######## design 1 ########
Fig. 1: design 1, cell sizes after repair
(3 px per µm)
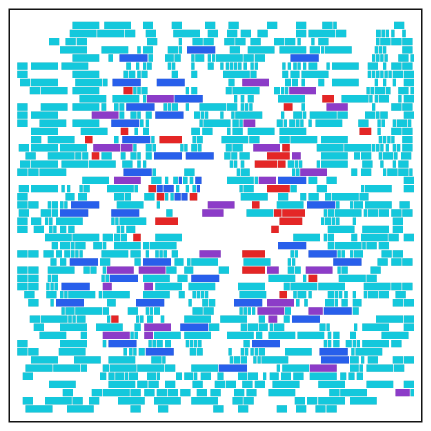
==> src/rtl/wb_gpio_ctrl.sv <==
// wb_gpio_ctrl
// Wishbone classic slave that owns the 38 user I/O pads. A single-cycle
// transfer is decoded into a small register bank that drives the pad
// output data and output-enable lines and reads back synchronised pad
// inputs. Each request is acknowledged for exactly one cycle.
//
// Optional feature macro: GPIO_IRQ_EN
//   defined   - rising-edge detectors on pins 0-31, IRQ_EN / IRQ_STAT
//               registers, and user_irq[0] interrupt output.
//   undefined - edge logic removed; 0x18/0x1C read 0, ignore writes,
//               still acknowledge; user_irq is constant 0.
//
// Ports:
//   wb_clk_i, wb_rst_ni         clock, asynchronous active-low reset
//   wbs_cyc_i/stb_i/we_i        Wishbone request qualifiers
//   wbs_adr_i[31:0]             byte address (offset = adr[5:2])
//   wbs_dat_i[31:0], wbs_sel_i  write data and byte enables
//   wbs_ack_o, wbs_dat_o[31:0]  acknowledge and read data (0 when idle)
//   io_in[37:0]                 asynchronous pad inputs
//   io_out[37:0], io_oeb[37:0]  pad output data, active-low output enable
//   user_irq[2:0]               [0] GPIO interrupt, [2:1] tied 0
`timescale 1ns/1ps
module wb_gpio_ctrl #(
  parameter logic [31:0] BASE_ADDR = 32'h3000_0000,
  parameter logic [31:0] ADDR_MASK = 32'hFFFF_FFC0
) (
  input  logic        wb_clk_i,
  input  logic        wb_rst_ni,
  input  logic        wbs_cyc_i,
  input  logic        wbs_stb_i,
  input  logic        wbs_we_i,
  input  logic [31:0] wbs_adr_i,
  input  logic [31:0] wbs_dat_i,
  input  logic [3:0]  wbs_sel_i,
  output logic        wbs_ack_o,
  output logic [31:0] wbs_dat_o,
  input  logic [37:0] io_in,
  output logic [37:0] io_out,
  output logic [37:0] io_oeb,
  output logic [2:0]  user_irq
);

  localparam logic [3:0] OFF_OUT_LO   = 4'h0;
  localparam logic [3:0] OFF_OUT_HI   = 4'h1;
  localparam logic [3:0] OFF_OEB_LO   = 4'h2;
  localparam logic [3:0] OFF_OEB_HI   = 4'h3;
  localparam logic [3:0] OFF_IN_LO    = 4'h4;
  localparam logic [3:0] OFF_IN_HI    = 4'h5;
  localparam logic [3:0] OFF_IRQ_EN   = 4'h6;
  localparam logic [3:0] OFF_IRQ_STAT = 4'h7;

  // Replace only the bytes whose select bit is set.
  function automatic logic [31:0] byte_merge(input logic [31:0] old_v,
                                             input logic [31:0] new_v,
                                             input logic [3:0]  sel);
    logic [31:0] res;
    for (int b = 0; b < 4; b++) begin
      res[b*8 +: 8] = sel[b] ? new_v[b*8 +: 8] : old_v[b*8 +: 8];
    end
    return res;
  endfunction

  logic [37:0] out_q, out_d;
  logic [37:0] oeb_q, oeb_d;
  logic [37:0] sync1_q, sync1_d;
  logic [37:0] sync2_q, sync2_d;
  logic        ack_q, ack_d;
  logic [31:0] dat_q, dat_d;

  logic        hit, req, wr, rd;
  logic [3:0]  offset;
  logic [31:0] rd_mux;
  logic [31:0] hi_tmp;
  logic [31:0] irq_en_rd, irq_stat_rd;

  // Request decode. The !ack term makes a held strobe re-accept only
  // every second cycle.
  always_comb begin
    hit    = (wbs_adr_i & ADDR_MASK) == BASE_ADDR;
    req    = wbs_cyc_i & wbs_stb_i & hit & ~ack_q;
    wr     = req & wbs_we_i;
    rd     = req & ~wbs_we_i;
    offset = wbs_adr_i[5:2];
  end

  always_comb begin
    out_d   = out_q;
    oeb_d   = oeb_q;
    hi_tmp  = '0;
    sync1_d = io_in;
    sync2_d = sync1_q;
    if (wr) begin
      case (offset)
        OFF_OUT_LO: out_d[31:0] = byte_merge(out_q[31:0], wbs_dat_i, wbs_sel_i);
        OFF_OUT_HI: begin
          hi_tmp       = byte_merge({26'b0, out_q[37:32]}, wbs_dat_i, wbs_sel_i);
          out_d[37:32] = hi_tmp[5:0];
        end
        OFF_OEB_LO: oeb_d[31:0] = byte_merge(oeb_q[31:0], wbs_dat_i, wbs_sel_i);
        OFF_OEB_HI: begin
          hi_tmp       = byte_merge({26'b0, oeb_q[37:32]}, wbs_dat_i, wbs_sel_i);
          oeb_d[37:32] = hi_tmp[5:0];
        end
        default: ;
      endcase
    end
  end

  // Read data is captured at the request edge and presented only during
  // the ack cycle; the bus sees 0 at all other times.
  always_comb begin
    rd_mux = '0;
    case (offset)
      OFF_OUT_LO:   rd_mux = out_q[31:0];
      OFF_OUT_HI:   rd_mux = {26'b0, out_q[37:32]};
      OFF_OEB_LO:   rd_mux = oeb_q[31:0];
      OFF_OEB_HI:   rd_mux = {26'b0, oeb_q[37:32]};
      OFF_IN_LO:    rd_mux = sync2_q[31:0];
      OFF_IN_HI:    rd_mux = {26'b0, sync2_q[37:32]};
      OFF_IRQ_EN:   rd_mux = irq_en_rd;
      OFF_IRQ_STAT: rd_mux = irq_stat_rd;
      default:      rd_mux = '0;
    endcase
    ack_d = req;
    dat_d = rd ? rd_mux : 32'h0;
  end

  always_ff @(posedge wb_clk_i or negedge wb_rst_ni) begin
    if (!wb_rst_ni) begin
      out_q   <= '0;
      oeb_q   <= '1;
      sync1_q <= '0;
      sync2_q <= '0;
      ack_q   <= 1'b0;
      dat_q   <= '0;
    end else begin
      out_q   <= out_d;
      oeb_q   <= oeb_d;
      sync1_q <= sync1_d;
      sync2_q <= sync2_d;
      ack_q   <= ack_d;
      dat_q   <= dat_d;
    end
  end

`ifdef GPIO_IRQ_EN
  logic [31:0] prev_q, prev_d;
  logic [31:0] irq_en_q, irq_en_d;
  logic [31:0] irq_stat_q, irq_stat_d;
  logic [31:0] rise, clr;

  // A fresh edge wins over a same-cycle W1C so no event is lost.
  always_comb begin
    prev_d   = sync2_q[31:0];
    rise     = sync2_q[31:0] & ~prev_q;
    irq_en_d = irq_en_q;
    clr      = '0;
    if (wr && offset == OFF_IRQ_EN)
      irq_en_d = byte_merge(irq_en_q, wbs_dat_i, wbs_sel_i);
    if (wr && offset == OFF_IRQ_STAT)
      clr = byte_merge(32'h0, wbs_dat_i, wbs_sel_i);
    irq_stat_d = (irq_stat_q & ~clr) | rise;
  end

  always_ff @(posedge wb_clk_i or negedge wb_rst_ni) begin
    if (!wb_rst_ni) begin
      prev_q     <= '0;
      irq_en_q   <= '0;
      irq_stat_q <= '0;
    end else begin
      prev_q     <= prev_d;
      irq_en_q   <= irq_en_d;
      irq_stat_q <= irq_stat_d;
    end
  end

  assign irq_en_rd   = irq_en_q;
  assign irq_stat_rd = irq_stat_q;
  // Pure AND-OR of flop outputs, so the interrupt line cannot glitch
  // on bus activity.
  assign user_irq    = {2'b00, |(irq_stat_q & irq_en_q)};
`else
  assign irq_en_rd   = '0;
  assign irq_stat_rd = '0;
  assign user_irq    = 3'b000;
`endif

  assign wbs_ack_o = ack_q;
  assign wbs_dat_o = dat_q;
  assign io_out    = out_q;
  assign io_oeb    = oeb_q;

endmodule

==> config.mk <==
export PLATFORM = sky130hd
export DESIGN_NAME = wb_gpio_ctrl
export DESIGN_NICKNAME = d
export VERILOG_FILES = /design/src/rtl/wb_gpio_ctrl.sv
export SDC_FILE = /design/constraint.sdc
export NUM_CORES = 1
export LEC_CHECK = 0
export ABC_AREA = 1
export CORE_MARGIN = 2
export CORE_UTILIZATION = 41
export CTS_CLUSTER_SIZE = 28
export DETAILED_ROUTE_END_ITERATION = 16
export HOLD_SLACK_MARGIN = 0.02
export PLACE_DENSITY_LB_ADDON = 0.05
export SLEW_MARGIN = 0
export SYNTH_ARGS = -nofsm -noshare
export SYNTH_HDL_FRONTEND = slang
export SYNTH_SLANG_ARGS = --single-unit
==> constraint.sdc <==
create_clock -name wb_clk_i -period 3.37 [get_ports wb_clk_i]
set_clock_uncertainty 0.2 [all_clocks]
set_input_delay 0.337 -clock wb_clk_i [delete_from_list [all_inputs] [get_ports wb_clk_i]]
set_output_delay 0.337 -clock wb_clk_i [all_outputs]
set_load 0.02 [all_outputs]
==> flow_summary.json <==
{
  "diodes": 0,
  "ys_top_cells_by_area": "dfrtp_1, dfstp_2, nand2_1",
  "mostFrequentLayoutCells": "clkdlybuf4s50_1, nand2_1, dfrtp_1, nand4_1, nor2_1",
  "crit_arrival_ps": 1630,
  "regArea_um2": 4680,
  "wl_um": 20300,
  "drtAntennaViolNets": 0,
  "tap_cells": 225,
  "path_cells": "clkdlybuf4s50_1",
  "overflow": 0,
  "cp_max_fo": 3,
  "r2r-start": "wbs_ack_o$_DFF_PN0_",
  "status": "complete, no violations",
  "drive_gt1_share_pct": 11.6,
  "top_usage_layer": "met2",
  "ys_cells": 673,
  "worstPathRequired_ps": 2830,
  "stdcell_count": 1118,
  "clock_latency_ps": 440,
  "core_um2": 17300,
  "cts_made_buffers": 17,
  "met2_usage_pct": 34.1,
  "inverters": 20,
  "flop_cell": "dfrtp_1",
  "dp.cells": 1085,
  "finalCritPeriodShare_pct": 64.3,
  "hold_ws_ps": 135,
  "slowest_delay_ps": 660,
  "io_pins": 223,
  "die_h_um": 137,
  "finalSetupTns_ps": 0,
  "combPwrFrac_pct": 6.4
}
Notes on Fig. 1 above:
blue -> _2 cells  # cells 45
red -> _3 and _4 cells  # cells 28
purple -> _6 and larger  # cells 31
cyan -> _0 and _1 cells  # cells 789
Signal buffers: 234
worst setup margin: 1200 ps

-- timing repair --
action	4_1_cts	5_1_grt
setup buffers	0	0
hold buffers	1	0
endpoints found under the hold margin	76	0
endpoints found under the setup margin	0	0
-- logic make-up (layout without fill, tap and decap cells) --
kind of cell | Yosys count | after routing | share of synthesized area (%)
AND-OR/OR-AND | 32 | 32 | 3.86
buffers and inverters | 68 | 286 | 5.03
flip-flops | 185 | 185 | 64.4
other | 1 | 3 | 0.0517
AND/OR/NAND/NOR | 387 | 387 | 26.6

######## design 2 ########
[config.mk]
export PLATFORM = sky130hd
export DESIGN_NAME = vga_pan_ctrl
export DESIGN_NICKNAME = d
export VERILOG_FILES = /design/src/rtl/vga_pkg.sv /design/src/rtl/vga_btn_debounce.sv /design/src/rtl/vga_pan_ctrl.sv
export SDC_FILE = /design/constraint.sdc
export NUM_CORES = 1
export LEC_CHECK = 0
export CORE_MARGIN = 1.5
export CORE_UTILIZATION = 30
export DETAILED_ROUTE_END_ITERATION = 8
export MAX_ROUTING_LAYER = met4
export SLEW_MARGIN = 10
export SYNTH_ARGS = -nofsm -noshare
export SYNTH_HDL_FRONTEND = slang
export SYNTH_HIERARCHICAL = 1
export SYNTH_SLANG_ARGS = --single-unit
[constraint.sdc]
create_clock -name clk -period 5.94 [get_ports clk]
set_input_delay 0.594 -clock clk [delete_from_list [all_inputs] [get_ports clk]]
set_output_delay 0.594 -clock clk [all_outputs]
set_load 0.005 [all_outputs]
[src/rtl/vga_pkg.sv]
`default_nettype none
// ============================================================================
// Module   : vga_pkg
// Purpose  : Constants and helpers shared by the VGA pan control and display stages.
// Revision : 1.0
// ============================================================================
package vga_pkg;

    localparam int H_ACTIVE      = 640;
    localparam int V_ACTIVE      = 480;
    localparam int OFF_W         = 12;
    localparam int X_OFF_MAX_DEF = 320;
    localparam int Y_OFF_MAX_DEF = 240;

    typedef struct packed {
        logic ret;
        logic left;
        logic right;
        logic up;
        logic down;
    } pan_sw_t;

    // One axis step: a wider sum keeps cur+step from wrapping before the clamp.
    function automatic logic [OFF_W-1:0] pan_step(
        input logic [OFF_W-1:0] cur,
        input logic             inc,
        input logic             dec,
        input logic [OFF_W-1:0] step,
        input logic [OFF_W-1:0] max
    );
        logic [OFF_W:0] sum;
        sum      = {1'b0, cur} + {1'b0, step};
        pan_step = cur;
        if (inc && !dec) begin
            pan_step = (sum > {1'b0, max}) ? max : sum[OFF_W-1:0];
        end else if (dec && !inc) begin
            pan_step = (cur < step) ? '0 : (cur - step);
        end
    endfunction

endpackage
`default_nettype wire

[src/rtl/vga_btn_debounce.sv]
`default_nettype none
// ============================================================================
// Module   : vga_btn_debounce
// Purpose  : Two-flop synchronizer followed by a stable-count switch debouncer.
// Revision : 1.0
// ============================================================================
module vga_btn_debounce #(
    parameter int DEB_CYC = 250000
) (
    input  logic clk,
    input  logic rst,
    input  logic sw,
    output logic level
);

    localparam int              CNT_W    = (DEB_CYC > 1) ? $clog2(DEB_CYC) : 1;
    localparam logic [CNT_W-1:0] CNT_LAST = CNT_W'(DEB_CYC - 1);

    logic             sync_a;
    logic             sync_b;
    logic             stable;
    logic [CNT_W-1:0] cnt;

    always_ff @(posedge clk or negedge rst) begin
        if (!rst) begin
            sync_a <= 1'b0;
            sync_b <= 1'b0;
            stable <= 1'b0;
            cnt    <= '0;
        end else begin
            sync_a <= sw;
            sync_b <= sync_a;
            // Any cycle agreeing with the stable state restarts the qualification window.
            if (sync_b != stable) begin
                if (cnt == CNT_LAST) begin
                    stable <= ~stable;
                    cnt    <= '0;
                end else begin
                    cnt <= cnt + 1'b1;
                end
            end else begin
                cnt <= '0;
            end
        end
    end

    assign level = stable;

endmodule
`default_nettype wire

[src/rtl/vga_pan_ctrl.sv]
`default_nettype none
// ============================================================================
// Module   : vga_pan_ctrl
// Purpose  : Debounced front-panel pan control; offsets update once per frame at vsync start.
// Revision : 1.0
// ============================================================================
module vga_pan_ctrl
    import vga_pkg::*;
#(
    parameter int DEB_CYC   = 250000,
    parameter int STEP      = 4,
    parameter int X_OFF_MAX = X_OFF_MAX_DEF,
    parameter int Y_OFF_MAX = Y_OFF_MAX_DEF
) (
    input  logic             clk,
    input  logic             rst,
    input  logic             vs,
    input  logic             sw_left,
    input  logic             sw_right,
    input  logic             sw_up,
    input  logic             sw_down,
    input  logic             sw_return,
    output logic [OFF_W-1:0] x_off,
    output logic [OFF_W-1:0] y_off,
    output logic             frame_tick,
    output logic             moving
);

    localparam logic [OFF_W-1:0] STEP_V = OFF_W'(STEP);
    localparam logic [OFF_W-1:0] XMAX_V = OFF_W'(X_OFF_MAX);
    localparam logic [OFF_W-1:0] YMAX_V = OFF_W'(Y_OFF_MAX);

    pan_sw_t          raw;
    pan_sw_t          db;
    logic [4:0]       raw_bits;
    logic [4:0]       db_bits;
    logic             vs_d;
    logic             sync_start;
    logic [OFF_W-1:0] x_nxt;
    logic [OFF_W-1:0] y_nxt;

    assign raw      = '{ret: sw_return, left: sw_left, right: sw_right, up: sw_up, down: sw_down};
    assign raw_bits = raw;
    assign db       = pan_sw_t'(db_bits);

    for (genvar i = 0; i < 5; i++) begin : g_deb
        vga_btn_debounce #(
            .DEB_CYC (DEB_CYC)
        ) u_deb (
            .clk   (clk),
            .rst   (rst),
            .sw    (raw_bits[i]),
            .level (db_bits[i])
        );
    end

    assign sync_start = vs_d & ~vs;

    // Return overrides both axes for the frame it is seen in.
    always_comb begin
        x_nxt = pan_step(x_off, db.right, db.left, STEP_V, XMAX_V);
        y_nxt = pan_step(y_off, db.down,  db.up,   STEP_V, YMAX_V);
        if (db.ret) begin
            x_nxt = '0;
            y_nxt = '0;
        end
    end

    always_ff @(posedge clk or negedge rst) begin
        if (!rst) begin
            vs_d       <= 1'b1;
            frame_tick <= 1'b0;
            x_off      <= '0;
            y_off      <= '0;
        end else begin
            vs_d       <= vs;
            frame_tick <= sync_start;
            if (sync_start) begin
                x_off <= x_nxt;
                y_off <= y_nxt;
            end
        end
    end

    assign moving = db.left | db.right | db.up | db.down;

endmodule
`default_nettype wire

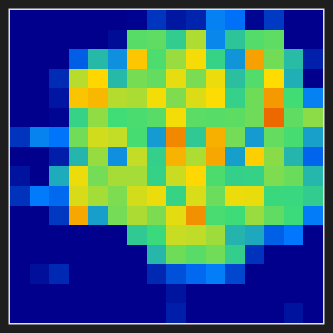
Fig. 2. Placement density heat map (design 2).
(2 px per µm) 16 x 16 tiles, from dark blue (low) to red (high), 0 to 100% covered.
nearly empty tiles = 34%
fullest tile = 88%
tiles over 75% full = 5.9%
densest ninth of the die = middle
emptiest ninth of the die = bottom left
Core ar.: 22800 µm²
Core Util, Final: 35.6%
fp util: 30.9%

==> flow_summary.json <==
{
  "status": "complete, no violations",
  "crit_slowest_cell": "or4_1",
  "grt_pass1_wl_um": 25200,
  "synthesis.area_um2": 7060,
  "yosys.area_share.simple_pct": 27.6,
  "dr_wl_met3_um": 423,
  "design_area_um2": 8140,
  "dp.cells": 1053,
  "synth_flops": 127,
  "area_growth_pct": 15.2,
  "synth.most_common_cell": "dfrtp_1",
  "crit_arrival_ps": 1900,
  "mostFrequentLayoutCells": "dfrtp_1, nor2_1, xnor2_1, nand2_1",
  "clock_sinks": 127,
  "overflow": 0,
  "vdd_drop_max_mv": 0.148,
  "finalSetupTns_ps": 0,
  "ctsResizeCount": 0,
  "vias": 5384,
  "wl_per_cell_um": 13.1,
  "power_mw": 1.98,
  "use_met3_pct": 3.02,
  "die_h_um": 156,
  "tool_warnings": 28,
  "routed_via_density": 4.96,
  "hold_ws_ps": 171,
  "syn_avg_cell_area_um2": 9.60,
  "wl_um": 14200,
  "ys_warn_count": 6,
  "synth-async-reset-ratio_pct": 100,
  "cp.depth": 2,
  "grt_pass1_vias": 5185,
  "finalCritPeriodShare_pct": 42.0,
  "ys_seq_share_pct": 45.0,
  "period_minus_slack_ps": 2500,
  "drtPass1Iterations": 5,
  "path_cells": "or4_1 > clkdlybuf4s50_1",
  "antenna_found_initial": 0,
  "top_usage_layer": "met2",
  "largest_area_cell": "dfrtp_1",
  "post-cts-setup-buffers": 0,
  "maxCapViolations": 0,
  "port_buffers": 29
}
-- area by class of cell --
class,count,area [µm²],share of cell area (%)
Clock buffer,25,465,5.72
Clock inverter,7,113,1.38
Inverter,19,71.3,0.876
Multi-Input combinational cell,564,3620,44.5
Sequential cell,127,3180,39.1
Tap cell,313,392,4.81
Timing Repair Buffer,30,299,3.67
-- where the power goes --
part           switching [mW]  total, mW  internal (mW)  leakage, nW
clock                   0.369       1.04          0.669        0.279
sequential             0.0123      0.891          0.879         1.70
combinational          0.0370     0.0538         0.0168         1.20
total                   0.419       1.98           1.56         3.18

######## design 3 ########
Fig. 3: design 3, placement view
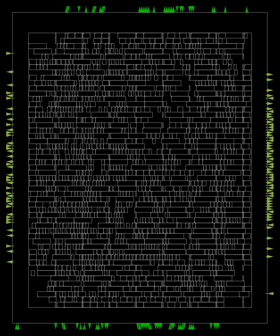
`src/rtl/if_fetch.sv`:
```
`timescale 1ns/1ps
// ---------------------------------------------------------------------------
// if_fetch -- instruction-fetch stage of the 5-stage RISC-V pipeline.
//
// Owns the fetch PC and drives a variable-latency req/ack instruction memory.
// It presents at most one instruction per cycle to the IF/ID register. It
// honours the IF/ID hold (PC_lock) by parking one returned word in a skid
// register. It honours redirects (ControlChange) by flushing the slot and
// discarding any fetch that is still in flight.
//
// Optional feature macro: IF_MISALIGN_CHECK_EN
//   defined   : a redirect to a target with PC_target[1:0] != 0 parks the
//               stage in FAULT and raises fetch_misalign.
//   undefined : PC_target[1:0] is forced to 2'b00, fetch_misalign is tied
//               low, and the FAULT state does not exist.
//
// Parameters
//   RESET_PC       first fetch address after reset
//   NOP_INST       instruction presented while the slot is empty
// Ports
//   clk            clock, rising edge
//   rst            asynchronous reset, active low
//   ControlChange  redirect request; fetch resumes at PC_target
//   PC_target      redirect address
//   PC_lock        IF/ID hold: the presented slot is not consumed this cycle
//   imem_req       fetch request valid
//   imem_addr      fetch address, stable from request until ack
//   imem_ack       response strobe, imem_rdata valid in the same cycle
//   imem_rdata     fetched instruction word
//   PC_out         PC of the presented instruction (0 when empty)
//   inst_out       presented instruction (NOP_INST when empty)
//   inst_valid     PC_out/inst_out hold a real fetched instruction
//   fetch_misalign misaligned-redirect fault flag
// ---------------------------------------------------------------------------
// state | meaning
// FETCH | request outstanding at fetch_pc; returned word goes to slot or skid
// SKID  | slot full and held, one extra word parked in skid; no request
// DROP  | redirect arrived mid-request; wait for that ack and discard the data
// FAULT | misaligned redirect target; idle until an aligned redirect
// ---------------------------------------------------------------------------
module if_fetch #(
  parameter logic [31:0] RESET_PC = 32'h0000_0000,
  parameter logic [31:0] NOP_INST = 32'h0000_0013
) (
  input  logic        clk,
  input  logic        rst,
  input  logic        ControlChange,
  input  logic [31:0] PC_target,
  input  logic        PC_lock,
  output logic        imem_req,
  output logic [31:0] imem_addr,
  input  logic        imem_ack,
  input  logic [31:0] imem_rdata,
  output logic [31:0] PC_out,
  output logic [31:0] inst_out,
  output logic        inst_valid,
  output logic        fetch_misalign
);

  typedef enum logic [1:0] {
    FETCH = 2'd0,
    SKID  = 2'd1,
    DROP  = 2'd2
`ifdef IF_MISALIGN_CHECK_EN
    , FAULT = 2'd3
`endif
  } state_t;

  state_t      state_q, state_d;
  logic [31:0] fetch_pc_q, fetch_pc_d;
  logic [31:0] drop_addr_q, drop_addr_d;
  logic        slot_valid_q, slot_valid_d;
  logic [31:0] slot_pc_q, slot_pc_d;
  logic [31:0] slot_inst_q, slot_inst_d;
  logic [31:0] skid_pc_q, skid_pc_d;
  logic [31:0] skid_inst_q, skid_inst_d;

  logic        slot_consumed;
  logic        slot_free;
  logic [31:0] redirect_pc;
  state_t      redirect_state;

`ifdef IF_MISALIGN_CHECK_EN
  logic        target_misaligned;
  // A misaligned redirect that lands while a fetch is outstanding must first
  // finish the DROP; this remembers that FAULT follows the discarded ack.
  logic        drop_fault_q, drop_fault_d;
`endif

  assign slot_consumed = slot_valid_q & ~PC_lock;
  assign slot_free     = ~slot_valid_q | ~PC_lock;

`ifdef IF_MISALIGN_CHECK_EN
  assign redirect_pc       = PC_target;
  assign target_misaligned = |PC_target[1:0];
  assign redirect_state    = target_misaligned ? FAULT : FETCH;
`else
  assign redirect_pc       = PC_target & 32'hFFFF_FFFC;
  assign redirect_state    = FETCH;
`endif

  always_comb begin
    state_d      = state_q;
    fetch_pc_d   = fetch_pc_q;
    drop_addr_d  = drop_addr_q;
    slot_valid_d = slot_valid_q;
    slot_pc_d    = slot_pc_q;
    slot_inst_d  = slot_inst_q;
    skid_pc_d    = skid_pc_q;
    skid_inst_d  = skid_inst_q;
`ifdef IF_MISALIGN_CHECK_EN
    drop_fault_d = drop_fault_q;
`endif

    if (ControlChange) begin
      // Redirect beats everything, including a held slot.
      slot_valid_d = 1'b0;
      slot_pc_d    = 32'h0;
      slot_inst_d  = NOP_INST;
      skid_pc_d    = 32'h0;
      skid_inst_d  = NOP_INST;
      fetch_pc_d   = redirect_pc;
      case (state_q)
        FETCH: begin
          if (imem_ack) begin
            // Word for the old path arrives with the redirect: drop it.
            state_d = redirect_state;
          end else begin
            // Request cannot be withdrawn; keep its address until the ack.
            state_d     = DROP;
            drop_addr_d = fetch_pc_q;
`ifdef IF_MISALIGN_CHECK_EN
            drop_fault_d = target_misaligned;
`endif
          end
        end
        DROP: begin
          state_d = DROP;
`ifdef IF_MISALIGN_CHECK_EN
          drop_fault_d = target_misaligned;
`endif
        end
        default: state_d = redirect_state;
      endcase
    end else begin
      case (state_q)
        FETCH: begin
          if (imem_ack) begin
            fetch_pc_d = fetch_pc_q + 32'd4;
            if (slot_free) begin
              slot_valid_d = 1'b1;
              slot_pc_d    = fetch_pc_q;
              slot_inst_d  = imem_rdata;
            end else begin
              skid_pc_d   = fetch_pc_q;
              skid_inst_d = imem_rdata;
              state_d     = SKID;
            end
          end else if (slot_consumed) begin
            slot_valid_d = 1'b0;
            slot_pc_d    = 32'h0;
            slot_inst_d  = NOP_INST;
          end
        end
        SKID: begin
          // Slot is always full here; the skid drains only when it moves on.
          if (slot_consumed) begin
            slot_valid_d = 1'b1;
            slot_pc_d    = skid_pc_q;
            slot_inst_d  = skid_inst_q;
            state_d      = FETCH;
          end
        end
        DROP: begin
          if (imem_ack) begin
`ifdef IF_MISALIGN_CHECK_EN
            state_d = drop_fault_q ? FAULT : FETCH;
`else
            state_d = FETCH;
`endif
          end
        end
`ifdef IF_MISALIGN_CHECK_EN
        FAULT: state_d = FAULT;
`endif
        default: state_d = FETCH;
      endcase
    end
  end

  always_ff @(posedge clk or negedge rst) begin
    if (!rst) begin
      state_q      <= FETCH;
      fetch_pc_q   <= RESET_PC;
      drop_addr_q  <= RESET_PC;
      slot_valid_q <= 1'b0;
      slot_pc_q    <= 32'h0;
      slot_inst_q  <= NOP_INST;
      skid_pc_q    <= 32'h0;
      skid_inst_q  <= NOP_INST;
`ifdef IF_MISALIGN_CHECK_EN
      drop_fault_q <= 1'b0;
`endif
    end else begin
      state_q      <= state_d;
      fetch_pc_q   <= fetch_pc_d;
      drop_addr_q  <= drop_addr_d;
      slot_valid_q <= slot_valid_d;
      slot_pc_q    <= slot_pc_d;
      slot_inst_q  <= slot_inst_d;
      skid_pc_q    <= skid_pc_d;
      skid_inst_q  <= skid_inst_d;
`ifdef IF_MISALIGN_CHECK_EN
      drop_fault_q <= drop_fault_d;
`endif
    end
  end

  // Request is held low for as long as reset is asserted; it rises from state
  // as soon as reset is released.
  assign imem_req   = rst & ((state_q == FETCH) | (state_q == DROP));
  assign imem_addr  = (state_q == DROP) ? drop_addr_q : fetch_pc_q;

  assign PC_out     = slot_pc_q;
  assign inst_out   = slot_inst_q;
  assign inst_valid = slot_valid_q;

`ifdef IF_MISALIGN_CHECK_EN
  assign fetch_misalign = (state_q == FAULT);
`else
  assign fetch_misalign = 1'b0;
`endif

endmodule
```
`config.mk`:
```
export PLATFORM = sky130hd
export DESIGN_NAME = if_fetch
export DESIGN_NICKNAME = d
export VERILOG_FILES = /design/src/rtl/if_fetch.sv
export SDC_FILE = /design/constraint.sdc
export NUM_CORES = 1
export LEC_CHECK = 0
export ABC_AREA = 1
export CAP_MARGIN = 15
export CORE_ASPECT_RATIO = 1.25
export CORE_MARGIN = 8
export CORE_UTILIZATION = 58
export DETAILED_ROUTE_END_ITERATION = 16
export PLACE_DENSITY = 0.87
export SYNTH_ARGS = -nofsm -noshare
export SYNTH_HDL_FRONTEND = slang
export SYNTH_SLANG_ARGS = --single-unit
```
`constraint.sdc`:
```
create_clock -name clk -period 3.5 [get_ports clk]
set_clock_uncertainty 0.1 [all_clocks]
set_input_delay 0.525 -clock clk [delete_from_list [all_inputs] [get_ports clk]]
set_output_delay 0.525 -clock clk [all_outputs]
set_load 0.005 [all_outputs]
```
==> flow_summary.json <==
{
  "status": "complete, no violations",
  "fin_nets": 1455,
  "fin_ws_ps": 403,
  "top_layer_used": "met4",
  "maxCapViolations": 0,
  "mostFrequentLayoutCells": "nand2_1, dfrtp_1, clkdlybuf4s50_1, o21ai_0, nor2_1",
  "comb_area_um2": 4170,
  "synth_flops": 189,
  "p_leak_nw": 5.67,
  "die_width_um": 131,
  "min_from": "skid_pc_q[19]$_DFFE_PN0P_",
  "port_buffers": 162,
  "vdd_drop_max_mv": 0.321,
  "ys_seq_share_pct": 49.1,
  "r2r_slack_ps": 1110,
  "syn_avg_cell_area_um2": 7.62,
  "placed_cell_area_um2": 11200
}
Notes on Fig. 3 above:
number of tapcells: 216
final non-filler cell total: 1614

[worst max-delay path, delay by kind of cell, from the launching register on]
family	cells	cell delay (ps)
buffers and inverters	2	620
and+or+nand+nor	2	840
DFF	1	400
AOI/OAI and AO/OA	1	170
[sequential cells by signal, summed over array words and instances, names as in the netlist]
register	flops
inst_out	32
inst_valid	1
PC_out	31
drop_addr_q	30
fetch_pc_q	30
state_q	2
skid_inst_q	32
skid_pc_q	31

######## design 4 ########
Fig. 4: design 4, placement density heat map
(3 px per µm) 9 x 13 tiles, from dark blue (low) to red (high), 0 to 100% covered.
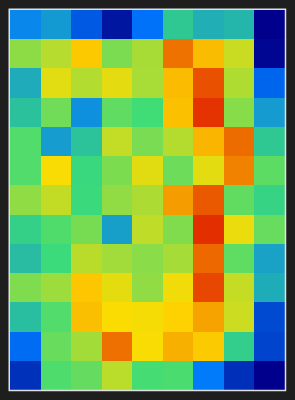
==> src/rtl/stream_pixel_unpacker.sv <==
// Receive side of the packed 24-bit RGB AXI-Stream: rebuilds one pixel per handshake
// from 4-pixels-per-3-words packing, tracks x/y/frame position and flags SOF/EOL framing errors.
module stream_pixel_unpacker #(
    parameter int unsigned X_SIZE = 640,
    parameter int unsigned Y_SIZE = 480
) (
    input  logic        aclk,
    input  logic        aresetn,
    input  logic [31:0] in_stream_tdata,
    input  logic [3:0]  in_stream_tkeep,
    input  logic        in_stream_tlast,
    input  logic        in_stream_tuser,
    input  logic        in_stream_tvalid,
    output logic        in_stream_tready,
    output logic [7:0]  r,
    output logic [7:0]  g,
    output logic [7:0]  b,
    output logic [9:0]  pix_x,
    output logic [8:0]  pix_y,
    output logic        pix_sof,
    output logic        pix_eol,
    output logic        pix_valid,
    input  logic        pix_ready,
    output logic        frame_done,
    output logic [15:0] frame_count,
    output logic        err_sof,
    output logic        err_eol
);

    typedef enum logic {HUNT, RUN} state_t;

    localparam logic [9:0] X_LAST     = 10'(X_SIZE - 1);
    localparam logic [9:0] X_EOL_WORD = 10'(X_SIZE - 2);
    localparam logic [8:0] Y_LAST     = 9'(Y_SIZE - 1);

    state_t      state, state_nxt;
    logic [1:0]  phase, phase_nxt, eff_phase;
    logic [9:0]  x, x_nxt, eff_x;
    logic [8:0]  y, y_nxt, eff_y;
    logic [23:0] residual, residual_nxt, res_new, pixel;
    logic        load_en, word_acc, restart, do_load, tlast_expected;
    logic        err_sof_nxt, err_eol_nxt, frame_done_nxt;
    logic [15:0] frame_count_nxt;
    logic        tkeep_unused;

    assign tkeep_unused     = ^in_stream_tkeep;
    assign load_en          = !pix_valid || pix_ready;
    assign in_stream_tready = (state == HUNT) || ((phase != 2'd3) && load_en);

    always_comb begin
        state_nxt       = state;
        phase_nxt       = phase;
        x_nxt           = x;
        y_nxt           = y;
        residual_nxt    = residual;
        pixel           = '0;
        res_new         = '0;

        word_acc = in_stream_tvalid && in_stream_tready;
        // A tuser word anywhere but the natural frame start re-anchors decoding at x=y=0, phase 0.
        restart  = word_acc && in_stream_tuser &&
                   ((state == HUNT) || (phase != 2'd0) || (x != '0) || (y != '0));
        eff_phase = restart ? 2'd0 : phase;
        eff_x     = restart ? '0 : x;
        eff_y     = restart ? '0 : y;

        if (state == HUNT)
            do_load = restart;
        else
            do_load = (phase == 2'd3) ? load_en : word_acc;

        case (eff_phase)
            2'd0: begin
                pixel   = in_stream_tdata[23:0];
                res_new = {16'h0000, in_stream_tdata[31:24]};
            end
            2'd1: begin
                pixel   = {in_stream_tdata[15:0], residual[7:0]};
                res_new = {8'h00, in_stream_tdata[31:16]};
            end
            2'd2: begin
                pixel   = {in_stream_tdata[7:0], residual[15:0]};
                res_new = in_stream_tdata[31:8];
            end
            default: begin
                pixel   = residual;
                res_new = residual;
            end
        endcase

        if (do_load) begin
            state_nxt    = RUN;
            phase_nxt    = eff_phase + 2'd1;
            residual_nxt = res_new;
            if (eff_x == X_LAST) begin
                x_nxt = '0;
                y_nxt = (eff_y == Y_LAST) ? '0 : eff_y + 9'd1;
            end else begin
                x_nxt = eff_x + 10'd1;
                y_nxt = eff_y;
            end
        end

        tlast_expected  = (eff_phase == 2'd2) && (eff_x == X_EOL_WORD);
        err_sof_nxt     = err_sof || (restart && (state == RUN));
        err_eol_nxt     = err_eol || (word_acc && (state == RUN) && (in_stream_tlast != tlast_expected));
        frame_done_nxt  = pix_valid && pix_ready && (pix_x == X_LAST) && (pix_y == Y_LAST);
        frame_count_nxt = frame_count + 16'(frame_done_nxt);
    end

    always_ff @(posedge aclk) begin
        if (!aresetn) begin
            state       <= HUNT;
            phase       <= '0;
            x           <= '0;
            y           <= '0;
            residual    <= '0;
            r           <= '0;
            g           <= '0;
            b           <= '0;
            pix_x       <= '0;
            pix_y       <= '0;
            pix_sof     <= 1'b0;
            pix_eol     <= 1'b0;
            pix_valid   <= 1'b0;
            frame_done  <= 1'b0;
            frame_count <= '0;
            err_sof     <= 1'b0;
            err_eol     <= 1'b0;
        end else begin
            state       <= state_nxt;
            phase       <= phase_nxt;
            x           <= x_nxt;
            y           <= y_nxt;
            residual    <= residual_nxt;
            frame_done  <= frame_done_nxt;
            frame_count <= frame_count_nxt;
            err_sof     <= err_sof_nxt;
            err_eol     <= err_eol_nxt;
            if (do_load) begin
                r         <= pixel[23:16];
                g         <= pixel[15:8];
                b         <= pixel[7:0];
                pix_x     <= eff_x;
                pix_y     <= eff_y;
                pix_sof   <= (eff_x == '0) && (eff_y == '0);
                pix_eol   <= (eff_x == X_LAST);
                pix_valid <= 1'b1;
            end else if (pix_ready) begin
                pix_valid <= 1'b0;
            end
        end
    end

endmodule

==> config.mk <==
export PLATFORM = sky130hd
export DESIGN_NAME = stream_pixel_unpacker
export DESIGN_NICKNAME = d
export VERILOG_FILES = /design/src/rtl/stream_pixel_unpacker.sv
export SDC_FILE = /design/constraint.sdc
export NUM_CORES = 1
export LEC_CHECK = 0
export CORE_ASPECT_RATIO = 1.4
export CORE_MARGIN = 2
export CORE_UTILIZATION = 50
export DETAILED_ROUTE_END_ITERATION = 8
export MAX_ROUTING_LAYER = met4
export PLACE_DENSITY = 0.78
export SLEW_MARGIN = 5
export SYNTH_ARGS = -nofsm -noshare
export SYNTH_HDL_FRONTEND = slang
export SYNTH_SLANG_ARGS = --single-unit
export TNS_END_PERCENT = 100
==> constraint.sdc <==
create_clock -name aclk -period 5 [get_ports aclk]
set_input_delay 1.5 -clock aclk [delete_from_list [all_inputs] [get_ports aclk]]
set_output_delay 1.5 -clock aclk [all_outputs]
set_load 0.005 [all_outputs]
==> flow_summary.json <==
{
  "place.gp.congestion": 0.872,
  "postSynthNetCount": 721,
  "ys_top_cells_by_area": "dfxtp_1, nand2_1, a22oi_1",
  "status": "complete, no violations",
  "r2r_slack_ps": 2030,
  "tool_warnings": 36,
  "grt_max_degree": 63,
  "worstMarginPinSlew_ps": 1130,
  "placed_cell_area_um2": 6450,
  "drtPass1Iterations": 5,
  "regMostFlops": "residual",
  "die_width_um": 91.6,
  "finalSetupTns_ps": 0,
  "drt-initial-drc-count": 312,
  "hold_ws_ps": 452,
  "p_per_area_nw_per_um2": 281,
  "ctsHtreeMaxLevel": 3,
  "grt_usage_pct": 26.8,
  "critPathCaptureType": "output port",
  "hpwl_um": 10600,
  "slowest_delay_ps": 560,
  "crit_arrival_ps": 2900,
  "ys_seq_share_pct": 41.4,
  "top_usage_layer": "met2",
  "slew_viol_final": 0
}
About Fig. 4:
mean over tiles = 56%
tiles over 75% full = 19%
nearly empty tiles = 2.6%
fullest tile = 95%
fp util: 51.6%
Core ar.: 10400 µm²
Core Util, Final: 64.6%

==> layer usage <==
layer / routed length, µm / share of wire [%]
met4: 420 / 2.8
met1: 5950 / 39
met2: 7990 / 53
met3: 703 / 4.7
met5: 0 / 0
==> cell type report <==
class	instances	area share (%)
clock inverters	6	0.670
repair buffers	119	17.1
flip-flops and latches	111	33.0
inverters	9	0.502
well taps	138	2.57
multi-input cells	488	42.7
clock buffers	9	3.35

######## design 5 ########
Fig. 5: design 5, placement view
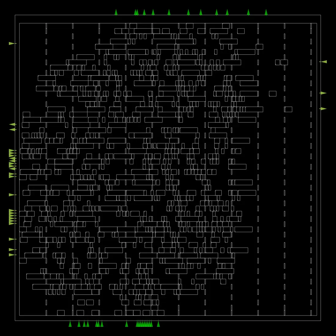
File: config.mk
export PLATFORM = sky130hd
export DESIGN_NAME = au_div_responder
export DESIGN_NICKNAME = d
export VERILOG_FILES = /design/src/rtl/au_div_responder.sv
export SDC_FILE = /design/constraint.sdc
export NUM_CORES = 1
export LEC_CHECK = 0
export ABC_AREA = 1
export CORE_MARGIN = 2
export CORE_UTILIZATION = 25
export DETAILED_ROUTE_END_ITERATION = 8
export PLACE_DENSITY = 0.44
export SLEW_MARGIN = 10
export SYNTH_ARGS = -nofsm -noshare
export SYNTH_HDL_FRONTEND = slang
export SYNTH_SLANG_ARGS = --single-unit
File: constraint.sdc
create_clock -name clk -period 4.4 [get_ports clk]
set_input_delay 0.44 -clock clk [delete_from_list [all_inputs] [get_ports clk]]
set_output_delay 0.44 -clock clk [all_outputs]
set_load 0.01 [all_outputs]
File: src/rtl/au_div_responder.sv
// WAIT-handshake divider: latches signed Q-format operands on a launch, runs a
// restoring divide one quotient bit per cycle, then pulses continue_o for one cycle.
module au_div_responder #(
    parameter int W    = 16,
    parameter int FRAC = 8
) (
    input  logic         clk,
    input  logic         rst,
    input  logic         run_i,
    input  logic [1:0]   ctl_c,
    input  logic [W-1:0] num_i,
    input  logic [W-1:0] den_i,
    output logic         continue_o,
    output logic         busy_o,
    output logic [W-1:0] q_o,
    output logic         dz_o
);
    localparam int N  = W + FRAC;
    localparam int CW = $clog2(N + 1);

    localparam logic [W-1:0] MAX_POS = {1'b0, {(W-1){1'b1}}};
    localparam logic [W-1:0] MIN_NEG = {1'b1, {(W-1){1'b0}}};

    typedef enum logic [1:0] {IDLE, CALC, DONE} state_t;

    state_t        state;
    logic [CW-1:0] cnt;
    logic [W-1:0]  rem;
    logic [W-1:0]  dmag;
    logic [N-1:0]  dvd;
    logic [N-1:0]  quo;
    logic          sign;

    logic [W-1:0]  nabs, dabs;
    logic [W:0]    rem_sh, rem_sub;
    logic          fits;
    logic [W-1:0]  rem_nx;
    logic [N-1:0]  quo_nx;
    logic          pos_ovf, neg_ovf;
    logic [W-1:0]  q_fin;

    // Magnitudes as W-bit unsigned: 2^(W-1) from the most-negative input fits.
    assign nabs = num_i[W-1] ? (~num_i + 1'b1) : num_i;
    assign dabs = den_i[W-1] ? (~den_i + 1'b1) : den_i;

    // The borrow out of the W+1-bit trial subtraction decides the quotient bit.
    assign rem_sh  = {rem, dvd[N-1]};
    assign rem_sub = rem_sh - {1'b0, dmag};
    assign fits    = ~rem_sub[W];
    assign rem_nx  = fits ? rem_sub[W-1:0] : rem_sh[W-1:0];
    assign quo_nx  = {quo[N-2:0], fits};

    assign pos_ovf = quo_nx > {{(N-W){1'b0}}, MAX_POS};
    assign neg_ovf = quo_nx > {{(N-W){1'b0}}, MIN_NEG};
    assign q_fin   = sign ? (neg_ovf ? MIN_NEG : (~quo_nx[W-1:0] + 1'b1))
                          : (pos_ovf ? MAX_POS : quo_nx[W-1:0]);

    assign continue_o = (state == DONE);
    assign busy_o     = (state != IDLE);

    always_ff @(posedge clk or posedge rst) begin
        if (rst) begin
            state <= IDLE;
            cnt   <= '0;
            rem   <= '0;
            dmag  <= '0;
            dvd   <= '0;
            quo   <= '0;
            sign  <= 1'b0;
            q_o   <= '0;
            dz_o  <= 1'b0;
        end else begin
            case (state)
                IDLE: begin
                    if (run_i && ctl_c == 2'b01) begin
                        sign <= num_i[W-1] ^ den_i[W-1];
                        dvd  <= {nabs, {FRAC{1'b0}}};
                        dmag <= dabs;
                        rem  <= '0;
                        quo  <= '0;
                        cnt  <= CW'(N);
                        dz_o <= 1'b0;
                        if (den_i == '0) begin
                            dz_o  <= 1'b1;
                            q_o   <= num_i[W-1] ? MIN_NEG : MAX_POS;
                            state <= DONE;
                        end else begin
                            state <= CALC;
                        end
                    end
                end
                CALC: begin
                    rem <= rem_nx;
                    quo <= quo_nx;
                    dvd <= {dvd[N-2:0], 1'b0};
                    cnt <= cnt - 1'b1;
                    if (cnt == CW'(1)) begin
                        q_o   <= q_fin;
                        state <= DONE;
                    end
                end
                DONE:    state <= IDLE;
                default: state <= IDLE;
            endcase
        end
    end
endmodule

==> flow_summary.json <==
{
  "design_area_um2": 7210,
  "die_width_um": 159,
  "hold_end": "dmag[6]$_DFFE_PP0P_",
  "comb_area_um2": 3080,
  "wl_um": 16300,
  "ys_warn_count": 0,
  "placed_cell_area_um2": 6910,
  "min_from": "dmag[6]$_DFFE_PP0P_",
  "switching_power_mw": 2.79,
  "ys_cells": 790,
  "status": "complete, no violations",
  "combPwrFrac_pct": 59.8,
  "synth.most_common_cell": "nand2_1",
  "fin_nets": 895,
  "largest_area_cell": "dfrtp_1",
  "antenna_found_initial": 0,
  "vias": 5182,
  "grt_pass1_wl_um": 27300,
  "drtAntennaViolNets": 0,
  "tool_warnings": 27,
  "power_mw": 5.88,
  "whs_path_depth": 2,
  "cts_tree": "yes",
  "top_layer_used": "met4",
  "inverters": 108,
  "synth_flops": 96,
  "ctsHtreeMaxLevel": 3,
  "worst-path-buf-inv": 1,
  "wl_met2_um": 7350,
  "maxCapViolations": 0,
  "ctsHoldBuffers": 0,
  "vdd_drop_max_mv": 0.263,
  "reg2reg_to": "q_o[12]$_DFFE_PP0P_",
  "comb_area_share_pct": 42.7,
  "crit_slowest_cell": "fa_1",
  "cp.depth": 21,
  "place.gp.congestion": 0.785,
  "postSynthNetCount": 849,
  "switching_share_pct": 47.4,
  "regArea_um2": 2400,
  "worstMarginPinSlew_ps": 901,
  "grt_max_degree": 68
}
## Picture notes: Fig. 5
Seq area share: 33.3%
final non-filler cell total: 1160

## cell families after synthesis
| logic type | synth area share (%) |
|---|---|
| AND/OR/NAND/NOR | 24.6 |
| buffers and inverters | 9.12 |
| AND-OR/OR-AND | 15.5 |
| adder cells (fa/ha/maj) | 4.69 |
| flip-flops | 39.8 |
| XOR/XNOR | 6.24 |
## state kept, by name, indices dropped and copies added (netlist names)
register and cells:
cnt 5, dmag 16, dvd 16, dz_o 1, q_o 16, quo 23
rem 16, sign 1, state 2
## worst min-delay path, delay by kind of cell (launching register included)
family,cells,cell delay [ps]
and+or+nand+nor,1,50
DFF,1,340
AOI/OAI and AO/OA,1,50

######## design 6 ########
### src/rtl/uart_receiver_if.sv
// Serial-side and byte-side signals of the UART receiver.
// The master modport drives the line; the slave modport is the receiver itself.
interface uart_receiver_if;
    logic       data_in;
    logic [7:0] data_out;
    logic       data_valid;
    logic       frame_err;
    logic       busy;

    modport master (
        output data_in,
        input  data_out,
        input  data_valid,
        input  frame_err,
        input  busy
    );

    modport slave (
        input  data_in,
        output data_out,
        output data_valid,
        output frame_err,
        output busy
    );
endinterface

### src/rtl/uart_receiver.sv
// 8N1 UART receiver: two-flop line synchronizer, mid-bit sampling FSM,
// one-cycle data_valid / frame_err pulses and a BREAK hold after a bad stop bit.
module uart_receiver #(
    parameter int CLKS_PER_BIT = 16
) (
    input  logic            clk_in,
    input  logic            reset,
    uart_receiver_if.slave  bus
);
    localparam int              CNT_W     = $clog2(CLKS_PER_BIT);
    localparam logic [CNT_W-1:0] HALF_LAST = CNT_W'(CLKS_PER_BIT / 2 - 1);
    localparam logic [CNT_W-1:0] FULL_LAST = CNT_W'(CLKS_PER_BIT - 1);

    typedef enum logic [2:0] {
        S_IDLE  = 3'd0,
        S_START = 3'd1,
        S_DATA  = 3'd2,
        S_STOP  = 3'd3,
        S_BREAK = 3'd4
    } state_t;

    logic             r_sync1;
    logic             r_sync2;
    logic             w_line;
    state_t           r_state;
    logic [CNT_W-1:0] r_cnt;
    logic [2:0]       r_idx;
    logic [7:0]       r_shift;
    logic [7:0]       r_data_out;
    logic             r_data_valid;
    logic             r_frame_err;

    // Line synchronizer; flops reset to the idle (high) level.
    always_ff @(posedge clk_in or posedge reset) begin
        if (reset) begin
            r_sync1 <= 1'b1;
            r_sync2 <= 1'b1;
        end else begin
            r_sync1 <= bus.data_in;
            r_sync2 <= r_sync1;
        end
    end

    assign w_line = r_sync2;

    // Receive FSM with registered byte and pulse outputs.
    always_ff @(posedge clk_in or posedge reset) begin
        if (reset) begin
            r_state      <= S_IDLE;
            r_cnt        <= '0;
            r_idx        <= 3'd0;
            r_shift      <= 8'h00;
            r_data_out   <= 8'h00;
            r_data_valid <= 1'b0;
            r_frame_err  <= 1'b0;
        end else begin
            r_data_valid <= 1'b0;
            r_frame_err  <= 1'b0;
            case (r_state)
                S_IDLE: begin
                    r_cnt <= '0;
                    if (!w_line) begin
                        r_state <= S_START;
                    end else begin
                        r_state <= S_IDLE;
                    end
                end
                S_START: begin
                    if (r_cnt == HALF_LAST) begin
                        r_cnt <= '0;
                        r_idx <= 3'd0;
                        // A high line at mid start bit is a glitch, not a frame.
                        if (!w_line) begin
                            r_state <= S_DATA;
                        end else begin
                            r_state <= S_IDLE;
                        end
                    end else begin
                        r_cnt <= r_cnt + CNT_W'(1);
                    end
                end
                S_DATA: begin
                    if (r_cnt == FULL_LAST) begin
                        r_cnt          <= '0;
                        r_shift[r_idx] <= w_line;
                        r_idx          <= r_idx + 3'd1;
                        if (r_idx == 3'd7) begin
                            r_state <= S_STOP;
                        end else begin
                            r_state <= S_DATA;
                        end
                    end else begin
                        r_cnt <= r_cnt + CNT_W'(1);
                    end
                end
                S_STOP: begin
                    if (r_cnt == FULL_LAST) begin
                        r_cnt <= '0;
                        if (w_line) begin
                            r_data_out   <= r_shift;
                            r_data_valid <= 1'b1;
                            r_state      <= S_IDLE;
                        end else begin
                            r_frame_err <= 1'b1;
                            r_state     <= S_BREAK;
                        end
                    end else begin
                        r_cnt <= r_cnt + CNT_W'(1);
                    end
                end
                S_BREAK: begin
                    r_cnt <= '0;
                    if (w_line) begin
                        r_state <= S_IDLE;
                    end else begin
                        r_state <= S_BREAK;
                    end
                end
                default: begin
                    r_state <= S_IDLE;
                    r_cnt   <= '0;
                    r_idx   <= 3'd0;
                end
            endcase
        end
    end

    assign bus.data_out   = r_data_out;
    assign bus.data_valid = r_data_valid;
    assign bus.frame_err  = r_frame_err;
    assign bus.busy       = (r_state != S_IDLE);

endmodule

### src/flat_wrapper.sv
// flat-port wrapper written by rule: the top's interface ports become plain ports
module uart_receiver_flat 
#(
    parameter int CLKS_PER_BIT = 16
)
  (clk_in, reset, bus_data_in, bus_data_out, bus_data_valid, bus_frame_err, bus_busy);
  uart_receiver_if bus_i ();
  input  logic clk_in;
  input  logic reset;
  input wire logic [$bits(bus_i.data_in)-1:0] bus_data_in;
  output wire logic [$bits(bus_i.data_out)-1:0] bus_data_out;
  output wire logic [$bits(bus_i.data_valid)-1:0] bus_data_valid;
  output wire logic [$bits(bus_i.frame_err)-1:0] bus_frame_err;
  output wire logic [$bits(bus_i.busy)-1:0] bus_busy;
  assign bus_i.data_in = bus_data_in;
  assign bus_data_out = bus_i.data_out;
  assign bus_data_valid = bus_i.data_valid;
  assign bus_frame_err = bus_i.frame_err;
  assign bus_busy = bus_i.busy;
  uart_receiver #(.CLKS_PER_BIT(CLKS_PER_BIT)) u_core (.clk_in(clk_in), .reset(reset), .bus(bus_i));
endmodule
### config.mk
export PLATFORM = sky130hd
export DESIGN_NAME = uart_receiver_flat
export DESIGN_NICKNAME = d
export VERILOG_FILES = /design/src/rtl/uart_receiver_if.sv /design/src/rtl/uart_receiver.sv /design/src/flat_wrapper.sv
export SDC_FILE = /design/constraint.sdc
export NUM_CORES = 1
export LEC_CHECK = 0
export ABC_CLOCK_PERIOD_IN_PS = 1600
export CORE_ASPECT_RATIO = 1.5
export CORE_UTILIZATION = 49
export CTS_CLUSTER_SIZE = 12
export DETAILED_ROUTE_END_ITERATION = 12
export GPL_TIMING_DRIVEN = 0
export MAX_ROUTING_LAYER = met4
export PLACE_DENSITY = 0.73
export REMOVE_ABC_BUFFERS = 1
export SLEW_MARGIN = 20
export SYNTH_ARGS = -nofsm -noshare
export SYNTH_HDL_FRONTEND = slang
export SYNTH_SLANG_ARGS = --single-unit
### constraint.sdc
create_clock -name clk_in -period 1.6 [get_ports clk_in]
set_input_delay 0.24 -clock clk_in [delete_from_list [all_inputs] [get_ports clk_in]]
set_output_delay 0.24 -clock clk_in [all_outputs]
set_load 0.02 [all_outputs]
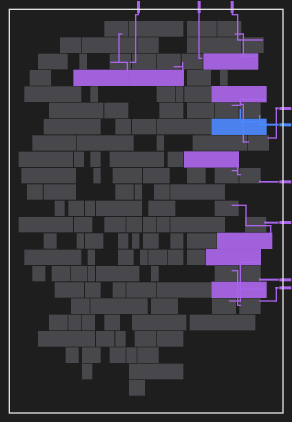
Fig. 6. Wires at chosen ports, followed through buffers (design 6).
(6 px per µm)
blue -> bus_data_valid  # bits 1, direction output, edge right, end cells 1, wire 10.7 µm
purple -> bus_data_out  # bits 8, direction output, edge 5 right, 3 top, end cells 8, wire 121 µm
IO Count: 14
# port buffers: 13

==> flow_summary.json <==
{
  "status": "complete, no violations",
  "grt_pass1_wl_um": 4180,
  "grt_pass1_vias": 925,
  "drive_gt1_share_pct": 34.4,
  "power_top_consumer": "registers",
  "met2_usage_pct": 34.4,
  "vdd_drop_max_mv": 1.03,
  "power_mw": 2.40,
  "path_cells": "ha_2 > nand3b_4 > nor4_2 > mux2_2",
  "pwr-share-clk_pct": 32.2,
  "ctsResizeCount": 9,
  "comb_area_um2": 607,
  "clk_pin_slew_ps": 60,
  "grt_usage_pct": 20.5,
  "top_layer_used": "met4",
  "cp.depth": 4,
  "setup_violations": 0,
  "grt_setup_unrepaired": "true",
  "hpwl_um": 1660,
  "hold_ws_ps": 340,
  "setup.worst_path.end": "u_core.r_shift[7]$_DFFE_PP0P_",
  "fin_nets": 136,
  "synth-async-reset-ratio_pct": 100,
  "ys_top_cells_by_area": "dfrtp_1, mux2_2, dfstp_2",
  "worstMarginPinSlew_ps": 593,
  "r2r_slack_ps": 40,
  "synth.most_common_cell": "dfrtp_1",
  "met1Wirelength_um": 1020,
  "vias": 951,
  "finalCritPeriodShare_pct": 97.8,
  "p_leak_nw": 0.778,
  "tool_warnings": 26,
  "fin_ws_ps": 35.1,
  "use_met1_pct": 20.3,
  "drcViolationCount": 0
}
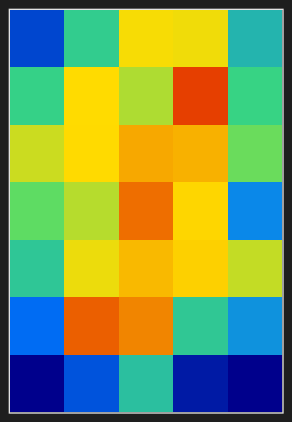
Fig. 7. Placement density heat map (design 6).
(6 px per µm) 5 x 7 tiles, from dark blue (low) to red (high), 0 to 100% covered.
tiles over 75% full = 31%
densest ninth of the die = middle
nearly empty tiles = 5.7%
mean over tiles = 55%
emptiest ninth of the die = bottom right
fullest tile = 93%
Core ar.: 2680 µm²
fp util: 51.7%
Core Util, Final: 64.3%

[kinds of logic after synthesis]
kind of cell / count (synthesis) / share of synthesized area (%)
muxes: 12 / 9.77
AOI/OAI and AO/OA: 19 / 10.7
and+or+nand+nor: 32 / 16.7
adders and majority gates: 3 / 2.72
buffers and inverters: 10 / 3.71
xor gates and xnor gates: 3 / 1.90
DFF: 30 / 54.5
[final cells by class]
type	instances	area share, %
Sequential cell	30	44.1
Multi-Input combinational cell	69	35.3
Timing Repair Buffer	20	10.3
Clock buffer	7	5.02
Tap cell	37	2.69
Clock inverter	1	1.75
Inverter	4	0.873

######## design 7 ########
Fig. 8: design 7, cell sizes after repair
(2 px per µm)
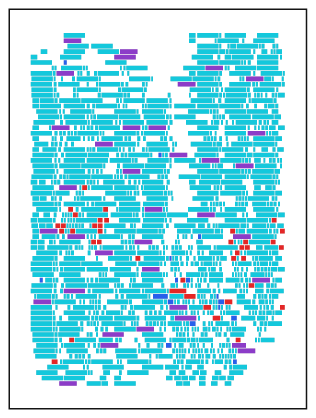
Fig. 9: design 7, placement view
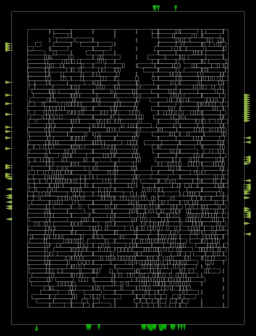
**config.mk**
```make
export PLATFORM = sky130hd
export DESIGN_NAME = alu_program_sequencer_flat
export DESIGN_NICKNAME = d
export VERILOG_FILES = /design/src/rtl/alu_program_sequencer_if.sv /design/src/rtl/alu_program_sequencer.sv /design/src/flat_wrapper.sv
export SDC_FILE = /design/constraint.sdc
export NUM_CORES = 1
export LEC_CHECK = 0
export ABC_AREA = 1
export CORE_ASPECT_RATIO = 1.4
export CORE_MARGIN = 10
export CORE_UTILIZATION = 61
export DETAILED_ROUTE_END_ITERATION = 8
export HOLD_SLACK_MARGIN = 0.15
export PLACE_DENSITY = 0.8
export SLEW_MARGIN = 20
export SYNTH_ARGS = -nofsm -noshare
export SYNTH_HDL_FRONTEND = slang
export SYNTH_SLANG_ARGS = --single-unit
```
**constraint.sdc**
```tcl
create_clock -name clk -period 4.1 [get_ports clk]
set_clock_uncertainty 0.05 [all_clocks]
set_input_delay 0.82 -clock clk [delete_from_list [all_inputs] [get_ports clk]]
set_output_delay 0.82 -clock clk [all_outputs]
set_load 0.01 [all_outputs]
```
**src/rtl/alu_program_sequencer_if.sv**
```systemverilog
// Handshake bundle between the program sequencer, the ALU and the result consumer.
// master: the sequencer side; slave: the ALU / consumer side.
interface alu_program_sequencer_if;
  logic [11:0] instr;
  logic        instr_valid;
  logic        instr_ready;
  logic        res_valid;
  logic        res_halt;
  logic [11:0] res_data;
  logic        out_valid;
  logic [11:0] out_data;
  logic        out_ready;

  modport master (
    output instr, instr_valid, out_valid, out_data,
    input  instr_ready, res_valid, res_halt, res_data, out_ready
  );

  modport slave (
    input  instr, instr_valid, out_valid, out_data,
    output instr_ready, res_valid, res_halt, res_data, out_ready
  );
endinterface

```
**src/rtl/alu_program_sequencer.sv**
```systemverilog
// Host-side driver for the 12-bit ALU pipeline: program memory, instruction
// issue with valid/ready handshake, and a first-word-fall-through result FIFO.
module alu_program_sequencer #(
  parameter int PDEPTH = 16,
  parameter int PAW    = 4,
  parameter int RDEPTH = 8,
  parameter int RAW    = 3
) (
  input  logic           clk,
  input  logic           reset,
  input  logic           prog_we,
  input  logic [PAW-1:0] prog_addr,
  input  logic [11:0]    prog_data,
  input  logic           start,
  alu_program_sequencer_if.master bus,
  output logic           busy,
  output logic           done,
  output logic           err_runoff,
  output logic           err_ovf,
  output logic [PAW-1:0] pc,
  output logic [15:0]    issue_cnt
);

  localparam logic [3:0] OP_HALT = 4'hD;

  typedef enum logic [1:0] {IDLE, RUN, DRAIN, DONE} state_t;
  state_t state;

  logic [11:0]    pmem [PDEPTH];
  logic           start_go;

  logic [11:0]    rbuf [RDEPTH];
  logic [RAW-1:0] wptr, rptr;
  logic [RAW:0]   count;
  logic           full, pop, push_ok;

  assign start_go = start && (state == IDLE || state == DONE);

  // Program memory: host writes only while the sequencer is not executing.
  always_ff @(posedge clk) begin
    if (prog_we && (state == IDLE || state == DONE))
      pmem[prog_addr] <= prog_data;
  end

  // Sequencer FSM; instr is reloaded from mem[pc] one cycle after each handshake.
  always_ff @(posedge clk) begin
    if (reset) begin
      state           <= IDLE;
      pc              <= '0;
      issue_cnt       <= '0;
      bus.instr       <= '0;
      bus.instr_valid <= 1'b0;
      busy            <= 1'b0;
      done            <= 1'b0;
      err_runoff      <= 1'b0;
    end else begin
      case (state)
        IDLE, DONE: begin
          if (start) begin
            state      <= RUN;
            pc         <= '0;
            issue_cnt  <= '0;
            err_runoff <= 1'b0;
            busy       <= 1'b1;
            done       <= 1'b0;
          end
        end
        RUN: begin
          if (!bus.instr_valid) begin
            bus.instr       <= pmem[pc];
            bus.instr_valid <= 1'b1;
          end else if (bus.instr_ready) begin
            bus.instr_valid <= 1'b0;
            pc              <= pc + 1'b1;
            if (issue_cnt != '1)
              issue_cnt <= issue_cnt + 16'd1;
            if (bus.instr[11:8] == OP_HALT) begin
              state <= DRAIN;
            end else if (pc == PAW'(PDEPTH - 1)) begin
              err_runoff <= 1'b1;
              state      <= DONE;
              busy       <= 1'b0;
              done       <= 1'b1;
            end
          end
        end
        DRAIN: begin
          if (bus.res_valid && bus.res_halt) begin
            state <= DONE;
            busy  <= 1'b0;
            done  <= 1'b1;
          end
        end
        default: state <= IDLE;
      endcase
    end
  end

  assign full    = (count == (RAW + 1)'(RDEPTH));
  assign pop     = bus.out_valid && bus.out_ready;
  // A pop frees a slot in the same cycle, so a push into a full FIFO still lands.
  assign push_ok = bus.res_valid && (!full || pop);

  // Result storage; no reset needed since occupancy gates visibility.
  always_ff @(posedge clk) begin
    if (push_ok)
      rbuf[wptr] <= bus.res_data;
  end

  // Result FIFO pointers, occupancy and sticky overflow flag.
  always_ff @(posedge clk) begin
    if (reset) begin
      wptr    <= '0;
      rptr    <= '0;
      count   <= '0;
      err_ovf <= 1'b0;
    end else begin
      if (push_ok) wptr <= wptr + 1'b1;
      if (pop)     rptr <= rptr + 1'b1;
      case ({push_ok, pop})
        2'b10:   count <= count + 1'b1;
        2'b01:   count <= count - 1'b1;
        default: count <= count;
      endcase
      if (start_go)
        err_ovf <= 1'b0;
      if (bus.res_valid && full && !pop)
        err_ovf <= 1'b1;
    end
  end

  assign bus.out_valid = (count != '0);
  assign bus.out_data  = bus.out_valid ? rbuf[rptr] : '0;

endmodule

```
**src/flat_wrapper.sv**
```systemverilog
// flat-port wrapper written by rule: the top's interface ports become plain ports
module alu_program_sequencer_flat 
#(
  parameter int PDEPTH = 16,
  parameter int PAW    = 4,
  parameter int RDEPTH = 8,
  parameter int RAW    = 3
)
  (clk, reset, prog_we, prog_addr, prog_data, start, busy, done, err_runoff, err_ovf, pc, issue_cnt, bus_instr, bus_instr_valid, bus_out_valid, bus_out_data, bus_instr_ready, bus_res_valid, bus_res_halt, bus_res_data, bus_out_ready);
  alu_program_sequencer_if bus_i ();
  input  logic clk;
  input  logic reset;
  input  logic prog_we;
  input  logic [PAW-1:0] prog_addr;
  input  logic [11:0] prog_data;
  input  logic start;
  output logic busy;
  output logic done;
  output logic err_runoff;
  output logic err_ovf;
  output logic [PAW-1:0] pc;
  output logic [15:0] issue_cnt;
  output wire logic [$bits(bus_i.instr)-1:0] bus_instr;
  output wire logic [$bits(bus_i.instr_valid)-1:0] bus_instr_valid;
  output wire logic [$bits(bus_i.out_valid)-1:0] bus_out_valid;
  output wire logic [$bits(bus_i.out_data)-1:0] bus_out_data;
  input wire logic [$bits(bus_i.instr_ready)-1:0] bus_instr_ready;
  input wire logic [$bits(bus_i.res_valid)-1:0] bus_res_valid;
  input wire logic [$bits(bus_i.res_halt)-1:0] bus_res_halt;
  input wire logic [$bits(bus_i.res_data)-1:0] bus_res_data;
  input wire logic [$bits(bus_i.out_ready)-1:0] bus_out_ready;
  assign bus_instr = bus_i.instr;
  assign bus_instr_valid = bus_i.instr_valid;
  assign bus_out_valid = bus_i.out_valid;
  assign bus_out_data = bus_i.out_data;
  assign bus_i.instr_ready = bus_instr_ready;
  assign bus_i.res_valid = bus_res_valid;
  assign bus_i.res_halt = bus_res_halt;
  assign bus_i.res_data = bus_res_data;
  assign bus_i.out_ready = bus_out_ready;
  alu_program_sequencer #(.PDEPTH(PDEPTH), .PAW(PAW), .RDEPTH(RDEPTH), .RAW(RAW)) u_core (.clk(clk), .reset(reset), .prog_we(prog_we), .prog_addr(prog_addr), .prog_data(prog_data), .start(start), .bus(bus_i), .busy(busy), .done(done), .err_runoff(err_runoff), .err_ovf(err_ovf), .pc(pc), .issue_cnt(issue_cnt));
endmodule
```
==> flow_summary.json <==
{
  "status": "complete, no violations",
  "fin_nets": 1409,
  "diodes": 0,
  "drtPass1Iterations": 6,
  "critPathCaptureType": "output port",
  "mux_area_share_pct": 0,
  "met1Wirelength_um": 12200,
  "die_width_um": 148,
  "use_met3_pct": 3.02,
  "lay_top_count": "nor2_1",
  "critPathKind": "flip-flop to output port",
  "regArea_um2": 9690,
  "vdd_drop_max_mv": 0.414,
  "topCombFamilyByArea": "simple AND/OR/NAND/NOR gates",
  "mostFrequentLayoutCells": "nor2_1, edfxtp_1, o21ai_0, nand2_1, nand3_1",
  "cts_tree": "yes",
  "period_minus_slack_ps": 3460,
  "synth-async-reset-ratio_pct": 0,
  "slowest_delay_ps": 560,
  "comb_area_um2": 3790,
  "crit_slowest_cell": "clkdlybuf4s50_1",
  "p_per_area_nw_per_um2": 571,
  "reg2reg_to": "u_core.count[2]$_SDFFE_PP0P_",
  "common_cells": "nor2_1, edfxtp_1, o21ai_0, nand2_1, nand3_1",
  "r2r_slack_ps": 1330,
  "worst-path-buf-inv": 2,
  "sh_seq_area_pct": 60.1,
  "grt_max_degree": 100,
  "clock.fmax_mhz": 289,
  "reg.largest.list": "u_core.pmem (192), u_core.rbuf (96), u_core.issue_cnt (16)",
  "path_cells": "buf_4 > nor2_1 > o32ai_1 > nor2_1 > nor2_1 > clkdlybuf4s50_1",
  "met2_usage_pct": 39.5,
  "clkbuf_count": 38,
  "clock_sinks": 340,
  "antenna_found_initial": 0,
  "setup.worst_path.end": "bus_out_data[8]",
  "grt_pass1_vias": 9659,
  "synth_cell_types": 33,
  "post-cts-setup-buffers": 0,
  "cp.depth": 6,
  "clkCellAreaFrac_pct": 6.16,
  "hold_viol_final": 0,
  "drcViolationCount": 0
}
About Fig. 8:
red -> _3 and _4 cells  # cells 39
purple -> _6 and larger  # cells 36
cyan -> _0 and _1 cells  # cells 1296
blue -> _2 cells  # cells 16
worst setup margin: 635 ps
Signal buffers: 116
Post-Layout Inst Area: 16100 µm²

About Fig. 9:
flip-flops: 340
filler instances: 1532

## per-stage QoR
step	cell area [µm²]	setup WS (ps)	utilization (%)	total power, mW
6_report	16100	635	71.6	9.20
5_1_grt	16100	451	71.6	9.63
4_1_cts	16100	576	71.6	9.24
3_5_place_dp	15100	1160	67.2	6.41
3_3_place_gp	15100	1240	67.2	6.33
2_1_floorplan	14000	1820	-	5.57
## where the power goes
group | internal (mW) | switching [mW]
Sequential | 3.94 | 0.116
Combinational | 0.809 | 1.50
Clock | 1.63 | 1.20

######## design 8 ########
Fig. 10: design 8, placement view
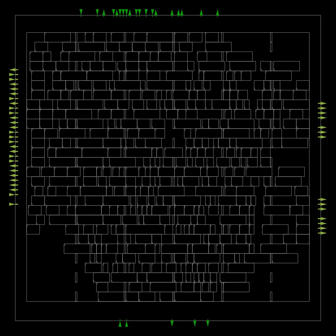
Fig. 11: design 8, wires at chosen ports, followed through buffers
(4 px per µm)
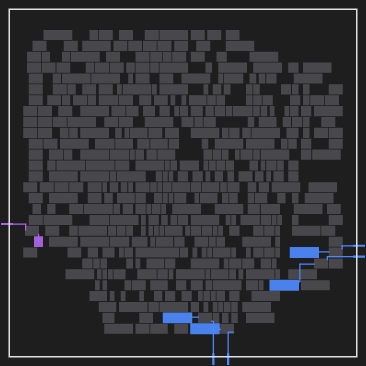
Fig. 12: design 8, placement density heat map
(4 px per µm) 9 x 9 tiles, from dark blue (low) to red (high), 0 to 100% covered.
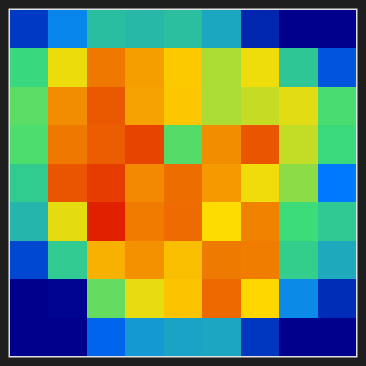
### config.mk
export PLATFORM = sky130hd
export DESIGN_NAME = round_sequencer
export DESIGN_NICKNAME = d
export VERILOG_FILES = /design/src/rtl/round_sequencer_pkg.sv /design/src/rtl/round_sequencer_bcd2_counter.sv /design/src/rtl/round_sequencer.sv
export SDC_FILE = /design/constraint.sdc
export NUM_CORES = 1
export LEC_CHECK = 0
export ABC_AREA = 0
export CORE_MARGIN = 3
export CORE_UTILIZATION = 51
export DETAILED_ROUTE_END_ITERATION = 8
export PLACE_DENSITY = 0.89
export SLEW_MARGIN = 20
export SYNTH_ARGS = -nofsm -noshare
export SYNTH_HDL_FRONTEND = slang
export SYNTH_SLANG_ARGS = --single-unit
### constraint.sdc
create_clock -name clk -period 3 [get_ports clk]
set_input_delay 0.45 -clock clk [delete_from_list [all_inputs] [get_ports clk]]
set_output_delay 0.45 -clock clk [all_outputs]
set_load 0.05 [all_outputs]
### src/rtl/round_sequencer_pkg.sv
// Shared types and constants for the typing-test round sequencer.
package round_sequencer_pkg;

    typedef enum logic [1:0] {
        IDLE   = 2'd0,
        LOAD   = 2'd1,
        PLAY   = 2'd2,
        RESULT = 2'd3
    } state_t;

    localparam int BCD_W     = 4;
    localparam int SCORE_MAX = 99;
    localparam int ERR_MAX   = 15;

    // Index of the target digit currently being typed (0 = leftmost).
    typedef logic [1:0] pos_t;

    // Pick target digit p out of a packed word; position 0 sits in [15:12].
    function automatic logic [BCD_W-1:0] digit_at(input logic [15:0] word, input pos_t p);
        logic [BCD_W-1:0] d;
        case (p)
            2'd0:    d = word[15:12];
            2'd1:    d = word[11:8];
            2'd2:    d = word[7:4];
            default: d = word[3:0];
        endcase
        return d;
    endfunction

endpackage

### src/rtl/round_sequencer_bcd2_counter.sv
// Two-digit BCD counter with load, saturating increment and saturating decrement.
module bcd2_counter
    import round_sequencer_pkg::*;
(
    input  logic               clk,
    input  logic               rst_n,
    input  logic               load,
    input  logic [2*BCD_W-1:0] load_val,
    input  logic               inc,
    input  logic               dec,
    output logic [BCD_W-1:0]   tens,
    output logic [BCD_W-1:0]   ones
);

    logic at_max;
    logic at_min;

    assign at_max = (tens == 4'd9) && (ones == 4'd9);
    assign at_min = (tens == 4'd0) && (ones == 4'd0);

    // Counter register: load beats inc beats dec; ones borrows/carries into tens.
    always_ff @(posedge clk) begin
        // NOTE: sequential state is assigned with <= so every register samples pre-edge values.
        if (!rst_n) begin
            tens <= '0;
            ones <= '0;
        end else if (load) begin
            {tens, ones} <= load_val;
        end else if (inc && !at_max) begin
            if (ones == 4'd9) begin
                ones <= 4'd0;
                tens <= tens + 4'd1;
            end else begin
                ones <= ones + 4'd1;
            end
        end else if (dec && !at_min) begin
            if (ones == 4'd0) begin
                ones <= 4'd9;
                tens <= tens - 4'd1;
            end else begin
                ones <= ones - 4'd1;
            end
        end
    end

endmodule

### src/rtl/round_sequencer.sv
// Typing-test round sequencer: target loading, key matching, countdown timer and result display.
module round_sequencer
    import round_sequencer_pkg::*;
#(
    parameter int ROUND_SECONDS = 30,
    parameter int HOLD_SECONDS  = 3
) (
    input  logic        clk,
    input  logic        rst_n,
    input  logic        one_hz_tick,
    input  logic        button_pressed,
    input  logic [3:0]  dec,
    input  logic [15:0] rand_digits,
    output logic [15:0] target_digits,
    output logic [3:0]  target_en,
    output logic [3:0]  ssd_tens,
    output logic [3:0]  ssd_ones,
    output logic [1:0]  ssd_en,
    output logic [6:0]  score,
    output logic [3:0]  errors,
    output logic        round_active
);

    localparam logic [7:0] ROUND_BCD = {4'(ROUND_SECONDS / 10), 4'(ROUND_SECONDS % 10)};

    state_t     state_q, state_d;
    pos_t       pos_q;
    logic       btn_q, btn_qq, key_evt;
    logic [3:0] hold_q;
    logic [3:0] timer_tens, timer_ones, score_tens, score_ones;
    logic       timer_load, timer_dec, score_clr, score_inc;
    logic       err_clr, err_inc, hold_load, hold_dec, tgt_load, adv;
    logic       match, tick_to_zero, timer_zero;

    assign key_evt      = btn_q & ~btn_qq;
    assign match        = key_evt && (dec == digit_at(target_digits, pos_q));
    assign timer_zero   = (timer_tens == 4'd0) && (timer_ones == 4'd0);
    assign tick_to_zero = one_hz_tick && (timer_tens == 4'd0) && (timer_ones == 4'd1);

    bcd2_counter u_timer (
        .clk      (clk),
        .rst_n    (rst_n),
        .load     (timer_load),
        .load_val (ROUND_BCD),
        .inc      (1'b0),
        .dec      (timer_dec),
        .tens     (timer_tens),
        .ones     (timer_ones)
    );

    bcd2_counter u_score (
        .clk      (clk),
        .rst_n    (rst_n),
        .load     (score_clr),
        .load_val (8'h00),
        .inc      (score_inc),
        .dec      (1'b0),
        .tens     (score_tens),
        .ones     (score_ones)
    );

    // State register.
    always_ff @(posedge clk) begin
        if (!rst_n) state_q <= IDLE;
        else        state_q <= state_d;
    end

    // Next state and per-cycle control strobes; a tick reaching 00 outranks any key.
    always_comb begin
        // NOTE: every always_comb output gets a default first so no path can infer a latch.
        state_d    = state_q;
        timer_load = 1'b0;
        timer_dec  = 1'b0;
        score_clr  = 1'b0;
        score_inc  = 1'b0;
        err_clr    = 1'b0;
        err_inc    = 1'b0;
        hold_load  = 1'b0;
        hold_dec   = 1'b0;
        tgt_load   = 1'b0;
        adv        = 1'b0;
        case (state_q)
            IDLE: begin
                if (key_evt) begin
                    score_clr  = 1'b1;
                    err_clr    = 1'b1;
                    timer_load = 1'b1;
                    state_d    = LOAD;
                end
            end
            LOAD: begin
                tgt_load  = 1'b1;
                timer_dec = one_hz_tick;
                state_d   = PLAY;
            end
            PLAY: begin
                timer_dec = one_hz_tick;
                if (tick_to_zero || timer_zero) begin
                    hold_load = 1'b1;
                    state_d   = RESULT;
                end else if (match) begin
                    adv = 1'b1;
                    if (pos_q == 2'd3) begin
                        score_inc = 1'b1;
                        state_d   = LOAD;
                    end
                end else if (key_evt) begin
                    err_inc = 1'b1;
                end
            end
            RESULT: begin
                hold_dec = one_hz_tick && (hold_q != 4'd0);
                if (key_evt && hold_q == 4'd0) begin
                    score_clr  = 1'b1;
                    err_clr    = 1'b1;
                    timer_load = 1'b1;
                    state_d    = LOAD;
                end
            end
            default: state_d = IDLE;
        endcase
    end

    // Datapath: key edge detector, targets, position, error/score counts, hold timer.
    always_ff @(posedge clk) begin
        if (!rst_n) begin
            btn_q         <= 1'b0;
            btn_qq        <= 1'b0;
            target_digits <= '0;
            target_en     <= '0;
            pos_q         <= '0;
            errors        <= '0;
            score         <= '0;
            hold_q        <= '0;
            round_active  <= 1'b0;
        end else begin
            btn_q        <= button_pressed;
            btn_qq       <= btn_q;
            round_active <= (state_d == PLAY);

            if (tgt_load) begin
                target_digits <= rand_digits;
                pos_q         <= '0;
                target_en     <= 4'b1111;
            end else if (adv) begin
                target_en[~pos_q] <= 1'b0;
                pos_q             <= pos_q + 2'd1;
            end
            if (hold_load) target_en <= 4'b0000;

            if (err_clr)                             errors <= '0;
            else if (err_inc && errors != 4'(ERR_MAX)) errors <= errors + 4'd1;

            if (score_clr)                                score <= '0;
            else if (score_inc && score != 7'(SCORE_MAX)) score <= score + 7'd1;

            if (hold_load)     hold_q <= 4'(HOLD_SECONDS);
            else if (hold_dec) hold_q <= hold_q - 4'd1;
        end
    end

    // SSD driver: timer while a round runs, score in RESULT, blank in IDLE; zero tens blanked.
    always_ff @(posedge clk) begin
        if (!rst_n) begin
            ssd_tens <= '0;
            ssd_ones <= '0;
            ssd_en   <= 2'b00;
        end else begin
            case (state_q)
                LOAD, PLAY: begin
                    ssd_tens <= timer_tens;
                    ssd_ones <= timer_ones;
                    ssd_en   <= {timer_tens != 4'd0, 1'b1};
                end
                RESULT: begin
                    ssd_tens <= score_tens;
                    ssd_ones <= score_ones;
                    ssd_en   <= {score_tens != 4'd0, 1'b1};
                end
                default: begin
                    ssd_tens <= '0;
                    ssd_ones <= '0;
                    ssd_en   <= 2'b00;
                end
            endcase
        end
    end

endmodule

==> flow_summary.json <==
{
  "status": "complete, no violations",
  "whs_path_depth": 1,
  "design_area_um2": 4220,
  "min_from": "btn_q$_SDFF_PN0_",
  "drt-initial-drc-count": 145,
  "final-nonclk-buf-share_pct": 16.7,
  "switching_share_pct": 37.2,
  "use_met1_pct": 24.5,
  "met2_usage_pct": 36.9,
  "ctsHtreeMaxLevel": 3,
  "overflow": 0,
  "flop_cell": "dfxtp_1",
  "post-cts-setup-buffers": 0,
  "ys_area_um2": 3300,
  "maxCapViolations": 0,
  "grt_pass1_vias": 2887,
  "use_met3_pct": 6.65,
  "dp.cells": 499,
  "fin_nets": 477,
  "wl_um": 7820
}
About Fig. 10:
Core Util, Final: 69.2%
Core Rows: 28
Core ar.: 6100 µm²

About Fig. 11:
blue -> ssd_tens  # bits 4, direction output, edge 2 bottom, 2 right, end cells 4, wire 42.8 µm
purple -> button_pressed  # bits 1, direction input, edge left, end cells 1, wire 7.00 µm
IO Count: 66
# port buffers: 65

About Fig. 12:
emptiest ninth of the die = bottom left
nearly empty tiles = 9.9%
mean over tiles = 55%
densest ninth of the die = middle
tiles over 75% full = 36%
fullest tile = 96%
fp util: 54.2%

-- sequential cells by signal, summed over array words and instances (netlist names) --
name and flops:
u_timer.tens 4, u_score.ones 4, errors 4, ssd_ones 4, score 7, state_q 2, hold_q 4, target_en 4
btn_q 1, ssd_tens 4, target_digits 16, btn_qq 1, u_score.tens 4, ssd_en 2, round_active 1, u_timer.ones 4
pos_q 2
-- logic make-up after synthesis --
group	after synthesis	synth area share [%]
buffers and inverters	38	4.36
DFF	68	41.2
and+or+nand+nor	132	21.9
muxes	21	6.36
adders and majority gates	18	6.82
xor gates and xnor gates	10	2.65
AOI/OAI and AO/OA	84	16.7

######## design 9 ########
Fig. 13: design 9, placement density heat map
(4 px per µm) 11 x 11 tiles, from dark blue (low) to red (high), 0 to 100% covered.
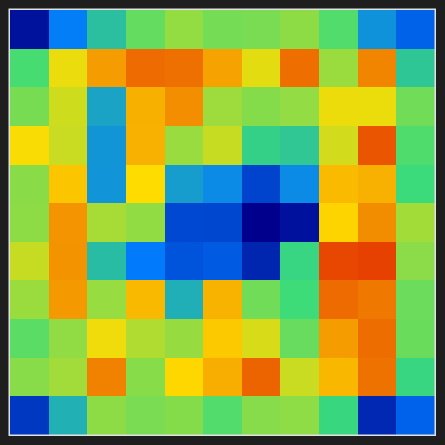
Fig. 14: design 9, cell sizes after repair
(4 px per µm)
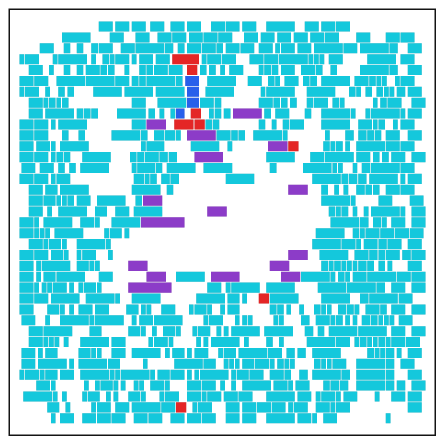
Fig. 15: design 9, met1 routing
(6 px per µm) Supply wires on this layer in grey.
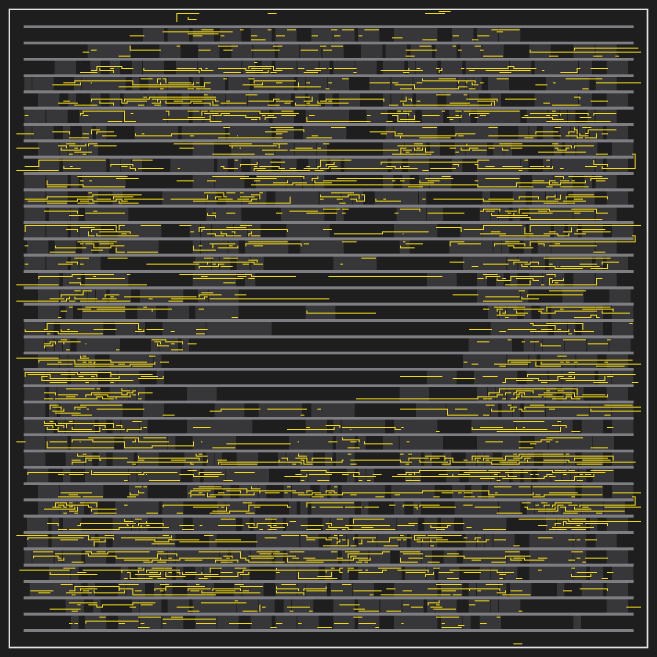
==> config.mk <==
export PLATFORM = sky130hd
export DESIGN_NAME = multu_seq_unit_flat
export DESIGN_NICKNAME = d
export VERILOG_FILES = /design/src/rtl/multu_seq_unit_if.sv /design/src/rtl/multu_seq_unit.sv /design/src/flat_wrapper.sv
export SDC_FILE = /design/constraint.sdc
export NUM_CORES = 1
export LEC_CHECK = 0
export CAP_MARGIN = 20
export CORE_MARGIN = 2
export CORE_UTILIZATION = 43
export CTS_BUF_LIST = sky130_fd_sc_hd__clkbuf_8 sky130_fd_sc_hd__clkbuf_16
export CTS_CLUSTER_DIAMETER = 80
export CTS_CLUSTER_SIZE = 28
export DETAILED_ROUTE_END_ITERATION = 8
export PLACE_DENSITY = 0.87
export SYNTH_ARGS = -nofsm -noshare
export SYNTH_HDL_FRONTEND = slang
export SYNTH_SLANG_ARGS = --single-unit
==> constraint.sdc <==
create_clock -name clk -period 2.9 [get_ports clk]
set_clock_uncertainty 0.2 [all_clocks]
set_input_delay 0.58 -clock clk [delete_from_list [all_inputs] [get_ports clk]]
set_output_delay 0.58 -clock clk [all_outputs]
set_load 0.005 [all_outputs]
==> src/rtl/multu_seq_unit_if.sv <==
`default_nettype none
// ============================================================================
// Module   : multu_seq_unit_if
// Purpose  : Issue-side bundle between an issuing stage and the sequential
//            unsigned multiplier.
// Signals  : start      - operation request from the issuer
//            src1       - multiplicand
//            src2       - multiplier
//            busy       - multiplier is not idle
//            done       - one-cycle pulse when the product is valid
//            product_hi - upper 32 bits of the 64-bit product
//            product_lo - lower 32 bits of the 64-bit product
// Modports : master - the issuing stage
//            slave  - the multiplier
// Revision : 1.0 - initial release
// ============================================================================
interface multu_seq_unit_if;
    logic        start;
    logic [31:0] src1;
    logic [31:0] src2;
    logic        busy;
    logic        done;
    logic [31:0] product_hi;
    logic [31:0] product_lo;

    modport master (
        output start, src1, src2,
        input  busy, done, product_hi, product_lo
    );

    modport slave (
        input  start, src1, src2,
        output busy, done, product_hi, product_lo
    );
endinterface
`default_nettype wire

==> src/rtl/multu_seq_unit.sv <==
`default_nettype none
// ============================================================================
// Module   : multu_seq_unit
// Purpose  : Sequential 32x32 unsigned shift-add multiplier controller. It
//            drives an external combinational ALU with one partial-product
//            add per cycle and folds the ALU sum/carry back into a 64-bit
//            {hi,lo} shift register.
// Ports    : clk        - clock, all state updates on the rising edge
//            rst        - synchronous active-high reset
//            bus        - issue-side start/busy/done/operand/product bundle
//            alu_src1   - ALU operand A (current upper partial product)
//            alu_src2   - ALU operand B (multiplicand or zero)
//            alu_funct  - ALU function code, always unsigned add
//            alu_result - ALU 32-bit sum
//            alu_carry  - ALU carry-out of the add
// Revision : 1.0 - initial release
// ============================================================================
module multu_seq_unit #(
    parameter logic [5:0] ADDU_FUNCT = 6'b001001,
    parameter int         ITERATIONS = 32
) (
    input  wire logic        clk,
    input  wire logic        rst,
    multu_seq_unit_if.slave  bus,
    output logic [31:0]      alu_src1,
    output logic [31:0]      alu_src2,
    output logic [5:0]       alu_funct,
    input  wire logic [31:0] alu_result,
    input  wire logic        alu_carry
);

    localparam logic [1:0] c_IDLE = 2'd0;
    localparam logic [1:0] c_CALC = 2'd1;
    localparam logic [1:0] c_DONE = 2'd2;

    localparam logic [4:0] c_LAST_CNT = 5'(ITERATIONS - 1);

    logic [1:0]  r_state;
    logic [31:0] r_mcand;
    logic [31:0] r_hi;
    logic [31:0] r_lo;
    logic [4:0]  r_cnt;

    // The low bit of lo is always the multiplier bit for the current step,
    // because lo shifts right once per step while product bits fill in at
    // the top.
    assign alu_src1  = r_hi;
    assign alu_src2  = r_lo[0] ? r_mcand : 32'h0;
    assign alu_funct = ADDU_FUNCT;

    assign bus.busy       = (r_state != c_IDLE);
    assign bus.done       = (r_state == c_DONE);
    assign bus.product_hi = r_hi;
    assign bus.product_lo = r_lo;

    always_ff @(posedge clk) begin
        if (rst) begin
            r_state <= c_IDLE;
            r_mcand <= 32'h0;
            r_hi    <= 32'h0;
            r_lo    <= 32'h0;
            r_cnt   <= 5'd0;
        end else begin
            case (r_state)
                c_IDLE: begin
                    if (bus.start) begin
                        r_mcand <= bus.src1;
                        r_hi    <= 32'h0;
                        r_lo    <= bus.src2;
                        r_cnt   <= 5'd0;
                        r_state <= c_CALC;
                    end
                end
                c_CALC: begin
                    // The carry is the 33rd sum bit; shifting the whole
                    // 33-bit sum right by one keeps it inside hi.
                    r_hi  <= {alu_carry, alu_result[31:1]};
                    r_lo  <= {alu_result[0], r_lo[31:1]};
                    r_cnt <= r_cnt + 5'd1;
                    if (r_cnt == c_LAST_CNT) begin
                        r_state <= c_DONE;
                    end
                end
                c_DONE: begin
                    r_state <= c_IDLE;
                end
                default: begin
                    r_state <= c_IDLE;
                end
            endcase
        end
    end

endmodule
`default_nettype wire

==> src/flat_wrapper.sv <==
// flat-port wrapper written by rule: the top's interface ports become plain ports
module multu_seq_unit_flat 
#(
    parameter logic [5:0] ADDU_FUNCT = 6'b001001,
    parameter int         ITERATIONS = 32
)
  (clk, rst, alu_src1, alu_src2, alu_funct, alu_result, alu_carry, bus_start, bus_src1, bus_src2, bus_busy, bus_done, bus_product_hi, bus_product_lo);
  multu_seq_unit_if bus_i ();
  input  wire logic clk;
  input  wire logic rst;
  output logic [31:0] alu_src1;
  output logic [31:0] alu_src2;
  output logic [5:0] alu_funct;
  input  wire logic [31:0] alu_result;
  input  wire logic alu_carry;
  input wire logic [$bits(bus_i.start)-1:0] bus_start;
  input wire logic [$bits(bus_i.src1)-1:0] bus_src1;
  input wire logic [$bits(bus_i.src2)-1:0] bus_src2;
  output wire logic [$bits(bus_i.busy)-1:0] bus_busy;
  output wire logic [$bits(bus_i.done)-1:0] bus_done;
  output wire logic [$bits(bus_i.product_hi)-1:0] bus_product_hi;
  output wire logic [$bits(bus_i.product_lo)-1:0] bus_product_lo;
  assign bus_i.start = bus_start;
  assign bus_i.src1 = bus_src1;
  assign bus_i.src2 = bus_src2;
  assign bus_busy = bus_i.busy;
  assign bus_done = bus_i.done;
  assign bus_product_hi = bus_i.product_hi;
  assign bus_product_lo = bus_i.product_lo;
  multu_seq_unit #(.ADDU_FUNCT(ADDU_FUNCT), .ITERATIONS(ITERATIONS)) u_core (.clk(clk), .rst(rst), .bus(bus_i), .alu_src1(alu_src1), .alu_src2(alu_src2), .alu_funct(alu_funct), .alu_result(alu_result), .alu_carry(alu_carry));
endmodule
==> flow_summary.json <==
{
  "status": "complete, no violations",
  "hold_ws_ps": 257,
  "min_from": "u_core.r_mcand[8]$_SDFFE_PP0P_",
  "lay_top_count": "clkdlybuf4s50_1",
  "grt_max_degree": 68,
  "comb_area_um2": 1910,
  "ctsHoldBuffers": 0,
  "ctsHtreeMaxLevel": 3,
  "worstPathRequired_ps": 2120,
  "cp_max_fo": 34,
  "tool_warnings": 26,
  "clkbuf_count": 10,
  "critPathKind": "flip-flop to output port",
  "die_area_um2": 11300,
  "grt_setup_unrepaired": "false",
  "crit_start": "u_core.bus.product_lo[0]$_SDFFE_PP0P_",
  "cp-start-kind": "flip-flop",
  "path_delay_family": "buffers and inverters",
  "synth_cell_types": 27,
  "whs_path_depth": 2,
  "logic_gate_count": 387,
  "cp.depth": 3
}
Notes on Fig. 13 above:
emptiest ninth of the die = middle
mean over tiles = 59%
tiles over 75% full = 28%
nearly empty tiles = 0.80%
fullest tile = 93%
fp util: 43.8%
Core ar.: 10200 µm²
Core Util, Final: 66.1%

Notes on Fig. 14 above:
cyan -> _0 and _1 cells  # cells 714
purple -> _6 and larger  # cells 16
blue -> _2 cells  # cells 4
red -> _3 and _4 cells  # cells 8
worst setup margin: 515 ps
area grow syn2layout: 50.7%
Signal buffers: 237

Notes on Fig. 15 above:
nets with wire on the layer = 721
main direction = horizontal
Via Count: 4440
final WL: 12600 µm
met1 GRT Util: 24.0%

## cell families (layout without fill, tap and decap cells)
group	after synthesis	count (layout)	share of synthesized area (%)
other	2	6	0.167
adders and majority gates	2	2	0.558
AOI/OAI and AO/OA	104	104	14.6
and+or+nand+nor	275	275	26.6
DFF	103	103	46.0
buffers and inverters	86	252	12.1
## state kept, by name (all words and copies together), names as in the netlist
name,flops
u_core.r_mcand,32
u_core.r_state,2
u_core.bus.product_lo,32
u_core.r_cnt,5
u_core.alu_src1,32

######## design 10 ########
<file path="src/rtl/s1423_pkg.sv">
// Shared types and constants for the s1423 state stage feeding the n85 cone.
// Bit maps tie each register bit back to its G-net name in the s1423 netlist.
package s1423_pkg;

    localparam int ACC_W    = 5;
    localparam int CHAIN_W  = 7;
    localparam int SCAN_LEN = ACC_W * 2 + CHAIN_W;
    localparam int CNT_W    = 8;
    localparam int SAT_W    = CHAIN_W - 1;

    // G-index of bit 0 of each register; bit i maps to G(base + i)
    localparam int G_PI_BASE    = 0;
    localparam int G_ALT_BASE   = 74;
    localparam int G_ACC_BASE   = 42;
    localparam int G_CHAIN_BASE = 24;
    localparam int G_SEL        = 90;
    localparam int CHAIN_N85_BIT = CHAIN_W - 1;

    typedef enum logic [1:0] {
        ST_IDLE = 2'd0,
        ST_LOAD = 2'd1,
        ST_RUN  = 2'd2,
        ST_FIN  = 2'd3
    } seq_state_t;

    function automatic logic [SAT_W-1:0] sat_inc(input logic [SAT_W-1:0] v);
        return (&v) ? v : v + 1'b1;
    endfunction

endpackage

</file>
<file path="src/rtl/s1423_state_seq_if.sv">
// Operand, handshake, scan and state-observation signals of the s1423 state stage.
// master drives the stimulus side, slave is the sequencer itself.
interface s1423_state_seq_if;
    import s1423_pkg::*;

    logic               start;
    logic               sel;
    logic [ACC_W-1:0]   pi;
    logic [ACC_W-1:0]   alt;
    logic               n85_in;
    logic               scan_en;
    logic               scan_in;
    logic [ACC_W-1:0]   opq;
    logic [ACC_W-1:0]   acc_q;
    logic [CHAIN_W-1:0] chain_q;
    logic               busy;
    logic               done;
    logic               scan_out;

    modport master (
        output start, sel, pi, alt, n85_in, scan_en, scan_in,
        input  opq, acc_q, chain_q, busy, done, scan_out
    );

    modport slave (
        input  start, sel, pi, alt, n85_in, scan_en, scan_in,
        output opq, acc_q, chain_q, busy, done, scan_out
    );

endinterface

</file>
<file path="src/rtl/s1423_acc_chain.sv">
// Accumulator (G42..G46) plus chain register (G24..G30): carry-driven saturating
// count in bits 5:0 and the captured n85 cone result in bit 6.
module s1423_acc_chain
    import s1423_pkg::*;
(
    input  logic               ck,
    input  logic               rst,
    input  logic               upd_en,
    input  logic               freeze,
    input  logic               shift_en,
    input  logic               shift_in,
    input  logic [ACC_W-1:0]   opq,
    input  logic               n85_in,
    output logic [ACC_W-1:0]   acc_q,
    output logic [CHAIN_W-1:0] chain_q
);

    logic [ACC_W:0] sum;

    assign sum = {1'b0, acc_q} + {1'b0, opq};

    // Scan shifts acc then chain as one segment: shift_in enters acc_q[0]
    always_ff @(posedge ck) begin
        if (rst) begin
            acc_q   <= '0;
            chain_q <= '0;
        end else if (!freeze) begin
            if (shift_en) begin
                {chain_q, acc_q} <= {chain_q[CHAIN_W-2:0], acc_q, shift_in};
            end else if (upd_en) begin
                acc_q                  <= sum[ACC_W-1:0];
                chain_q[CHAIN_N85_BIT] <= n85_in;
                if (sum[ACC_W]) begin
                    chain_q[SAT_W-1:0] <= sat_inc(chain_q[SAT_W-1:0]);
                end
            end
        end
    end

endmodule

</file>
<file path="src/rtl/s1423_state_seq.sv">
// Run sequencer and scan control for the s1423 n85 next-state state stage.
//   state | meaning
//   IDLE  | waiting for START; scan may shift
//   LOAD  | capture operand, clear cycle counter
//   RUN   | one accumulator/chain update per cycle, RUN_CYCLES times
//   FIN   | DONE pulse, state frozen; scan may shift
module s1423_state_seq
    import s1423_pkg::*;
#(
    parameter int RUN_CYCLES = 16
) (
    input  logic               ck,
    input  logic               rst,
    s1423_state_seq_if.slave   bus
);

    seq_state_t       state;
    seq_state_t       state_nxt;
    logic [CNT_W-1:0] cnt;
    logic [CNT_W-1:0] cnt_nxt;
    logic             load_op;
    logic             upd;
    logic             active;
    logic             freeze;
    logic             shift;
    logic [ACC_W-1:0] opnd_mux;
    logic [ACC_W-1:0] opq_q;
    logic             busy_q;
    logic             done_q;

    assign active   = (state == ST_LOAD) || (state == ST_RUN);
    assign freeze   = bus.scan_en & active;
    assign shift    = bus.scan_en & ~active;
    assign opnd_mux = bus.sel ? bus.alt : bus.pi;

    always_ff @(posedge ck) begin
        if (rst) begin
            state  <= ST_IDLE;
            cnt    <= '0;
            busy_q <= 1'b0;
            done_q <= 1'b0;
        end else begin
            state  <= state_nxt;
            cnt    <= cnt_nxt;
            busy_q <= (state_nxt == ST_LOAD) || (state_nxt == ST_RUN);
            done_q <= (state_nxt == ST_FIN);
        end
    end

    // A scan cycle during LOAD/RUN holds the state and counter, pausing the run
    always_comb begin
        state_nxt = state;
        cnt_nxt   = cnt;
        load_op   = 1'b0;
        upd       = 1'b0;
        unique case (state)
            ST_IDLE: begin
                if (bus.start && !bus.scan_en) begin
                    state_nxt = ST_LOAD;
                end
            end
            ST_LOAD: begin
                if (!bus.scan_en) begin
                    load_op   = 1'b1;
                    cnt_nxt   = '0;
                    state_nxt = ST_RUN;
                end
            end
            ST_RUN: begin
                if (!bus.scan_en) begin
                    upd     = 1'b1;
                    cnt_nxt = cnt + 1'b1;
                    if (cnt == CNT_W'(RUN_CYCLES - 1)) begin
                        state_nxt = ST_FIN;
                    end
                end
            end
            ST_FIN: begin
                state_nxt = ST_IDLE;
            end
            default: begin
                state_nxt = ST_IDLE;
            end
        endcase
    end

    // Operand register is the head of the scan chain: scan_in enters opq[0]
    always_ff @(posedge ck) begin
        if (rst) begin
            opq_q <= '0;
        end else if (shift) begin
            opq_q <= {opq_q[ACC_W-2:0], bus.scan_in};
        end else if (load_op || upd) begin
            opq_q <= opnd_mux;
        end
    end

    s1423_acc_chain u_acc_chain (
        .ck       (ck),
        .rst      (rst),
        .upd_en   (upd),
        .freeze   (freeze),
        .shift_en (shift),
        .shift_in (opq_q[ACC_W-1]),
        .opq      (opq_q),
        .n85_in   (bus.n85_in),
        .acc_q    (bus.acc_q),
        .chain_q  (bus.chain_q)
    );

    assign bus.opq      = opq_q;
    assign bus.busy     = busy_q;
    assign bus.done     = done_q;
    assign bus.scan_out = bus.chain_q[CHAIN_W-1];

endmodule

</file>
<file path="src/flat_wrapper.sv">
// flat-port wrapper written by rule: the top's interface ports become plain ports
module s1423_state_seq_flat import s1423_pkg::*;
#(
    parameter int RUN_CYCLES = 16
)
  (ck, rst, bus_start, bus_sel, bus_pi, bus_alt, bus_n85_in, bus_scan_en, bus_scan_in, bus_opq, bus_acc_q, bus_chain_q, bus_busy, bus_done, bus_scan_out);
  s1423_state_seq_if bus_i ();
  input  logic ck;
  input  logic rst;
  input wire logic [$bits(bus_i.start)-1:0] bus_start;
  input wire logic [$bits(bus_i.sel)-1:0] bus_sel;
  input wire logic [$bits(bus_i.pi)-1:0] bus_pi;
  input wire logic [$bits(bus_i.alt)-1:0] bus_alt;
  input wire logic [$bits(bus_i.n85_in)-1:0] bus_n85_in;
  input wire logic [$bits(bus_i.scan_en)-1:0] bus_scan_en;
  input wire logic [$bits(bus_i.scan_in)-1:0] bus_scan_in;
  output wire logic [$bits(bus_i.opq)-1:0] bus_opq;
  output wire logic [$bits(bus_i.acc_q)-1:0] bus_acc_q;
  output wire logic [$bits(bus_i.chain_q)-1:0] bus_chain_q;
  output wire logic [$bits(bus_i.busy)-1:0] bus_busy;
  output wire logic [$bits(bus_i.done)-1:0] bus_done;
  output wire logic [$bits(bus_i.scan_out)-1:0] bus_scan_out;
  assign bus_i.start = bus_start;
  assign bus_i.sel = bus_sel;
  assign bus_i.pi = bus_pi;
  assign bus_i.alt = bus_alt;
  assign bus_i.n85_in = bus_n85_in;
  assign bus_i.scan_en = bus_scan_en;
  assign bus_i.scan_in = bus_scan_in;
  assign bus_opq = bus_i.opq;
  assign bus_acc_q = bus_i.acc_q;
  assign bus_chain_q = bus_i.chain_q;
  assign bus_busy = bus_i.busy;
  assign bus_done = bus_i.done;
  assign bus_scan_out = bus_i.scan_out;
  s1423_state_seq #(.RUN_CYCLES(RUN_CYCLES)) u_core (.ck(ck), .rst(rst), .bus(bus_i));
endmodule
</file>
<file path="config.mk">
export PLATFORM = sky130hd
export DESIGN_NAME = s1423_state_seq_flat
export DESIGN_NICKNAME = d
export VERILOG_FILES = /design/src/rtl/s1423_pkg.sv /design/src/rtl/s1423_state_seq_if.sv /design/src/rtl/s1423_acc_chain.sv /design/src/rtl/s1423_state_seq.sv /design/src/flat_wrapper.sv
export SDC_FILE = /design/constraint.sdc
export NUM_CORES = 1
export LEC_CHECK = 0
export ABC_AREA = 1
export CAP_MARGIN = 20
export CORE_UTILIZATION = 55
export CTS_CLUSTER_DIAMETER = 40
export DETAILED_ROUTE_END_ITERATION = 16
export PLACE_DENSITY = 0.88
export SLEW_MARGIN = 40
export SYNTH_ARGS = -nofsm -noshare
export SYNTH_HDL_FRONTEND = slang
export SYNTH_SLANG_ARGS = --single-unit
</file>
<file path="constraint.sdc">
create_clock -name ck -period 3.26 [get_ports ck]
set_input_delay 0.978 -clock ck [delete_from_list [all_inputs] [get_ports ck]]
set_output_delay 0.978 -clock ck [all_outputs]
set_load 0.02 [all_outputs]
</file>
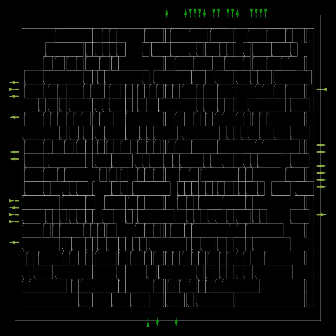
Fig. 16. Placement view (design 10).
final non-filler cell total: 353
Core Rows: 20
number of tapcells: 44
flip-flops: 29

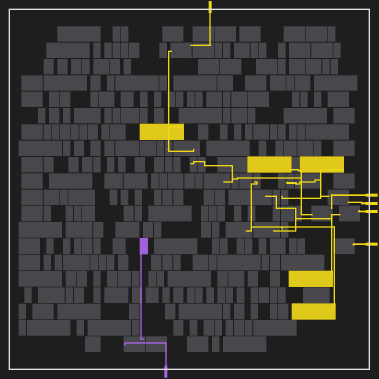
Fig. 17. Wires at chosen ports, followed through buffers (design 10).
(6 px per µm)
yellow -> bus_acc_q  # bits 5, direction output, edge 4 right, 1 top, end cells 5, wire 175 µm
purple -> bus_n85_in  # bits 1, direction input, edge bottom, end cells 1, wire 26.9 µm
# port buffers: 36
IO Count: 37

==> flow_summary.json <==
{
  "status": "complete, no violations",
  "clk_path_buf_depth": 2,
  "dp.cells": 346,
  "r2r-start": "u_core.state[0]$_SDFF_PP0_",
  "design_area_um2": 2250,
  "antenna_found_initial": 0,
  "whs_path_depth": 2,
  "core_um2": 3100,
  "cts-root-buf": "clkbuf_4",
  "combPwrFrac_pct": 36.5,
  "p_per_area_nw_per_um2": 458,
  "drt-initial-drc-count": 98,
  "switching_power_mw": 0.382,
  "edf_count": 0,
  "hpwl_um": 2890,
  "pwr-share-clk_pct": 22.2,
  "mux_area_share_pct": 0,
  "top_layer_used": "met4",
  "die_area_um2": 3570,
  "drive_gt1_share_pct": 6.47,
  "worstPathRequired_ps": 2280,
  "slew_viol_final": 0,
  "crit_slowest_cell": "clkdlybuf4s50_1",
  "clock_sinks": 29,
  "comb_area_share_pct": 45.7,
  "postSynthNetCount": 303,
  "pg_comb_mw": 0.377,
  "synth_flops": 29,
  "grt_usage_pct": 24.6,
  "vdd_drop_max_mv": 0.314,
  "largest_area_cell": "dfxtp_1"
}
==> state kept, by name, summed over array words and instances (netlist names) <==
name	cells
u_core.u_acc_chain.acc_q	5
u_core.cnt	8
u_core.state	2
u_core.bus.done	1
u_core.bus.opq	5
u_core.u_acc_chain.chain_q	7
u_core.bus.busy	1
==> layer usage <==
| metal | track usage (%) | vias up |
|---|---|---|
| met4 | 9.97 | 0 |
| met2 | 39.4 | 54 |
| li1 | - | 945 |
| met5 | 0 | - |
| met3 | 6.93 | 8 |
| met1 | 30.9 | 794 |

######## design 11 ########
Fig. 18: design 11, placement view
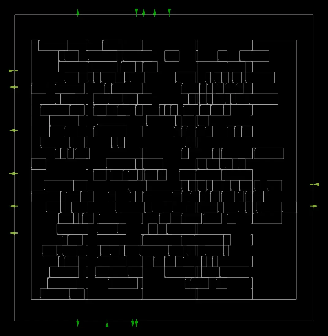
Fig. 19: design 11, placement density heat map
(4 px per µm) 8 x 8 tiles, from dark blue (low) to red (high), 0 to 100% covered.
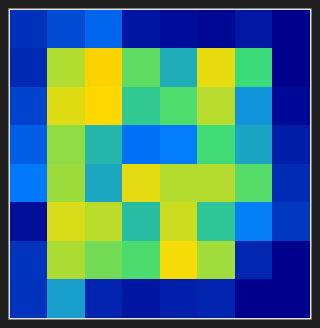
===== src/rtl/uart_rx_pkg.sv =====
// Shared definitions for the parametrised UART receiver:
// the state encoding, the parity-type constants and the majority vote.
package uart_rx_pkg;

  localparam logic [2:0] ST_IDLE   = 3'd0;
  localparam logic [2:0] ST_START  = 3'd1;
  localparam logic [2:0] ST_DATA   = 3'd2;
  localparam logic [2:0] ST_PARITY = 3'd3;
  localparam logic [2:0] ST_STOP   = 3'd4;

  typedef enum logic [2:0] {
    S_IDLE   = ST_IDLE,
    S_START  = ST_START,
    S_DATA   = ST_DATA,
    S_PARITY = ST_PARITY,
    S_STOP   = ST_STOP
  } state_e;

  localparam logic PAR_EVEN = 1'b0;
  localparam logic PAR_ODD  = 1'b1;

  function automatic logic maj3(input logic a, input logic b, input logic c);
    return (a & b) | (a & c) | (b & c);
  endfunction

endpackage


===== src/rtl/uart_rx_sampler.sv =====
// Two-flop synchroniser for the serial line plus three mid-bit samples
// and their majority vote.
module uart_rx_sampler
  import uart_rx_pkg::*;
#(
  parameter int OVERSAMPLE = 8
) (
  input  logic                          clk,
  input  logic                          rst,
  input  logic                          RX_IN,
  input  logic [$clog2(OVERSAMPLE)-1:0] edge_cnt,
  output logic                          rx_s,
  output logic                          sampled_bit
);

  localparam int CNT_W = $clog2(OVERSAMPLE);
  localparam logic [CNT_W-1:0] M_LO  = CNT_W'(OVERSAMPLE / 2 - 1);
  localparam logic [CNT_W-1:0] M_MID = CNT_W'(OVERSAMPLE / 2);
  localparam logic [CNT_W-1:0] M_HI  = CNT_W'(OVERSAMPLE / 2 + 1);

  logic       sync1_q;
  logic       rx_s_q;
  logic [2:0] smp_q;
  logic       smp_hi_d;

  // synchroniser chain and sample capture
  always_ff @(posedge clk) begin
    if (rst) begin
      sync1_q <= 1'b1;
      rx_s_q  <= 1'b1;
      smp_q   <= 3'b111;
    end else begin
      sync1_q <= RX_IN;
      rx_s_q  <= sync1_q;
      if (edge_cnt == M_LO)  smp_q[0] <= rx_s_q;
      if (edge_cnt == M_MID) smp_q[1] <= rx_s_q;
      if (edge_cnt == M_HI)  smp_q[2] <= rx_s_q;
    end
  end

  // the third sample is bypassed so the vote is ready in the M+1 cycle itself
  always_comb begin
    smp_hi_d = smp_q[2];
    if (edge_cnt == M_HI) begin
      smp_hi_d = rx_s_q;
    end else begin
      smp_hi_d = smp_q[2];
    end
  end

  assign rx_s        = rx_s_q;
  assign sampled_bit = maj3(smp_q[0], smp_q[1], smp_hi_d);

endmodule


===== src/rtl/uart_rx_param.sv =====
// Parametrised UART receiver: frame FSM, bit/edge counters, shift register,
// parity and stop checks, and registered result pulses.
module uart_rx_param
  import uart_rx_pkg::*;
#(
  parameter int DATA_W     = 8,
  parameter int OVERSAMPLE = 8
) (
  input  logic              clk,
  input  logic              rst,
  input  logic              RX_IN,
  input  logic              par_en,
  input  logic              par_typ,
  output logic [DATA_W-1:0] p_data,
  output logic              data_valid,
  output logic              par_err,
  output logic              stop_err,
  output logic              busy
);

  localparam int CNT_W = $clog2(OVERSAMPLE);
  localparam int BIT_W = $clog2(DATA_W + 1);
  localparam logic [CNT_W-1:0] CNT_MAX  = CNT_W'(OVERSAMPLE - 1);
  localparam logic [CNT_W-1:0] DECIDE   = CNT_W'(OVERSAMPLE / 2 + 1);
  localparam logic [BIT_W-1:0] LAST_BIT = BIT_W'(DATA_W - 1);

  state_e            state_q;
  logic [CNT_W-1:0]  edge_cnt_q;
  logic [BIT_W-1:0]  bit_cnt_q;
  logic [DATA_W-1:0] shift_q;
  logic [DATA_W-1:0] p_data_q;
  logic              par_en_q;
  logic              par_typ_q;
  logic              par_bad_q;
  logic              data_valid_q;
  logic              par_err_q;
  logic              stop_err_q;
  logic              busy_q;
  logic              rx_s;
  logic              sampled_bit;
  logic              wrap_s;
  logic              decide_s;

  uart_rx_sampler #(
    .OVERSAMPLE(OVERSAMPLE)
  ) u_sampler (
    .clk        (clk),
    .rst        (rst),
    .RX_IN      (RX_IN),
    .edge_cnt   (edge_cnt_q),
    .rx_s       (rx_s),
    .sampled_bit(sampled_bit)
  );

  assign wrap_s   = (edge_cnt_q == CNT_MAX);
  assign decide_s = (edge_cnt_q == DECIDE);

  // frame FSM with counters, shift register and registered outputs
  always_ff @(posedge clk) begin
    if (rst) begin
      state_q      <= S_IDLE;
      edge_cnt_q   <= '0;
      bit_cnt_q    <= '0;
      shift_q      <= '0;
      p_data_q     <= '0;
      par_en_q     <= 1'b0;
      par_typ_q    <= 1'b0;
      par_bad_q    <= 1'b0;
      data_valid_q <= 1'b0;
      par_err_q    <= 1'b0;
      stop_err_q   <= 1'b0;
      busy_q       <= 1'b0;
    end else begin
      data_valid_q <= 1'b0;
      par_err_q    <= 1'b0;
      stop_err_q   <= 1'b0;
      edge_cnt_q   <= wrap_s ? '0 : edge_cnt_q + CNT_W'(1);
      bit_cnt_q    <= wrap_s ? bit_cnt_q + BIT_W'(1) : bit_cnt_q;
      case (state_q)
        S_IDLE: begin
          edge_cnt_q <= '0;
          bit_cnt_q  <= '0;
          if (!rx_s) begin
            state_q   <= S_START;
            busy_q    <= 1'b1;
            par_en_q  <= par_en;
            par_typ_q <= par_typ;
            par_bad_q <= 1'b0;
          end else begin
            busy_q <= 1'b0;
          end
        end
        S_START: begin
          if (decide_s && sampled_bit) begin
            state_q    <= S_IDLE;
            busy_q     <= 1'b0;
            edge_cnt_q <= '0;
            bit_cnt_q  <= '0;
          end else if (wrap_s) begin
            state_q   <= S_DATA;
            bit_cnt_q <= '0;
          end else begin
            state_q <= S_START;
          end
        end
        S_DATA: begin
          if (decide_s) begin
            shift_q <= {sampled_bit, shift_q[DATA_W-1:1]};
          end else begin
            shift_q <= shift_q;
          end
          if (wrap_s && (bit_cnt_q == LAST_BIT)) begin
            state_q   <= par_en_q ? S_PARITY : S_STOP;
            bit_cnt_q <= '0;
          end else begin
            state_q <= S_DATA;
          end
        end
        S_PARITY: begin
          if (decide_s) begin
            par_bad_q <= sampled_bit != ((^shift_q) ^ (par_typ_q == PAR_ODD));
          end else begin
            par_bad_q <= par_bad_q;
          end
          if (wrap_s) begin
            state_q   <= S_STOP;
            bit_cnt_q <= '0;
          end else begin
            state_q <= S_PARITY;
          end
        end
        S_STOP: begin
          // leave half a bit early so a back-to-back start edge is not missed
          if (decide_s) begin
            state_q    <= S_IDLE;
            busy_q     <= 1'b0;
            edge_cnt_q <= '0;
            bit_cnt_q  <= '0;
            par_err_q  <= par_bad_q;
            stop_err_q <= ~sampled_bit;
            if (sampled_bit && !par_bad_q) begin
              p_data_q     <= shift_q;
              data_valid_q <= 1'b1;
            end else begin
              p_data_q <= p_data_q;
            end
          end else begin
            state_q <= S_STOP;
          end
        end
        default: begin
          state_q    <= S_IDLE;
          busy_q     <= 1'b0;
          edge_cnt_q <= '0;
          bit_cnt_q  <= '0;
        end
      endcase
    end
  end

  assign p_data     = p_data_q;
  assign data_valid = data_valid_q;
  assign par_err    = par_err_q;
  assign stop_err   = stop_err_q;
  assign busy       = busy_q;

endmodule


===== config.mk =====
export PLATFORM = sky130hd
export DESIGN_NAME = uart_rx_param
export DESIGN_NICKNAME = d
export VERILOG_FILES = /design/src/rtl/uart_rx_pkg.sv /design/src/rtl/uart_rx_sampler.sv /design/src/rtl/uart_rx_param.sv
export SDC_FILE = /design/constraint.sdc
export NUM_CORES = 1
export LEC_CHECK = 0
export CAP_MARGIN = 20
export CORE_AREA = 4 4 71 73
export CTS_CLUSTER_DIAMETER = 100
export DETAILED_ROUTE_END_ITERATION = 10
export DIE_AREA = 0 0 75 77
export PLACE_DENSITY_LB_ADDON = 0.05
export SYNTH_ARGS = -nofsm -noshare
export SYNTH_HDL_FRONTEND = slang
export SYNTH_SLANG_ARGS = --single-unit

===== constraint.sdc =====
create_clock -name clk -period 4 [get_ports clk]
set_clock_uncertainty 0.2 [all_clocks]
set_input_delay 0.8 -clock clk [delete_from_list [all_inputs] [get_ports clk]]
set_output_delay 0.8 -clock clk [all_outputs]
set_load 0.05 [all_outputs]

==> flow_summary.json <==
{
  "use_met1_pct": 15.2,
  "logic_gate_count": 134,
  "die_h_um": 77,
  "lay_top_count": "dfxtp_1",
  "synth_flops": 38,
  "nNonClkBuffers": 17,
  "pwr-share-seq_pct": 56.6,
  "grt_pass1_wl_um": 5880,
  "cts-root-buf": "clkbuf_8",
  "hold_viol_final": 0,
  "maxCapViolations": 0,
  "grt_setup_unrepaired": "false",
  "top_usage_layer": "met2",
  "area_growth_pct": 16.7,
  "clkCellAreaFrac_pct": 4.71,
  "drtAntennaViolNets": 0,
  "comb_area_share_pct": 45.0,
  "internal_power_mw": 0.531,
  "status": "complete, no violations",
  "p_per_area_nw_per_um2": 336,
  "slowest_delay_ps": 820,
  "place.gp.congestion": 0.832,
  "ys_seq_share_pct": 44.0,
  "ys_sh_aoi_pct": 11.1,
  "mux_area_share_pct": 9.26,
  "synth.most_common_cell": "dfxtp_1",
  "switching_power_mw": 0.149,
  "crit_arrival_ps": 2570,
  "diodes": 0,
  "synth-async-reset-ratio_pct": 0,
  "die_area_um2": 5780,
  "slew_headroom_pct": 34.0,
  "slew_viol_final": 0,
  "ys_cells": 186,
  "drive_gt1_share_pct": 7.39,
  "placed_cell_area_um2": 1920
}
About Fig. 18:
Seq area share: 37.7%
number of tapcells: 52
final non-filler cell total: 255
Core ar.: 4350 µm²
filler instances: 406

About Fig. 19:
nearly empty tiles = 11%
tiles over 75% full = 3.1%
fullest tile = 76%
emptiest ninth of the die = bottom right
Core Util, Final: 46.4%
fp util: 39.7%

[path summary, 6_finish.rpt]
kind                                     start                         to  slack, ps  cells past startpoint
setup / recovery      edge_cnt_q[1]$_SDFF_PP0_     p_data[5]$_SDFFE_PP0P_       1380                      7
hold / removal    u_sampler.sync1_q$_SDFF_PP1_  u_sampler.rx_s$_SDFF_PP1_        220                      1
setup reg to reg      edge_cnt_q[1]$_SDFF_PP0_     p_data[5]$_SDFFE_PP0P_       1380                      7
hold reg to reg   u_sampler.sync1_q$_SDFF_PP1_  u_sampler.rx_s$_SDFF_PP1_        220                      1

######## design 12 ########
**src/rtl/fwnoc_router_wh_arbiter_pkg.sv**
```systemverilog
// Shared definitions for the wormhole egress arbiter: header field positions,
// arbiter FSM states and a header LEN extractor.
package fwnoc_router_wh_arbiter_pkg;

    localparam int unsigned FLIT_WIDTH = 32;
    localparam int unsigned LEN_LSB    = 0;
    localparam int unsigned LEN_WIDTH  = 8;
    localparam int unsigned DSTX_LSB   = 24;
    localparam int unsigned DSTY_LSB   = 26;

    typedef enum logic [1:0] {
        StIdle,
        StHdr,
        StBody
    } fwnoc_arb_state_e;

    function automatic logic [LEN_WIDTH-1:0] hdr_len(input logic [FLIT_WIDTH-1:0] flit);
        return flit[LEN_LSB +: LEN_WIDTH];
    endfunction

endpackage

```
**src/rtl/fwnoc_router_wh_arbiter_if.sv**
```systemverilog
// Single ready/valid flit channel; master drives valid/data, slave drives ready.
interface fwnoc_router_wh_arbiter_if #(
    parameter int unsigned DATA_WIDTH = 32
);
    logic                  valid;
    logic [DATA_WIDTH-1:0] data;
    logic                  ready;

    modport master (output valid, output data, input ready);
    modport slave  (input valid, input data, output ready);
endinterface

```
**src/rtl/fwnoc_router_wh_arbiter_rr_pick4.sv**
```systemverilog
// Combinational 4-way round-robin picker: first requester at or after ptr,
// wrapping 3->0.
module fwnoc_router_wh_arbiter_rr_pick4 (
    input  logic [3:0] req,
    input  logic [1:0] ptr,
    output logic [1:0] winner,
    output logic       any
);

    logic       found;
    logic [1:0] idx;

    always_comb begin
        winner = '0;
        found  = 1'b0;
        idx    = ptr;
        for (int i = 0; i < 4; i++) begin
            idx = ptr + 2'(i);
            if (!found && req[idx]) begin
                winner = idx;
                found  = 1'b1;
            end
        end
        any = |req;
    end

endmodule

```
**src/rtl/fwnoc_router_wh_arbiter.sv**
```systemverilog
// Wormhole round-robin arbiter for one egress port: locks onto one of four
// ingress streams from header through last payload word.
module fwnoc_router_wh_arbiter
    import fwnoc_router_wh_arbiter_pkg::*;
#(
    parameter int unsigned DATA_WIDTH = fwnoc_router_wh_arbiter_pkg::FLIT_WIDTH,
    parameter int unsigned LEN_WIDTH  = fwnoc_router_wh_arbiter_pkg::LEN_WIDTH
) (
    input  logic                      clock,
    input  logic                      reset,
    fwnoc_router_wh_arbiter_if.slave  i0,
    fwnoc_router_wh_arbiter_if.slave  i1,
    fwnoc_router_wh_arbiter_if.slave  i2,
    fwnoc_router_wh_arbiter_if.slave  i3,
    fwnoc_router_wh_arbiter_if.master e,
    output logic                      busy,
    output logic [1:0]                grant
);

    fwnoc_arb_state_e       state_q, state_d;
    logic [1:0]             ptr_q, ptr_d;
    logic [1:0]             grant_q, grant_d;
    logic [LEN_WIDTH-1:0]   cnt_q, cnt_d;

    logic [3:0]             req;
    logic [1:0]             winner;
    logic                   any;
    logic                   sel_valid;
    logic [DATA_WIDTH-1:0]  sel_data;
    logic [LEN_WIDTH-1:0]   sel_len;
    logic                   locked;
    logic                   hs;

    assign req = {i3.valid, i2.valid, i1.valid, i0.valid};

    fwnoc_router_wh_arbiter_rr_pick4 u_pick (
        .req    (req),
        .ptr    (ptr_q),
        .winner (winner),
        .any    (any)
    );

    always_comb begin
        case (grant_q)
            2'd0:    begin sel_valid = i0.valid; sel_data = i0.data; end
            2'd1:    begin sel_valid = i1.valid; sel_data = i1.data; end
            2'd2:    begin sel_valid = i2.valid; sel_data = i2.data; end
            default: begin sel_valid = i3.valid; sel_data = i3.data; end
        endcase
    end

    assign locked  = (state_q != StIdle);
    assign sel_len = sel_data[LEN_LSB +: LEN_WIDTH];
    // A dropped upstream valid mid-packet simply produces no handshake.
    assign hs      = locked & sel_valid & e.ready;

    always_ff @(posedge clock or negedge reset) begin
        if (!reset) begin
            state_q <= StIdle;
            ptr_q   <= '0;
            grant_q <= '0;
            cnt_q   <= '0;
        end else begin
            state_q <= state_d;
            ptr_q   <= ptr_d;
            grant_q <= grant_d;
            cnt_q   <= cnt_d;
        end
    end

    always_comb begin
        state_d = state_q;
        ptr_d   = ptr_q;
        grant_d = grant_q;
        cnt_d   = cnt_q;
        unique case (state_q)
            StIdle: begin
                if (any) begin
                    grant_d = winner;
                    ptr_d   = winner + 2'd1;
                    state_d = StHdr;
                end
            end
            StHdr: begin
                if (hs) begin
                    if (sel_len == '0) begin
                        state_d = StIdle;
                    end else begin
                        cnt_d   = sel_len;
                        state_d = StBody;
                    end
                end
            end
            StBody: begin
                if (hs) begin
                    cnt_d = cnt_q - LEN_WIDTH'(1);
                    if (cnt_q == LEN_WIDTH'(1)) begin
                        state_d = StIdle;
                    end
                end
            end
            default: state_d = StIdle;
        endcase
    end

    always_comb begin
        busy     = locked;
        grant    = grant_q;
        e.valid  = locked & sel_valid;
        e.data   = locked ? sel_data : '0;
        i0.ready = locked && (grant_q == 2'd0) && e.ready;
        i1.ready = locked && (grant_q == 2'd1) && e.ready;
        i2.ready = locked && (grant_q == 2'd2) && e.ready;
        i3.ready = locked && (grant_q == 2'd3) && e.ready;
    end

endmodule

```
**src/flat_wrapper.sv**
```systemverilog
// flat-port wrapper written by rule: the top's interface ports become plain ports
module fwnoc_router_wh_arbiter_flat import fwnoc_router_wh_arbiter_pkg::*;
#(
    parameter int unsigned DATA_WIDTH = fwnoc_router_wh_arbiter_pkg::FLIT_WIDTH,
    parameter int unsigned LEN_WIDTH  = fwnoc_router_wh_arbiter_pkg::LEN_WIDTH
)
  (clock, reset, busy, grant, i0_valid, i0_data, i0_ready, i1_valid, i1_data, i1_ready, i2_valid, i2_data, i2_ready, i3_valid, i3_data, i3_ready, e_valid, e_data, e_ready);
  fwnoc_router_wh_arbiter_if #(.DATA_WIDTH(DATA_WIDTH)) i0_i ();
  fwnoc_router_wh_arbiter_if #(.DATA_WIDTH(DATA_WIDTH)) i1_i ();
  fwnoc_router_wh_arbiter_if #(.DATA_WIDTH(DATA_WIDTH)) i2_i ();
  fwnoc_router_wh_arbiter_if #(.DATA_WIDTH(DATA_WIDTH)) i3_i ();
  fwnoc_router_wh_arbiter_if #(.DATA_WIDTH(DATA_WIDTH)) e_i ();
  input  logic clock;
  input  logic reset;
  output logic busy;
  output logic [1:0] grant;
  input wire logic [$bits(i0_i.valid)-1:0] i0_valid;
  input wire logic [$bits(i0_i.data)-1:0] i0_data;
  output wire logic [$bits(i0_i.ready)-1:0] i0_ready;
  input wire logic [$bits(i1_i.valid)-1:0] i1_valid;
  input wire logic [$bits(i1_i.data)-1:0] i1_data;
  output wire logic [$bits(i1_i.ready)-1:0] i1_ready;
  input wire logic [$bits(i2_i.valid)-1:0] i2_valid;
  input wire logic [$bits(i2_i.data)-1:0] i2_data;
  output wire logic [$bits(i2_i.ready)-1:0] i2_ready;
  input wire logic [$bits(i3_i.valid)-1:0] i3_valid;
  input wire logic [$bits(i3_i.data)-1:0] i3_data;
  output wire logic [$bits(i3_i.ready)-1:0] i3_ready;
  output wire logic [$bits(e_i.valid)-1:0] e_valid;
  output wire logic [$bits(e_i.data)-1:0] e_data;
  input wire logic [$bits(e_i.ready)-1:0] e_ready;
  assign i0_i.valid = i0_valid;
  assign i0_i.data = i0_data;
  assign i0_ready = i0_i.ready;
  assign i1_i.valid = i1_valid;
  assign i1_i.data = i1_data;
  assign i1_ready = i1_i.ready;
  assign i2_i.valid = i2_valid;
  assign i2_i.data = i2_data;
  assign i2_ready = i2_i.ready;
  assign i3_i.valid = i3_valid;
  assign i3_i.data = i3_data;
  assign i3_ready = i3_i.ready;
  assign e_valid = e_i.valid;
  assign e_data = e_i.data;
  assign e_i.ready = e_ready;
  fwnoc_router_wh_arbiter #(.DATA_WIDTH(DATA_WIDTH), .LEN_WIDTH(LEN_WIDTH)) u_core (.clock(clock), .reset(reset), .i0(i0_i), .i1(i1_i), .i2(i2_i), .i3(i3_i), .e(e_i), .busy(busy), .grant(grant));
endmodule
```
**config.mk**
```make
export PLATFORM = sky130hd
export DESIGN_NAME = fwnoc_router_wh_arbiter_flat
export DESIGN_NICKNAME = d
export VERILOG_FILES = /design/src/rtl/fwnoc_router_wh_arbiter_pkg.sv /design/src/rtl/fwnoc_router_wh_arbiter_if.sv /design/src/rtl/fwnoc_router_wh_arbiter_rr_pick4.sv /design/src/rtl/fwnoc_router_wh_arbiter.sv /design/src/flat_wrapper.sv
export SDC_FILE = /design/constraint.sdc
export NUM_CORES = 1
export LEC_CHECK = 0
export CAP_MARGIN = 30
export CORE_MARGIN = 2
export CORE_UTILIZATION = 33
export CTS_BUF_LIST = sky130_fd_sc_hd__clkbuf_2
export DETAILED_ROUTE_END_ITERATION = 10
export GPL_TIMING_DRIVEN = 0
export PLACE_DENSITY_LB_ADDON = 0.1
export SLEW_MARGIN = 10
export SYNTH_ARGS = -nofsm -noshare
export SYNTH_HDL_FRONTEND = slang
export SYNTH_HIERARCHICAL = 1
export SYNTH_SLANG_ARGS = --single-unit
```
**constraint.sdc**
```tcl
create_clock -name clock -period 6.1 [get_ports clock]
set_input_delay 1.22 -clock clock [delete_from_list [all_inputs] [get_ports clock]]
set_output_delay 1.22 -clock clock [all_outputs]
set_load 0.01 [all_outputs]
```
==> flow_summary.json <==
{
  "synth-xor-area-share_pct": 2.25,
  "clock.fmax_mhz": 238,
  "drt-initial-drc-count": 165,
  "largest_class": "non-clock buffers",
  "grt_pass1_wl_um": 11900,
  "mux_area_share_pct": 40.2,
  "lay_top_count": "clkdlybuf4s50_1",
  "use_met3_pct": 7.33,
  "grt_max_degree": 15,
  "setup_violations": 0,
  "postSynthNetCount": 319,
  "flops": 14,
  "status": "complete, no violations",
  "dr_wl_met3_um": 655,
  "ctsHoldBuffers": 0,
  "cts-root-buf": "clkbuf_2",
  "reg2reg_to": "u_core/cnt_q[4]$_DFFE_PN0P_",
  "die_h_um": 80.8,
  "power_mw": 1.42
}
## report_power, final
group | switching, mW | internal [mW]
combinational | 0.510 | 0.682
clock | 0.0309 | 0.0134
sequential | 0.0498 | 0.137
total | 0.591 | 0.832
## through the flow
stage	worst slack [ps]	hold WS, ps	instance area, µm²	std cells
final	1900	544	3790	431
after global placement	1910	520	3780	428
after CTS	1910	544	3790	431
after detailed placement	1910	523	3780	428
after floorplan	2890	490	1950	182
after global routing	1780	578	3790	431
## registers in the layout, summed over array words and instances, names as in the netlist
name / flops
u_core/grant: 2
u_core/ptr_q: 2
u_core/state_q: 2
u_core/cnt_q: 8
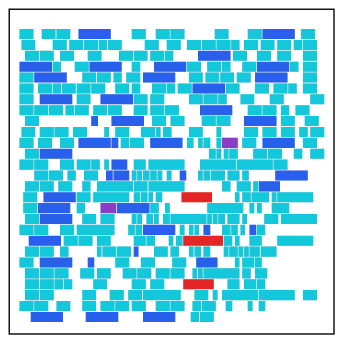
Fig. 20. Cell sizes after repair (design 12).
(4 px per µm)
purple -> _6 and larger  # cells 2
red -> _3 and _4 cells  # cells 3
cyan -> _0 and _1 cells  # cells 311
blue -> _2 cells  # cells 43
worst setup margin: 1900 ps
Signal buffers: 187
Post-Layout Inst Area: 3790 µm²
area grow syn2layout: 94.9%

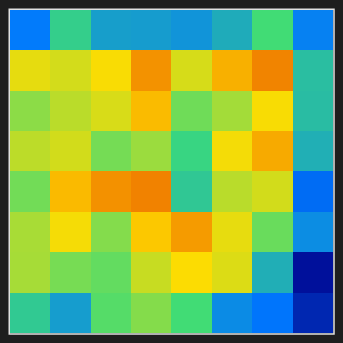
Fig. 21. Placement density heat map (design 12).
(4 px per µm) 8 x 8 tiles, from dark blue (low) to red (high), 0 to 100% covered.
mean over tiles = 57%
emptiest ninth of the die = bottom right
tiles over 75% full = 16%
fullest tile = 85%
Core ar.: 5610 µm²
fp util: 34.7%
Core Util, Final: 67.6%

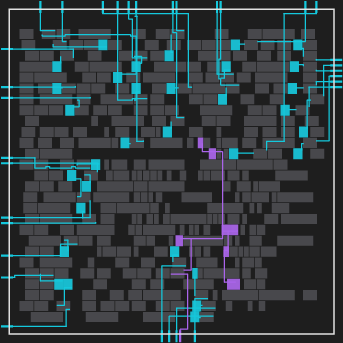
Fig. 22. Wires at chosen ports, followed through buffers (design 12).
(4 px per µm)
purple -> e_ready  # bits 1, direction input, edge bottom, end cells 7, wire 90.3 µm
cyan -> e_data  # bits 32, direction output, edge 12 top, 10 left, 6 right, 4 bottom, end cells 32, wire 747 µm
IO Count: 175
# port buffers: 174


######## design 13 ########
Fig. 23: design 13, cell sizes after repair
(3 px per µm)
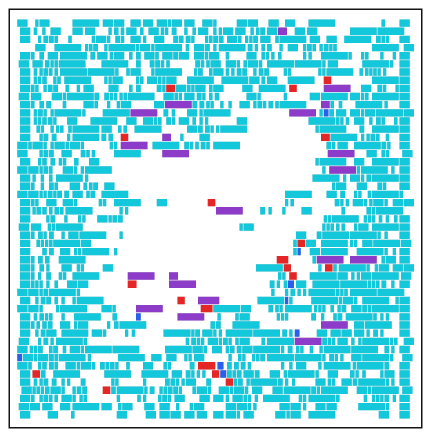
Fig. 24: design 13, placement view
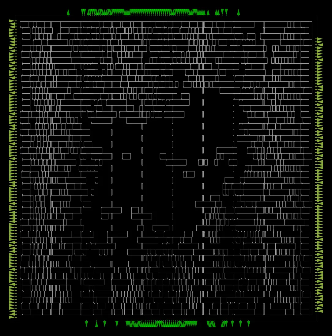
[config.mk]
export PLATFORM = sky130hd
export DESIGN_NAME = alu_share_arbiter_flat
export DESIGN_NICKNAME = d
export VERILOG_FILES = /design/src/rtl/alu_share_arbiter_if.sv /design/src/rtl/alu_share_arbiter.sv /design/src/flat_wrapper.sv
export SDC_FILE = /design/constraint.sdc
export NUM_CORES = 1
export LEC_CHECK = 0
export ABC_AREA = 1
export CORE_AREA = 2 2 135 137
export DETAILED_ROUTE_END_ITERATION = 12
export DIE_AREA = 0 0 137 139
export PLACE_DENSITY = 0.77
export SYNTH_ARGS = -nofsm -noshare
export SYNTH_HDL_FRONTEND = slang
export SYNTH_SLANG_ARGS = --single-unit
[constraint.sdc]
create_clock -name clk -period 5.3 [get_ports clk]
set_input_delay 1.59 -clock clk [delete_from_list [all_inputs] [get_ports clk]]
set_output_delay 1.59 -clock clk [all_outputs]
set_load 0.02 [all_outputs]
[src/rtl/alu_share_arbiter_if.sv]
// rtl/alu_share_arbiter_if.sv - request/response and ALU signal bundle for alu_share_arbiter
interface alu_share_arbiter_if #(
    parameter int WIDTH = 32
);
    logic             req0_valid;
    logic             req0_ready;
    logic [2:0]       req0_f;
    logic [WIDTH-1:0] req0_a;
    logic [WIDTH-1:0] req0_b;
    logic             rsp0_valid;
    logic             rsp0_ready;
    logic [WIDTH-1:0] rsp0_r;
    logic             req1_valid;
    logic             req1_ready;
    logic [2:0]       req1_f;
    logic [WIDTH-1:0] req1_a;
    logic [WIDTH-1:0] req1_b;
    logic             rsp1_valid;
    logic             rsp1_ready;
    logic [WIDTH-1:0] rsp1_r;
    logic [2:0]       alu_f;
    logic [WIDTH-1:0] alu_a;
    logic [WIDTH-1:0] alu_b;
    logic [WIDTH-1:0] alu_r;
    logic             busy;

    // Requesters and the ALU instance side
    modport master (
        output req0_valid, req0_f, req0_a, req0_b, rsp0_ready,
        output req1_valid, req1_f, req1_a, req1_b, rsp1_ready,
        output alu_r,
        input  req0_ready, rsp0_valid, rsp0_r,
        input  req1_ready, rsp1_valid, rsp1_r,
        input  alu_f, alu_a, alu_b, busy
    );

    // Arbiter side
    modport slave (
        input  req0_valid, req0_f, req0_a, req0_b, rsp0_ready,
        input  req1_valid, req1_f, req1_a, req1_b, rsp1_ready,
        input  alu_r,
        output req0_ready, rsp0_valid, rsp0_r,
        output req1_ready, rsp1_valid, rsp1_r,
        output alu_f, alu_a, alu_b, busy
    );
endinterface

[src/rtl/alu_share_arbiter.sv]
// rtl/alu_share_arbiter.sv - round-robin sharing of one combinational ALU between two requesters
module alu_share_arbiter #(
    parameter int WIDTH  = 32,
    parameter int SETTLE = 1
) (
    input  logic                 clk,
    input  logic                 rst,
    alu_share_arbiter_if.slave   bus
);
    localparam int CW = (SETTLE > 1) ? $clog2(SETTLE + 1) : 1;

    localparam logic [1:0] ST_IDLE = 2'd0;
    localparam logic [1:0] ST_EXEC = 2'd1;
    localparam logic [1:0] ST_RESP = 2'd2;

    logic [1:0]       state_q, state_d;
    logic             prio_q, prio_d;
    logic             owner_q, owner_d;
    logic [CW-1:0]    cnt_q, cnt_d;
    logic [2:0]       alu_f_q, alu_f_d;
    logic [WIDTH-1:0] alu_a_q, alu_a_d;
    logic [WIDTH-1:0] alu_b_q, alu_b_d;
    logic [WIDTH-1:0] rsp0_r_q, rsp0_r_d;
    logic [WIDTH-1:0] rsp1_r_q, rsp1_r_d;
    logic             gnt0, gnt1;
    logic             rsp_ack;

    // Grant: a lone valid requester wins; prio breaks a tie (prio=1 favours requester 1)
    always_comb begin
        gnt1 = bus.req1_valid && (!bus.req0_valid || prio_q);
        gnt0 = bus.req0_valid && !gnt1;
    end

    // Next-state: accept in IDLE, hold operands for SETTLE cycles, capture, wait for consumer
    always_comb begin
        state_d  = state_q;
        prio_d   = prio_q;
        owner_d  = owner_q;
        cnt_d    = cnt_q;
        alu_f_d  = alu_f_q;
        alu_a_d  = alu_a_q;
        alu_b_d  = alu_b_q;
        rsp0_r_d = rsp0_r_q;
        rsp1_r_d = rsp1_r_q;
        rsp_ack  = owner_q ? bus.rsp1_ready : bus.rsp0_ready;
        case (state_q)
            ST_IDLE: begin
                if (gnt0 || gnt1) begin
                    owner_d = gnt1;
                    alu_f_d = gnt1 ? bus.req1_f : bus.req0_f;
                    alu_a_d = gnt1 ? bus.req1_a : bus.req0_a;
                    alu_b_d = gnt1 ? bus.req1_b : bus.req0_b;
                    cnt_d   = CW'(SETTLE);
                    state_d = ST_EXEC;
                end
            end
            ST_EXEC: begin
                cnt_d = cnt_q - CW'(1);
                if (cnt_q == CW'(1)) begin
                    if (owner_q) begin
                        rsp1_r_d = bus.alu_r;
                    end else begin
                        rsp0_r_d = bus.alu_r;
                    end
                    state_d = ST_RESP;
                end
            end
            ST_RESP: begin
                if (rsp_ack) begin
                    prio_d  = ~owner_q;
                    state_d = ST_IDLE;
                end
            end
            default: state_d = ST_IDLE;
        endcase
    end

    // State registers; reset drops any in-flight operation
    always_ff @(posedge clk or posedge rst) begin
        if (rst) begin
            state_q  <= ST_IDLE;
            prio_q   <= 1'b0;
            owner_q  <= 1'b0;
            cnt_q    <= '0;
            alu_f_q  <= '0;
            alu_a_q  <= '0;
            alu_b_q  <= '0;
            rsp0_r_q <= '0;
            rsp1_r_q <= '0;
        end else begin
            state_q  <= state_d;
            prio_q   <= prio_d;
            owner_q  <= owner_d;
            cnt_q    <= cnt_d;
            alu_f_q  <= alu_f_d;
            alu_a_q  <= alu_a_d;
            alu_b_q  <= alu_b_d;
            rsp0_r_q <= rsp0_r_d;
            rsp1_r_q <= rsp1_r_d;
        end
    end

    assign bus.req0_ready = (state_q == ST_IDLE) && gnt0;
    assign bus.req1_ready = (state_q == ST_IDLE) && gnt1;
    assign bus.rsp0_valid = (state_q == ST_RESP) && !owner_q;
    assign bus.rsp1_valid = (state_q == ST_RESP) && owner_q;
    assign bus.rsp0_r     = rsp0_r_q;
    assign bus.rsp1_r     = rsp1_r_q;
    assign bus.alu_f      = alu_f_q;
    assign bus.alu_a      = alu_a_q;
    assign bus.alu_b      = alu_b_q;
    assign bus.busy       = (state_q != ST_IDLE);
endmodule
[src/flat_wrapper.sv]
// flat-port wrapper written by rule: the top's interface ports become plain ports
module alu_share_arbiter_flat 
#(
    parameter int WIDTH  = 32,
    parameter int SETTLE = 1
)
  (clk, rst, bus_req0_valid, bus_req0_f, bus_req0_a, bus_req0_b, bus_rsp0_ready, bus_req1_valid, bus_req1_f, bus_req1_a, bus_req1_b, bus_rsp1_ready, bus_alu_r, bus_req0_ready, bus_rsp0_valid, bus_rsp0_r, bus_req1_ready, bus_rsp1_valid, bus_rsp1_r, bus_alu_f, bus_alu_a, bus_alu_b, bus_busy);
  alu_share_arbiter_if #(.WIDTH(WIDTH)) bus_i ();
  input  logic clk;
  input  logic rst;
  input wire logic [$bits(bus_i.req0_valid)-1:0] bus_req0_valid;
  input wire logic [$bits(bus_i.req0_f)-1:0] bus_req0_f;
  input wire logic [$bits(bus_i.req0_a)-1:0] bus_req0_a;
  input wire logic [$bits(bus_i.req0_b)-1:0] bus_req0_b;
  input wire logic [$bits(bus_i.rsp0_ready)-1:0] bus_rsp0_ready;
  input wire logic [$bits(bus_i.req1_valid)-1:0] bus_req1_valid;
  input wire logic [$bits(bus_i.req1_f)-1:0] bus_req1_f;
  input wire logic [$bits(bus_i.req1_a)-1:0] bus_req1_a;
  input wire logic [$bits(bus_i.req1_b)-1:0] bus_req1_b;
  input wire logic [$bits(bus_i.rsp1_ready)-1:0] bus_rsp1_ready;
  input wire logic [$bits(bus_i.alu_r)-1:0] bus_alu_r;
  output wire logic [$bits(bus_i.req0_ready)-1:0] bus_req0_ready;
  output wire logic [$bits(bus_i.rsp0_valid)-1:0] bus_rsp0_valid;
  output wire logic [$bits(bus_i.rsp0_r)-1:0] bus_rsp0_r;
  output wire logic [$bits(bus_i.req1_ready)-1:0] bus_req1_ready;
  output wire logic [$bits(bus_i.rsp1_valid)-1:0] bus_rsp1_valid;
  output wire logic [$bits(bus_i.rsp1_r)-1:0] bus_rsp1_r;
  output wire logic [$bits(bus_i.alu_f)-1:0] bus_alu_f;
  output wire logic [$bits(bus_i.alu_a)-1:0] bus_alu_a;
  output wire logic [$bits(bus_i.alu_b)-1:0] bus_alu_b;
  output wire logic [$bits(bus_i.busy)-1:0] bus_busy;
  assign bus_i.req0_valid = bus_req0_valid;
  assign bus_i.req0_f = bus_req0_f;
  assign bus_i.req0_a = bus_req0_a;
  assign bus_i.req0_b = bus_req0_b;
  assign bus_i.rsp0_ready = bus_rsp0_ready;
  assign bus_i.req1_valid = bus_req1_valid;
  assign bus_i.req1_f = bus_req1_f;
  assign bus_i.req1_a = bus_req1_a;
  assign bus_i.req1_b = bus_req1_b;
  assign bus_i.rsp1_ready = bus_rsp1_ready;
  assign bus_i.alu_r = bus_alu_r;
  assign bus_req0_ready = bus_i.req0_ready;
  assign bus_rsp0_valid = bus_i.rsp0_valid;
  assign bus_rsp0_r = bus_i.rsp0_r;
  assign bus_req1_ready = bus_i.req1_ready;
  assign bus_rsp1_valid = bus_i.rsp1_valid;
  assign bus_rsp1_r = bus_i.rsp1_r;
  assign bus_alu_f = bus_i.alu_f;
  assign bus_alu_a = bus_i.alu_a;
  assign bus_alu_b = bus_i.alu_b;
  assign bus_busy = bus_i.busy;
  alu_share_arbiter #(.WIDTH(WIDTH), .SETTLE(SETTLE)) u_core (.clk(clk), .rst(rst), .bus(bus_i));
endmodule
==> flow_summary.json <==
{
  "comb_area_share_pct": 22.8,
  "mostFrequentLayoutCells": "nand2_1, clkdlybuf4s50_1, nand3_1, inv_1, dfrtp_1",
  "finClkSkew_ps": 7.84,
  "common_cells": "nand2_1, nand3_1, inv_1, dfrtp_1, buf_2",
  "setup_violations": 0,
  "status": "complete, no violations",
  "ys_cells": 887,
  "logic_gate_count": 557,
  "clk_path_buf_depth": 2,
  "grt_pass1_vias": 6261,
  "cp.depth": 6,
  "slowest_delay_ps": 600,
  "r2r-start": "u_core.state_q[1]$_DFFE_PP0P_",
  "maxCapViolations": 0,
  "slew_viol_final": 0,
  "vdd_drop_max_mv": 0.372,
  "io_pins": 308,
  "period_minus_slack_ps": 4720,
  "clkCellAreaFrac_pct": 5.17,
  "initCoreUtil_pct": 37.1,
  "critPathCaptureType": "output port",
  "cts_made_buffers": 17,
  "p_leak_nw": 5.35,
  "ctsHtreeMaxLevel": 4,
  "final-nonclk-buf-share_pct": 30.8,
  "overflow": 0,
  "finalCritPeriodShare_pct": 89.1
}
## Picture notes: Fig. 23
cyan -> _0 and _1 cells  # cells 1135
red -> _3 and _4 cells  # cells 19
purple -> _6 and larger  # cells 22
blue -> _2 cells  # cells 9
Post-Layout Inst Area: 10300 µm²
Signal buffers: 317

## Picture notes: Fig. 24
Seq area share: 33.2%
number of tapcells: 229

==> sequential cells by signal (all words and copies together) (netlist names) <==
| name | cells |
|---|---|
| u_core.bus.alu_a | 32 |
| u_core.bus.alu_b | 32 |
| u_core.bus.alu_f | 3 |
| u_core.bus.rsp0_r | 32 |
| u_core.bus.rsp1_r | 32 |
| u_core.cnt_q | 1 |
| u_core.owner_q | 1 |
| u_core.prio_q | 1 |
| u_core.state_q | 2 |
==> report_power, final <==
group	internal, mW	switching, mW
clock	0.601	0.462
combinational	1.35	1.79
sequential	1.57	0.299

######## design 14 ########
Fig. 25: design 14, placement view
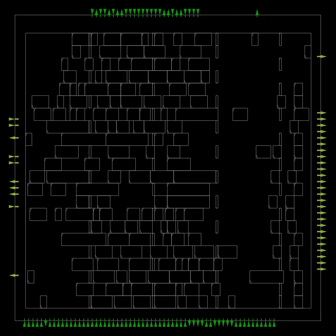
Fig. 26: design 14, placement density heat map
(6 px per µm) 7 x 7 tiles, from dark blue (low) to red (high), 0 to 100% covered.
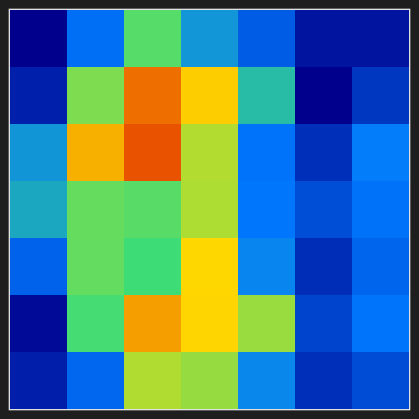
**config.mk**
```make
export PLATFORM = sky130hd
export DESIGN_NAME = axi4_lite_route_decoder_flat
export DESIGN_NICKNAME = d
export VERILOG_FILES = /design/src/rtl/axi4_lite_route_decoder_if.sv /design/src/rtl/axi4_lite_route_decoder.sv /design/src/flat_wrapper.sv
export SDC_FILE = /design/constraint.sdc
export NUM_CORES = 1
export LEC_CHECK = 0
export CAP_MARGIN = 10
export CORE_MARGIN = 2
export CORE_UTILIZATION = 23
export CTS_BUF_LIST = sky130_fd_sc_hd__clkbuf_2 sky130_fd_sc_hd__clkbuf_4 sky130_fd_sc_hd__clkbuf_8
export CTS_CLUSTER_SIZE = 30
export DETAILED_ROUTE_END_ITERATION = 10
export PLACE_DENSITY = 0.9
export SLEW_MARGIN = 20
export SYNTH_ARGS = -nofsm -noshare
export SYNTH_HDL_FRONTEND = slang
export SYNTH_SLANG_ARGS = --single-unit
export TNS_END_PERCENT = 1
```
**constraint.sdc**
```tcl
create_clock -name clk -period 1.4 [get_ports clk]
set_input_delay 0.28 -clock clk [delete_from_list [all_inputs] [get_ports clk]]
set_output_delay 0.28 -clock clk [all_outputs]
set_load 0.01 [all_outputs]
```
**src/rtl/axi4_lite_route_decoder_if.sv**
```systemverilog
// Bus bundle for axi4_lite_route_decoder: master-side AXI4-Lite control, routing outputs, error slave.
// AXIL_ROUTE_DECERR_CNT_EN adds the DECERR counters.
interface axi4_lite_route_decoder_if #(
  parameter int unsigned ADDR_WIDTH = 32,
  parameter int unsigned DATA_WIDTH = 32,
  parameter int unsigned SLAVE_NUM  = 2
);
  localparam int unsigned IDX_W = (SLAVE_NUM > 1) ? $clog2(SLAVE_NUM) : 1;

  logic [ADDR_WIDTH-1:0] aw_addr;
  logic                  aw_valid;
  logic                  w_valid;
  logic                  b_valid;
  logic                  b_ready;
  logic [ADDR_WIDTH-1:0] ar_addr;
  logic                  ar_valid;
  logic                  r_valid;
  logic                  r_ready;

  logic                  wr_route_valid;
  logic [SLAVE_NUM-1:0]  wr_sel;
  logic [IDX_W-1:0]      wr_idx;
  logic                  wr_err;
  logic                  rd_route_valid;
  logic [SLAVE_NUM-1:0]  rd_sel;
  logic [IDX_W-1:0]      rd_idx;
  logic                  rd_err;

  logic                  err_awready;
  logic                  err_wready;
  logic                  err_bvalid;
  logic [1:0]            err_bresp;
  logic                  err_arready;
  logic                  err_rvalid;
  logic [DATA_WIDTH-1:0] err_rdata;
  logic [1:0]            err_rresp;
`ifdef AXIL_ROUTE_DECERR_CNT_EN
  logic [15:0]           wr_decerr_cnt;
  logic [15:0]           rd_decerr_cnt;
`endif

  modport master (
    output aw_addr, aw_valid, w_valid, b_valid, b_ready,
           ar_addr, ar_valid, r_valid, r_ready,
    input  wr_route_valid, wr_sel, wr_idx, wr_err,
           rd_route_valid, rd_sel, rd_idx, rd_err,
           err_awready, err_wready, err_bvalid, err_bresp,
           err_arready, err_rvalid, err_rdata, err_rresp
`ifdef AXIL_ROUTE_DECERR_CNT_EN
    , input wr_decerr_cnt, rd_decerr_cnt
`endif
  );

  modport slave (
    input  aw_addr, aw_valid, w_valid, b_valid, b_ready,
           ar_addr, ar_valid, r_valid, r_ready,
    output wr_route_valid, wr_sel, wr_idx, wr_err,
           rd_route_valid, rd_sel, rd_idx, rd_err,
           err_awready, err_wready, err_bvalid, err_bresp,
           err_arready, err_rvalid, err_rdata, err_rresp
`ifdef AXIL_ROUTE_DECERR_CNT_EN
    , output wr_decerr_cnt, rd_decerr_cnt
`endif
  );
endinterface

```
**src/rtl/axi4_lite_route_decoder.sv**
```systemverilog
// Registered AXI4-Lite write/read address decoder with a built-in DECERR error slave.
// Optional macro AXIL_ROUTE_DECERR_CNT_EN adds saturating per-direction DECERR counters.
module axi4_lite_route_decoder #(
  parameter int unsigned ADDR_WIDTH = 32,
  parameter int unsigned DATA_WIDTH = 32,
  parameter int unsigned SLAVE_NUM  = 2,
  parameter logic [SLAVE_NUM-1:0][ADDR_WIDTH-1:0] SLAVE_BASE_ADDR = {32'h1000_0000, 32'h0000_0000},
  parameter logic [SLAVE_NUM-1:0][ADDR_WIDTH-1:0] SLAVE_ADDR_MASK = {32'hFFFF_0000, 32'hFFFF_0000},
  parameter logic [DATA_WIDTH-1:0] ERR_RDATA = DATA_WIDTH'(32'hDEAD_BEEF)
) (
  input logic clk,
  input logic rst_n,
  axi4_lite_route_decoder_if.slave bus
);
  localparam int unsigned IDX_W = (SLAVE_NUM > 1) ? $clog2(SLAVE_NUM) : 1;

  typedef enum logic [2:0] {W_IDLE, W_ROUTE, W_ERR_ADDR, W_ERR_DATA, W_ERR_RESP} w_state_e;
  typedef enum logic [1:0] {R_IDLE, R_ROUTE, R_ERR_ADDR, R_ERR_RESP} r_state_e;
  typedef struct packed {
    logic             hit;
    logic [IDX_W-1:0] idx;
  } dec_t;

  // Ascending scan with a hit guard gives lowest-index priority.
  function automatic dec_t decode(input logic [ADDR_WIDTH-1:0] addr);
    dec_t d;
    d = '0;
    for (int unsigned i = 0; i < SLAVE_NUM; i++) begin
      if (!d.hit && ((addr & SLAVE_ADDR_MASK[i]) == SLAVE_BASE_ADDR[i])) begin
        d.hit = 1'b1;
        d.idx = IDX_W'(i);
      end
    end
    return d;
  endfunction

  w_state_e             w_state_q, w_state_d;
  r_state_e             r_state_q, r_state_d;
  logic [SLAVE_NUM-1:0] wr_sel_q, wr_sel_d, rd_sel_q, rd_sel_d;
  logic [IDX_W-1:0]     wr_idx_q, wr_idx_d, rd_idx_q, rd_idx_d;
  dec_t                 w_dec, r_dec;
  logic                 w_err_entry, r_err_entry;

  assign w_dec = decode(bus.aw_addr);
  assign r_dec = decode(bus.ar_addr);

  always_ff @(posedge clk or negedge rst_n) begin
    if (!rst_n) begin
      w_state_q <= W_IDLE;
      r_state_q <= R_IDLE;
      wr_sel_q  <= '0;
      wr_idx_q  <= '0;
      rd_sel_q  <= '0;
      rd_idx_q  <= '0;
    end else begin
      w_state_q <= w_state_d;
      r_state_q <= r_state_d;
      wr_sel_q  <= wr_sel_d;
      wr_idx_q  <= wr_idx_d;
      rd_sel_q  <= rd_sel_d;
      rd_idx_q  <= rd_idx_d;
    end
  end

  always_comb begin
    w_state_d   = w_state_q;
    wr_sel_d    = wr_sel_q;
    wr_idx_d    = wr_idx_q;
    w_err_entry = 1'b0;
    case (w_state_q)
      W_IDLE: if (bus.aw_valid) begin
        if (w_dec.hit) begin
          w_state_d = W_ROUTE;
          wr_sel_d  = SLAVE_NUM'(1) << w_dec.idx;
          wr_idx_d  = w_dec.idx;
        end else begin
          w_state_d   = W_ERR_ADDR;
          w_err_entry = 1'b1;
        end
      end
      W_ROUTE: if (bus.b_valid && bus.b_ready) begin
        w_state_d = W_IDLE;
        wr_sel_d  = '0;
        wr_idx_d  = '0;
      end
      W_ERR_ADDR: if (bus.aw_valid) w_state_d = W_ERR_DATA;
      W_ERR_DATA: if (bus.w_valid)  w_state_d = W_ERR_RESP;
      W_ERR_RESP: if (bus.b_ready)  w_state_d = W_IDLE;
      default:    w_state_d = W_IDLE;
    endcase

    bus.wr_route_valid = (w_state_q != W_IDLE);
    bus.wr_sel         = wr_sel_q;
    bus.wr_idx         = wr_idx_q;
    bus.wr_err         = (w_state_q == W_ERR_ADDR) || (w_state_q == W_ERR_DATA) ||
                         (w_state_q == W_ERR_RESP);
    bus.err_awready    = (w_state_q == W_ERR_ADDR) && bus.aw_valid;
    bus.err_wready     = (w_state_q == W_ERR_DATA) && bus.w_valid;
    bus.err_bvalid     = (w_state_q == W_ERR_RESP);
    bus.err_bresp      = (w_state_q == W_ERR_RESP) ? 2'b11 : 2'b00;
  end

  always_comb begin
    r_state_d   = r_state_q;
    rd_sel_d    = rd_sel_q;
    rd_idx_d    = rd_idx_q;
    r_err_entry = 1'b0;
    case (r_state_q)
      R_IDLE: if (bus.ar_valid) begin
        if (r_dec.hit) begin
          r_state_d = R_ROUTE;
          rd_sel_d  = SLAVE_NUM'(1) << r_dec.idx;
          rd_idx_d  = r_dec.idx;
        end else begin
          r_state_d   = R_ERR_ADDR;
          r_err_entry = 1'b1;
        end
      end
      R_ROUTE: if (bus.r_valid && bus.r_ready) begin
        r_state_d = R_IDLE;
        rd_sel_d  = '0;
        rd_idx_d  = '0;
      end
      R_ERR_ADDR: if (bus.ar_valid) r_state_d = R_ERR_RESP;
      R_ERR_RESP: if (bus.r_ready)  r_state_d = R_IDLE;
      default:    r_state_d = R_IDLE;
    endcase

    bus.rd_route_valid = (r_state_q != R_IDLE);
    bus.rd_sel         = rd_sel_q;
    bus.rd_idx         = rd_idx_q;
    bus.rd_err         = (r_state_q == R_ERR_ADDR) || (r_state_q == R_ERR_RESP);
    bus.err_arready    = (r_state_q == R_ERR_ADDR) && bus.ar_valid;
    bus.err_rvalid     = (r_state_q == R_ERR_RESP);
    bus.err_rresp      = (r_state_q == R_ERR_RESP) ? 2'b11 : 2'b00;
    bus.err_rdata      = (r_state_q == R_ERR_RESP) ? ERR_RDATA : '0;
  end

`ifdef AXIL_ROUTE_DECERR_CNT_EN
  logic [15:0] wr_cnt_q, wr_cnt_d, rd_cnt_q, rd_cnt_d;

  always_comb begin
    wr_cnt_d = wr_cnt_q;
    rd_cnt_d = rd_cnt_q;
    if (w_err_entry && (wr_cnt_q != 16'hFFFF)) wr_cnt_d = wr_cnt_q + 16'd1;
    if (r_err_entry && (rd_cnt_q != 16'hFFFF)) rd_cnt_d = rd_cnt_q + 16'd1;
  end

  always_ff @(posedge clk or negedge rst_n) begin
    if (!rst_n) begin
      wr_cnt_q <= '0;
      rd_cnt_q <= '0;
    end else begin
      wr_cnt_q <= wr_cnt_d;
      rd_cnt_q <= rd_cnt_d;
    end
  end

  assign bus.wr_decerr_cnt = wr_cnt_q;
  assign bus.rd_decerr_cnt = rd_cnt_q;
`else
  // Error-entry strobes only feed the optional counters.
  logic unused_err_entry;
  assign unused_err_entry = w_err_entry ^ r_err_entry;
`endif

endmodule
```
**src/flat_wrapper.sv**
```systemverilog
// flat-port wrapper written by rule: the top's interface ports become plain ports
module axi4_lite_route_decoder_flat 
#(
  parameter int unsigned ADDR_WIDTH = 32,
  parameter int unsigned DATA_WIDTH = 32,
  parameter int unsigned SLAVE_NUM  = 2,
  parameter logic [SLAVE_NUM-1:0][ADDR_WIDTH-1:0] SLAVE_BASE_ADDR = {32'h1000_0000, 32'h0000_0000},
  parameter logic [SLAVE_NUM-1:0][ADDR_WIDTH-1:0] SLAVE_ADDR_MASK = {32'hFFFF_0000, 32'hFFFF_0000},
  parameter logic [DATA_WIDTH-1:0] ERR_RDATA = DATA_WIDTH'(32'hDEAD_BEEF)
)
  (clk, rst_n, bus_aw_addr, bus_aw_valid, bus_w_valid, bus_b_valid, bus_b_ready, bus_ar_addr, bus_ar_valid, bus_r_valid, bus_r_ready, bus_wr_route_valid, bus_wr_sel, bus_wr_idx, bus_wr_err, bus_rd_route_valid, bus_rd_sel, bus_rd_idx, bus_rd_err, bus_err_awready, bus_err_wready, bus_err_bvalid, bus_err_bresp, bus_err_arready, bus_err_rvalid, bus_err_rdata, bus_err_rresp);
  axi4_lite_route_decoder_if #(.ADDR_WIDTH(ADDR_WIDTH), .DATA_WIDTH(DATA_WIDTH), .SLAVE_NUM(SLAVE_NUM)) bus_i ();
  input logic clk;
  input logic rst_n;
  input wire logic [$bits(bus_i.aw_addr)-1:0] bus_aw_addr;
  input wire logic [$bits(bus_i.aw_valid)-1:0] bus_aw_valid;
  input wire logic [$bits(bus_i.w_valid)-1:0] bus_w_valid;
  input wire logic [$bits(bus_i.b_valid)-1:0] bus_b_valid;
  input wire logic [$bits(bus_i.b_ready)-1:0] bus_b_ready;
  input wire logic [$bits(bus_i.ar_addr)-1:0] bus_ar_addr;
  input wire logic [$bits(bus_i.ar_valid)-1:0] bus_ar_valid;
  input wire logic [$bits(bus_i.r_valid)-1:0] bus_r_valid;
  input wire logic [$bits(bus_i.r_ready)-1:0] bus_r_ready;
  output wire logic [$bits(bus_i.wr_route_valid)-1:0] bus_wr_route_valid;
  output wire logic [$bits(bus_i.wr_sel)-1:0] bus_wr_sel;
  output wire logic [$bits(bus_i.wr_idx)-1:0] bus_wr_idx;
  output wire logic [$bits(bus_i.wr_err)-1:0] bus_wr_err;
  output wire logic [$bits(bus_i.rd_route_valid)-1:0] bus_rd_route_valid;
  output wire logic [$bits(bus_i.rd_sel)-1:0] bus_rd_sel;
  output wire logic [$bits(bus_i.rd_idx)-1:0] bus_rd_idx;
  output wire logic [$bits(bus_i.rd_err)-1:0] bus_rd_err;
  output wire logic [$bits(bus_i.err_awready)-1:0] bus_err_awready;
  output wire logic [$bits(bus_i.err_wready)-1:0] bus_err_wready;
  output wire logic [$bits(bus_i.err_bvalid)-1:0] bus_err_bvalid;
  output wire logic [$bits(bus_i.err_bresp)-1:0] bus_err_bresp;
  output wire logic [$bits(bus_i.err_arready)-1:0] bus_err_arready;
  output wire logic [$bits(bus_i.err_rvalid)-1:0] bus_err_rvalid;
  output wire logic [$bits(bus_i.err_rdata)-1:0] bus_err_rdata;
  output wire logic [$bits(bus_i.err_rresp)-1:0] bus_err_rresp;
  assign bus_i.aw_addr = bus_aw_addr;
  assign bus_i.aw_valid = bus_aw_valid;
  assign bus_i.w_valid = bus_w_valid;
  assign bus_i.b_valid = bus_b_valid;
  assign bus_i.b_ready = bus_b_ready;
  assign bus_i.ar_addr = bus_ar_addr;
  assign bus_i.ar_valid = bus_ar_valid;
  assign bus_i.r_valid = bus_r_valid;
  assign bus_i.r_ready = bus_r_ready;
  assign bus_wr_route_valid = bus_i.wr_route_valid;
  assign bus_wr_sel = bus_i.wr_sel;
  assign bus_wr_idx = bus_i.wr_idx;
  assign bus_wr_err = bus_i.wr_err;
  assign bus_rd_route_valid = bus_i.rd_route_valid;
  assign bus_rd_sel = bus_i.rd_sel;
  assign bus_rd_idx = bus_i.rd_idx;
  assign bus_rd_err = bus_i.rd_err;
  assign bus_err_awready = bus_i.err_awready;
  assign bus_err_wready = bus_i.err_wready;
  assign bus_err_bvalid = bus_i.err_bvalid;
  assign bus_err_bresp = bus_i.err_bresp;
  assign bus_err_arready = bus_i.err_arready;
  assign bus_err_rvalid = bus_i.err_rvalid;
  assign bus_err_rdata = bus_i.err_rdata;
  assign bus_err_rresp = bus_i.err_rresp;
  axi4_lite_route_decoder #(.ADDR_WIDTH(ADDR_WIDTH), .DATA_WIDTH(DATA_WIDTH), .SLAVE_NUM(SLAVE_NUM), .SLAVE_BASE_ADDR(SLAVE_BASE_ADDR), .SLAVE_ADDR_MASK(SLAVE_ADDR_MASK), .ERR_RDATA(ERR_RDATA)) u_core (.clk(clk), .rst_n(rst_n), .bus(bus_i));
endmodule
```
==> flow_summary.json <==
{
  "ctsHoldBuffers": 0,
  "ys_area_um2": 898,
  "status": "complete, but fails checks",
  "synth_flops": 9,
  "setup_violations": 8,
  "wl_per_cell_um": 11.2,
  "fin_ws_ps": -61.3,
  "reg2reg_to": "u_core.bus.rd_sel[0]$_DFFE_PN0P_",
  "synth-async-reset-ratio_pct": 100,
  "critPathKind": "flip-flop to output port",
  "r2r-start": "u_core.r_state_q[0]$_DFFE_PN0P_",
  "place.gp.congestion": 0.784,
  "logic_gate_count": 63,
  "violations": "negative setup slack",
  "clock_sinks": 9,
  "pwr-share-seq_pct": 17.1
}
## Picture notes: Fig. 25
filler instances: 377
number of tapcells: 48
Core Util, Final: 45.4%

## Picture notes: Fig. 26
emptiest ninth of the die = top right
fullest tile = 91%
tiles over 75% full = 14%
densest ninth of the die = bottom middle
Core ar.: 3720 µm²
fp util: 24.2%

-- registers in the layout (all words and copies together) (netlist names) --
register,count
u_core.w_state_q,3
u_core.bus.rd_sel,2
u_core.r_state_q,2
u_core.bus.wr_idx,1
u_core.bus.wr_sel,1
-- layer usage --
layer | GRT usage [%] | up-vias | share of wire (%)
met1 | 10.9 | 441 | 35
met3 | 3.72 | 2 | 8.4
met4 | 2.81 | 0 | 0.89
met2 | 20.8 | 43 | 55
met5 | 0 | - | 0
li1 | - | 475 | -
-- critical path, stage by stage (launching register included) --
cell     delay [ps]
dfrtp_2         410
or3_1           390
buf_2           160

######## design 15 ########
Fig. 27: design 15, met1 routing
(3 px per µm) Supply wires on this layer in grey.
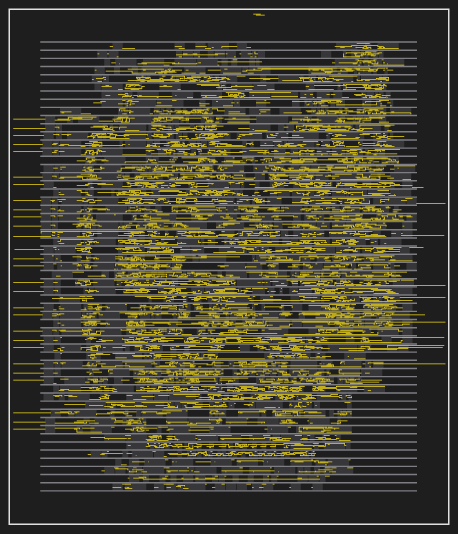
--- config.mk ---
export PLATFORM = sky130hd
export DESIGN_NAME = tdc_edge_decoder
export DESIGN_NICKNAME = d
export VERILOG_FILES = /design/src/rtl/tdc_pkg.sv /design/src/rtl/tdc_bubble_edge_find.sv /design/src/rtl/tdc_edge_decoder.sv
export SDC_FILE = /design/constraint.sdc
export NUM_CORES = 1
export LEC_CHECK = 0
export CAP_MARGIN = 20
export CORE_ASPECT_RATIO = 1.2
export CORE_MARGIN = 10
export CORE_UTILIZATION = 53
export DETAILED_ROUTE_END_ITERATION = 16
export GPL_ROUTABILITY_DRIVEN = 0
export PLACE_DENSITY = 0.78
export SYNTH_ARGS = -nofsm -noshare
export SYNTH_HDL_FRONTEND = slang
export SYNTH_SLANG_ARGS = --single-unit
--- constraint.sdc ---
create_clock -name ref_clk -period 4.9 [get_ports ref_clk]
set_input_delay 0.735 -clock ref_clk [delete_from_list [all_inputs] [get_ports ref_clk]]
set_output_delay 0.735 -clock ref_clk [all_outputs]
set_load 0.01 [all_outputs]
--- src/rtl/tdc_pkg.sv ---
// Shared types and helpers for the TDC edge decoder.
package tdc_pkg;

    typedef enum logic {StCal, StTrack} tdc_state_e;

    localparam int unsigned NtdcDefault = 64;

    function automatic int unsigned pos_width(input int unsigned ntdc);
        return $clog2(ntdc);
    endfunction

    function automatic int unsigned per_width(input int unsigned pos_w, input int unsigned frac);
        return pos_w + 1 + frac;
    endfunction

    function automatic logic maj3(input logic a, input logic b, input logic c);
        return (a & b) | (a & c) | (b & c);
    endfunction

endpackage

--- src/rtl/tdc_bubble_edge_find.sv ---
// Combinational bubble filter and first-rise/first-fall priority encoders.
module tdc_bubble_edge_find
    import tdc_pkg::*;
#(
    parameter int unsigned NTDC  = NtdcDefault,
    parameter int unsigned POS_W = pos_width(NTDC)
) (
    input  logic [NTDC-1:0]  raw,
    output logic [NTDC-1:0]  filt,
    input  logic [NTDC-1:0]  m,
    output logic [POS_W-1:0] rise_pos,
    output logic             rise_found,
    output logic [POS_W-1:0] fall_pos,
    output logic             fall_found
);

    // Replicate the end bits so the array edges see a 3-tap window too.
    logic [NTDC+1:0] ext;
    assign ext = {raw[NTDC-1], raw, raw[0]};

    always_comb begin
        filt = '0;
        for (int n = 0; n < NTDC; n++) begin
            filt[n] = maj3(ext[n], ext[n+1], ext[n+2]);
        end
    end

    // Scan downward so the lowest matching index is the last one written.
    always_comb begin
        rise_pos   = '0;
        rise_found = 1'b0;
        fall_pos   = '0;
        fall_found = 1'b0;
        for (int k = NTDC - 1; k >= 1; k--) begin
            if (!m[k-1] && m[k]) begin
                rise_pos   = POS_W'(k);
                rise_found = 1'b1;
            end
            if (m[k-1] && !m[k]) begin
                fall_pos   = POS_W'(k);
                fall_found = 1'b1;
            end
        end
    end

endmodule

--- src/rtl/tdc_edge_decoder.sv ---
// TDC back end: 3-stage edge decode pipeline plus calibrated, IIR-tracked period estimate.
module tdc_edge_decoder
    import tdc_pkg::*;
#(
    parameter int unsigned NTDC      = NtdcDefault,
    parameter int unsigned POS_W     = pos_width(NTDC),
    parameter int unsigned PER_FRAC  = 4,
    parameter int unsigned AVG_LOG2  = 4,
    parameter int unsigned IIR_SHIFT = 3,
    parameter int unsigned PER_W     = per_width(POS_W, PER_FRAC)
) (
    input  logic             ref_clk,
    input  logic             rst_n,
    input  logic             tdc_valid,
    input  logic [NTDC-1:0]  sampled_tdc,
    input  logic             cal_start,
    output logic             out_valid,
    output logic [POS_W-1:0] rise_pos,
    output logic             rise_found,
    output logic [POS_W-1:0] fall_pos,
    output logic             fall_found,
    output logic [PER_W-1:0] period_est,
    output logic             cal_done,
    output logic             outlier
);

    localparam int unsigned PS_W  = POS_W + 1;
    localparam int unsigned ACC_W = PS_W + AVG_LOG2;

    logic [NTDC-1:0]  s1_q, s2_q, filt;
    logic             s1_valid_q, s2_valid_q;
    logic [POS_W-1:0] rise_c, fall_c;
    logic             rise_found_c, fall_found_c;

    logic             out_valid_q, rise_found_q, fall_found_q;
    logic [POS_W-1:0] rise_pos_q, fall_pos_q;

    tdc_bubble_edge_find #(
        .NTDC  (NTDC),
        .POS_W (POS_W)
    ) u_find (
        .raw        (s1_q),
        .filt       (filt),
        .m          (s2_q),
        .rise_pos   (rise_c),
        .rise_found (rise_found_c),
        .fall_pos   (fall_c),
        .fall_found (fall_found_c)
    );

    always_ff @(posedge ref_clk) begin
        if (!rst_n) begin
            s1_q         <= '0;
            s1_valid_q   <= 1'b0;
            s2_q         <= '0;
            s2_valid_q   <= 1'b0;
            out_valid_q  <= 1'b0;
            rise_pos_q   <= '0;
            rise_found_q <= 1'b0;
            fall_pos_q   <= '0;
            fall_found_q <= 1'b0;
        end else begin
            s1_q        <= sampled_tdc;
            s1_valid_q  <= tdc_valid;
            s2_q        <= filt;
            s2_valid_q  <= s1_valid_q;
            out_valid_q <= s2_valid_q;
            // Positions hold their last value when the edge is absent.
            if (s2_valid_q) begin
                rise_found_q <= rise_found_c;
                fall_found_q <= fall_found_c;
                if (rise_found_c) rise_pos_q <= rise_c;
                if (fall_found_c) fall_pos_q <= fall_c;
            end
        end
    end

    tdc_state_e        state_q, state_d;
    logic [ACC_W-1:0]  acc_q, acc_d, acc_sum;
    logic [AVG_LOG2-1:0] cnt_q, cnt_d;
    logic [PER_W-1:0]  period_q, period_d;
    logic              outlier_q, outlier_d;

    logic [POS_W-1:0]      pos_diff;
    logic [PS_W-1:0]       ps;
    logic                  ps_valid;
    logic [PER_W-1:0]      sample;
    logic                  in_range;
    logic signed [PER_W:0]   diff, step;
    logic signed [PER_W+1:0] step_ext, sum;
    logic [PER_W-1:0]      tracked;

    assign pos_diff = (rise_pos_q >= fall_pos_q) ? (rise_pos_q - fall_pos_q)
                                                 : (fall_pos_q - rise_pos_q);
    assign ps       = {pos_diff, 1'b0};
    assign ps_valid = out_valid_q & rise_found_q & fall_found_q;
    assign sample   = {ps, {PER_FRAC{1'b0}}};
    assign acc_sum  = acc_q + ACC_W'(ps);

    // p/2 <= S <= 2p, compared as p <= 2S to avoid truncating p/2.
    assign in_range = ({1'b0, period_q} <= {sample, 1'b0}) &&
                      ({1'b0, sample} <= {period_q, 1'b0});

    assign diff     = $signed({1'b0, sample}) - $signed({1'b0, period_q});
    assign step     = diff >>> IIR_SHIFT;
    assign step_ext = {step[PER_W], step};
    assign sum      = $signed({2'b00, period_q}) + step_ext;

    always_comb begin
        tracked = sum[PER_W-1:0];
        if (sum[PER_W+1])  tracked = '0;
        else if (sum[PER_W]) tracked = '1;
    end

    always_ff @(posedge ref_clk) begin
        if (!rst_n) begin
            state_q   <= StCal;
            acc_q     <= '0;
            cnt_q     <= '0;
            period_q  <= '0;
            outlier_q <= 1'b0;
        end else begin
            state_q   <= state_d;
            acc_q     <= acc_d;
            cnt_q     <= cnt_d;
            period_q  <= period_d;
            outlier_q <= outlier_d;
        end
    end

    always_comb begin
        state_d   = state_q;
        acc_d     = acc_q;
        cnt_d     = cnt_q;
        period_d  = period_q;
        outlier_d = 1'b0;
        if (cal_start) begin
            // A sample coinciding with the restart is dropped.
            state_d = StCal;
            acc_d   = '0;
            cnt_d   = '0;
        end else if (ps_valid) begin
            unique case (state_q)
                StCal: begin
                    if (cnt_q == '1) begin
                        period_d = PER_W'({acc_sum, {PER_FRAC{1'b0}}} >> AVG_LOG2);
                        acc_d    = '0;
                        cnt_d    = '0;
                        state_d  = StTrack;
                    end else begin
                        acc_d = acc_sum;
                        cnt_d = cnt_q + 1'b1;
                    end
                end
                StTrack: begin
                    if (in_range) period_d  = tracked;
                    else          outlier_d = 1'b1;
                end
                default: ;
            endcase
        end
    end

    assign out_valid  = out_valid_q;
    assign rise_pos   = rise_pos_q;
    assign rise_found = rise_found_q;
    assign fall_pos   = fall_pos_q;
    assign fall_found = fall_found_q;
    assign period_est = period_q;
    assign cal_done   = (state_q == StTrack);
    assign outlier    = outlier_q;

endmodule

==> flow_summary.json <==
{
  "overflow": 0,
  "ctsHoldBuffers": 0,
  "ys_seq_share_pct": 34.1,
  "clock_latency_ps": 440,
  "reg2reg_to": "period_est[4]$_SDFFE_PN0P_",
  "yosys.area_share.simple_pct": 26.9,
  "die_h_um": 171,
  "whs_path_depth": 1,
  "grt_setup_unrepaired": "true",
  "edf_count": 0,
  "sh_seq_area_pct": 28.5,
  "path_cells": "inv_2 > ha_4 > inv_2 > fa_2 > nand3_2 > nand2_2 > o221ai_4 > mux2_2 > ha_1 > o21a_1 > o21a_1 > and2_4 > nor2_4 > xnor2_1 > ha_1 > nand2_2 > nor4_4 > nor3_2 > o41ai_2 > xor2_1 > buf_4 > o21ai_2 > a311oi_2",
  "synth-adder-area-share_pct": 6.30,
  "status": "complete, but fails checks",
  "ys_sh_aoi_pct": 25.6,
  "top_cell_area_share_pct": 34.1,
  "ys_cells": 1282,
  "clkbuf_count": 20,
  "p_clk_mw": 1.29,
  "die_width_um": 146,
  "critPathCaptureType": "flip-flop",
  "grt_pass1_vias": 8691,
  "cts-root-buf": "clkbuf_16",
  "largest_area_cell": "dfxtp_1",
  "postSynthNetCount": 1399,
  "violations": "negative setup slack",
  "synth.most_common_cell": "dfxtp_1",
  "worst-path-buf-inv": 3,
  "cp_max_fo": 5,
  "lay_top_count": "dfxtp_1",
  "cp.depth": 23,
  "setup_violations": 8,
  "ys_top_cells_by_area": "dfxtp_1, a21oi_1, o21ai_0",
  "ys_area_um2": 10100,
  "clock_sinks": 172,
  "p_seq_mw": 1.53,
  "drt-initial-drc-count": 619,
  "fin_ws_ps": -63.1
}
## Picture notes: Fig. 27
share of all routed wire = 42%
main direction = horizontal
longest straight run = 58.9 µm
Via Count: 9415
met1 GRT Util: 21.3%
final WL: 24600 µm

## what timing repair did
action / CTS / global route
cloned: 1 / 1
gates resized: 3 / 41
pin swaps: 2 / 27
setup buffers: 2 / 6
endpoints found under the setup margin: 10 / 11
## stage by stage
step | hold WS, ps | setup slack [ps] | setup TNS (ps) | cells
after CTS | 444 | 1.16 | 0 | 1650
after floorplan | 412 | 126 | 0 | 1282
after global routing | 460 | -355 | -3460 | 1657
after detailed placement | 427 | -85.8 | -715 | 1615
final | 438 | -63.1 | -305 | 1657
after global placement | 432 | 125 | 0 | 1614

######## design 16 ########
**src/rtl/alu_pkg.sv**
```systemverilog
// Shared types and constants for the bit-serial ALU sequencer and its 1-bit slice.
// Optional feature macro: ALU_SERIAL_OVF_EN (adds the signed-overflow flag to the sequencer).
package alu_pkg;

  // 3-bit operation encoding shared with the multicycle MIPS ALU slice.
  typedef enum logic [2:0] {
    OP_AND = 3'b000,
    OP_OR  = 3'b001,
    OP_ADD = 3'b010,
    OP_XOR = 3'b011,
    OP_RSV = 3'b100,
    OP_NOR = 3'b101,
    OP_SUB = 3'b110,
    OP_SLT = 3'b111
  } alu_op_t;

  localparam logic [2:0] ALU_OP_AND = 3'b000;
  localparam logic [2:0] ALU_OP_OR  = 3'b001;
  localparam logic [2:0] ALU_OP_ADD = 3'b010;
  localparam logic [2:0] ALU_OP_XOR = 3'b011;
  localparam logic [2:0] ALU_OP_RSV = 3'b100;
  localparam logic [2:0] ALU_OP_NOR = 3'b101;
  localparam logic [2:0] ALU_OP_SUB = 3'b110;
  localparam logic [2:0] ALU_OP_SLT = 3'b111;

  // Sequencer states.
  typedef enum logic [1:0] {
    IDLE = 2'd0,
    RUN  = 2'd1,
    DONE = 2'd2
  } seq_state_t;

  // Bit counter width for a WIDTH-bit operand (WIDTH >= 2).
  function automatic int cnt_width(input int width);
    return $clog2(width);
  endfunction

  // Majority of three: the carry out of a full adder.
  function automatic logic maj3(input logic x, input logic y, input logic z);
    return (x & y) | (x & z) | (y & z);
  endfunction

endpackage

```
**src/rtl/alu_bit_core.sv**
```systemverilog
// Combinational 1-bit ALU slice: one bit of and/or/xor/nor/add/sub/slt.
// Subtract-like ops (sub, slt) invert b here; the caller seeds carry-in with 1.
module alu_bit_core
  import alu_pkg::*;
(
  input  logic       a_i,
  input  logic       b_i,
  input  logic       cin_i,
  input  logic [2:0] op_i,
  output logic       res_o,
  output logic       sum_o,
  output logic       cout_o
);

  logic b_eff;

  // Full adder on (a, possibly inverted b, cin) plus the per-op bit result.
  always_comb begin
    b_eff  = b_i ^ ((op_i == ALU_OP_SUB) || (op_i == ALU_OP_SLT));
    sum_o  = a_i ^ b_eff ^ cin_i;
    cout_o = maj3(a_i, b_eff, cin_i);
    res_o  = 1'b0;
    case (op_i)
      ALU_OP_AND: res_o = a_i & b_i;
      ALU_OP_OR:  res_o = a_i | b_i;
      ALU_OP_XOR: res_o = a_i ^ b_i;
      ALU_OP_NOR: res_o = ~(a_i | b_i);
      ALU_OP_ADD,
      ALU_OP_SUB: res_o = sum_o;
      default:    res_o = 1'b0; // slt is patched on the last bit; reserved gives 0
    endcase
  end

endmodule

```
**src/rtl/alu_serial_seq.sv**
```systemverilog
// Bit-serial ALU sequencer: accepts a WIDTH-bit op, evaluates it LSB-first one bit
// per cycle through alu_bit_core, returns result and zero flag.
// Handshakes: a transfer happens on a rising edge where valid && ready are both high;
// valid never depends on ready, and the sender holds its payload until the transfer.
// Optional macro ALU_SERIAL_OVF_EN adds the `overflow` output (signed overflow of add/sub).
module alu_serial_seq
  import alu_pkg::*;
#(
  parameter int WIDTH = 32
) (
  input  logic             clk,
  input  logic             reset,
  input  logic             in_valid,
  output logic             in_ready,
  input  logic [WIDTH-1:0] a,
  input  logic [WIDTH-1:0] b,
  input  logic [2:0]       op,
  output logic             out_valid,
  input  logic             out_ready,
  output logic [WIDTH-1:0] result,
  output logic             zero,
  output logic             busy,
  output logic [1:0]       dbg_state
`ifdef ALU_SERIAL_OVF_EN
  ,
  output logic             overflow
`endif
);

  localparam int CW = cnt_width(WIDTH);
  localparam logic [CW-1:0] LAST_BIT = CW'(WIDTH - 1);

  seq_state_t       state_q, state_d;
  logic [CW-1:0]    cnt_q, cnt_d;
  logic             carry_q, carry_d;
  logic [WIDTH-1:0] a_q, a_d;
  logic [WIDTH-1:0] b_q, b_d;
  logic [2:0]       op_q, op_d;
  logic [WIDTH-1:0] res_q, res_d;
  logic             zero_q, zero_d;
`ifdef ALU_SERIAL_OVF_EN
  logic             ovf_q, ovf_d;
`endif

  logic bit_res, bit_sum, bit_cout;
  logic last_bit;
  logic slt_set;

  alu_bit_core u_bit (
    .a_i    (a_q[0]),
    .b_i    (b_q[0]),
    .cin_i  (carry_q),
    .op_i   (op_q),
    .res_o  (bit_res),
    .sum_o  (bit_sum),
    .cout_o (bit_cout)
  );

  assign last_bit = (cnt_q == LAST_BIT);
  // Signed less-than: sign of a-b corrected by the MSB overflow term.
  assign slt_set  = bit_sum ^ (carry_q ^ bit_cout);

  // State and datapath registers; reset aborts any operation in flight.
  always_ff @(posedge clk or posedge reset) begin
    if (reset) begin
      state_q <= IDLE;
      cnt_q   <= '0;
      carry_q <= 1'b0;
      a_q     <= '0;
      b_q     <= '0;
      op_q    <= '0;
      res_q   <= '0;
      zero_q  <= 1'b0;
`ifdef ALU_SERIAL_OVF_EN
      ovf_q   <= 1'b0;
`endif
    end else begin
      state_q <= state_d;
      cnt_q   <= cnt_d;
      carry_q <= carry_d;
      a_q     <= a_d;
      b_q     <= b_d;
      op_q    <= op_d;
      res_q   <= res_d;
      zero_q  <= zero_d;
`ifdef ALU_SERIAL_OVF_EN
      ovf_q   <= ovf_d;
`endif
    end
  end

  // Next-state: capture in IDLE, shift one bit per cycle in RUN, hold in DONE.
  always_comb begin
    state_d = state_q;
    cnt_d   = cnt_q;
    carry_d = carry_q;
    a_d     = a_q;
    b_d     = b_q;
    op_d    = op_q;
    res_d   = res_q;
    zero_d  = zero_q;
`ifdef ALU_SERIAL_OVF_EN
    ovf_d   = ovf_q;
`endif
    case (state_q)
      IDLE: begin
        if (in_valid) begin
          a_d     = a;
          b_d     = b;
          op_d    = op;
          cnt_d   = '0;
          carry_d = op[2] & op[1];
          res_d   = '0;
          state_d = RUN;
        end
      end
      RUN: begin
        a_d     = a_q >> 1;
        b_d     = b_q >> 1;
        carry_d = bit_cout;
        cnt_d   = cnt_q + CW'(1);
        res_d   = {bit_res, res_q[WIDTH-1:1]};
        if (last_bit) begin
          if (op_q == ALU_OP_SLT) begin
            res_d = WIDTH'(slt_set);
          end
          zero_d  = (res_d == '0);
`ifdef ALU_SERIAL_OVF_EN
          ovf_d   = ((op_q == ALU_OP_ADD) || (op_q == ALU_OP_SUB)) & (carry_q ^ bit_cout);
`endif
          state_d = DONE;
        end
      end
      DONE: begin
        if (out_ready) begin
          state_d = IDLE;
        end
      end
      default: state_d = IDLE;
    endcase
  end

  assign in_ready  = (state_q == IDLE);
  assign out_valid = (state_q == DONE);
  assign busy      = (state_q != IDLE);
  assign result    = res_q;
  assign zero      = zero_q;
  assign dbg_state = state_q;
`ifdef ALU_SERIAL_OVF_EN
  assign overflow  = ovf_q;
`endif

endmodule
```
**config.mk**
```make
export PLATFORM = sky130hd
export DESIGN_NAME = alu_serial_seq
export DESIGN_NICKNAME = d
export VERILOG_FILES = /design/src/rtl/alu_pkg.sv /design/src/rtl/alu_bit_core.sv /design/src/rtl/alu_serial_seq.sv
export SDC_FILE = /design/constraint.sdc
export NUM_CORES = 1
export LEC_CHECK = 0
export ABC_CLOCK_PERIOD_IN_PS = 4200
export CAP_MARGIN = 20
export CORE_MARGIN = 8
export CORE_UTILIZATION = 50
export CTS_CLUSTER_DIAMETER = 150
export CTS_CLUSTER_SIZE = 30
export DETAILED_ROUTE_END_ITERATION = 16
export PLACE_DENSITY = 0.8
export SYNTH_ARGS = -nofsm -noshare
export SYNTH_HDL_FRONTEND = slang
export SYNTH_SLANG_ARGS = --single-unit
```
**constraint.sdc**
```tcl
create_clock -name clk -period 4.2 [get_ports clk]
set_clock_uncertainty 0.2 [all_clocks]
set_input_delay 0.63 -clock clk [delete_from_list [all_inputs] [get_ports clk]]
set_output_delay 0.63 -clock clk [all_outputs]
set_load 0.1 [all_outputs]
```
==> flow_summary.json <==
{
  "setup.worst_path.end": "in_ready",
  "dr_wl_met3_um": 680,
  "clock.fmax_mhz": 315,
  "cts-root-buf": "clkbuf_8",
  "topCombFamilyByArea": "AND-OR/OR-AND gates",
  "synth_cells": 437,
  "critPathKind": "flip-flop to output port",
  "path_delay_family": "buffers and inverters",
  "mux_area_share_pct": 0.467,
  "r2r-start": "cnt_q[0]$_DFFE_PP0P_",
  "cp-start-kind": "flip-flop",
  "clkbuf_count": 10,
  "met2_usage_pct": 25.2,
  "fin_nets": 610,
  "synth.most_common_cell": "nand2_1",
  "ys_cells": 437,
  "tap_cells": 111,
  "top_layer_used": "met4",
  "n_fill_cell": 707,
  "status": "complete, no violations"
}
## report_power, final
part | switching [mW] | internal, mW | leakage [nW] | total, mW
Combinational | 1.78 | 0.802 | 1.32 | 2.59
Sequential | 0.354 | 1.50 | 1.37 | 1.86
Clock | 0.341 | 0.291 | 0.0910 | 0.632
Total | 2.48 | 2.60 | 2.78 | 5.08
## cell usage in the layout, fill, tap and decap left out, drive strengths merged, types with 6 or more instances in the layout
cell and count:
a22o 31, a22oi 57, buf 6, clkbuf 10
clkdlybuf4s50 108, dfrtp 108, inv 9, nand2 136
nor2 6, nor3 6, nor4 6, o21ai 14
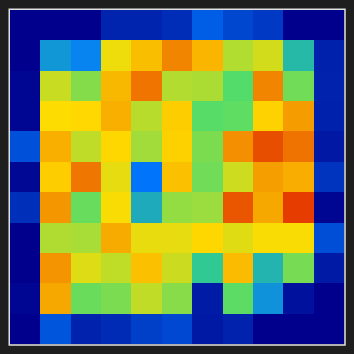
Fig. 28. Placement density heat map (design 16).
(3 px per µm) 11 x 11 tiles, from dark blue (low) to red (high), 0 to 100% covered.
mean over tiles = 47%
emptiest ninth of the die = bottom right
fullest tile = 93%
tiles over 75% full = 26%
nearly empty tiles = 15%
Core ar.: 9020 µm²
fp util: 50.5%
Core Util, Final: 65.7%

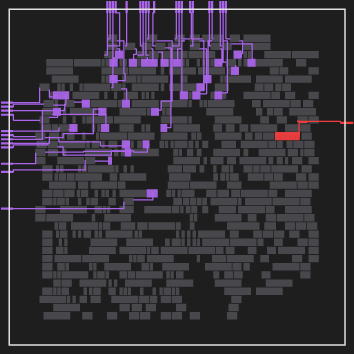
Fig. 29. Wires at chosen ports, followed through buffers (design 16).
(3 px per µm)
purple -> a  # bits 32, direction input, edge 20 top, 12 left, end cells 32, wire 915 µm
red -> in_valid  # bits 1, direction input, edge right, end cells 2, wire 32.2 µm
IO Count: 109
# port buffers: 108


######## design 17 ########
--- config.mk ---
export PLATFORM = sky130hd
export DESIGN_NAME = shot_turn_controller_flat
export DESIGN_NICKNAME = d
export VERILOG_FILES = /design/src/rtl/shot_turn_controller_if.sv /design/src/rtl/shot_turn_controller.sv /design/src/flat_wrapper.sv
export SDC_FILE = /design/constraint.sdc
export NUM_CORES = 1
export LEC_CHECK = 0
export CAP_MARGIN = 20
export CORE_MARGIN = 3
export CORE_UTILIZATION = 38
export DETAILED_ROUTE_END_ITERATION = 10
export PLACE_DENSITY_LB_ADDON = 0.12
export SETUP_SLACK_MARGIN = 0.1
export SLEW_MARGIN = 20
export SYNTH_ARGS = -nofsm -noshare
export SYNTH_HDL_FRONTEND = slang
export SYNTH_SLANG_ARGS = --single-unit
--- constraint.sdc ---
create_clock -name clk -period 3.6 [get_ports clk]
set_input_delay 0.36 -clock clk [delete_from_list [all_inputs] [get_ports clk]]
set_output_delay 0.36 -clock clk [all_outputs]
set_load 0.1 [all_outputs]
--- src/rtl/shot_turn_controller_if.sv ---
// Signal bundle between the shot/turn controller and the keyboard, ball and display blocks.
// Pulse outputs are one clk wide and come from registers. There is no back-pressure: a consumer must sample on that clk.
interface shot_turn_controller_if;
  logic       startOfFrame;
  logic       keyUp;
  logic       keyDown;
  logic       keyLeft;
  logic       keyRight;
  logic       keyFire;
  logic [3:0] ballMoving;
  logic [3:0] pocketed;
  logic       chargeUp;
  logic       chargeDown;
  logic       chargeLeft;
  logic       chargeRight;
  logic       releaseBall;
  logic       respawnWhite;
  logic       currentPlayer;
  logic       foul;
  logic [3:0] score0;
  logic [3:0] score1;
  logic       gameOver;
  logic [2:0] state;

  modport master (
    output startOfFrame, keyUp, keyDown, keyLeft, keyRight, keyFire, ballMoving, pocketed,
    input  chargeUp, chargeDown, chargeLeft, chargeRight, releaseBall, respawnWhite,
    input  currentPlayer, foul, score0, score1, gameOver, state
  );

  modport slave (
    input  startOfFrame, keyUp, keyDown, keyLeft, keyRight, keyFire, ballMoving, pocketed,
    output chargeUp, chargeDown, chargeLeft, chargeRight, releaseBall, respawnWhite,
    output currentPlayer, foul, score0, score1, gameOver, state
  );
endinterface

--- src/rtl/shot_turn_controller.sv ---
// Turn sequencing for a two-player pool game: aim charging, shot release, roll settling,
// pocket scoring with white-ball fouls, and game-over handling.
module shot_turn_controller #(
  parameter int CHARGE_LIMIT  = 5,
  parameter int SETTLE_FRAMES = 8,
  parameter int WIN_SCORE     = 3
) (
  input  logic                  clk,
  input  logic                  resetN,
  shot_turn_controller_if.slave bus
);

  typedef enum logic [2:0] {
    S_AIM       = 3'd0,
    S_FIRE      = 3'd1,
    S_ROLL      = 3'd2,
    S_SCORE     = 3'd3,
    S_GAME_OVER = 3'd4
  } state_t;

  localparam int CW   = $clog2(CHARGE_LIMIT + 1) + 1;
  localparam int ST_W = $clog2(SETTLE_FRAMES + 1);
  localparam logic signed [CW-1:0] LIM_P = CW'(CHARGE_LIMIT);
  localparam logic signed [CW-1:0] LIM_N = -LIM_P;
  localparam logic [ST_W-1:0] SETTLE_LAST = ST_W'(SETTLE_FRAMES - 1);
  localparam logic [3:0] WIN = 4'(WIN_SCORE);

  state_t r_state;
  state_t w_next;

  logic signed [CW-1:0] r_ycnt;
  logic signed [CW-1:0] r_xcnt;
  logic [ST_W-1:0]      r_settle;
  logic [3:0]           r_mask;
  logic                 r_fire_prev;
  logic                 r_up;
  logic                 r_down;
  logic                 r_left;
  logic                 r_right;
  logic                 r_release;
  logic                 r_respawn;
  logic                 r_player;
  logic                 r_foul;
  logic [3:0]           r_score0;
  logic [3:0]           r_score1;
  logic                 r_game_over;

  logic       w_fire_edge;
  logic       w_charged;
  logic       w_still;
  logic       w_aim_frame;
  logic       w_up_n;
  logic       w_down_n;
  logic       w_left_n;
  logic       w_right_n;
  logic       w_release_n;
  logic       w_enter_score;
  logic [3:0] w_mask_final;
  logic [2:0] w_obj_cnt;
  logic [3:0] w_cur_score;
  logic [4:0] w_sum;
  logic [3:0] w_new_score;

  assign w_fire_edge = bus.keyFire & ~r_fire_prev;
  assign w_charged   = (r_ycnt != '0) || (r_xcnt != '0);
  assign w_still     = bus.startOfFrame && (bus.ballMoving == 4'd0);

  // State register
  always_ff @(posedge clk or negedge resetN) begin
    if (!resetN) r_state <= S_AIM;
    else         r_state <= w_next;
  end

  // Next-state logic
  always_comb begin
    w_next = r_state;
    case (r_state)
      S_AIM:       if (w_fire_edge && w_charged) w_next = S_FIRE;
      S_FIRE:      w_next = S_ROLL;
      S_ROLL:      if (w_still && (r_settle == SETTLE_LAST)) w_next = S_SCORE;
      S_SCORE:     w_next = ((r_score0 >= WIN) || (r_score1 >= WIN)) ? S_GAME_OVER : S_AIM;
      S_GAME_OVER: if (w_fire_edge) w_next = S_AIM;
      default:     w_next = S_AIM;
    endcase
  end

  // Output logic: next values for the registered pulses and the turn result
  always_comb begin
    w_aim_frame   = (r_state == S_AIM) && bus.startOfFrame;
    w_up_n        = w_aim_frame && bus.keyUp    && !bus.keyDown  && (r_ycnt != LIM_P);
    w_down_n      = w_aim_frame && bus.keyDown  && !bus.keyUp    && (r_ycnt != LIM_N);
    w_left_n      = w_aim_frame && bus.keyLeft  && !bus.keyRight && (r_xcnt != LIM_P);
    w_right_n     = w_aim_frame && bus.keyRight && !bus.keyLeft  && (r_xcnt != LIM_N);
    w_release_n   = (r_state == S_AIM) && (w_next == S_FIRE);
    w_enter_score = (r_state == S_ROLL) && (w_next == S_SCORE);
    // Pocket events in the settling clk still belong to this turn
    w_mask_final  = r_mask | bus.pocketed;
    w_obj_cnt     = {2'b00, w_mask_final[1]} + {2'b00, w_mask_final[2]} + {2'b00, w_mask_final[3]};
    w_cur_score   = r_player ? r_score1 : r_score0;
    w_sum         = {1'b0, w_cur_score} + {2'b00, w_obj_cnt};
    w_new_score   = w_sum[4] ? 4'hF : w_sum[3:0];
  end

  always_ff @(posedge clk or negedge resetN) begin
    if (!resetN) begin
      r_ycnt      <= '0;
      r_xcnt      <= '0;
      r_settle    <= '0;
      r_mask      <= '0;
      r_fire_prev <= 1'b0;
      r_up        <= 1'b0;
      r_down      <= 1'b0;
      r_left      <= 1'b0;
      r_right     <= 1'b0;
      r_release   <= 1'b0;
      r_respawn   <= 1'b0;
      r_player    <= 1'b0;
      r_foul      <= 1'b0;
      r_score0    <= '0;
      r_score1    <= '0;
      r_game_over <= 1'b0;
    end else begin
      r_fire_prev <= bus.keyFire;
      r_up        <= w_up_n;
      r_down      <= w_down_n;
      r_left      <= w_left_n;
      r_right     <= w_right_n;
      r_release   <= w_release_n;
      r_respawn   <= w_enter_score && w_mask_final[0];
      r_game_over <= (w_next == S_GAME_OVER);

      if (r_state == S_FIRE) begin
        r_ycnt   <= '0;
        r_xcnt   <= '0;
        r_settle <= '0;
        r_mask   <= '0;
      end else begin
        if (w_up_n)         r_ycnt <= r_ycnt + CW'(1);
        else if (w_down_n)  r_ycnt <= r_ycnt - CW'(1);
        if (w_left_n)       r_xcnt <= r_xcnt + CW'(1);
        else if (w_right_n) r_xcnt <= r_xcnt - CW'(1);
        if (r_state == S_ROLL) begin
          r_mask <= w_mask_final;
          if (bus.startOfFrame) begin
            if (bus.ballMoving == 4'd0) r_settle <= r_settle + ST_W'(1);
            else                        r_settle <= '0;
          end
        end
      end

      // Turn result lands on entry to SCORE so the game-over test sees updated scores
      if (w_enter_score) begin
        r_foul <= w_mask_final[0];
        if (w_mask_final[0]) begin
          r_player <= ~r_player;
        end else if (w_obj_cnt != 3'd0) begin
          if (r_player) r_score1 <= w_new_score;
          else          r_score0 <= w_new_score;
        end else begin
          r_player <= ~r_player;
        end
      end

      if ((r_state == S_GAME_OVER) && w_fire_edge) begin
        r_score0 <= '0;
        r_score1 <= '0;
        r_foul   <= 1'b0;
        r_player <= 1'b0;
      end
    end
  end

  assign bus.chargeUp      = r_up;
  assign bus.chargeDown    = r_down;
  assign bus.chargeLeft    = r_left;
  assign bus.chargeRight   = r_right;
  assign bus.releaseBall   = r_release;
  assign bus.respawnWhite  = r_respawn;
  assign bus.currentPlayer = r_player;
  assign bus.foul          = r_foul;
  assign bus.score0        = r_score0;
  assign bus.score1        = r_score1;
  assign bus.gameOver      = r_game_over;
  assign bus.state         = r_state;

endmodule

--- src/flat_wrapper.sv ---
// flat-port wrapper written by rule: the top's interface ports become plain ports
module shot_turn_controller_flat 
#(
  parameter int CHARGE_LIMIT  = 5,
  parameter int SETTLE_FRAMES = 8,
  parameter int WIN_SCORE     = 3
)
  (clk, resetN, bus_startOfFrame, bus_keyUp, bus_keyDown, bus_keyLeft, bus_keyRight, bus_keyFire, bus_ballMoving, bus_pocketed, bus_chargeUp, bus_chargeDown, bus_chargeLeft, bus_chargeRight, bus_releaseBall, bus_respawnWhite, bus_currentPlayer, bus_foul, bus_score0, bus_score1, bus_gameOver, bus_state);
  shot_turn_controller_if bus_i ();
  input  logic clk;
  input  logic resetN;
  input wire logic [$bits(bus_i.startOfFrame)-1:0] bus_startOfFrame;
  input wire logic [$bits(bus_i.keyUp)-1:0] bus_keyUp;
  input wire logic [$bits(bus_i.keyDown)-1:0] bus_keyDown;
  input wire logic [$bits(bus_i.keyLeft)-1:0] bus_keyLeft;
  input wire logic [$bits(bus_i.keyRight)-1:0] bus_keyRight;
  input wire logic [$bits(bus_i.keyFire)-1:0] bus_keyFire;
  input wire logic [$bits(bus_i.ballMoving)-1:0] bus_ballMoving;
  input wire logic [$bits(bus_i.pocketed)-1:0] bus_pocketed;
  output wire logic [$bits(bus_i.chargeUp)-1:0] bus_chargeUp;
  output wire logic [$bits(bus_i.chargeDown)-1:0] bus_chargeDown;
  output wire logic [$bits(bus_i.chargeLeft)-1:0] bus_chargeLeft;
  output wire logic [$bits(bus_i.chargeRight)-1:0] bus_chargeRight;
  output wire logic [$bits(bus_i.releaseBall)-1:0] bus_releaseBall;
  output wire logic [$bits(bus_i.respawnWhite)-1:0] bus_respawnWhite;
  output wire logic [$bits(bus_i.currentPlayer)-1:0] bus_currentPlayer;
  output wire logic [$bits(bus_i.foul)-1:0] bus_foul;
  output wire logic [$bits(bus_i.score0)-1:0] bus_score0;
  output wire logic [$bits(bus_i.score1)-1:0] bus_score1;
  output wire logic [$bits(bus_i.gameOver)-1:0] bus_gameOver;
  output wire logic [$bits(bus_i.state)-1:0] bus_state;
  assign bus_i.startOfFrame = bus_startOfFrame;
  assign bus_i.keyUp = bus_keyUp;
  assign bus_i.keyDown = bus_keyDown;
  assign bus_i.keyLeft = bus_keyLeft;
  assign bus_i.keyRight = bus_keyRight;
  assign bus_i.keyFire = bus_keyFire;
  assign bus_i.ballMoving = bus_ballMoving;
  assign bus_i.pocketed = bus_pocketed;
  assign bus_chargeUp = bus_i.chargeUp;
  assign bus_chargeDown = bus_i.chargeDown;
  assign bus_chargeLeft = bus_i.chargeLeft;
  assign bus_chargeRight = bus_i.chargeRight;
  assign bus_releaseBall = bus_i.releaseBall;
  assign bus_respawnWhite = bus_i.respawnWhite;
  assign bus_currentPlayer = bus_i.currentPlayer;
  assign bus_foul = bus_i.foul;
  assign bus_score0 = bus_i.score0;
  assign bus_score1 = bus_i.score1;
  assign bus_gameOver = bus_i.gameOver;
  assign bus_state = bus_i.state;
  shot_turn_controller #(.CHARGE_LIMIT(CHARGE_LIMIT), .SETTLE_FRAMES(SETTLE_FRAMES), .WIN_SCORE(WIN_SCORE)) u_core (.clk(clk), .resetN(resetN), .bus(bus_i));
endmodule
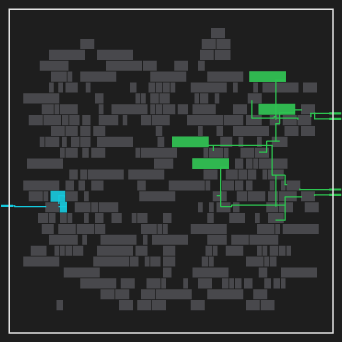
Fig. 30. Wires at chosen ports, followed through buffers (design 17).
(4 px per µm)
cyan -> bus_keyRight  # bits 1, direction input, edge left, end cells 2, wire 14.3 µm
green -> bus_score0  # bits 4, direction output, edge right, end cells 4, wire 154 µm
IO Count: 36
# port buffers: 35

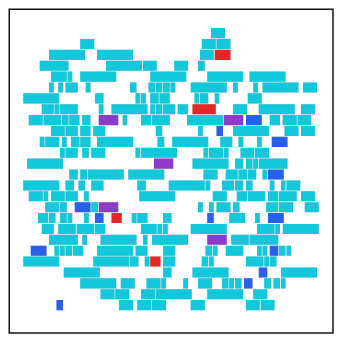
Fig. 31. Cell sizes after repair (design 17).
(4 px per µm)
blue -> _2 cells  # cells 13
purple -> _6 and larger  # cells 5
cyan -> _0 and _1 cells  # cells 227
red -> _3 and _4 cells  # cells 4
worst setup margin: 862 ps
Post-Layout Inst Area: 2610 µm²
Signal buffers: 37

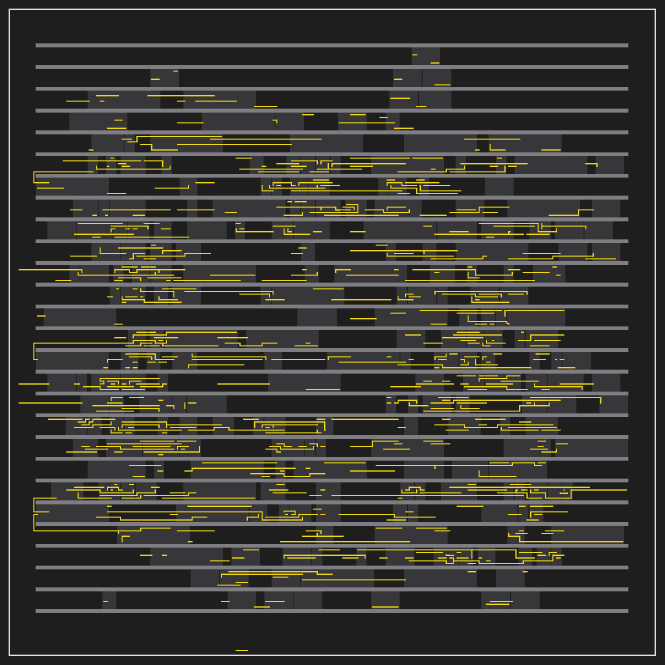
Fig. 32. Met1 routing (design 17).
(8 px per µm) Supply wires on this layer in grey.
main direction = horizontal
wire length on this layer = 1990 µm
share of all routed wire = 46%
longest straight run = 23.9 µm
nets with wire on the layer = 247
Via Count: 1630
final WL: 4340 µm
met1 GRT Util: 19.0%

critical path, stage by stage:
cell	delay, ps
clkdlybuf4s50_1	420
or2_2	320
ha_1	280
ha_1	180
ha_1	210
ha_1	340
nor2b_1	150
o21ai_0	240
o21ai_0	180
mux2i_1	160
nor2_1	50
cell usage after synthesis, drive strengths merged, types with 5 or more instances:
cell | instances | area (µm²)
a21oi | 13 | 65.1
dfrtp | 37 | 926
ha | 11 | 138
inv | 16 | 60.1
mux2 | 7 | 78.8
mux2i | 10 | 100
nand2 | 10 | 37.5
nor2 | 28 | 105
nor2b | 5 | 31.3
o21ai | 11 | 55.1
==> flow_summary.json <==
{
  "setup_violations": 0,
  "drive_gt1_share_pct": 8.84,
  "finalSetupTns_ps": 0,
  "flop_cell": "dfrtp_1",
  "top_layer_used": "met4",
  "p_seq_mw": 0.582,
  "cts_tree": "yes",
  "slew_headroom_pct": 35.0,
  "synth-adder-area-share_pct": 10.3,
  "synth_flops": 37,
  "synth_cells": 210,
  "r2r_slack_ps": 930,
  "clock_sinks": 37,
  "clk_path_buf_depth": 2,
  "diodes": 0,
  "ctsHoldBuffers": 0,
  "flops": 37,
  "p_per_area_nw_per_um2": 555,
  "mostFrequentLayoutCells": "dfrtp_1, clkdlybuf4s50_1, nor2_1, inv_1, a21oi_1",
  "lay_top_count": "dfrtp_1",
  "antenna_found_initial": 0,
  "pwr-share-seq_pct": 40.1,
  "maxCapViolations": 0,
  "status": "complete, no violations"
}

######## design 18 ########
==> src/rtl/sdram_line_client.sv <==
// sdram_line_client: cache-side initiator for a full-page burst SDRAM
// controller. It holds one line buffer, fills it from SDRAM with a read
// burst and flushes it back with a write burst. Host logic uses a simple
// word port into the buffer while the block is idle.
module sdram_line_client #(
  parameter int WORDS   = 128,
  parameter int TIMEOUT = 1023
) (
  input  logic        clk_in,
  input  logic        rst_n,
  input  logic        req_fill,
  input  logic        req_flush,
  input  logic [23:0] line_addr,
  output logic        busy,
  output logic        done,
  output logic        err,
  input  logic [6:0]  buf_addr,
  input  logic        buf_we,
  input  logic [15:0] buf_wdata,
  output logic [15:0] buf_rdata,
  output logic        ctl_rd,
  output logic        ctl_wr,
  output logic [23:0] ctl_ad,
  input  logic        ctl_get,
  input  logic        ctl_put,
  input  logic [15:0] ctl_rdata,
  output logic [15:0] ctl_wdata,
  input  logic        ctl_calib
);

  localparam int PW = $clog2(WORDS);
  localparam int TW = $clog2(TIMEOUT + 1);

  localparam logic [2:0] IDLE    = 3'd0;
  localparam logic [2:0] REQ     = 3'd1;
  localparam logic [2:0] XFER_RD = 3'd2;
  localparam logic [2:0] XFER_WR = 3'd3;
  localparam logic [2:0] FIN     = 3'd4;

  logic [2:0]    r_state;
  logic          r_dir;      // 1 = write burst (flush), 0 = read burst (fill)
  logic [PW-1:0] r_ptr;
  logic          r_full;     // all WORDS words transferred; r_ptr saturates
  logic [TW-1:0] r_tcnt;
  logic          r_rd;
  logic          r_wr;
  logic [23:0]   r_ad;
  logic [15:0]   r_wdata;
  logic [15:0]   r_rdata;
  logic          r_done;
  logic          r_err;
  logic [15:0]   r_mem [WORDS];

  logic          w_idle;
  logic          w_start;
  logic          w_ctl_wr_mem;
  logic          w_adv_wr;
  logic          w_adv;
  logic          w_mem_we;
  logic [PW-1:0] w_maddr;
  logic [15:0]   w_mdata;
  logic [15:0]   w_rword;

  assign w_idle  = (r_state == IDLE);
  assign w_start = w_idle && (req_fill || req_flush);

  // A get in REQ carries word 0, so it is stored just like a get in XFER_RD.
  assign w_ctl_wr_mem = ((r_state == REQ) && !r_dir && ctl_get) ||
                        ((r_state == XFER_RD) && ctl_get && !r_full);
  // The put that ends REQ is put cycle 0 and fetches word 0.
  assign w_adv_wr     = ((r_state == REQ) && r_dir && ctl_put) ||
                        ((r_state == XFER_WR) && ctl_put && !r_full);
  assign w_adv        = w_ctl_wr_mem || w_adv_wr;

  // Host owns the buffer port only while idle; otherwise the pointer does.
  assign w_mem_we = (w_idle && buf_we) || w_ctl_wr_mem;
  assign w_maddr  = w_idle ? buf_addr : r_ptr;
  assign w_mdata  = w_idle ? buf_wdata : ctl_rdata;
  assign w_rword  = r_mem[w_maddr];

  assign busy      = !w_idle;
  assign done      = r_done;
  assign err       = r_err;
  assign buf_rdata = r_rdata;
  assign ctl_rd    = r_rd;
  assign ctl_wr    = r_wr;
  assign ctl_ad    = r_ad;
  assign ctl_wdata = r_wdata;

  // Line buffer storage; contents survive reset.
  always_ff @(posedge clk_in) begin
    if (w_mem_we) r_mem[w_maddr] <= w_mdata;
  end

  // Host read register updates only while idle and holds during a transfer.
  always_ff @(posedge clk_in or negedge rst_n) begin
    if (!rst_n)      r_rdata <= '0;
    else if (w_idle) r_rdata <= w_rword;
  end

  // Write data to the controller: one buffer word per accepted put.
  always_ff @(posedge clk_in or negedge rst_n) begin
    if (!rst_n)        r_wdata <= '0;
    else if (w_adv_wr) r_wdata <= w_rword;
  end

  // Saturating word pointer with a terminal flag instead of wrapping.
  always_ff @(posedge clk_in or negedge rst_n) begin
    if (!rst_n) begin
      r_ptr  <= '0;
      r_full <= 1'b0;
    end else if (w_start) begin
      r_ptr  <= '0;
      r_full <= 1'b0;
    end else if (w_adv) begin
      if (r_ptr == PW'(WORDS - 1)) r_full <= 1'b1;
      else                         r_ptr  <= r_ptr + PW'(1);
    end
  end

  // Transfer sequencing: request handshake, burst tracking, completion.
  always_ff @(posedge clk_in or negedge rst_n) begin
    if (!rst_n) begin
      r_state <= IDLE;
      r_dir   <= 1'b0;
      r_tcnt  <= '0;
      r_rd    <= 1'b0;
      r_wr    <= 1'b0;
      r_ad    <= '0;
      r_done  <= 1'b0;
      r_err   <= 1'b0;
    end else begin
      case (r_state)
        IDLE: begin
          r_done <= 1'b0;
          r_err  <= 1'b0;
          if (w_start) begin
            r_ad    <= line_addr;
            r_dir   <= req_flush;   // flush wins over a simultaneous fill
            r_tcnt  <= '0;
            r_state <= REQ;
          end
        end
        REQ: begin
          // The request must fall right after the first data strobe so the
          // controller does not see it again in standby and start a second burst.
          if (!r_dir && ctl_get) begin
            r_rd    <= 1'b0;
            r_state <= XFER_RD;
          end else if (r_dir && ctl_put) begin
            r_wr    <= 1'b0;
            r_state <= XFER_WR;
          end else if (ctl_calib) begin
            r_rd <= 1'b0;
            r_wr <= 1'b0;
          end else if (r_tcnt == TW'(TIMEOUT - 1)) begin
            r_rd    <= 1'b0;
            r_wr    <= 1'b0;
            r_done  <= 1'b1;
            r_err   <= 1'b1;
            r_state <= FIN;
          end else begin
            r_rd   <= !r_dir;
            r_wr   <= r_dir;
            r_tcnt <= r_tcnt + TW'(1);
          end
        end
        XFER_RD: begin
          if (!ctl_get) begin
            r_done  <= 1'b1;
            r_err   <= !r_full;
            r_state <= FIN;
          end
        end
        XFER_WR: begin
          if (!ctl_put) begin
            r_done  <= 1'b1;
            r_err   <= !r_full;
            r_state <= FIN;
          end
        end
        FIN: begin
          r_done  <= 1'b0;
          r_err   <= 1'b0;
          r_state <= IDLE;
        end
        default: r_state <= IDLE;
      endcase
    end
  end

endmodule

==> config.mk <==
export PLATFORM = sky130hd
export DESIGN_NAME = sdram_line_client
export DESIGN_NICKNAME = d
export VERILOG_FILES = /design/src/rtl/sdram_line_client.sv
export SDC_FILE = /design/constraint.sdc
export NUM_CORES = 2
export LEC_CHECK = 0
export ABC_AREA = 1
export CAP_MARGIN = 20
export CORE_UTILIZATION = 45
export DETAILED_ROUTE_END_ITERATION = 7
export GPL_TIMING_DRIVEN = 0
export RECOVER_POWER = 100
export SLEW_MARGIN = 0
export SYNTH_ARGS = -nofsm -noshare
export SYNTH_HDL_FRONTEND = slang
export SYNTH_SLANG_ARGS = --single-unit
==> constraint.sdc <==
create_clock -name clk_in -period 3.4 [get_ports clk_in]
set_input_delay 0.51 -clock clk_in [delete_from_list [all_inputs] [get_ports clk_in]]
set_output_delay 0.51 -clock clk_in [all_outputs]
set_load 0.02 [all_outputs]
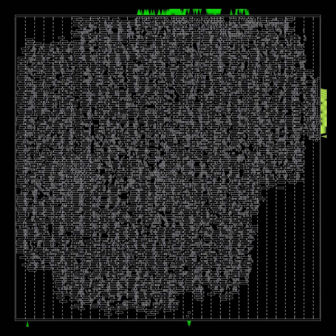
Fig. 33. Placement view (design 18).
Core ar.: 203000 µm²
Seq area share: 58.0%
filler instances: 17400
Core Rows: 165
Core Util, Final: 54.0%

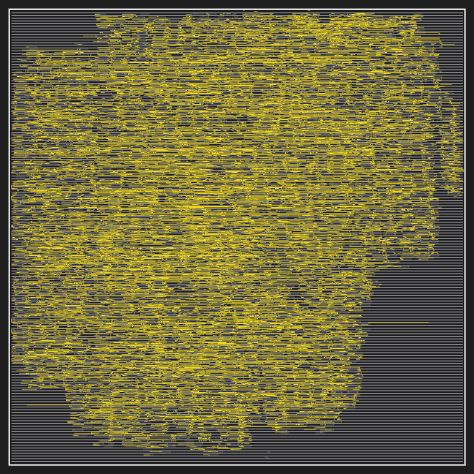
Fig. 34. Met1 routing (design 18).
(1 px per µm) Supply wires on this layer in grey.
main direction = horizontal
share of all routed wire = 40%
longest straight run = 170 µm
nets with wire on the layer = 9241
met1 GRT Util: 35.4%
Via Count: 63500

==> flow_summary.json <==
{
  "io_pins": 132,
  "final-nonclk-buf-share_pct": 6.95,
  "vdd_drop_max_mv": 0.616,
  "setup_violations": 15,
  "violations": "max-capacitance violations, max-slew violations, negative setup slack",
  "fin_ws_ps": -80.9,
  "drtPass1Iterations": 6,
  "wl_um": 284000,
  "maxCapViolations": 1,
  "path_delay_family": "simple AND/OR/NAND/NOR gates",
  "slew_viol_final": 64,
  "drt-initial-drc-count": 7196,
  "finalSetupTns_ps": -445,
  "die_area_um2": 206000,
  "clock.fmax_mhz": 287,
  "ctsHoldBuffers": 2,
  "comb_area_share_pct": 18.7,
  "power_top_consumer": "combinational logic",
  "edf_count": 2048,
  "status": "complete, but fails checks",
  "synth-adder-area-share_pct": 0.0408,
  "synth-async-reset-ratio_pct": 3.85
}
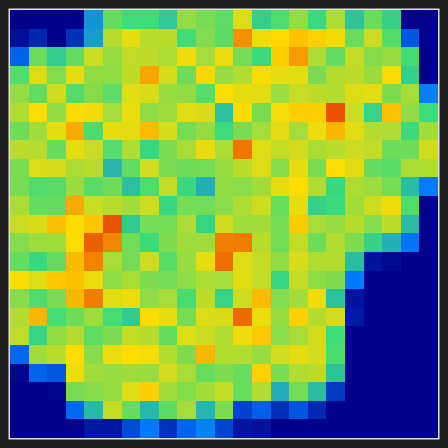
Fig. 35. Placement density heat map (design 18).
23 x 23 tiles, from dark blue (low) to red (high), 0 to 100% covered.
fullest tile = 91%
mean over tiles = 52%
nearly empty tiles = 14%
emptiest ninth of the die = bottom right
tiles over 75% full = 7.9%
fp util: 45.4%

per-layer routing:
layer	vias up	GRT usage, %	part of all wire, %
met5	-	0	0.023
met3	544	4.89	8.0
met2	2558	44.3	47
met1	30600	35.4	40
li1	29800	-	-
met4	2	12.9	5.2
cell usage after synthesis, drive strengths merged (14+ instances only):
library cell,instances
dfrtp,82
o211ai,80
nand2,2746
nor2,331
edfxtp,2048
nand3,958
buf,335
inv,2033
clkbuf,62
o21ai,117
a21oi,14
nand4,163

######## design 19 ########
Fig. 36: design 19, cell sizes after repair
(2 px per µm)
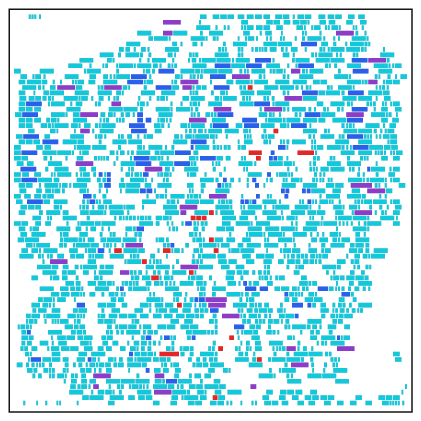
Fig. 37: design 19, met1 routing
(3 px per µm) Supply wires on this layer in grey.
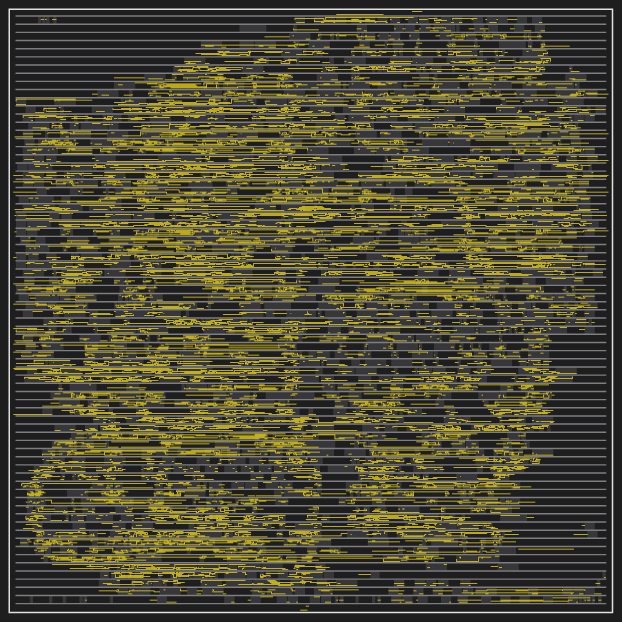
Fig. 38: design 19, wires at chosen ports, followed through buffers
(2 px per µm)
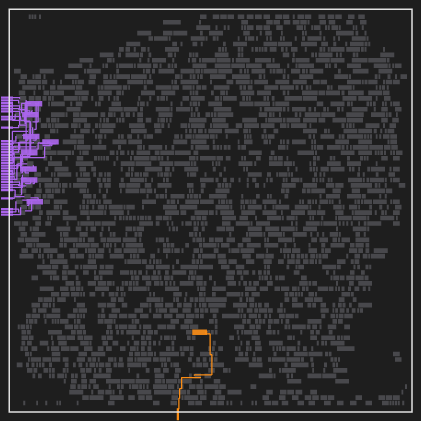
`config.mk`:
```
export PLATFORM = sky130hd
export DESIGN_NAME = conv3x3_stage_flat
export DESIGN_NICKNAME = d
export VERILOG_FILES = /design/src/rtl/conv3x3_stage_pkg.sv /design/src/rtl/conv3x3_stage_if.sv /design/src/rtl/conv3x3_stage_mac.sv /design/src/rtl/conv3x3_stage.sv /design/src/flat_wrapper.sv
export SDC_FILE = /design/constraint.sdc
export NUM_CORES = 1
export LEC_CHECK = 0
export CELL_PAD_IN_SITES_DETAIL_PLACEMENT = 0
export CELL_PAD_IN_SITES_GLOBAL_PLACEMENT = 1
export CORE_MARGIN = 1.5
export CORE_UTILIZATION = 43
export DETAILED_ROUTE_END_ITERATION = 6
export MAX_ROUTING_LAYER = met4
export PLACE_DENSITY_LB_ADDON = 0.3
export SYNTH_ARGS = -nofsm -noshare
export SYNTH_HDL_FRONTEND = slang
export SYNTH_SLANG_ARGS = --single-unit
```
`constraint.sdc`:
```
create_clock -name clk -period 10 [get_ports clk]
set_input_delay 2 -clock clk [delete_from_list [all_inputs] [get_ports clk]]
set_output_delay 2 -clock clk [all_outputs]
set_load 0.01 [all_outputs]
```
`src/rtl/conv3x3_stage_pkg.sv`:
```
// Shared definitions for the 3x3 convolution stage: AHB encodings, FSM states,
// accumulator width and the window tap-index helper.
package conv_pkg;

   localparam int ACC_W = 20;

   localparam logic [1:0] HTRANS_IDLE   = 2'b00;
   localparam logic [1:0] HTRANS_NONSEQ = 2'b10;
   localparam logic [2:0] HSIZE_BYTE    = 3'b000;

   typedef enum logic [2:0] {
      IDLE, RD_ADDR, RD_DATA, MAC, WR_ADDR, WR_DATA, NEXT, DONE
   } state_t;

   // Nine bytes, entry k = 3*kr + kc, so entry k lines up with weights[8k+7:8k].
   typedef logic [8:0][7:0] taps_t;

   function automatic logic [3:0] tapIndex(input logic [1:0] kr, input logic [1:0] kc);
      return {kr, 2'b00} - {2'b00, kr} + {2'b00, kc};
   endfunction

endpackage

```
`src/rtl/conv3x3_stage_if.sv`:
```
// AHB-lite master bus of the convolution stage, with master and slave views.
interface conv3x3_stage_if;
   logic [31:0] haddr;
   logic [2:0]  hburst;
   logic [3:0]  hprot;
   logic [2:0]  hsize;
   logic [1:0]  htrans;
   logic [31:0] hwdata;
   logic        hwrite;
   logic        sel;
   logic        hready_in;
   logic [31:0] hrdata;
   logic        hready_out;
   logic        hresp;

   modport master (
      output haddr, hburst, hprot, hsize, htrans, hwdata, hwrite, sel, hready_in,
      input  hrdata, hready_out, hresp
   );

   modport slave (
      input  haddr, hburst, hprot, hsize, htrans, hwdata, hwrite, sel, hready_in,
      output hrdata, hready_out, hresp
   );
endinterface

```
`src/rtl/conv3x3_stage_mac.sv`:
```
// Nine-cycle sequential multiply-accumulate with shift and clamp to one byte.
// Define CONV3X3_RELU_EN for ReLU clamping to [0,255]; otherwise signed [-128,127].
module conv3x3_mac
   import conv_pkg::*;
#(
   parameter int SHIFT = 7
) (
   input  logic       clk,
   input  logic       reset,
   input  logic       i_en,
   input  logic [3:0] i_tap,
   input  taps_t      i_weights,
   input  taps_t      i_window,
   output logic [7:0] o_byte
);

`ifdef CONV3X3_RELU_EN
   localparam logic signed [ACC_W-1:0] Y_MIN = ACC_W'(0);
   localparam logic signed [ACC_W-1:0] Y_MAX = ACC_W'(255);
`else
   localparam logic signed [ACC_W-1:0] Y_MIN = ACC_W'(-128);
   localparam logic signed [ACC_W-1:0] Y_MAX = ACC_W'(127);
`endif

   logic signed [ACC_W-1:0] r_acc;
   logic signed [ACC_W-1:0] w_weight;
   logic signed [ACC_W-1:0] w_pixel;
   logic signed [ACC_W-1:0] w_prod;
   logic signed [ACC_W-1:0] w_shift;

   // Pixels are unsigned, so they enter the product zero-extended.
   always_comb begin
      w_weight = {{(ACC_W-8){i_weights[i_tap][7]}}, i_weights[i_tap]};
      w_pixel  = {{(ACC_W-8){1'b0}}, i_window[i_tap]};
      w_prod   = w_weight * w_pixel;
      w_shift  = r_acc >>> SHIFT;
      o_byte   = (w_shift < Y_MIN) ? Y_MIN[7:0] :
                 (w_shift > Y_MAX) ? Y_MAX[7:0] : w_shift[7:0];
   end

   // Tap 0 restarts the sum, so each window starts from a clean accumulator.
   always_ff @(posedge clk) begin
      if (!reset) begin
         r_acc <= '0;
      end else if (i_en) begin
         r_acc <= ((i_tap == 4'd0) ? '0 : r_acc) + w_prod;
      end
   end

endmodule

```
`src/rtl/conv3x3_stage.sv`:
```
// 3x3 convolution stage: reads the image over AHB with a sliding window,
// convolves through conv3x3_mac and writes the byte feature map back.
module conv3x3_stage
   import conv_pkg::*;
#(
   parameter int          IMG_W    = 84,
   parameter int          OUT_W    = 84 - 2,
   parameter logic [31:0] SRC_BASE = 32'h4001_0000,
   parameter logic [31:0] DST_BASE = 32'h4002_0000,
   parameter int          SHIFT    = 7
) (
   input  logic               clk,
   input  logic               reset,
   input  logic               start,
   input  logic [71:0]        weights,
   output logic               finish,
   output logic [15:0]        o_errCnt,
   conv3x3_stage_if.master    bus
);

   localparam int CW = $clog2(IMG_W);

   state_t        r_state;
   logic          r_phase;
   logic [1:0]    r_kr, r_kc;
   logic [CW-1:0] r_row, r_col;
   logic [3:0]    r_tap;
   taps_t         r_weights, r_win;
   logic [31:0]   r_haddr, r_hwdata;
   logic [3:0]    r_hprot;
   logic [1:0]    r_htrans;
   logic          r_hwrite, r_sel, r_hreadyIn, r_finish;
   logic [15:0]   r_errCnt;

   logic [31:0]   w_rdAddr, w_wrAddr;
   logic [7:0]    w_laneByte, w_byte;
   logic          w_lastPixel;

   assign w_rdAddr    = SRC_BASE + (32'(r_row) + 32'(r_kr)) * 32'(IMG_W) + 32'(r_col) + 32'(r_kc);
   assign w_wrAddr    = DST_BASE + 32'(r_row) * 32'(OUT_W) + 32'(r_col);
   assign w_laneByte  = bus.hrdata[{r_haddr[1:0], 3'b000} +: 8];
   assign w_lastPixel = (r_row == CW'(OUT_W - 1)) && (r_col == CW'(OUT_W - 1));

   assign bus.haddr     = r_haddr;
   assign bus.hburst    = 3'b000;
   assign bus.hprot     = r_hprot;
   assign bus.hsize     = HSIZE_BYTE;
   assign bus.htrans    = r_htrans;
   assign bus.hwdata    = r_hwdata;
   assign bus.hwrite    = r_hwrite;
   assign bus.sel       = r_sel;
   assign bus.hready_in = r_hreadyIn;
   assign finish        = r_finish;
   assign o_errCnt      = r_errCnt;

   conv3x3_mac #(.SHIFT(SHIFT)) u_mac (
      .clk       (clk),
      .reset     (reset),
      .i_en      (r_state == MAC),
      .i_tap     (r_tap),
      .i_weights (r_weights),
      .i_window  (r_win),
      .o_byte    (w_byte)
   );

   // r_phase splits each address state into issue and retire cycles.
   always_ff @(posedge clk) begin
      if (!reset) begin
         r_state    <= IDLE;
         r_phase    <= 1'b0;
         r_kr       <= '0;
         r_kc       <= '0;
         r_row      <= '0;
         r_col      <= '0;
         r_tap      <= '0;
         r_weights  <= '0;
         r_win      <= '0;
         r_haddr    <= '0;
         r_hwdata   <= '0;
         r_hprot    <= '0;
         r_htrans   <= HTRANS_IDLE;
         r_hwrite   <= 1'b0;
         r_sel      <= 1'b0;
         r_hreadyIn <= 1'b0;
         r_finish   <= 1'b0;
         r_errCnt   <= '0;
      end else begin
         case (r_state)
            IDLE: if (start) begin
               r_weights <= weights;
               r_row     <= '0;
               r_col     <= '0;
               r_kr      <= '0;
               r_kc      <= '0;
               r_phase   <= 1'b0;
               r_state   <= RD_ADDR;
            end
            RD_ADDR: if (!r_phase) begin
               if (bus.hready_out) begin
                  r_htrans   <= HTRANS_NONSEQ;
                  r_hwrite   <= 1'b0;
                  r_sel      <= 1'b1;
                  r_hprot    <= 4'd1;
                  r_hreadyIn <= 1'b1;
                  r_haddr    <= w_rdAddr;
                  r_phase    <= 1'b1;
               end
            end else begin
               r_htrans   <= HTRANS_IDLE;
               r_hreadyIn <= 1'b0;
               r_phase    <= 1'b0;
               r_state    <= RD_DATA;
            end
            RD_DATA: if (bus.hready_out) begin
               r_win[tapIndex(r_kr, r_kc)] <= w_laneByte;
               r_sel <= 1'b0;
               if (bus.hresp) r_errCnt <= r_errCnt + 16'd1;
               if (r_kr == 2'd2 && r_kc == 2'd2) begin
                  r_tap   <= '0;
                  r_state <= MAC;
               end else if (r_kc == 2'd2) begin
                  r_kr    <= r_kr + 2'd1;
                  r_kc    <= (r_col == '0) ? 2'd0 : 2'd2;
                  r_state <= RD_ADDR;
               end else begin
                  r_kc    <= r_kc + 2'd1;
                  r_state <= RD_ADDR;
               end
            end
            MAC: begin
               r_tap <= r_tap + 4'd1;
               if (r_tap == 4'd8) r_state <= WR_ADDR;
            end
            WR_ADDR: if (!r_phase) begin
               if (bus.hready_out && !bus.hresp) begin
                  r_htrans <= HTRANS_NONSEQ;
                  r_hwrite <= 1'b1;
                  r_hprot  <= 4'd9;
                  r_sel    <= 1'b1;
                  r_haddr  <= w_wrAddr;
                  r_hwdata <= {4{w_byte}};
                  r_phase  <= 1'b1;
               end
            end else begin
               r_htrans   <= HTRANS_IDLE;
               r_hreadyIn <= 1'b0;
               r_phase    <= 1'b0;
               r_state    <= WR_DATA;
            end
            WR_DATA: if (bus.hready_out) begin
               r_sel      <= 1'b0;
               r_hwrite   <= 1'b0;
               r_hwdata   <= '0;
               r_hprot    <= '0;
               r_hreadyIn <= 1'b1;
               if (bus.hresp) r_errCnt <= r_errCnt + 16'd1;
               r_state    <= NEXT;
            end
            // Moving right keeps two columns of the window; a new row refetches all nine.
            NEXT: begin
               r_kr <= '0;
               if (w_lastPixel) begin
                  r_haddr    <= '0;
                  r_hreadyIn <= 1'b0;
                  r_hprot    <= '0;
                  r_finish   <= 1'b1;
                  r_state    <= DONE;
               end else begin
                  if (r_col != CW'(OUT_W - 1)) begin
                     r_col <= r_col + CW'(1);
                     r_kc  <= 2'd2;
                     for (int kr = 0; kr < 3; kr++) begin
                        r_win[3*kr]     <= r_win[3*kr + 1];
                        r_win[3*kr + 1] <= r_win[3*kr + 2];
                     end
                  end else begin
                     r_col <= '0;
                     r_row <= r_row + CW'(1);
                     r_kc  <= 2'd0;
                  end
                  r_state <= RD_ADDR;
               end
            end
            DONE: if (!start) begin
               r_finish <= 1'b0;
               r_state  <= IDLE;
            end
            default: r_state <= IDLE;
         endcase
      end
   end

endmodule

```
`src/flat_wrapper.sv`:
```
// flat-port wrapper written by rule: the top's interface ports become plain ports
module conv3x3_stage_flat import conv_pkg::*;
#(
   parameter int          IMG_W    = 84,
   parameter int          OUT_W    = 84 - 2,
   parameter logic [31:0] SRC_BASE = 32'h4001_0000,
   parameter logic [31:0] DST_BASE = 32'h4002_0000,
   parameter int          SHIFT    = 7
)
  (clk, reset, start, weights, finish, o_errCnt, bus_haddr, bus_hburst, bus_hprot, bus_hsize, bus_htrans, bus_hwdata, bus_hwrite, bus_sel, bus_hready_in, bus_hrdata, bus_hready_out, bus_hresp);
  conv3x3_stage_if bus_i ();
  input  logic clk;
  input  logic reset;
  input  logic start;
  input  logic [71:0] weights;
  output logic finish;
  output logic [15:0] o_errCnt;
  output wire logic [$bits(bus_i.haddr)-1:0] bus_haddr;
  output wire logic [$bits(bus_i.hburst)-1:0] bus_hburst;
  output wire logic [$bits(bus_i.hprot)-1:0] bus_hprot;
  output wire logic [$bits(bus_i.hsize)-1:0] bus_hsize;
  output wire logic [$bits(bus_i.htrans)-1:0] bus_htrans;
  output wire logic [$bits(bus_i.hwdata)-1:0] bus_hwdata;
  output wire logic [$bits(bus_i.hwrite)-1:0] bus_hwrite;
  output wire logic [$bits(bus_i.sel)-1:0] bus_sel;
  output wire logic [$bits(bus_i.hready_in)-1:0] bus_hready_in;
  input wire logic [$bits(bus_i.hrdata)-1:0] bus_hrdata;
  input wire logic [$bits(bus_i.hready_out)-1:0] bus_hready_out;
  input wire logic [$bits(bus_i.hresp)-1:0] bus_hresp;
  assign bus_haddr = bus_i.haddr;
  assign bus_hburst = bus_i.hburst;
  assign bus_hprot = bus_i.hprot;
  assign bus_hsize = bus_i.hsize;
  assign bus_htrans = bus_i.htrans;
  assign bus_hwdata = bus_i.hwdata;
  assign bus_hwrite = bus_i.hwrite;
  assign bus_sel = bus_i.sel;
  assign bus_hready_in = bus_i.hready_in;
  assign bus_i.hrdata = bus_hrdata;
  assign bus_i.hready_out = bus_hready_out;
  assign bus_i.hresp = bus_hresp;
  conv3x3_stage #(.IMG_W(IMG_W), .OUT_W(OUT_W), .SRC_BASE(SRC_BASE), .DST_BASE(DST_BASE), .SHIFT(SHIFT)) u_core (.clk(clk), .reset(reset), .start(start), .weights(weights), .finish(finish), .o_errCnt(o_errCnt), .bus(bus_i));
endmodule
```
==> flow_summary.json <==
{
  "met1Wirelength_um": 20600,
  "grt_usage_pct": 22.4,
  "combPwrFrac_pct": 28.3,
  "min_from": "u_core.u_mac.r_acc[4]$_SDFFE_PN0P_",
  "diodes": 0,
  "drive_gt1_share_pct": 7.86,
  "n_fill_cell": 3738,
  "flops": 240,
  "edf_count": 0,
  "stdcell_count": 2656,
  "slew_headroom_pct": 25.7,
  "sh_seq_area_pct": 24.4,
  "synth_cells": 2012,
  "finalCritPeriodShare_pct": 84.8,
  "worst-path-buf-inv": 6,
  "status": "complete, no violations",
  "mostFrequentLayoutCells": "nor2_1, nand2_1, dfxtp_1, a21oi_1, clkdlybuf4s50_1",
  "p_seq_mw": 1.13,
  "critPathCaptureType": "flip-flop"
}
About Fig. 36:
blue -> _2 cells  # cells 104
cyan -> _0 and _1 cells  # cells 1970
purple -> _6 and larger  # cells 42
red -> _3 and _4 cells  # cells 22
Signal buffers: 196
area grow syn2layout: 17.2%
Post-Layout Inst Area: 19700 µm²

About Fig. 37:
share of all routed wire = 46%
wire length on this layer = 20.6 mm
Via Count: 14200
final WL: 44500 µm
met1 GRT Util: 29.1%

About Fig. 38:
orange -> bus_hready_in  # bits 1, direction output, edge bottom, end cells 1, wire 62.6 µm
purple -> bus_hrdata  # bits 32, direction input, edge left, end cells 8, wire 541 µm
IO Count: 205
# port buffers: 182

## cell families (layout without fill, tap and decap cells)
| kind of cell | after synthesis | in the layout | synth area share (%) |
|---|---|---|---|
| simple gates | 728 | 728 | 19.2 |
| other cells | 1 | 22 | 0.0223 |
| mux | 89 | 89 | 8.29 |
| compound gates | 437 | 437 | 16.5 |
| buf+inv | 245 | 350 | 6.81 |
| fa+ha+maj | 188 | 188 | 16.1 |
| xor+xnor | 84 | 84 | 4.43 |
| flops | 240 | 240 | 28.6 |

######## design 20 ########
Fig. 39: design 20, met1 routing
(4 px per µm) Supply wires on this layer in grey.
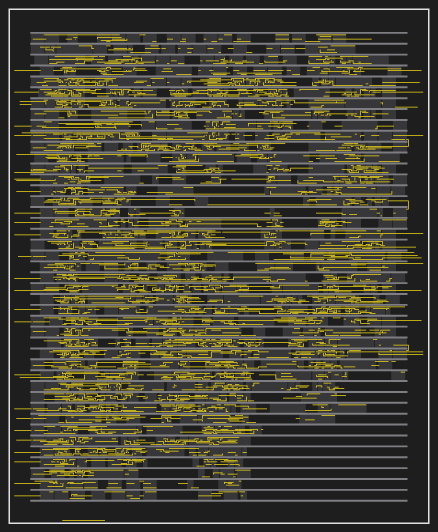
Fig. 40: design 20, placement view
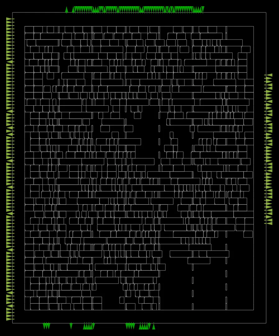
Fig. 41: design 20, placement density heat map
(3 px per µm) 10 x 13 tiles, from dark blue (low) to red (high), 0 to 100% covered.
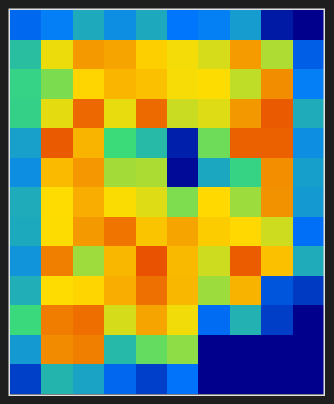
## config.mk

```make
export PLATFORM = sky130hd
export DESIGN_NAME = mul16_rr_scheduler
export DESIGN_NICKNAME = d
export VERILOG_FILES = /design/src/rtl/mul16_sched_pkg.sv /design/src/rtl/rr_arbiter.sv /design/src/rtl/mul16_rr_scheduler.sv
export SDC_FILE = /design/constraint.sdc
export NUM_CORES = 1
export LEC_CHECK = 0
export CAP_MARGIN = 5
export CORE_ASPECT_RATIO = 1.25
export CORE_MARGIN = 5
export CORE_UTILIZATION = 42
export DETAILED_ROUTE_END_ITERATION = 16
export GPL_ROUTABILITY_DRIVEN = 0
export GPL_TIMING_DRIVEN = 0
export PLACE_DENSITY = 0.87
export SLEW_MARGIN = 20
export SYNTH_ARGS = -nofsm -noshare
export SYNTH_HDL_FRONTEND = slang
export SYNTH_SLANG_ARGS = --single-unit
```

## constraint.sdc

```tcl
create_clock -name I_CLK -period 3.2 [get_ports I_CLK]
set_input_delay 0.48 -clock I_CLK [delete_from_list [all_inputs] [get_ports I_CLK]]
set_output_delay 0.48 -clock I_CLK [all_outputs]
set_load 0.01 [all_outputs]
```

## src/rtl/mul16_sched_pkg.sv

```systemverilog
// -----------------------------------------------------------------------------
// mul16_sched_pkg
//   Shared definitions for the mul16_rr_scheduler block:
//   - state_t        : scheduler FSM states
//   - DATA_W         : operand / product width of the shared multiplier
//   - Q_FRAC         : fractional bits of the Q2.13 format (informational; the
//                      scheduler forwards products untouched)
//   - timeout_cnt_w(): width of a counter able to hold 0 .. timeout-1
// -----------------------------------------------------------------------------
package mul16_sched_pkg;

  localparam int DATA_W = 16;
  localparam int Q_FRAC = 13;

  typedef enum logic [1:0] {
    IDLE  = 2'd0,
    ISSUE = 2'd1,
    WAIT  = 2'd2,
    RESP  = 2'd3
  } state_t;

  function automatic int timeout_cnt_w(input int timeout);
    return (timeout <= 2) ? 1 : $clog2(timeout);
  endfunction

endpackage

```

## src/rtl/rr_arbiter.sv

```systemverilog
// -----------------------------------------------------------------------------
// rr_arbiter
//   Purely combinational round-robin pick. Starting at index ptr and wrapping
//   around, the first asserted request bit wins.
//
//   Ports:
//     req      in  NUM_REQ  request vector
//     ptr      in  ID_W     highest-priority index (must be < NUM_REQ)
//     gnt      out NUM_REQ  one-hot grant (all zero when nothing requests)
//     gnt_idx  out ID_W     binary index of the granted bit
//     any_gnt  out 1        at least one request present
// -----------------------------------------------------------------------------
module rr_arbiter #(
  parameter int NUM_REQ = 4,
  parameter int ID_W    = 2
) (
  input  logic [NUM_REQ-1:0] req,
  input  logic [ID_W-1:0]    ptr,
  output logic [NUM_REQ-1:0] gnt,
  output logic [ID_W-1:0]    gnt_idx,
  output logic               any_gnt
);

  // One extra bit so ptr + offset cannot overflow before the wrap correction.
  localparam int SW = ID_W + 1;
  typedef logic [SW-1:0] sum_t;

  sum_t            sum;
  logic [ID_W-1:0] idx;

  always_comb begin
    gnt     = '0;
    gnt_idx = '0;
    any_gnt = 1'b0;
    sum     = '0;
    idx     = '0;
    for (int k = 0; k < NUM_REQ; k++) begin
      sum = {1'b0, ptr} + sum_t'(k);
      if (sum >= sum_t'(NUM_REQ)) begin
        sum = sum - sum_t'(NUM_REQ);
      end
      idx = sum[ID_W-1:0];
      if (!any_gnt && req[idx]) begin
        any_gnt   = 1'b1;
        gnt[idx]  = 1'b1;
        gnt_idx   = idx;
      end
    end
  end

endmodule

```

## src/rtl/mul16_rr_scheduler.sv

```systemverilog
// -----------------------------------------------------------------------------
// mul16_rr_scheduler
//   Shares one multi-cycle 16-bit fixed-point multiplier between NUM_REQ
//   clients. Round-robin arbitration, one operation in flight, valid/ready
//   response per client and a watchdog that converts a missing multiplier
//   result into an error response.
//
//   Ports:
//     I_CLK          in   1            clock
//     I_RST_N        in   1            asynchronous active-low reset
//     I_REQ_VLD      in   NUM_REQ      per-requester request valid
//     I_REQ_M1       in   NUM_REQ*16   multiplicands, slice i = [16i+15:16i]
//     I_REQ_M2       in   NUM_REQ*16   multipliers,   slice i = [16i+15:16i]
//     O_REQ_RDY      out  NUM_REQ      one-hot accept strobe (combinational)
//     O_RSP_VLD      out  NUM_REQ      one-hot response valid
//     O_RSP_DATA     out  16           product (Q2.13, forwarded unmodified)
//     O_RSP_ERR      out  1            1 = watchdog timeout response
//     I_RSP_RDY      in   NUM_REQ      per-requester response ready
//     O_MUL_VLD      out  1            multiplier start strobe
//     O_MUL_M1/M2    out  16           multiplier operands
//     I_MUL_VLD      in   1            multiplier result valid
//     I_MUL_BUSY     in   1            multiplier busy
//     I_MUL_PRODUCT  in   16           multiplier result
//     O_BUSY         out  1            scheduler not idle
//     O_OWNER        out  ID_W         index of current owner
// -----------------------------------------------------------------------------
module mul16_rr_scheduler
  import mul16_sched_pkg::*;
#(
  parameter int NUM_REQ = 4,
  parameter int ID_W    = 2,
  parameter int TIMEOUT = 64
) (
  input  logic                      I_CLK,
  input  logic                      I_RST_N,
  input  logic [NUM_REQ-1:0]        I_REQ_VLD,
  input  logic [NUM_REQ*DATA_W-1:0] I_REQ_M1,
  input  logic [NUM_REQ*DATA_W-1:0] I_REQ_M2,
  output logic [NUM_REQ-1:0]        O_REQ_RDY,
  output logic [NUM_REQ-1:0]        O_RSP_VLD,
  output logic [DATA_W-1:0]         O_RSP_DATA,
  output logic                      O_RSP_ERR,
  input  logic [NUM_REQ-1:0]        I_RSP_RDY,
  output logic                      O_MUL_VLD,
  output logic [DATA_W-1:0]         O_MUL_M1,
  output logic [DATA_W-1:0]         O_MUL_M2,
  input  logic                      I_MUL_VLD,
  input  logic                      I_MUL_BUSY,
  input  logic [DATA_W-1:0]         I_MUL_PRODUCT,
  output logic                      O_BUSY,
  output logic [ID_W-1:0]           O_OWNER
);

  localparam int              CNT_W   = timeout_cnt_w(TIMEOUT);
  localparam logic [CNT_W-1:0] CNT_MAX = CNT_W'(TIMEOUT - 1);

  state_t             state;
  logic [ID_W-1:0]    rr_ptr;
  logic [CNT_W-1:0]   wd_cnt;

  logic [NUM_REQ-1:0] arb_gnt;
  logic [ID_W-1:0]    arb_idx;
  logic               arb_any;
  logic               accept;
  logic [ID_W-1:0]    ptr_nxt;

  logic signed [DATA_W-1:0] win_m1;
  logic signed [DATA_W-1:0] win_m2;
  logic [NUM_REQ-1:0] owner_oh;
  logic               owner_rdy;

  rr_arbiter #(
    .NUM_REQ (NUM_REQ),
    .ID_W    (ID_W)
  ) u_arb (
    .req     (I_REQ_VLD),
    .ptr     (rr_ptr),
    .gnt     (arb_gnt),
    .gnt_idx (arb_idx),
    .any_gnt (arb_any)
  );

  // A busy multiplier blocks arbitration entirely so the pointer holds.
  assign accept    = (state == IDLE) && arb_any && !I_MUL_BUSY;
  assign O_REQ_RDY = accept ? arb_gnt : '0;
  assign O_BUSY    = (state != IDLE);

  assign ptr_nxt = (arb_idx == ID_W'(NUM_REQ - 1)) ? '0 : arb_idx + ID_W'(1);

  // Grant-qualified AND-OR mux: only the winner's operand bits reach the
  // operand registers.
  always_comb begin
    win_m1 = '0;
    win_m2 = '0;
    for (int i = 0; i < NUM_REQ; i++) begin
      if (arb_gnt[i]) begin
        win_m1 = win_m1 | I_REQ_M1[i*DATA_W +: DATA_W];
        win_m2 = win_m2 | I_REQ_M2[i*DATA_W +: DATA_W];
      end
    end
  end

  always_comb begin
    owner_oh = '0;
    for (int i = 0; i < NUM_REQ; i++) begin
      if (O_OWNER == ID_W'(i)) begin
        owner_oh[i] = 1'b1;
      end
    end
  end

  // Ready bits of non-owners are masked off.
  assign owner_rdy = |(I_RSP_RDY & owner_oh);

  always_ff @(posedge I_CLK or negedge I_RST_N) begin
    if (!I_RST_N) begin
      state      <= IDLE;
      rr_ptr     <= '0;
      wd_cnt     <= '0;
      O_OWNER    <= '0;
      O_MUL_VLD  <= 1'b0;
      O_MUL_M1   <= '0;
      O_MUL_M2   <= '0;
      O_RSP_VLD  <= '0;
      O_RSP_DATA <= '0;
      O_RSP_ERR  <= 1'b0;
    end else begin
      case (state)
        IDLE: begin
          if (accept) begin
            O_MUL_M1  <= win_m1;
            O_MUL_M2  <= win_m2;
            O_OWNER   <= arb_idx;
            rr_ptr    <= ptr_nxt;
            O_MUL_VLD <= 1'b1;
            state     <= ISSUE;
          end
        end

        ISSUE: begin
          O_MUL_VLD <= 1'b0;
          O_MUL_M1  <= '0;
          O_MUL_M2  <= '0;
          wd_cnt    <= '0;
          state     <= WAIT;
        end

        WAIT: begin
          // A product arriving on the timeout cycle still wins.
          if (I_MUL_VLD) begin
            O_RSP_DATA <= I_MUL_PRODUCT;
            O_RSP_ERR  <= 1'b0;
            O_RSP_VLD  <= owner_oh;
            state      <= RESP;
          end else if (wd_cnt == CNT_MAX) begin
            O_RSP_DATA <= '0;
            O_RSP_ERR  <= 1'b1;
            O_RSP_VLD  <= owner_oh;
            state      <= RESP;
          end else begin
            wd_cnt <= wd_cnt + CNT_W'(1);
          end
        end

        RESP: begin
          if (owner_rdy) begin
            O_RSP_VLD  <= '0;
            O_RSP_DATA <= '0;
            O_RSP_ERR  <= 1'b0;
            wd_cnt     <= '0;
            state      <= IDLE;
          end
        end

        default: state <= IDLE;
      endcase
    end
  end

endmodule
```

==> flow_summary.json <==
{
  "status": "complete, no violations",
  "yosys.area_share.simple_pct": 19.4,
  "slew_viol_final": 0,
  "overflow": 0,
  "dp.cells": 910,
  "p_leak_nw": 3.04,
  "clkbuf_count": 9,
  "drive_gt1_share_pct": 9.41,
  "power_top_consumer": "combinational logic",
  "flop_cell": "dfrtp_1",
  "p_seq_mw": 1.32,
  "antenna_found_initial": 0,
  "clk_pin_slew_ps": 60,
  "r2r_slack_ps": 160,
  "finClkSkew_ps": 8.79,
  "synthesis.area_um2": 4690,
  "finalSetupTns_ps": 0,
  "top_usage_layer": "met2",
  "ys_top_cells_by_area": "dfrtp_1, a22oi_1, nand2_1",
  "post-cts-setup-buffers": 7,
  "critPathCaptureType": "output port",
  "vdd_drop_max_mv": 0.416,
  "edf_count": 0,
  "ctsHtreeMaxLevel": 3,
  "diodes": 0,
  "critPathKind": "flip-flop to output port",
  "port_buffers": 215,
  "use_met3_pct": 8.72,
  "clock_latency_ps": 340,
  "power_mw": 6.02,
  "tap_cells": 135,
  "met1Wirelength_um": 6810,
  "setup_violations": 0,
  "grt_pass1_wl_um": 29800,
  "cts_made_buffers": 9,
  "logic_gate_count": 413,
  "sh_seq_area_pct": 22.2,
  "flops": 66,
  "n_fill_cell": 856,
  "slew_headroom_pct": 52.9,
  "die_area_um2": 13400,
  "fin_nets": 960,
  "synth_flops": 66,
  "grt_max_degree": 46,
  "dp_slack_ps": -436
}
About Fig. 39:
main direction = horizontal
wire length on this layer = 6810 µm
Via Count: 5863
final WL: 19100 µm
met1 GRT Util: 30.0%

About Fig. 40:
Core Rows: 43
final non-filler cell total: 932

About Fig. 41:
nearly empty tiles = 7.7%
emptiest ninth of the die = bottom right
tiles over 75% full = 34%
mean over tiles = 54%
fullest tile = 91%
Core ar.: 11000 µm²
fp util: 42.5%

Yosys cell counts (4+ instances only):
master,count
nand2_1,83
a222oi_1,31
inv_1,28
xnor2_1,5
ha_1,12
mux2_2,5
buf_6,4
clkbuf_1,33
a21oi_1,9
nor3_1,10
o21ai_0,26
buf_2,10
a22oi_1,97
nand3_1,53
nand2b_1,8
o22ai_1,5
dfrtp_1,66
nor2_1,22
nor2b_1,8

######## design 21 ########
$ cat config.mk
export PLATFORM = sky130hd
export DESIGN_NAME = fetch_unit
export DESIGN_NICKNAME = d
export VERILOG_FILES = /design/src/rtl/fetch_pkg.sv /design/src/rtl/fetch_skid.sv /design/src/rtl/fetch_unit.sv
export SDC_FILE = /design/constraint.sdc
export NUM_CORES = 1
export LEC_CHECK = 0
export ABC_AREA = 0
export CORE_MARGIN = 1.5
export CORE_UTILIZATION = 54
export CTS_BUF_LIST = sky130_fd_sc_hd__clkbuf_8
export DETAILED_ROUTE_END_ITERATION = 6
export HOLD_SLACK_MARGIN = 0.05
export PLACE_DENSITY = 0.82
export REMOVE_ABC_BUFFERS = 1
export SYNTH_ARGS = -nofsm -noshare
export SYNTH_HDL_FRONTEND = slang
export SYNTH_SLANG_ARGS = --single-unit
$ cat constraint.sdc
create_clock -name clk_i -period 2.75 [get_ports clk_i]
set_input_delay 0.275 -clock clk_i [delete_from_list [all_inputs] [get_ports clk_i]]
set_output_delay 0.275 -clock clk_i [all_outputs]
set_load 0.005 [all_outputs]
$ cat src/rtl/fetch_pkg.sv
// Shared fetch-stage types: FSM encoding, IF/ID entry and PC helpers.
package fetch_pkg;

  localparam int INST_W = 32;
  localparam logic [INST_W-1:0] NOP_INST = '0;

  typedef enum logic [1:0] {
    ST_IDLE,
    ST_REQ,
    ST_HOLD,
    ST_DROP
  } fetch_st_t;

  typedef struct packed {
    logic [INST_W-1:0] inst;
    logic [31:0]       addr;
  } fetch_ent_t;

  function automatic logic [31:0] pc_inc(input logic [31:0] pc);
    return pc + 32'd4;
  endfunction

  function automatic logic [31:0] pc_align(input logic [31:0] a);
    return a & ~32'h3;
  endfunction

endpackage

$ cat src/rtl/fetch_skid.sv
// Single-entry {inst, addr} buffer catching a fetch that
// lands while the IF/ID register is stalled.
module fetch_skid
  import fetch_pkg::*;
(
  input  logic       clk,
  input  logic       rst_n,
  input  logic       load,
  input  logic       unload,
  input  logic       clear,
  input  fetch_ent_t din,
  output fetch_ent_t dout,
  output logic       full
);

  always_ff @(posedge clk or negedge rst_n) begin
    if (!rst_n) begin
      full <= 1'b0;
      dout <= '0;
    end else if (clear || unload) begin
      full <= 1'b0;
    end else if (load) begin
      full <= 1'b1;
      dout <= din;
    end
  end

endmodule

$ cat src/rtl/fetch_unit.sv
// Instruction fetch stage: owns the PC, talks req/ack to imem
// and drives the registered IF/ID bundle {inst, pc+4, valid}.
module fetch_unit #(
  parameter logic [31:0] RESET_PC = 32'h0000_0000,
  parameter logic [31:0] NOP_INST = fetch_pkg::NOP_INST
) (
  input  logic        clk_i,
  input  logic        rst_n_i,
  output logic        imem_req_o,
  output logic [31:0] imem_addr_o,
  input  logic        imem_ack_i,
  input  logic [31:0] imem_data_i,
  input  logic        hd_i,
  input  logic        flush_i,
  input  logic        redirect_i,
  input  logic [31:0] redirect_addr_i,
  output logic [31:0] inst_o,
  output logic [31:0] inst_addr_o,
  output logic        valid_o
);
  import fetch_pkg::*;

  fetch_st_t   state;
  logic [31:0] pc;
  logic [31:0] drop_addr;
  logic        active;
  logic        kill;
  logic        skid_load;
  logic        skid_unload;
  logic        skid_clear;
  logic        skid_full;
  fetch_ent_t  skid_din;
  fetch_ent_t  skid_dout;

  assign active      = state != ST_IDLE;
  assign imem_req_o  = (state == ST_REQ) || (state == ST_DROP);
  assign imem_addr_o = (state == ST_DROP) ? drop_addr : pc;

  assign skid_din    = '{inst: imem_data_i, addr: pc_inc(pc)};
  assign skid_load   = (state == ST_REQ) && imem_ack_i && hd_i
                    && !redirect_i && !flush_i;
  assign skid_unload = (state == ST_HOLD) && !hd_i
                    && !redirect_i && !flush_i;
  assign skid_clear  = active && (redirect_i || flush_i);

  // Bubble on redirect/flush, or a plain miss while not stalled.
  assign kill = skid_clear
             || ((state == ST_REQ) && !imem_ack_i && !hd_i);

  fetch_skid u_skid (
    .clk    (clk_i),
    .rst_n  (rst_n_i),
    .load   (skid_load),
    .unload (skid_unload),
    .clear  (skid_clear),
    .din    (skid_din),
    .dout   (skid_dout),
    .full   (skid_full)
  );

  always_ff @(posedge clk_i or negedge rst_n_i) begin
    if (!rst_n_i) begin
      state       <= ST_IDLE;
      pc          <= RESET_PC;
      drop_addr   <= '0;
      inst_o      <= NOP_INST;
      inst_addr_o <= '0;
      valid_o     <= 1'b0;
    end else begin
      if (kill) begin
        valid_o <= 1'b0;
        inst_o  <= NOP_INST;
      end
      unique case (state)
        ST_IDLE: state <= ST_REQ;
        ST_REQ: begin
          if (redirect_i) begin
            pc <= pc_align(redirect_addr_i);
            if (!imem_ack_i) begin
              state     <= ST_DROP;
              drop_addr <= pc;
            end
          end else if (flush_i) begin
            state <= ST_REQ;
          end else if (imem_ack_i && !hd_i) begin
            inst_o      <= imem_data_i;
            inst_addr_o <= pc_inc(pc);
            valid_o     <= 1'b1;
            pc          <= pc_inc(pc);
          end else if (imem_ack_i) begin
            pc    <= pc_inc(pc);
            state <= ST_HOLD;
          end
        end
        ST_HOLD: begin
          if (redirect_i) begin
            pc    <= pc_align(redirect_addr_i);
            state <= ST_REQ;
          end else if (flush_i) begin
            state <= ST_REQ;
          end else if (!hd_i) begin
            inst_o      <= skid_dout.inst;
            inst_addr_o <= skid_dout.addr;
            valid_o     <= skid_full;
            state       <= ST_REQ;
          end
        end
        ST_DROP: begin
          // The stale response is swallowed; pc already holds the target.
          if (redirect_i) pc <= pc_align(redirect_addr_i);
          if (imem_ack_i) state <= ST_REQ;
        end
        default: state <= ST_IDLE;
      endcase
    end
  end

endmodule

==> flow_summary.json <==
{
  "clk_path_buf_depth": 2,
  "ys_seq_share_pct": 52.2,
  "maxCapViolations": 0,
  "min_from": "redirect_addr_i[3]",
  "cts_made_buffers": 17,
  "routed_via_density": 5.92,
  "clkCellAreaFrac_pct": 3.67,
  "crit_start": "state[0]$_DFFE_PN0P_",
  "wl_um": 22800,
  "clock.fmax_mhz": 383,
  "hold_ws_ps": 395,
  "worstMarginPinSlew_ps": 857,
  "p_leak_nw": 4.72,
  "cp-start-kind": "flip-flop",
  "hold_end": "pc[3]$_DFFE_PN0P_",
  "finalCritPeriodShare_pct": 94.9,
  "status": "complete, no violations",
  "slew_headroom_pct": 42.9,
  "hp-class": "input port to flip-flop",
  "flop_cell": "dfrtp_1",
  "ctsHtreeMaxLevel": 4,
  "syn_avg_cell_area_um2": 10.1,
  "worstPathRequired_ps": 2480,
  "post-cts-setup-buffers": 0,
  "largest_area_cell": "dfrtp_1",
  "pg_comb_mw": 5.18,
  "p_clk_mw": 1.94,
  "power_top_consumer": "combinational logic",
  "pwr-share-clk_pct": 16.3,
  "dp_slack_ps": 315,
  "synth_cell_types": 52,
  "path_delay_family": "buffers and inverters",
  "grt_max_degree": 93,
  "overflow": 0,
  "cts-root-buf": "clkbuf_8",
  "topCombFamilyByArea": "AND-OR/OR-AND gates",
  "critPathCaptureType": "output port",
  "clock_sinks": 188,
  "logic_gate_count": 619,
  "die_area_um2": 17500
}
[worst min-delay path, cell delays in order]
cell	delay (ps)
clkdlybuf4s50_1	410
nand2_1	60
a31oi_1	70
[per-layer routing]
metal  GRT usage, %  wire [µm]  part of all wire, %
met4           9.89        477                  2.1
met2           42.3      10800                   47
met3           4.77       1450                  6.4
met1           35.6      10100                   44
met5              0          0                    0
[sequential cells by signal, indices dropped and copies added (netlist names)]
register	flops
u_skid.full	1
inst_addr_o	30
u_skid.dout	62
valid_o	1
pc	30
state	2
inst_o	32
drop_addr	30
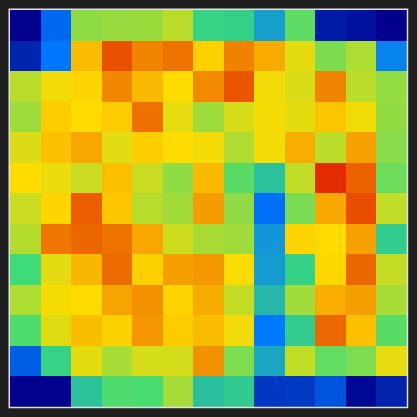
Fig. 42. Placement density heat map (design 21).
(3 px per µm) 13 x 13 tiles, from dark blue (low) to red (high), 0 to 100% covered.
mean over tiles = 64%
fullest tile = 95%
tiles over 75% full = 36%
nearly empty tiles = 3.0%
Core Util, Final: 69.2%
Core ar.: 16500 µm²

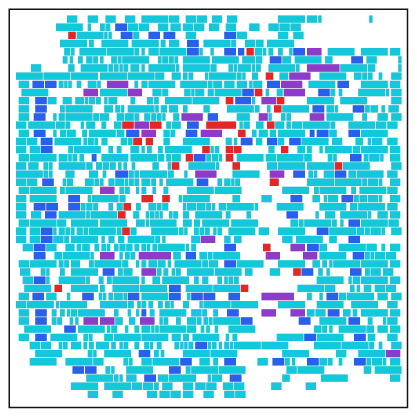
Fig. 43. Cell sizes after repair (design 21).
(3 px per µm)
cyan -> _0 and _1 cells  # cells 876
blue -> _2 cells  # cells 102
red -> _3 and _4 cells  # cells 33
purple -> _6 and larger  # cells 32
worst setup margin: 141 ps
Signal buffers: 195
Post-Layout Inst Area: 11400 µm²


######## design 22 ########
[config.mk]
export PLATFORM = sky130hd
export DESIGN_NAME = turbo_iter_ctrl
export DESIGN_NICKNAME = d
export VERILOG_FILES = /design/src/rtl/turbo_iter_ctrl.sv
export SDC_FILE = /design/constraint.sdc
export NUM_CORES = 1
export LEC_CHECK = 0
export ABC_AREA = 1
export CAP_MARGIN = 20
export CORE_ASPECT_RATIO = 1.75
export CORE_MARGIN = 8
export CORE_UTILIZATION = 55
export CTS_CLUSTER_SIZE = 14
export DETAILED_ROUTE_END_ITERATION = 7
export PLACE_DENSITY_LB_ADDON = 0.3
export SYNTH_ARGS = -nofsm -noshare
export SYNTH_HDL_FRONTEND = slang
export SYNTH_SLANG_ARGS = --single-unit
[constraint.sdc]
create_clock -name clk -period 4.96 [get_ports clk]
set_input_delay 0.744 -clock clk [delete_from_list [all_inputs] [get_ports clk]]
set_output_delay 0.744 -clock clk [all_outputs]
set_load 0.05 [all_outputs]
[src/rtl/turbo_iter_ctrl.sv]
// turbo_iter_ctrl: iteration scheduler for the max-product turbo decoder.
//
// Takes one code block at a time. It runs the shared SISO decoder for the
// configured number of half-iterations, alternating encoder 1 (natural
// order) and encoder 2 (interleaved order). After each SISO pass it makes
// one interleaver pass over the extrinsic memory. At the end it streams the
// N hard-decision addresses out under backpressure.
//
// Parameters
//   N          block length / extrinsic and hard-decision memory depth
//   HALF_ITER  half-iteration count used when cfg_half_iter == 0
//   AW         address width, derived from N
//
// Ports
//   clk, rst_n                  clock, asynchronous active-low reset
//   in_valid / in_ready         block handshake (in_ready = idle)
//   cfg_half_iter               half-iteration count, sampled on accept
//   siso_start/sel/done         SISO pass control (sel: 0 = enc1, 1 = enc2)
//   perm_valid/addr/dir         interleaver pass beats (dir: 0 fwd, 1 rev)
//   out_valid/ready/last        hard-decision stream handshake
//   hd_addr                     hard-decision read address
//   hi_count                    half-iterations completed for this block
//   busy                        controller owns a block
//   hd_changed                  SISO reports a changed hard decision
//
// Optional feature, enabled by defining EARLY_STOP_EN:
//   When hd_changed is 0 on siso_done and hi_count >= 1, the current
//   interleaver pass is finished and the controller goes to OUT early.
//   It then pulses early_stop for one cycle on entry to OUT. Without the
//   macro, hd_changed is ignored and the early_stop port does not exist.
module turbo_iter_ctrl #(
  parameter  int N         = 64,
  parameter  int HALF_ITER = 1,
  localparam int AW        = $clog2(N)
) (
  input  logic          clk,
  input  logic          rst_n,
  input  logic          in_valid,
  output logic          in_ready,
  input  logic [7:0]    cfg_half_iter,
  output logic          siso_start,
  output logic          siso_sel,
  input  logic          siso_done,
  output logic          perm_valid,
  output logic [AW-1:0] perm_addr,
  output logic          perm_dir,
  output logic          out_valid,
  input  logic          out_ready,
  output logic          out_last,
  output logic [AW-1:0] hd_addr,
  output logic [7:0]    hi_count,
  output logic          busy,
  input  logic          hd_changed
`ifdef EARLY_STOP_EN
  ,
  output logic          early_stop
`endif
);

  typedef enum logic [2:0] {
    IDLE,
    START,
    WAIT,
    PERM,
    OUT
  } state_t;

  state_t     state, state_nxt;
  logic [7:0] target;
  logic [7:0] hi_inc;
  logic       alive;      // low until the first clock edge after reset
  logic       accept;
  logic       perm_last;
  logic       stop_req;
  logic       done_all;

  // Saturating increment of the half-iteration counter.
  assign hi_inc    = (hi_count == 8'hFF) ? hi_count : hi_count + 8'd1;
  assign accept    = (state == IDLE) && alive && in_valid;
  assign perm_last = (state == PERM) && (perm_addr == AW'(N - 1));
  assign done_all  = (hi_inc == target) || stop_req;

  always_comb begin
    state_nxt = state;
    unique case (state)
      IDLE:    if (accept) state_nxt = START;
      START:   state_nxt = WAIT;
      WAIT:    if (siso_done) state_nxt = PERM;
      PERM:    if (perm_last) state_nxt = done_all ? OUT : START;
      OUT:     if (out_ready && out_last) state_nxt = IDLE;
      default: state_nxt = IDLE;
    endcase
  end

  always_ff @(posedge clk or negedge rst_n) begin
    if (!rst_n) begin
      state     <= IDLE;
      alive     <= 1'b0;
      target    <= '0;
      hi_count  <= '0;
      perm_addr <= '0;
      hd_addr   <= '0;
    end else begin
      state <= state_nxt;
      alive <= 1'b1;
      unique case (state)
        IDLE: begin
          if (accept) begin
            target   <= (cfg_half_iter == 8'd0) ? 8'(HALF_ITER) : cfg_half_iter;
            hi_count <= '0;
          end
        end
        WAIT: begin
          if (siso_done) perm_addr <= '0;
        end
        PERM: begin
          perm_addr <= perm_last ? '0 : perm_addr + AW'(1);
          if (perm_last) begin
            hi_count <= hi_inc;
            if (done_all) hd_addr <= '0;
          end
        end
        OUT: begin
          if (out_ready) hd_addr <= out_last ? '0 : hd_addr + AW'(1);
        end
        default: ;
      endcase
    end
  end

`ifdef EARLY_STOP_EN
  logic stop_q;
  logic es_q;

  // The stop decision is taken on siso_done but only acted on at the end
  // of the following interleaver pass, so the extrinsics stay consistent.
  always_ff @(posedge clk or negedge rst_n) begin
    if (!rst_n) begin
      stop_q <= 1'b0;
      es_q   <= 1'b0;
    end else begin
      if (state == IDLE) begin
        stop_q <= 1'b0;
      end else if ((state == WAIT) && siso_done) begin
        stop_q <= !hd_changed && (hi_count != 8'd0);
      end
      es_q <= perm_last && stop_q && (hi_inc != target);
    end
  end

  assign stop_req   = stop_q;
  assign early_stop = es_q;
`else
  logic hd_changed_unused;
  assign stop_req          = 1'b0;
  assign hd_changed_unused = hd_changed;
`endif

  assign in_ready   = alive && (state == IDLE);
  assign busy       = alive && (state != IDLE);
  assign siso_start = (state == START);
  assign siso_sel   = ((state == START) || (state == WAIT)) && hi_count[0];
  assign perm_valid = (state == PERM);
  assign perm_dir   = (state == PERM) && hi_count[0];
  assign out_valid  = (state == OUT);
  assign out_last   = (state == OUT) && (hd_addr == AW'(N - 1));

endmodule

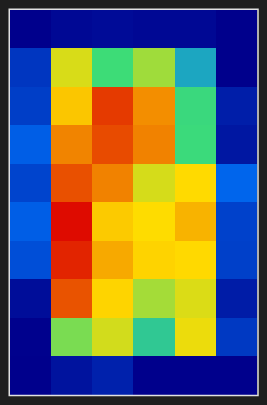
Fig. 44. Placement density heat map (design 22).
(4 px per µm) 6 x 10 tiles, from dark blue (low) to red (high), 0 to 100% covered.
emptiest ninth of the die = top right
fullest tile = 99%
nearly empty tiles = 18%
tiles over 75% full = 30%
mean over tiles = 43%
Core Util, Final: 72.0%
fp util: 56.3%

==> flow_summary.json <==
{
  "wl_per_cell_um": 14.8,
  "grt_max_degree": 33,
  "hold_end": "perm_addr[0]$_DFFE_PN0P_",
  "maxCapViolations": 0,
  "use_met3_pct": 3.08,
  "met1Wirelength_um": 2110,
  "worst-path-buf-inv": 3,
  "reg.largest.list": "hi_count (8), target (8)",
  "io_pins": 42,
  "syn_avg_cell_area_um2": 7.52,
  "grt_setup_unrepaired": "false",
  "clock_latency_ps": 290,
  "drcViolationCount": 0,
  "status": "complete, no violations",
  "ys_area_um2": 2020,
  "hp-class": "flip-flop to flip-flop",
  "ctsHoldBuffers": 0
}
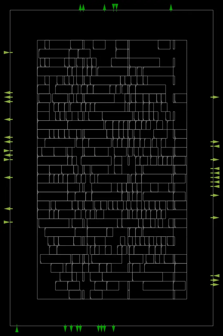
Fig. 45. Placement view (design 22).
filler instances: 256
final non-filler cell total: 360
Core Rows: 29
flip-flops: 32

-- final cells by class --
cell class	count	area, µm²
Fill cell	256	1010
Sequential cell	32	801
Clock inverter	1	30.0
Multi-Input combinational cell	196	1050
Timing Repair Buffer	41	408
Tap cell	46	57.6
Inverter	37	139
Clock buffer	7	96.3
-- power groups by stage --
stage	logic [mW]	registers, mW	clock network [mW]
floorplan	0.319	0.408	0
global placement	0.483	0.367	0
detailed placement	0.492	0.369	0
CTS	0.500	0.366	0.279
global route	0.542	0.373	0.287
finish	0.501	0.367	0.276

######## design 23 ########
Fig. 46: design 23, met1 routing
(6 px per µm) Supply wires on this layer in grey.
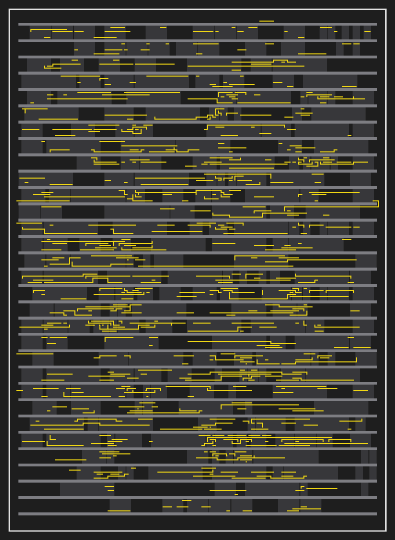
Fig. 47: design 23, placement density heat map
(4 px per µm) 6 x 9 tiles, from dark blue (low) to red (high), 0 to 100% covered.
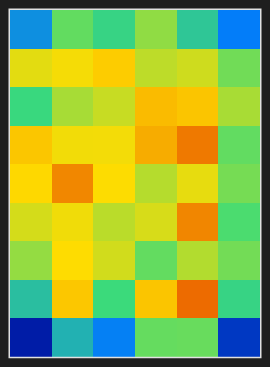
Fig. 48: design 23, wires at chosen ports, followed through buffers
(4 px per µm)
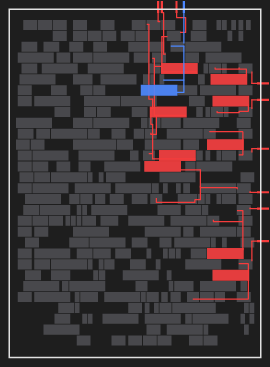
<file path="src/rtl/ifd_fetch_decode.sv">
// PDP-8 instruction fetch/decode stage.
// Reads the word at EXEC's PC from memory and decodes it. Memory-reference
// instructions produce one-hot mem_op controls. Opcode 7 produces operate
// bits. Opcode 6 (IOT) is flagged as illegal. Fetches are paced by EXEC's
// stall handshake.
// Optional feature macro: IFD_IND_RESOLVE_EN. When it is defined, the
// indirect operand pointer is read from memory before instr_valid is raised.
`timescale 1ns/1ps
module ifd_fetch_decode #(
  parameter logic [11:0] START_ADDR = 12'o200,
  parameter int unsigned MEM_LAT    = 1
) (
  input  logic        clk,
  input  logic        reset_n,
  input  logic        stall,
  input  logic [11:0] PC_value,
  output logic        rd_req,
  output logic [11:0] rd_addr,
  input  logic [11:0] rd_data,
  output logic [11:0] base_addr,
  output logic        instr_valid,
  output logic [5:0]  mem_op,
  output logic [11:0] mem_addr,
  output logic        indirect,
  output logic        op7_valid,
  output logic [8:0]  op7_bits,
  output logic        illegal_instr
);

  typedef enum logic [2:0] {
    S_INIT,
    S_FETCH,
    S_WAIT_MEM,
    S_DECODE,
    S_WAIT_ACK,
    S_IND_FETCH,
    S_IND_WAIT
  } state_t;

  // Wait counter reload: the counter reaches zero in the cycle in which
  // the read data is valid.
  localparam logic [2:0] LAT_M1 = 3'(MEM_LAT - 1);

  state_t      r_state;
  logic [2:0]  r_cnt;
  logic [11:0] r_pc;
  logic [11:0] r_word;
  logic        r_rd_req;
  logic [11:0] r_rd_addr;
  logic        r_instr_valid;
  logic [5:0]  r_mem_op;
  logic [11:0] r_mem_addr;
  logic        r_indirect;
  logic        r_op7_valid;
  logic [8:0]  r_op7_bits;
  logic        r_illegal;

  logic [2:0]  w_opcode;
  logic        w_is_mem;
  logic [5:0]  w_onehot;
  logic [11:0] w_direct;

  // Decode fields of the captured word. Page-relative addressing takes the
  // page (PC[11:7]) from the latched PC, never from the live PC_value.
  assign w_opcode = r_word[11:9];
  assign w_is_mem = (w_opcode != 3'd6) && (w_opcode != 3'd7);
  assign w_onehot = 6'b000001 << w_opcode;
  assign w_direct = r_word[7] ? {r_pc[11:7], r_word[6:0]} : {5'b0, r_word[6:0]};

  // Fetch/decode sequencer with registered outputs. The pulses default low each cycle.
  always_ff @(posedge clk or negedge reset_n) begin
    if (!reset_n) begin
      r_state       <= S_INIT;
      r_cnt         <= 3'd0;
      r_pc          <= 12'd0;
      r_word        <= 12'd0;
      r_rd_req      <= 1'b0;
      r_rd_addr     <= 12'd0;
      r_instr_valid <= 1'b0;
      r_mem_op      <= 6'd0;
      r_mem_addr    <= 12'd0;
      r_indirect    <= 1'b0;
      r_op7_valid   <= 1'b0;
      r_op7_bits    <= 9'd0;
      r_illegal     <= 1'b0;
    end else begin
      r_rd_req      <= 1'b0;
      r_instr_valid <= 1'b0;
      r_illegal     <= 1'b0;
      case (r_state)
        S_INIT: r_state <= S_FETCH;
        S_FETCH: begin
          if (!stall) begin
            r_rd_req  <= 1'b1;
            r_rd_addr <= PC_value;
            r_pc      <= PC_value;
            r_state   <= S_WAIT_MEM;
          end
        end
        S_WAIT_MEM: begin
          if (r_rd_req) begin
            r_cnt <= LAT_M1;
          end else if (r_cnt == 3'd0) begin
            r_word  <= rd_data;
            r_state <= S_DECODE;
          end else begin
            r_cnt <= r_cnt - 3'd1;
          end
        end
        S_DECODE: begin
`ifdef IFD_IND_RESOLVE_EN
          if (w_is_mem && r_word[8]) begin
            r_state <= S_IND_FETCH;
          end else
`endif
          begin
            r_instr_valid <= 1'b1;
            r_illegal     <= (w_opcode == 3'd6);
            r_mem_op      <= w_is_mem ? w_onehot : 6'd0;
            r_mem_addr    <= w_is_mem ? w_direct : 12'd0;
            r_indirect    <= w_is_mem & r_word[8];
            r_op7_valid   <= (w_opcode == 3'd7);
            r_op7_bits    <= (w_opcode == 3'd7) ? r_word[8:0] : 9'd0;
            r_state       <= S_WAIT_ACK;
          end
        end
        S_WAIT_ACK: begin
          if (stall) begin
            r_state <= S_FETCH;
          end
        end
`ifdef IFD_IND_RESOLVE_EN
        S_IND_FETCH: begin
          r_rd_req  <= 1'b1;
          r_rd_addr <= w_direct;
          r_state   <= S_IND_WAIT;
        end
        S_IND_WAIT: begin
          if (r_rd_req) begin
            r_cnt <= LAT_M1;
          end else if (r_cnt == 3'd0) begin
            r_instr_valid <= 1'b1;
            r_mem_op      <= w_onehot;
            r_mem_addr    <= rd_data;
            r_indirect    <= 1'b0;
            r_op7_valid   <= 1'b0;
            r_op7_bits    <= 9'd0;
            r_state       <= S_WAIT_ACK;
          end else begin
            r_cnt <= r_cnt - 3'd1;
          end
        end
`endif
        default: r_state <= S_INIT;
      endcase
    end
  end

  assign base_addr     = START_ADDR;
  assign rd_req        = r_rd_req;
  assign rd_addr       = r_rd_addr;
  assign instr_valid   = r_instr_valid;
  assign mem_op        = r_mem_op;
  assign mem_addr      = r_mem_addr;
  assign indirect      = r_indirect;
  assign op7_valid     = r_op7_valid;
  assign op7_bits      = r_op7_bits;
  assign illegal_instr = r_illegal;

endmodule
</file>
<file path="config.mk">
export PLATFORM = sky130hd
export DESIGN_NAME = ifd_fetch_decode
export DESIGN_NICKNAME = d
export VERILOG_FILES = /design/src/rtl/ifd_fetch_decode.sv
export SDC_FILE = /design/constraint.sdc
export NUM_CORES = 1
export LEC_CHECK = 0
export CORE_ASPECT_RATIO = 1.4
export CORE_UTILIZATION = 49
export DETAILED_ROUTE_END_ITERATION = 7
export PLACE_DENSITY_LB_ADDON = 0.08
export SYNTH_ARGS = -nofsm -noshare
export SYNTH_HDL_FRONTEND = slang
export SYNTH_SLANG_ARGS = --single-unit
</file>
<file path="constraint.sdc">
create_clock -name clk -period 4.05 [get_ports clk]
set_clock_uncertainty 0.2 [all_clocks]
set_input_delay 0.6075 -clock clk [delete_from_list [all_inputs] [get_ports clk]]
set_output_delay 0.6075 -clock clk [all_outputs]
set_load 0.005 [all_outputs]
</file>
==> flow_summary.json <==
{
  "critPathKind": "flip-flop to flip-flop",
  "grt_pass1_vias": 1758,
  "cts-root-buf": "clkbuf_8",
  "yosys.area_share.simple_pct": 9.47,
  "power_mw": 2.64,
  "top_usage_layer": "met2",
  "slew_viol_final": 0,
  "pwr-share-clk_pct": 22.6,
  "p_seq_mw": 1.11,
  "flops": 62,
  "stdcell_count": 336,
  "synth_cells": 194,
  "flop_cell": "dfrtp_1",
  "cp.depth": 4,
  "vdd_drop_max_mv": 0.433,
  "top_cell_area_share_pct": 61.8,
  "r2r_slack_ps": 1850,
  "fin_ws_ps": 1850,
  "synth-adder-area-share_pct": 0.997,
  "worst-path-buf-inv": 1,
  "p_per_area_nw_per_um2": 772,
  "path_cells": "nand3b_1 > buf_4 > nor3_4 > a22o_1",
  "diodes": 0,
  "crit_arrival_ps": 2260,
  "inverters": 9,
  "cp-start-kind": "flip-flop",
  "path_delay_family": "simple AND/OR/NAND/NOR gates",
  "mostFrequentLayoutCells": "clkdlybuf4s50_1, dfrtp_1, mux2_2, nand2_1, a22o_1",
  "grt_max_degree": 33,
  "status": "complete, no violations",
  "pg_comb_mw": 0.939,
  "dp_slack_ps": 1590
}
About Fig. 46:
main direction = horizontal
nets with wire on the layer = 241
final WL: 4850 µm
Via Count: 1703
met1 GRT Util: 23.6%

About Fig. 47:
fullest tile = 88%
tiles over 75% full = 22%
mean over tiles = 62%
Core Util, Final: 70.1%
fp util: 51.5%

About Fig. 48:
blue -> indirect  # bits 1, direction output, edge top, end cells 1, wire 29.8 µm
red -> op7_bits  # bits 9, direction output, edge 6 right, 3 top, end cells 9, wire 257 µm
IO Count: 83
# port buffers: 70

-- worst max-delay path by stage --
stage | endpoint | slack (ps)
finish | op7_bits[0]$_DFFE_PN0N_ | 1850
floorplan | r_cnt[0]$_DFFE_PN0P_ | 2300
global route | op7_bits[1]$_DFFE_PN0N_ | 1680
detailed placement | rd_addr[5]$_DFFE_PN0P_ | 1590
global placement | rd_addr[7]$_DFFE_PN0P_ | 1600
CTS | op7_bits[0]$_DFFE_PN0N_ | 1840


==> notes/layouts.md <==
Pictures saved along the way, in no particular order.

Met1 routing.
image #1
(6 px per µm) Supply wires on this layer in grey.
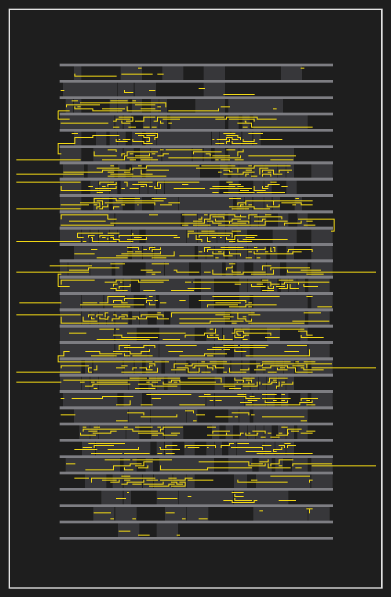
image #2
(3 px per µm) Supply wires on this layer in grey.
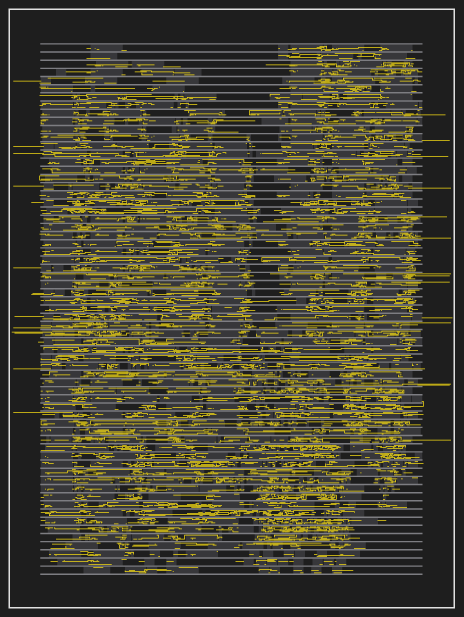
image #3
(4 px per µm) Supply wires on this layer in grey.
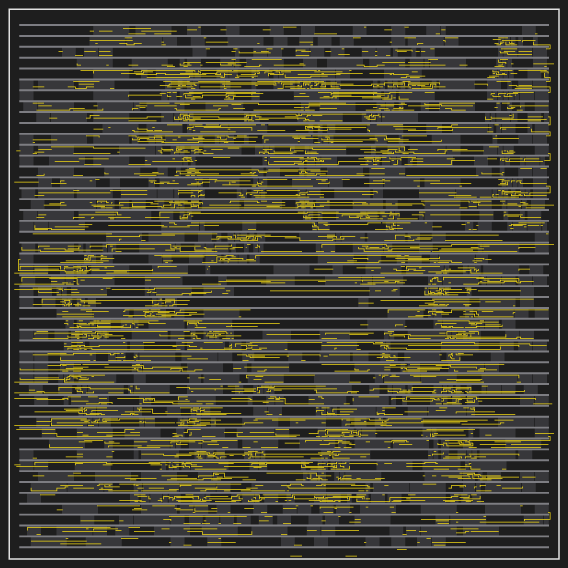
image #4
(4 px per µm) Supply wires on this layer in grey.
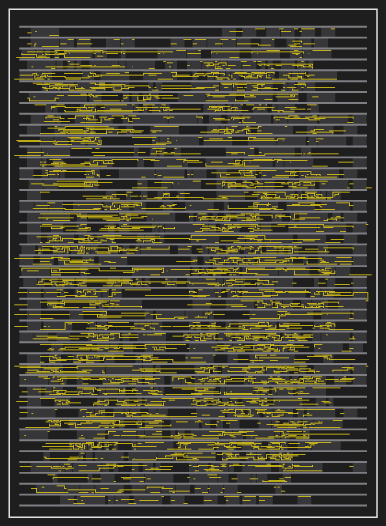
image #5
(8 px per µm) Supply wires on this layer in grey.
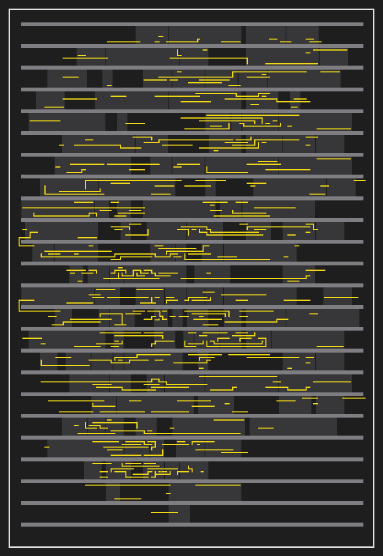
image #6
(4 px per µm) Supply wires on this layer in grey.
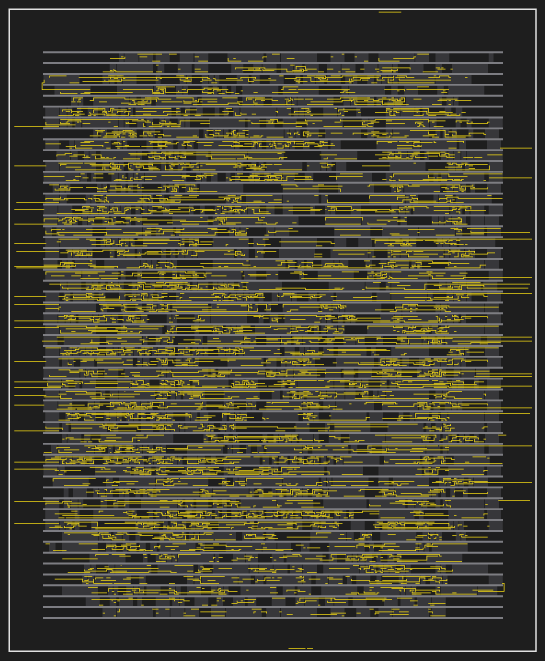
- largest die: image #2
- smallest die: image #5
- image #6 = design 3
- image #3 = design 1
- image #4 = design 4
- image #2 = design 7
- image #1 = design 22
- image #5 = design 6

Key to image #1:
share of all routed wire = 40%
nets with wire on the layer = 294


==> layout pictures side by side <==
Cell sizes after repair.
(a)
(2 px per µm)
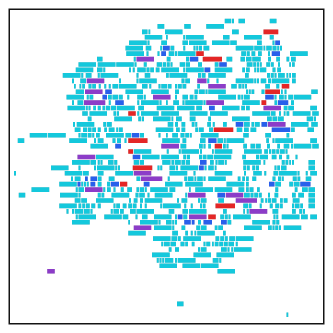
(b)
(3 px per µm)
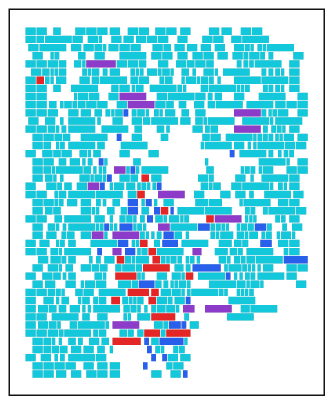
(c)
(2 px per µm)
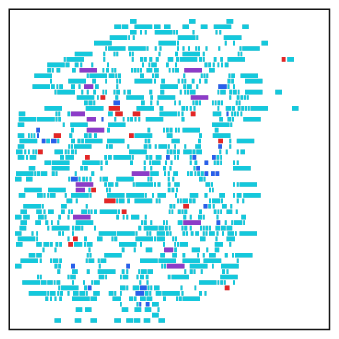
(d)
(4 px per µm)
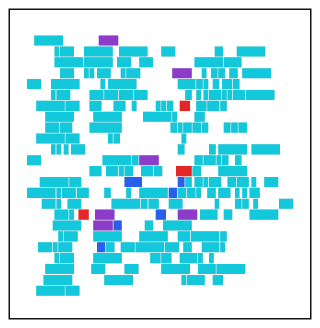
(e)
(4 px per µm)
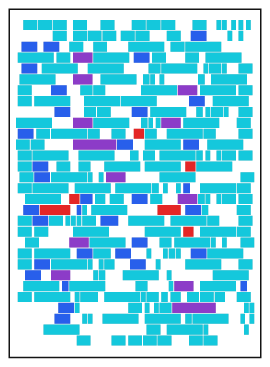
(f)
(6 px per µm)
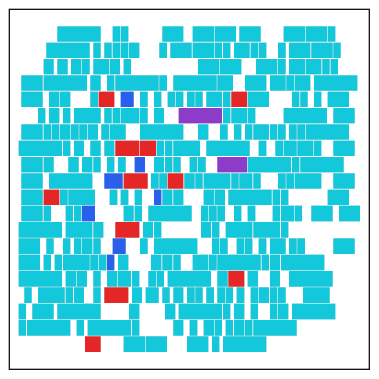
design 5: (c)
design 20: (b)
design 10: (f)
design 23: (e)
design 11: (d)
design 2: (a)

Power and IR drop assume default switching activity.
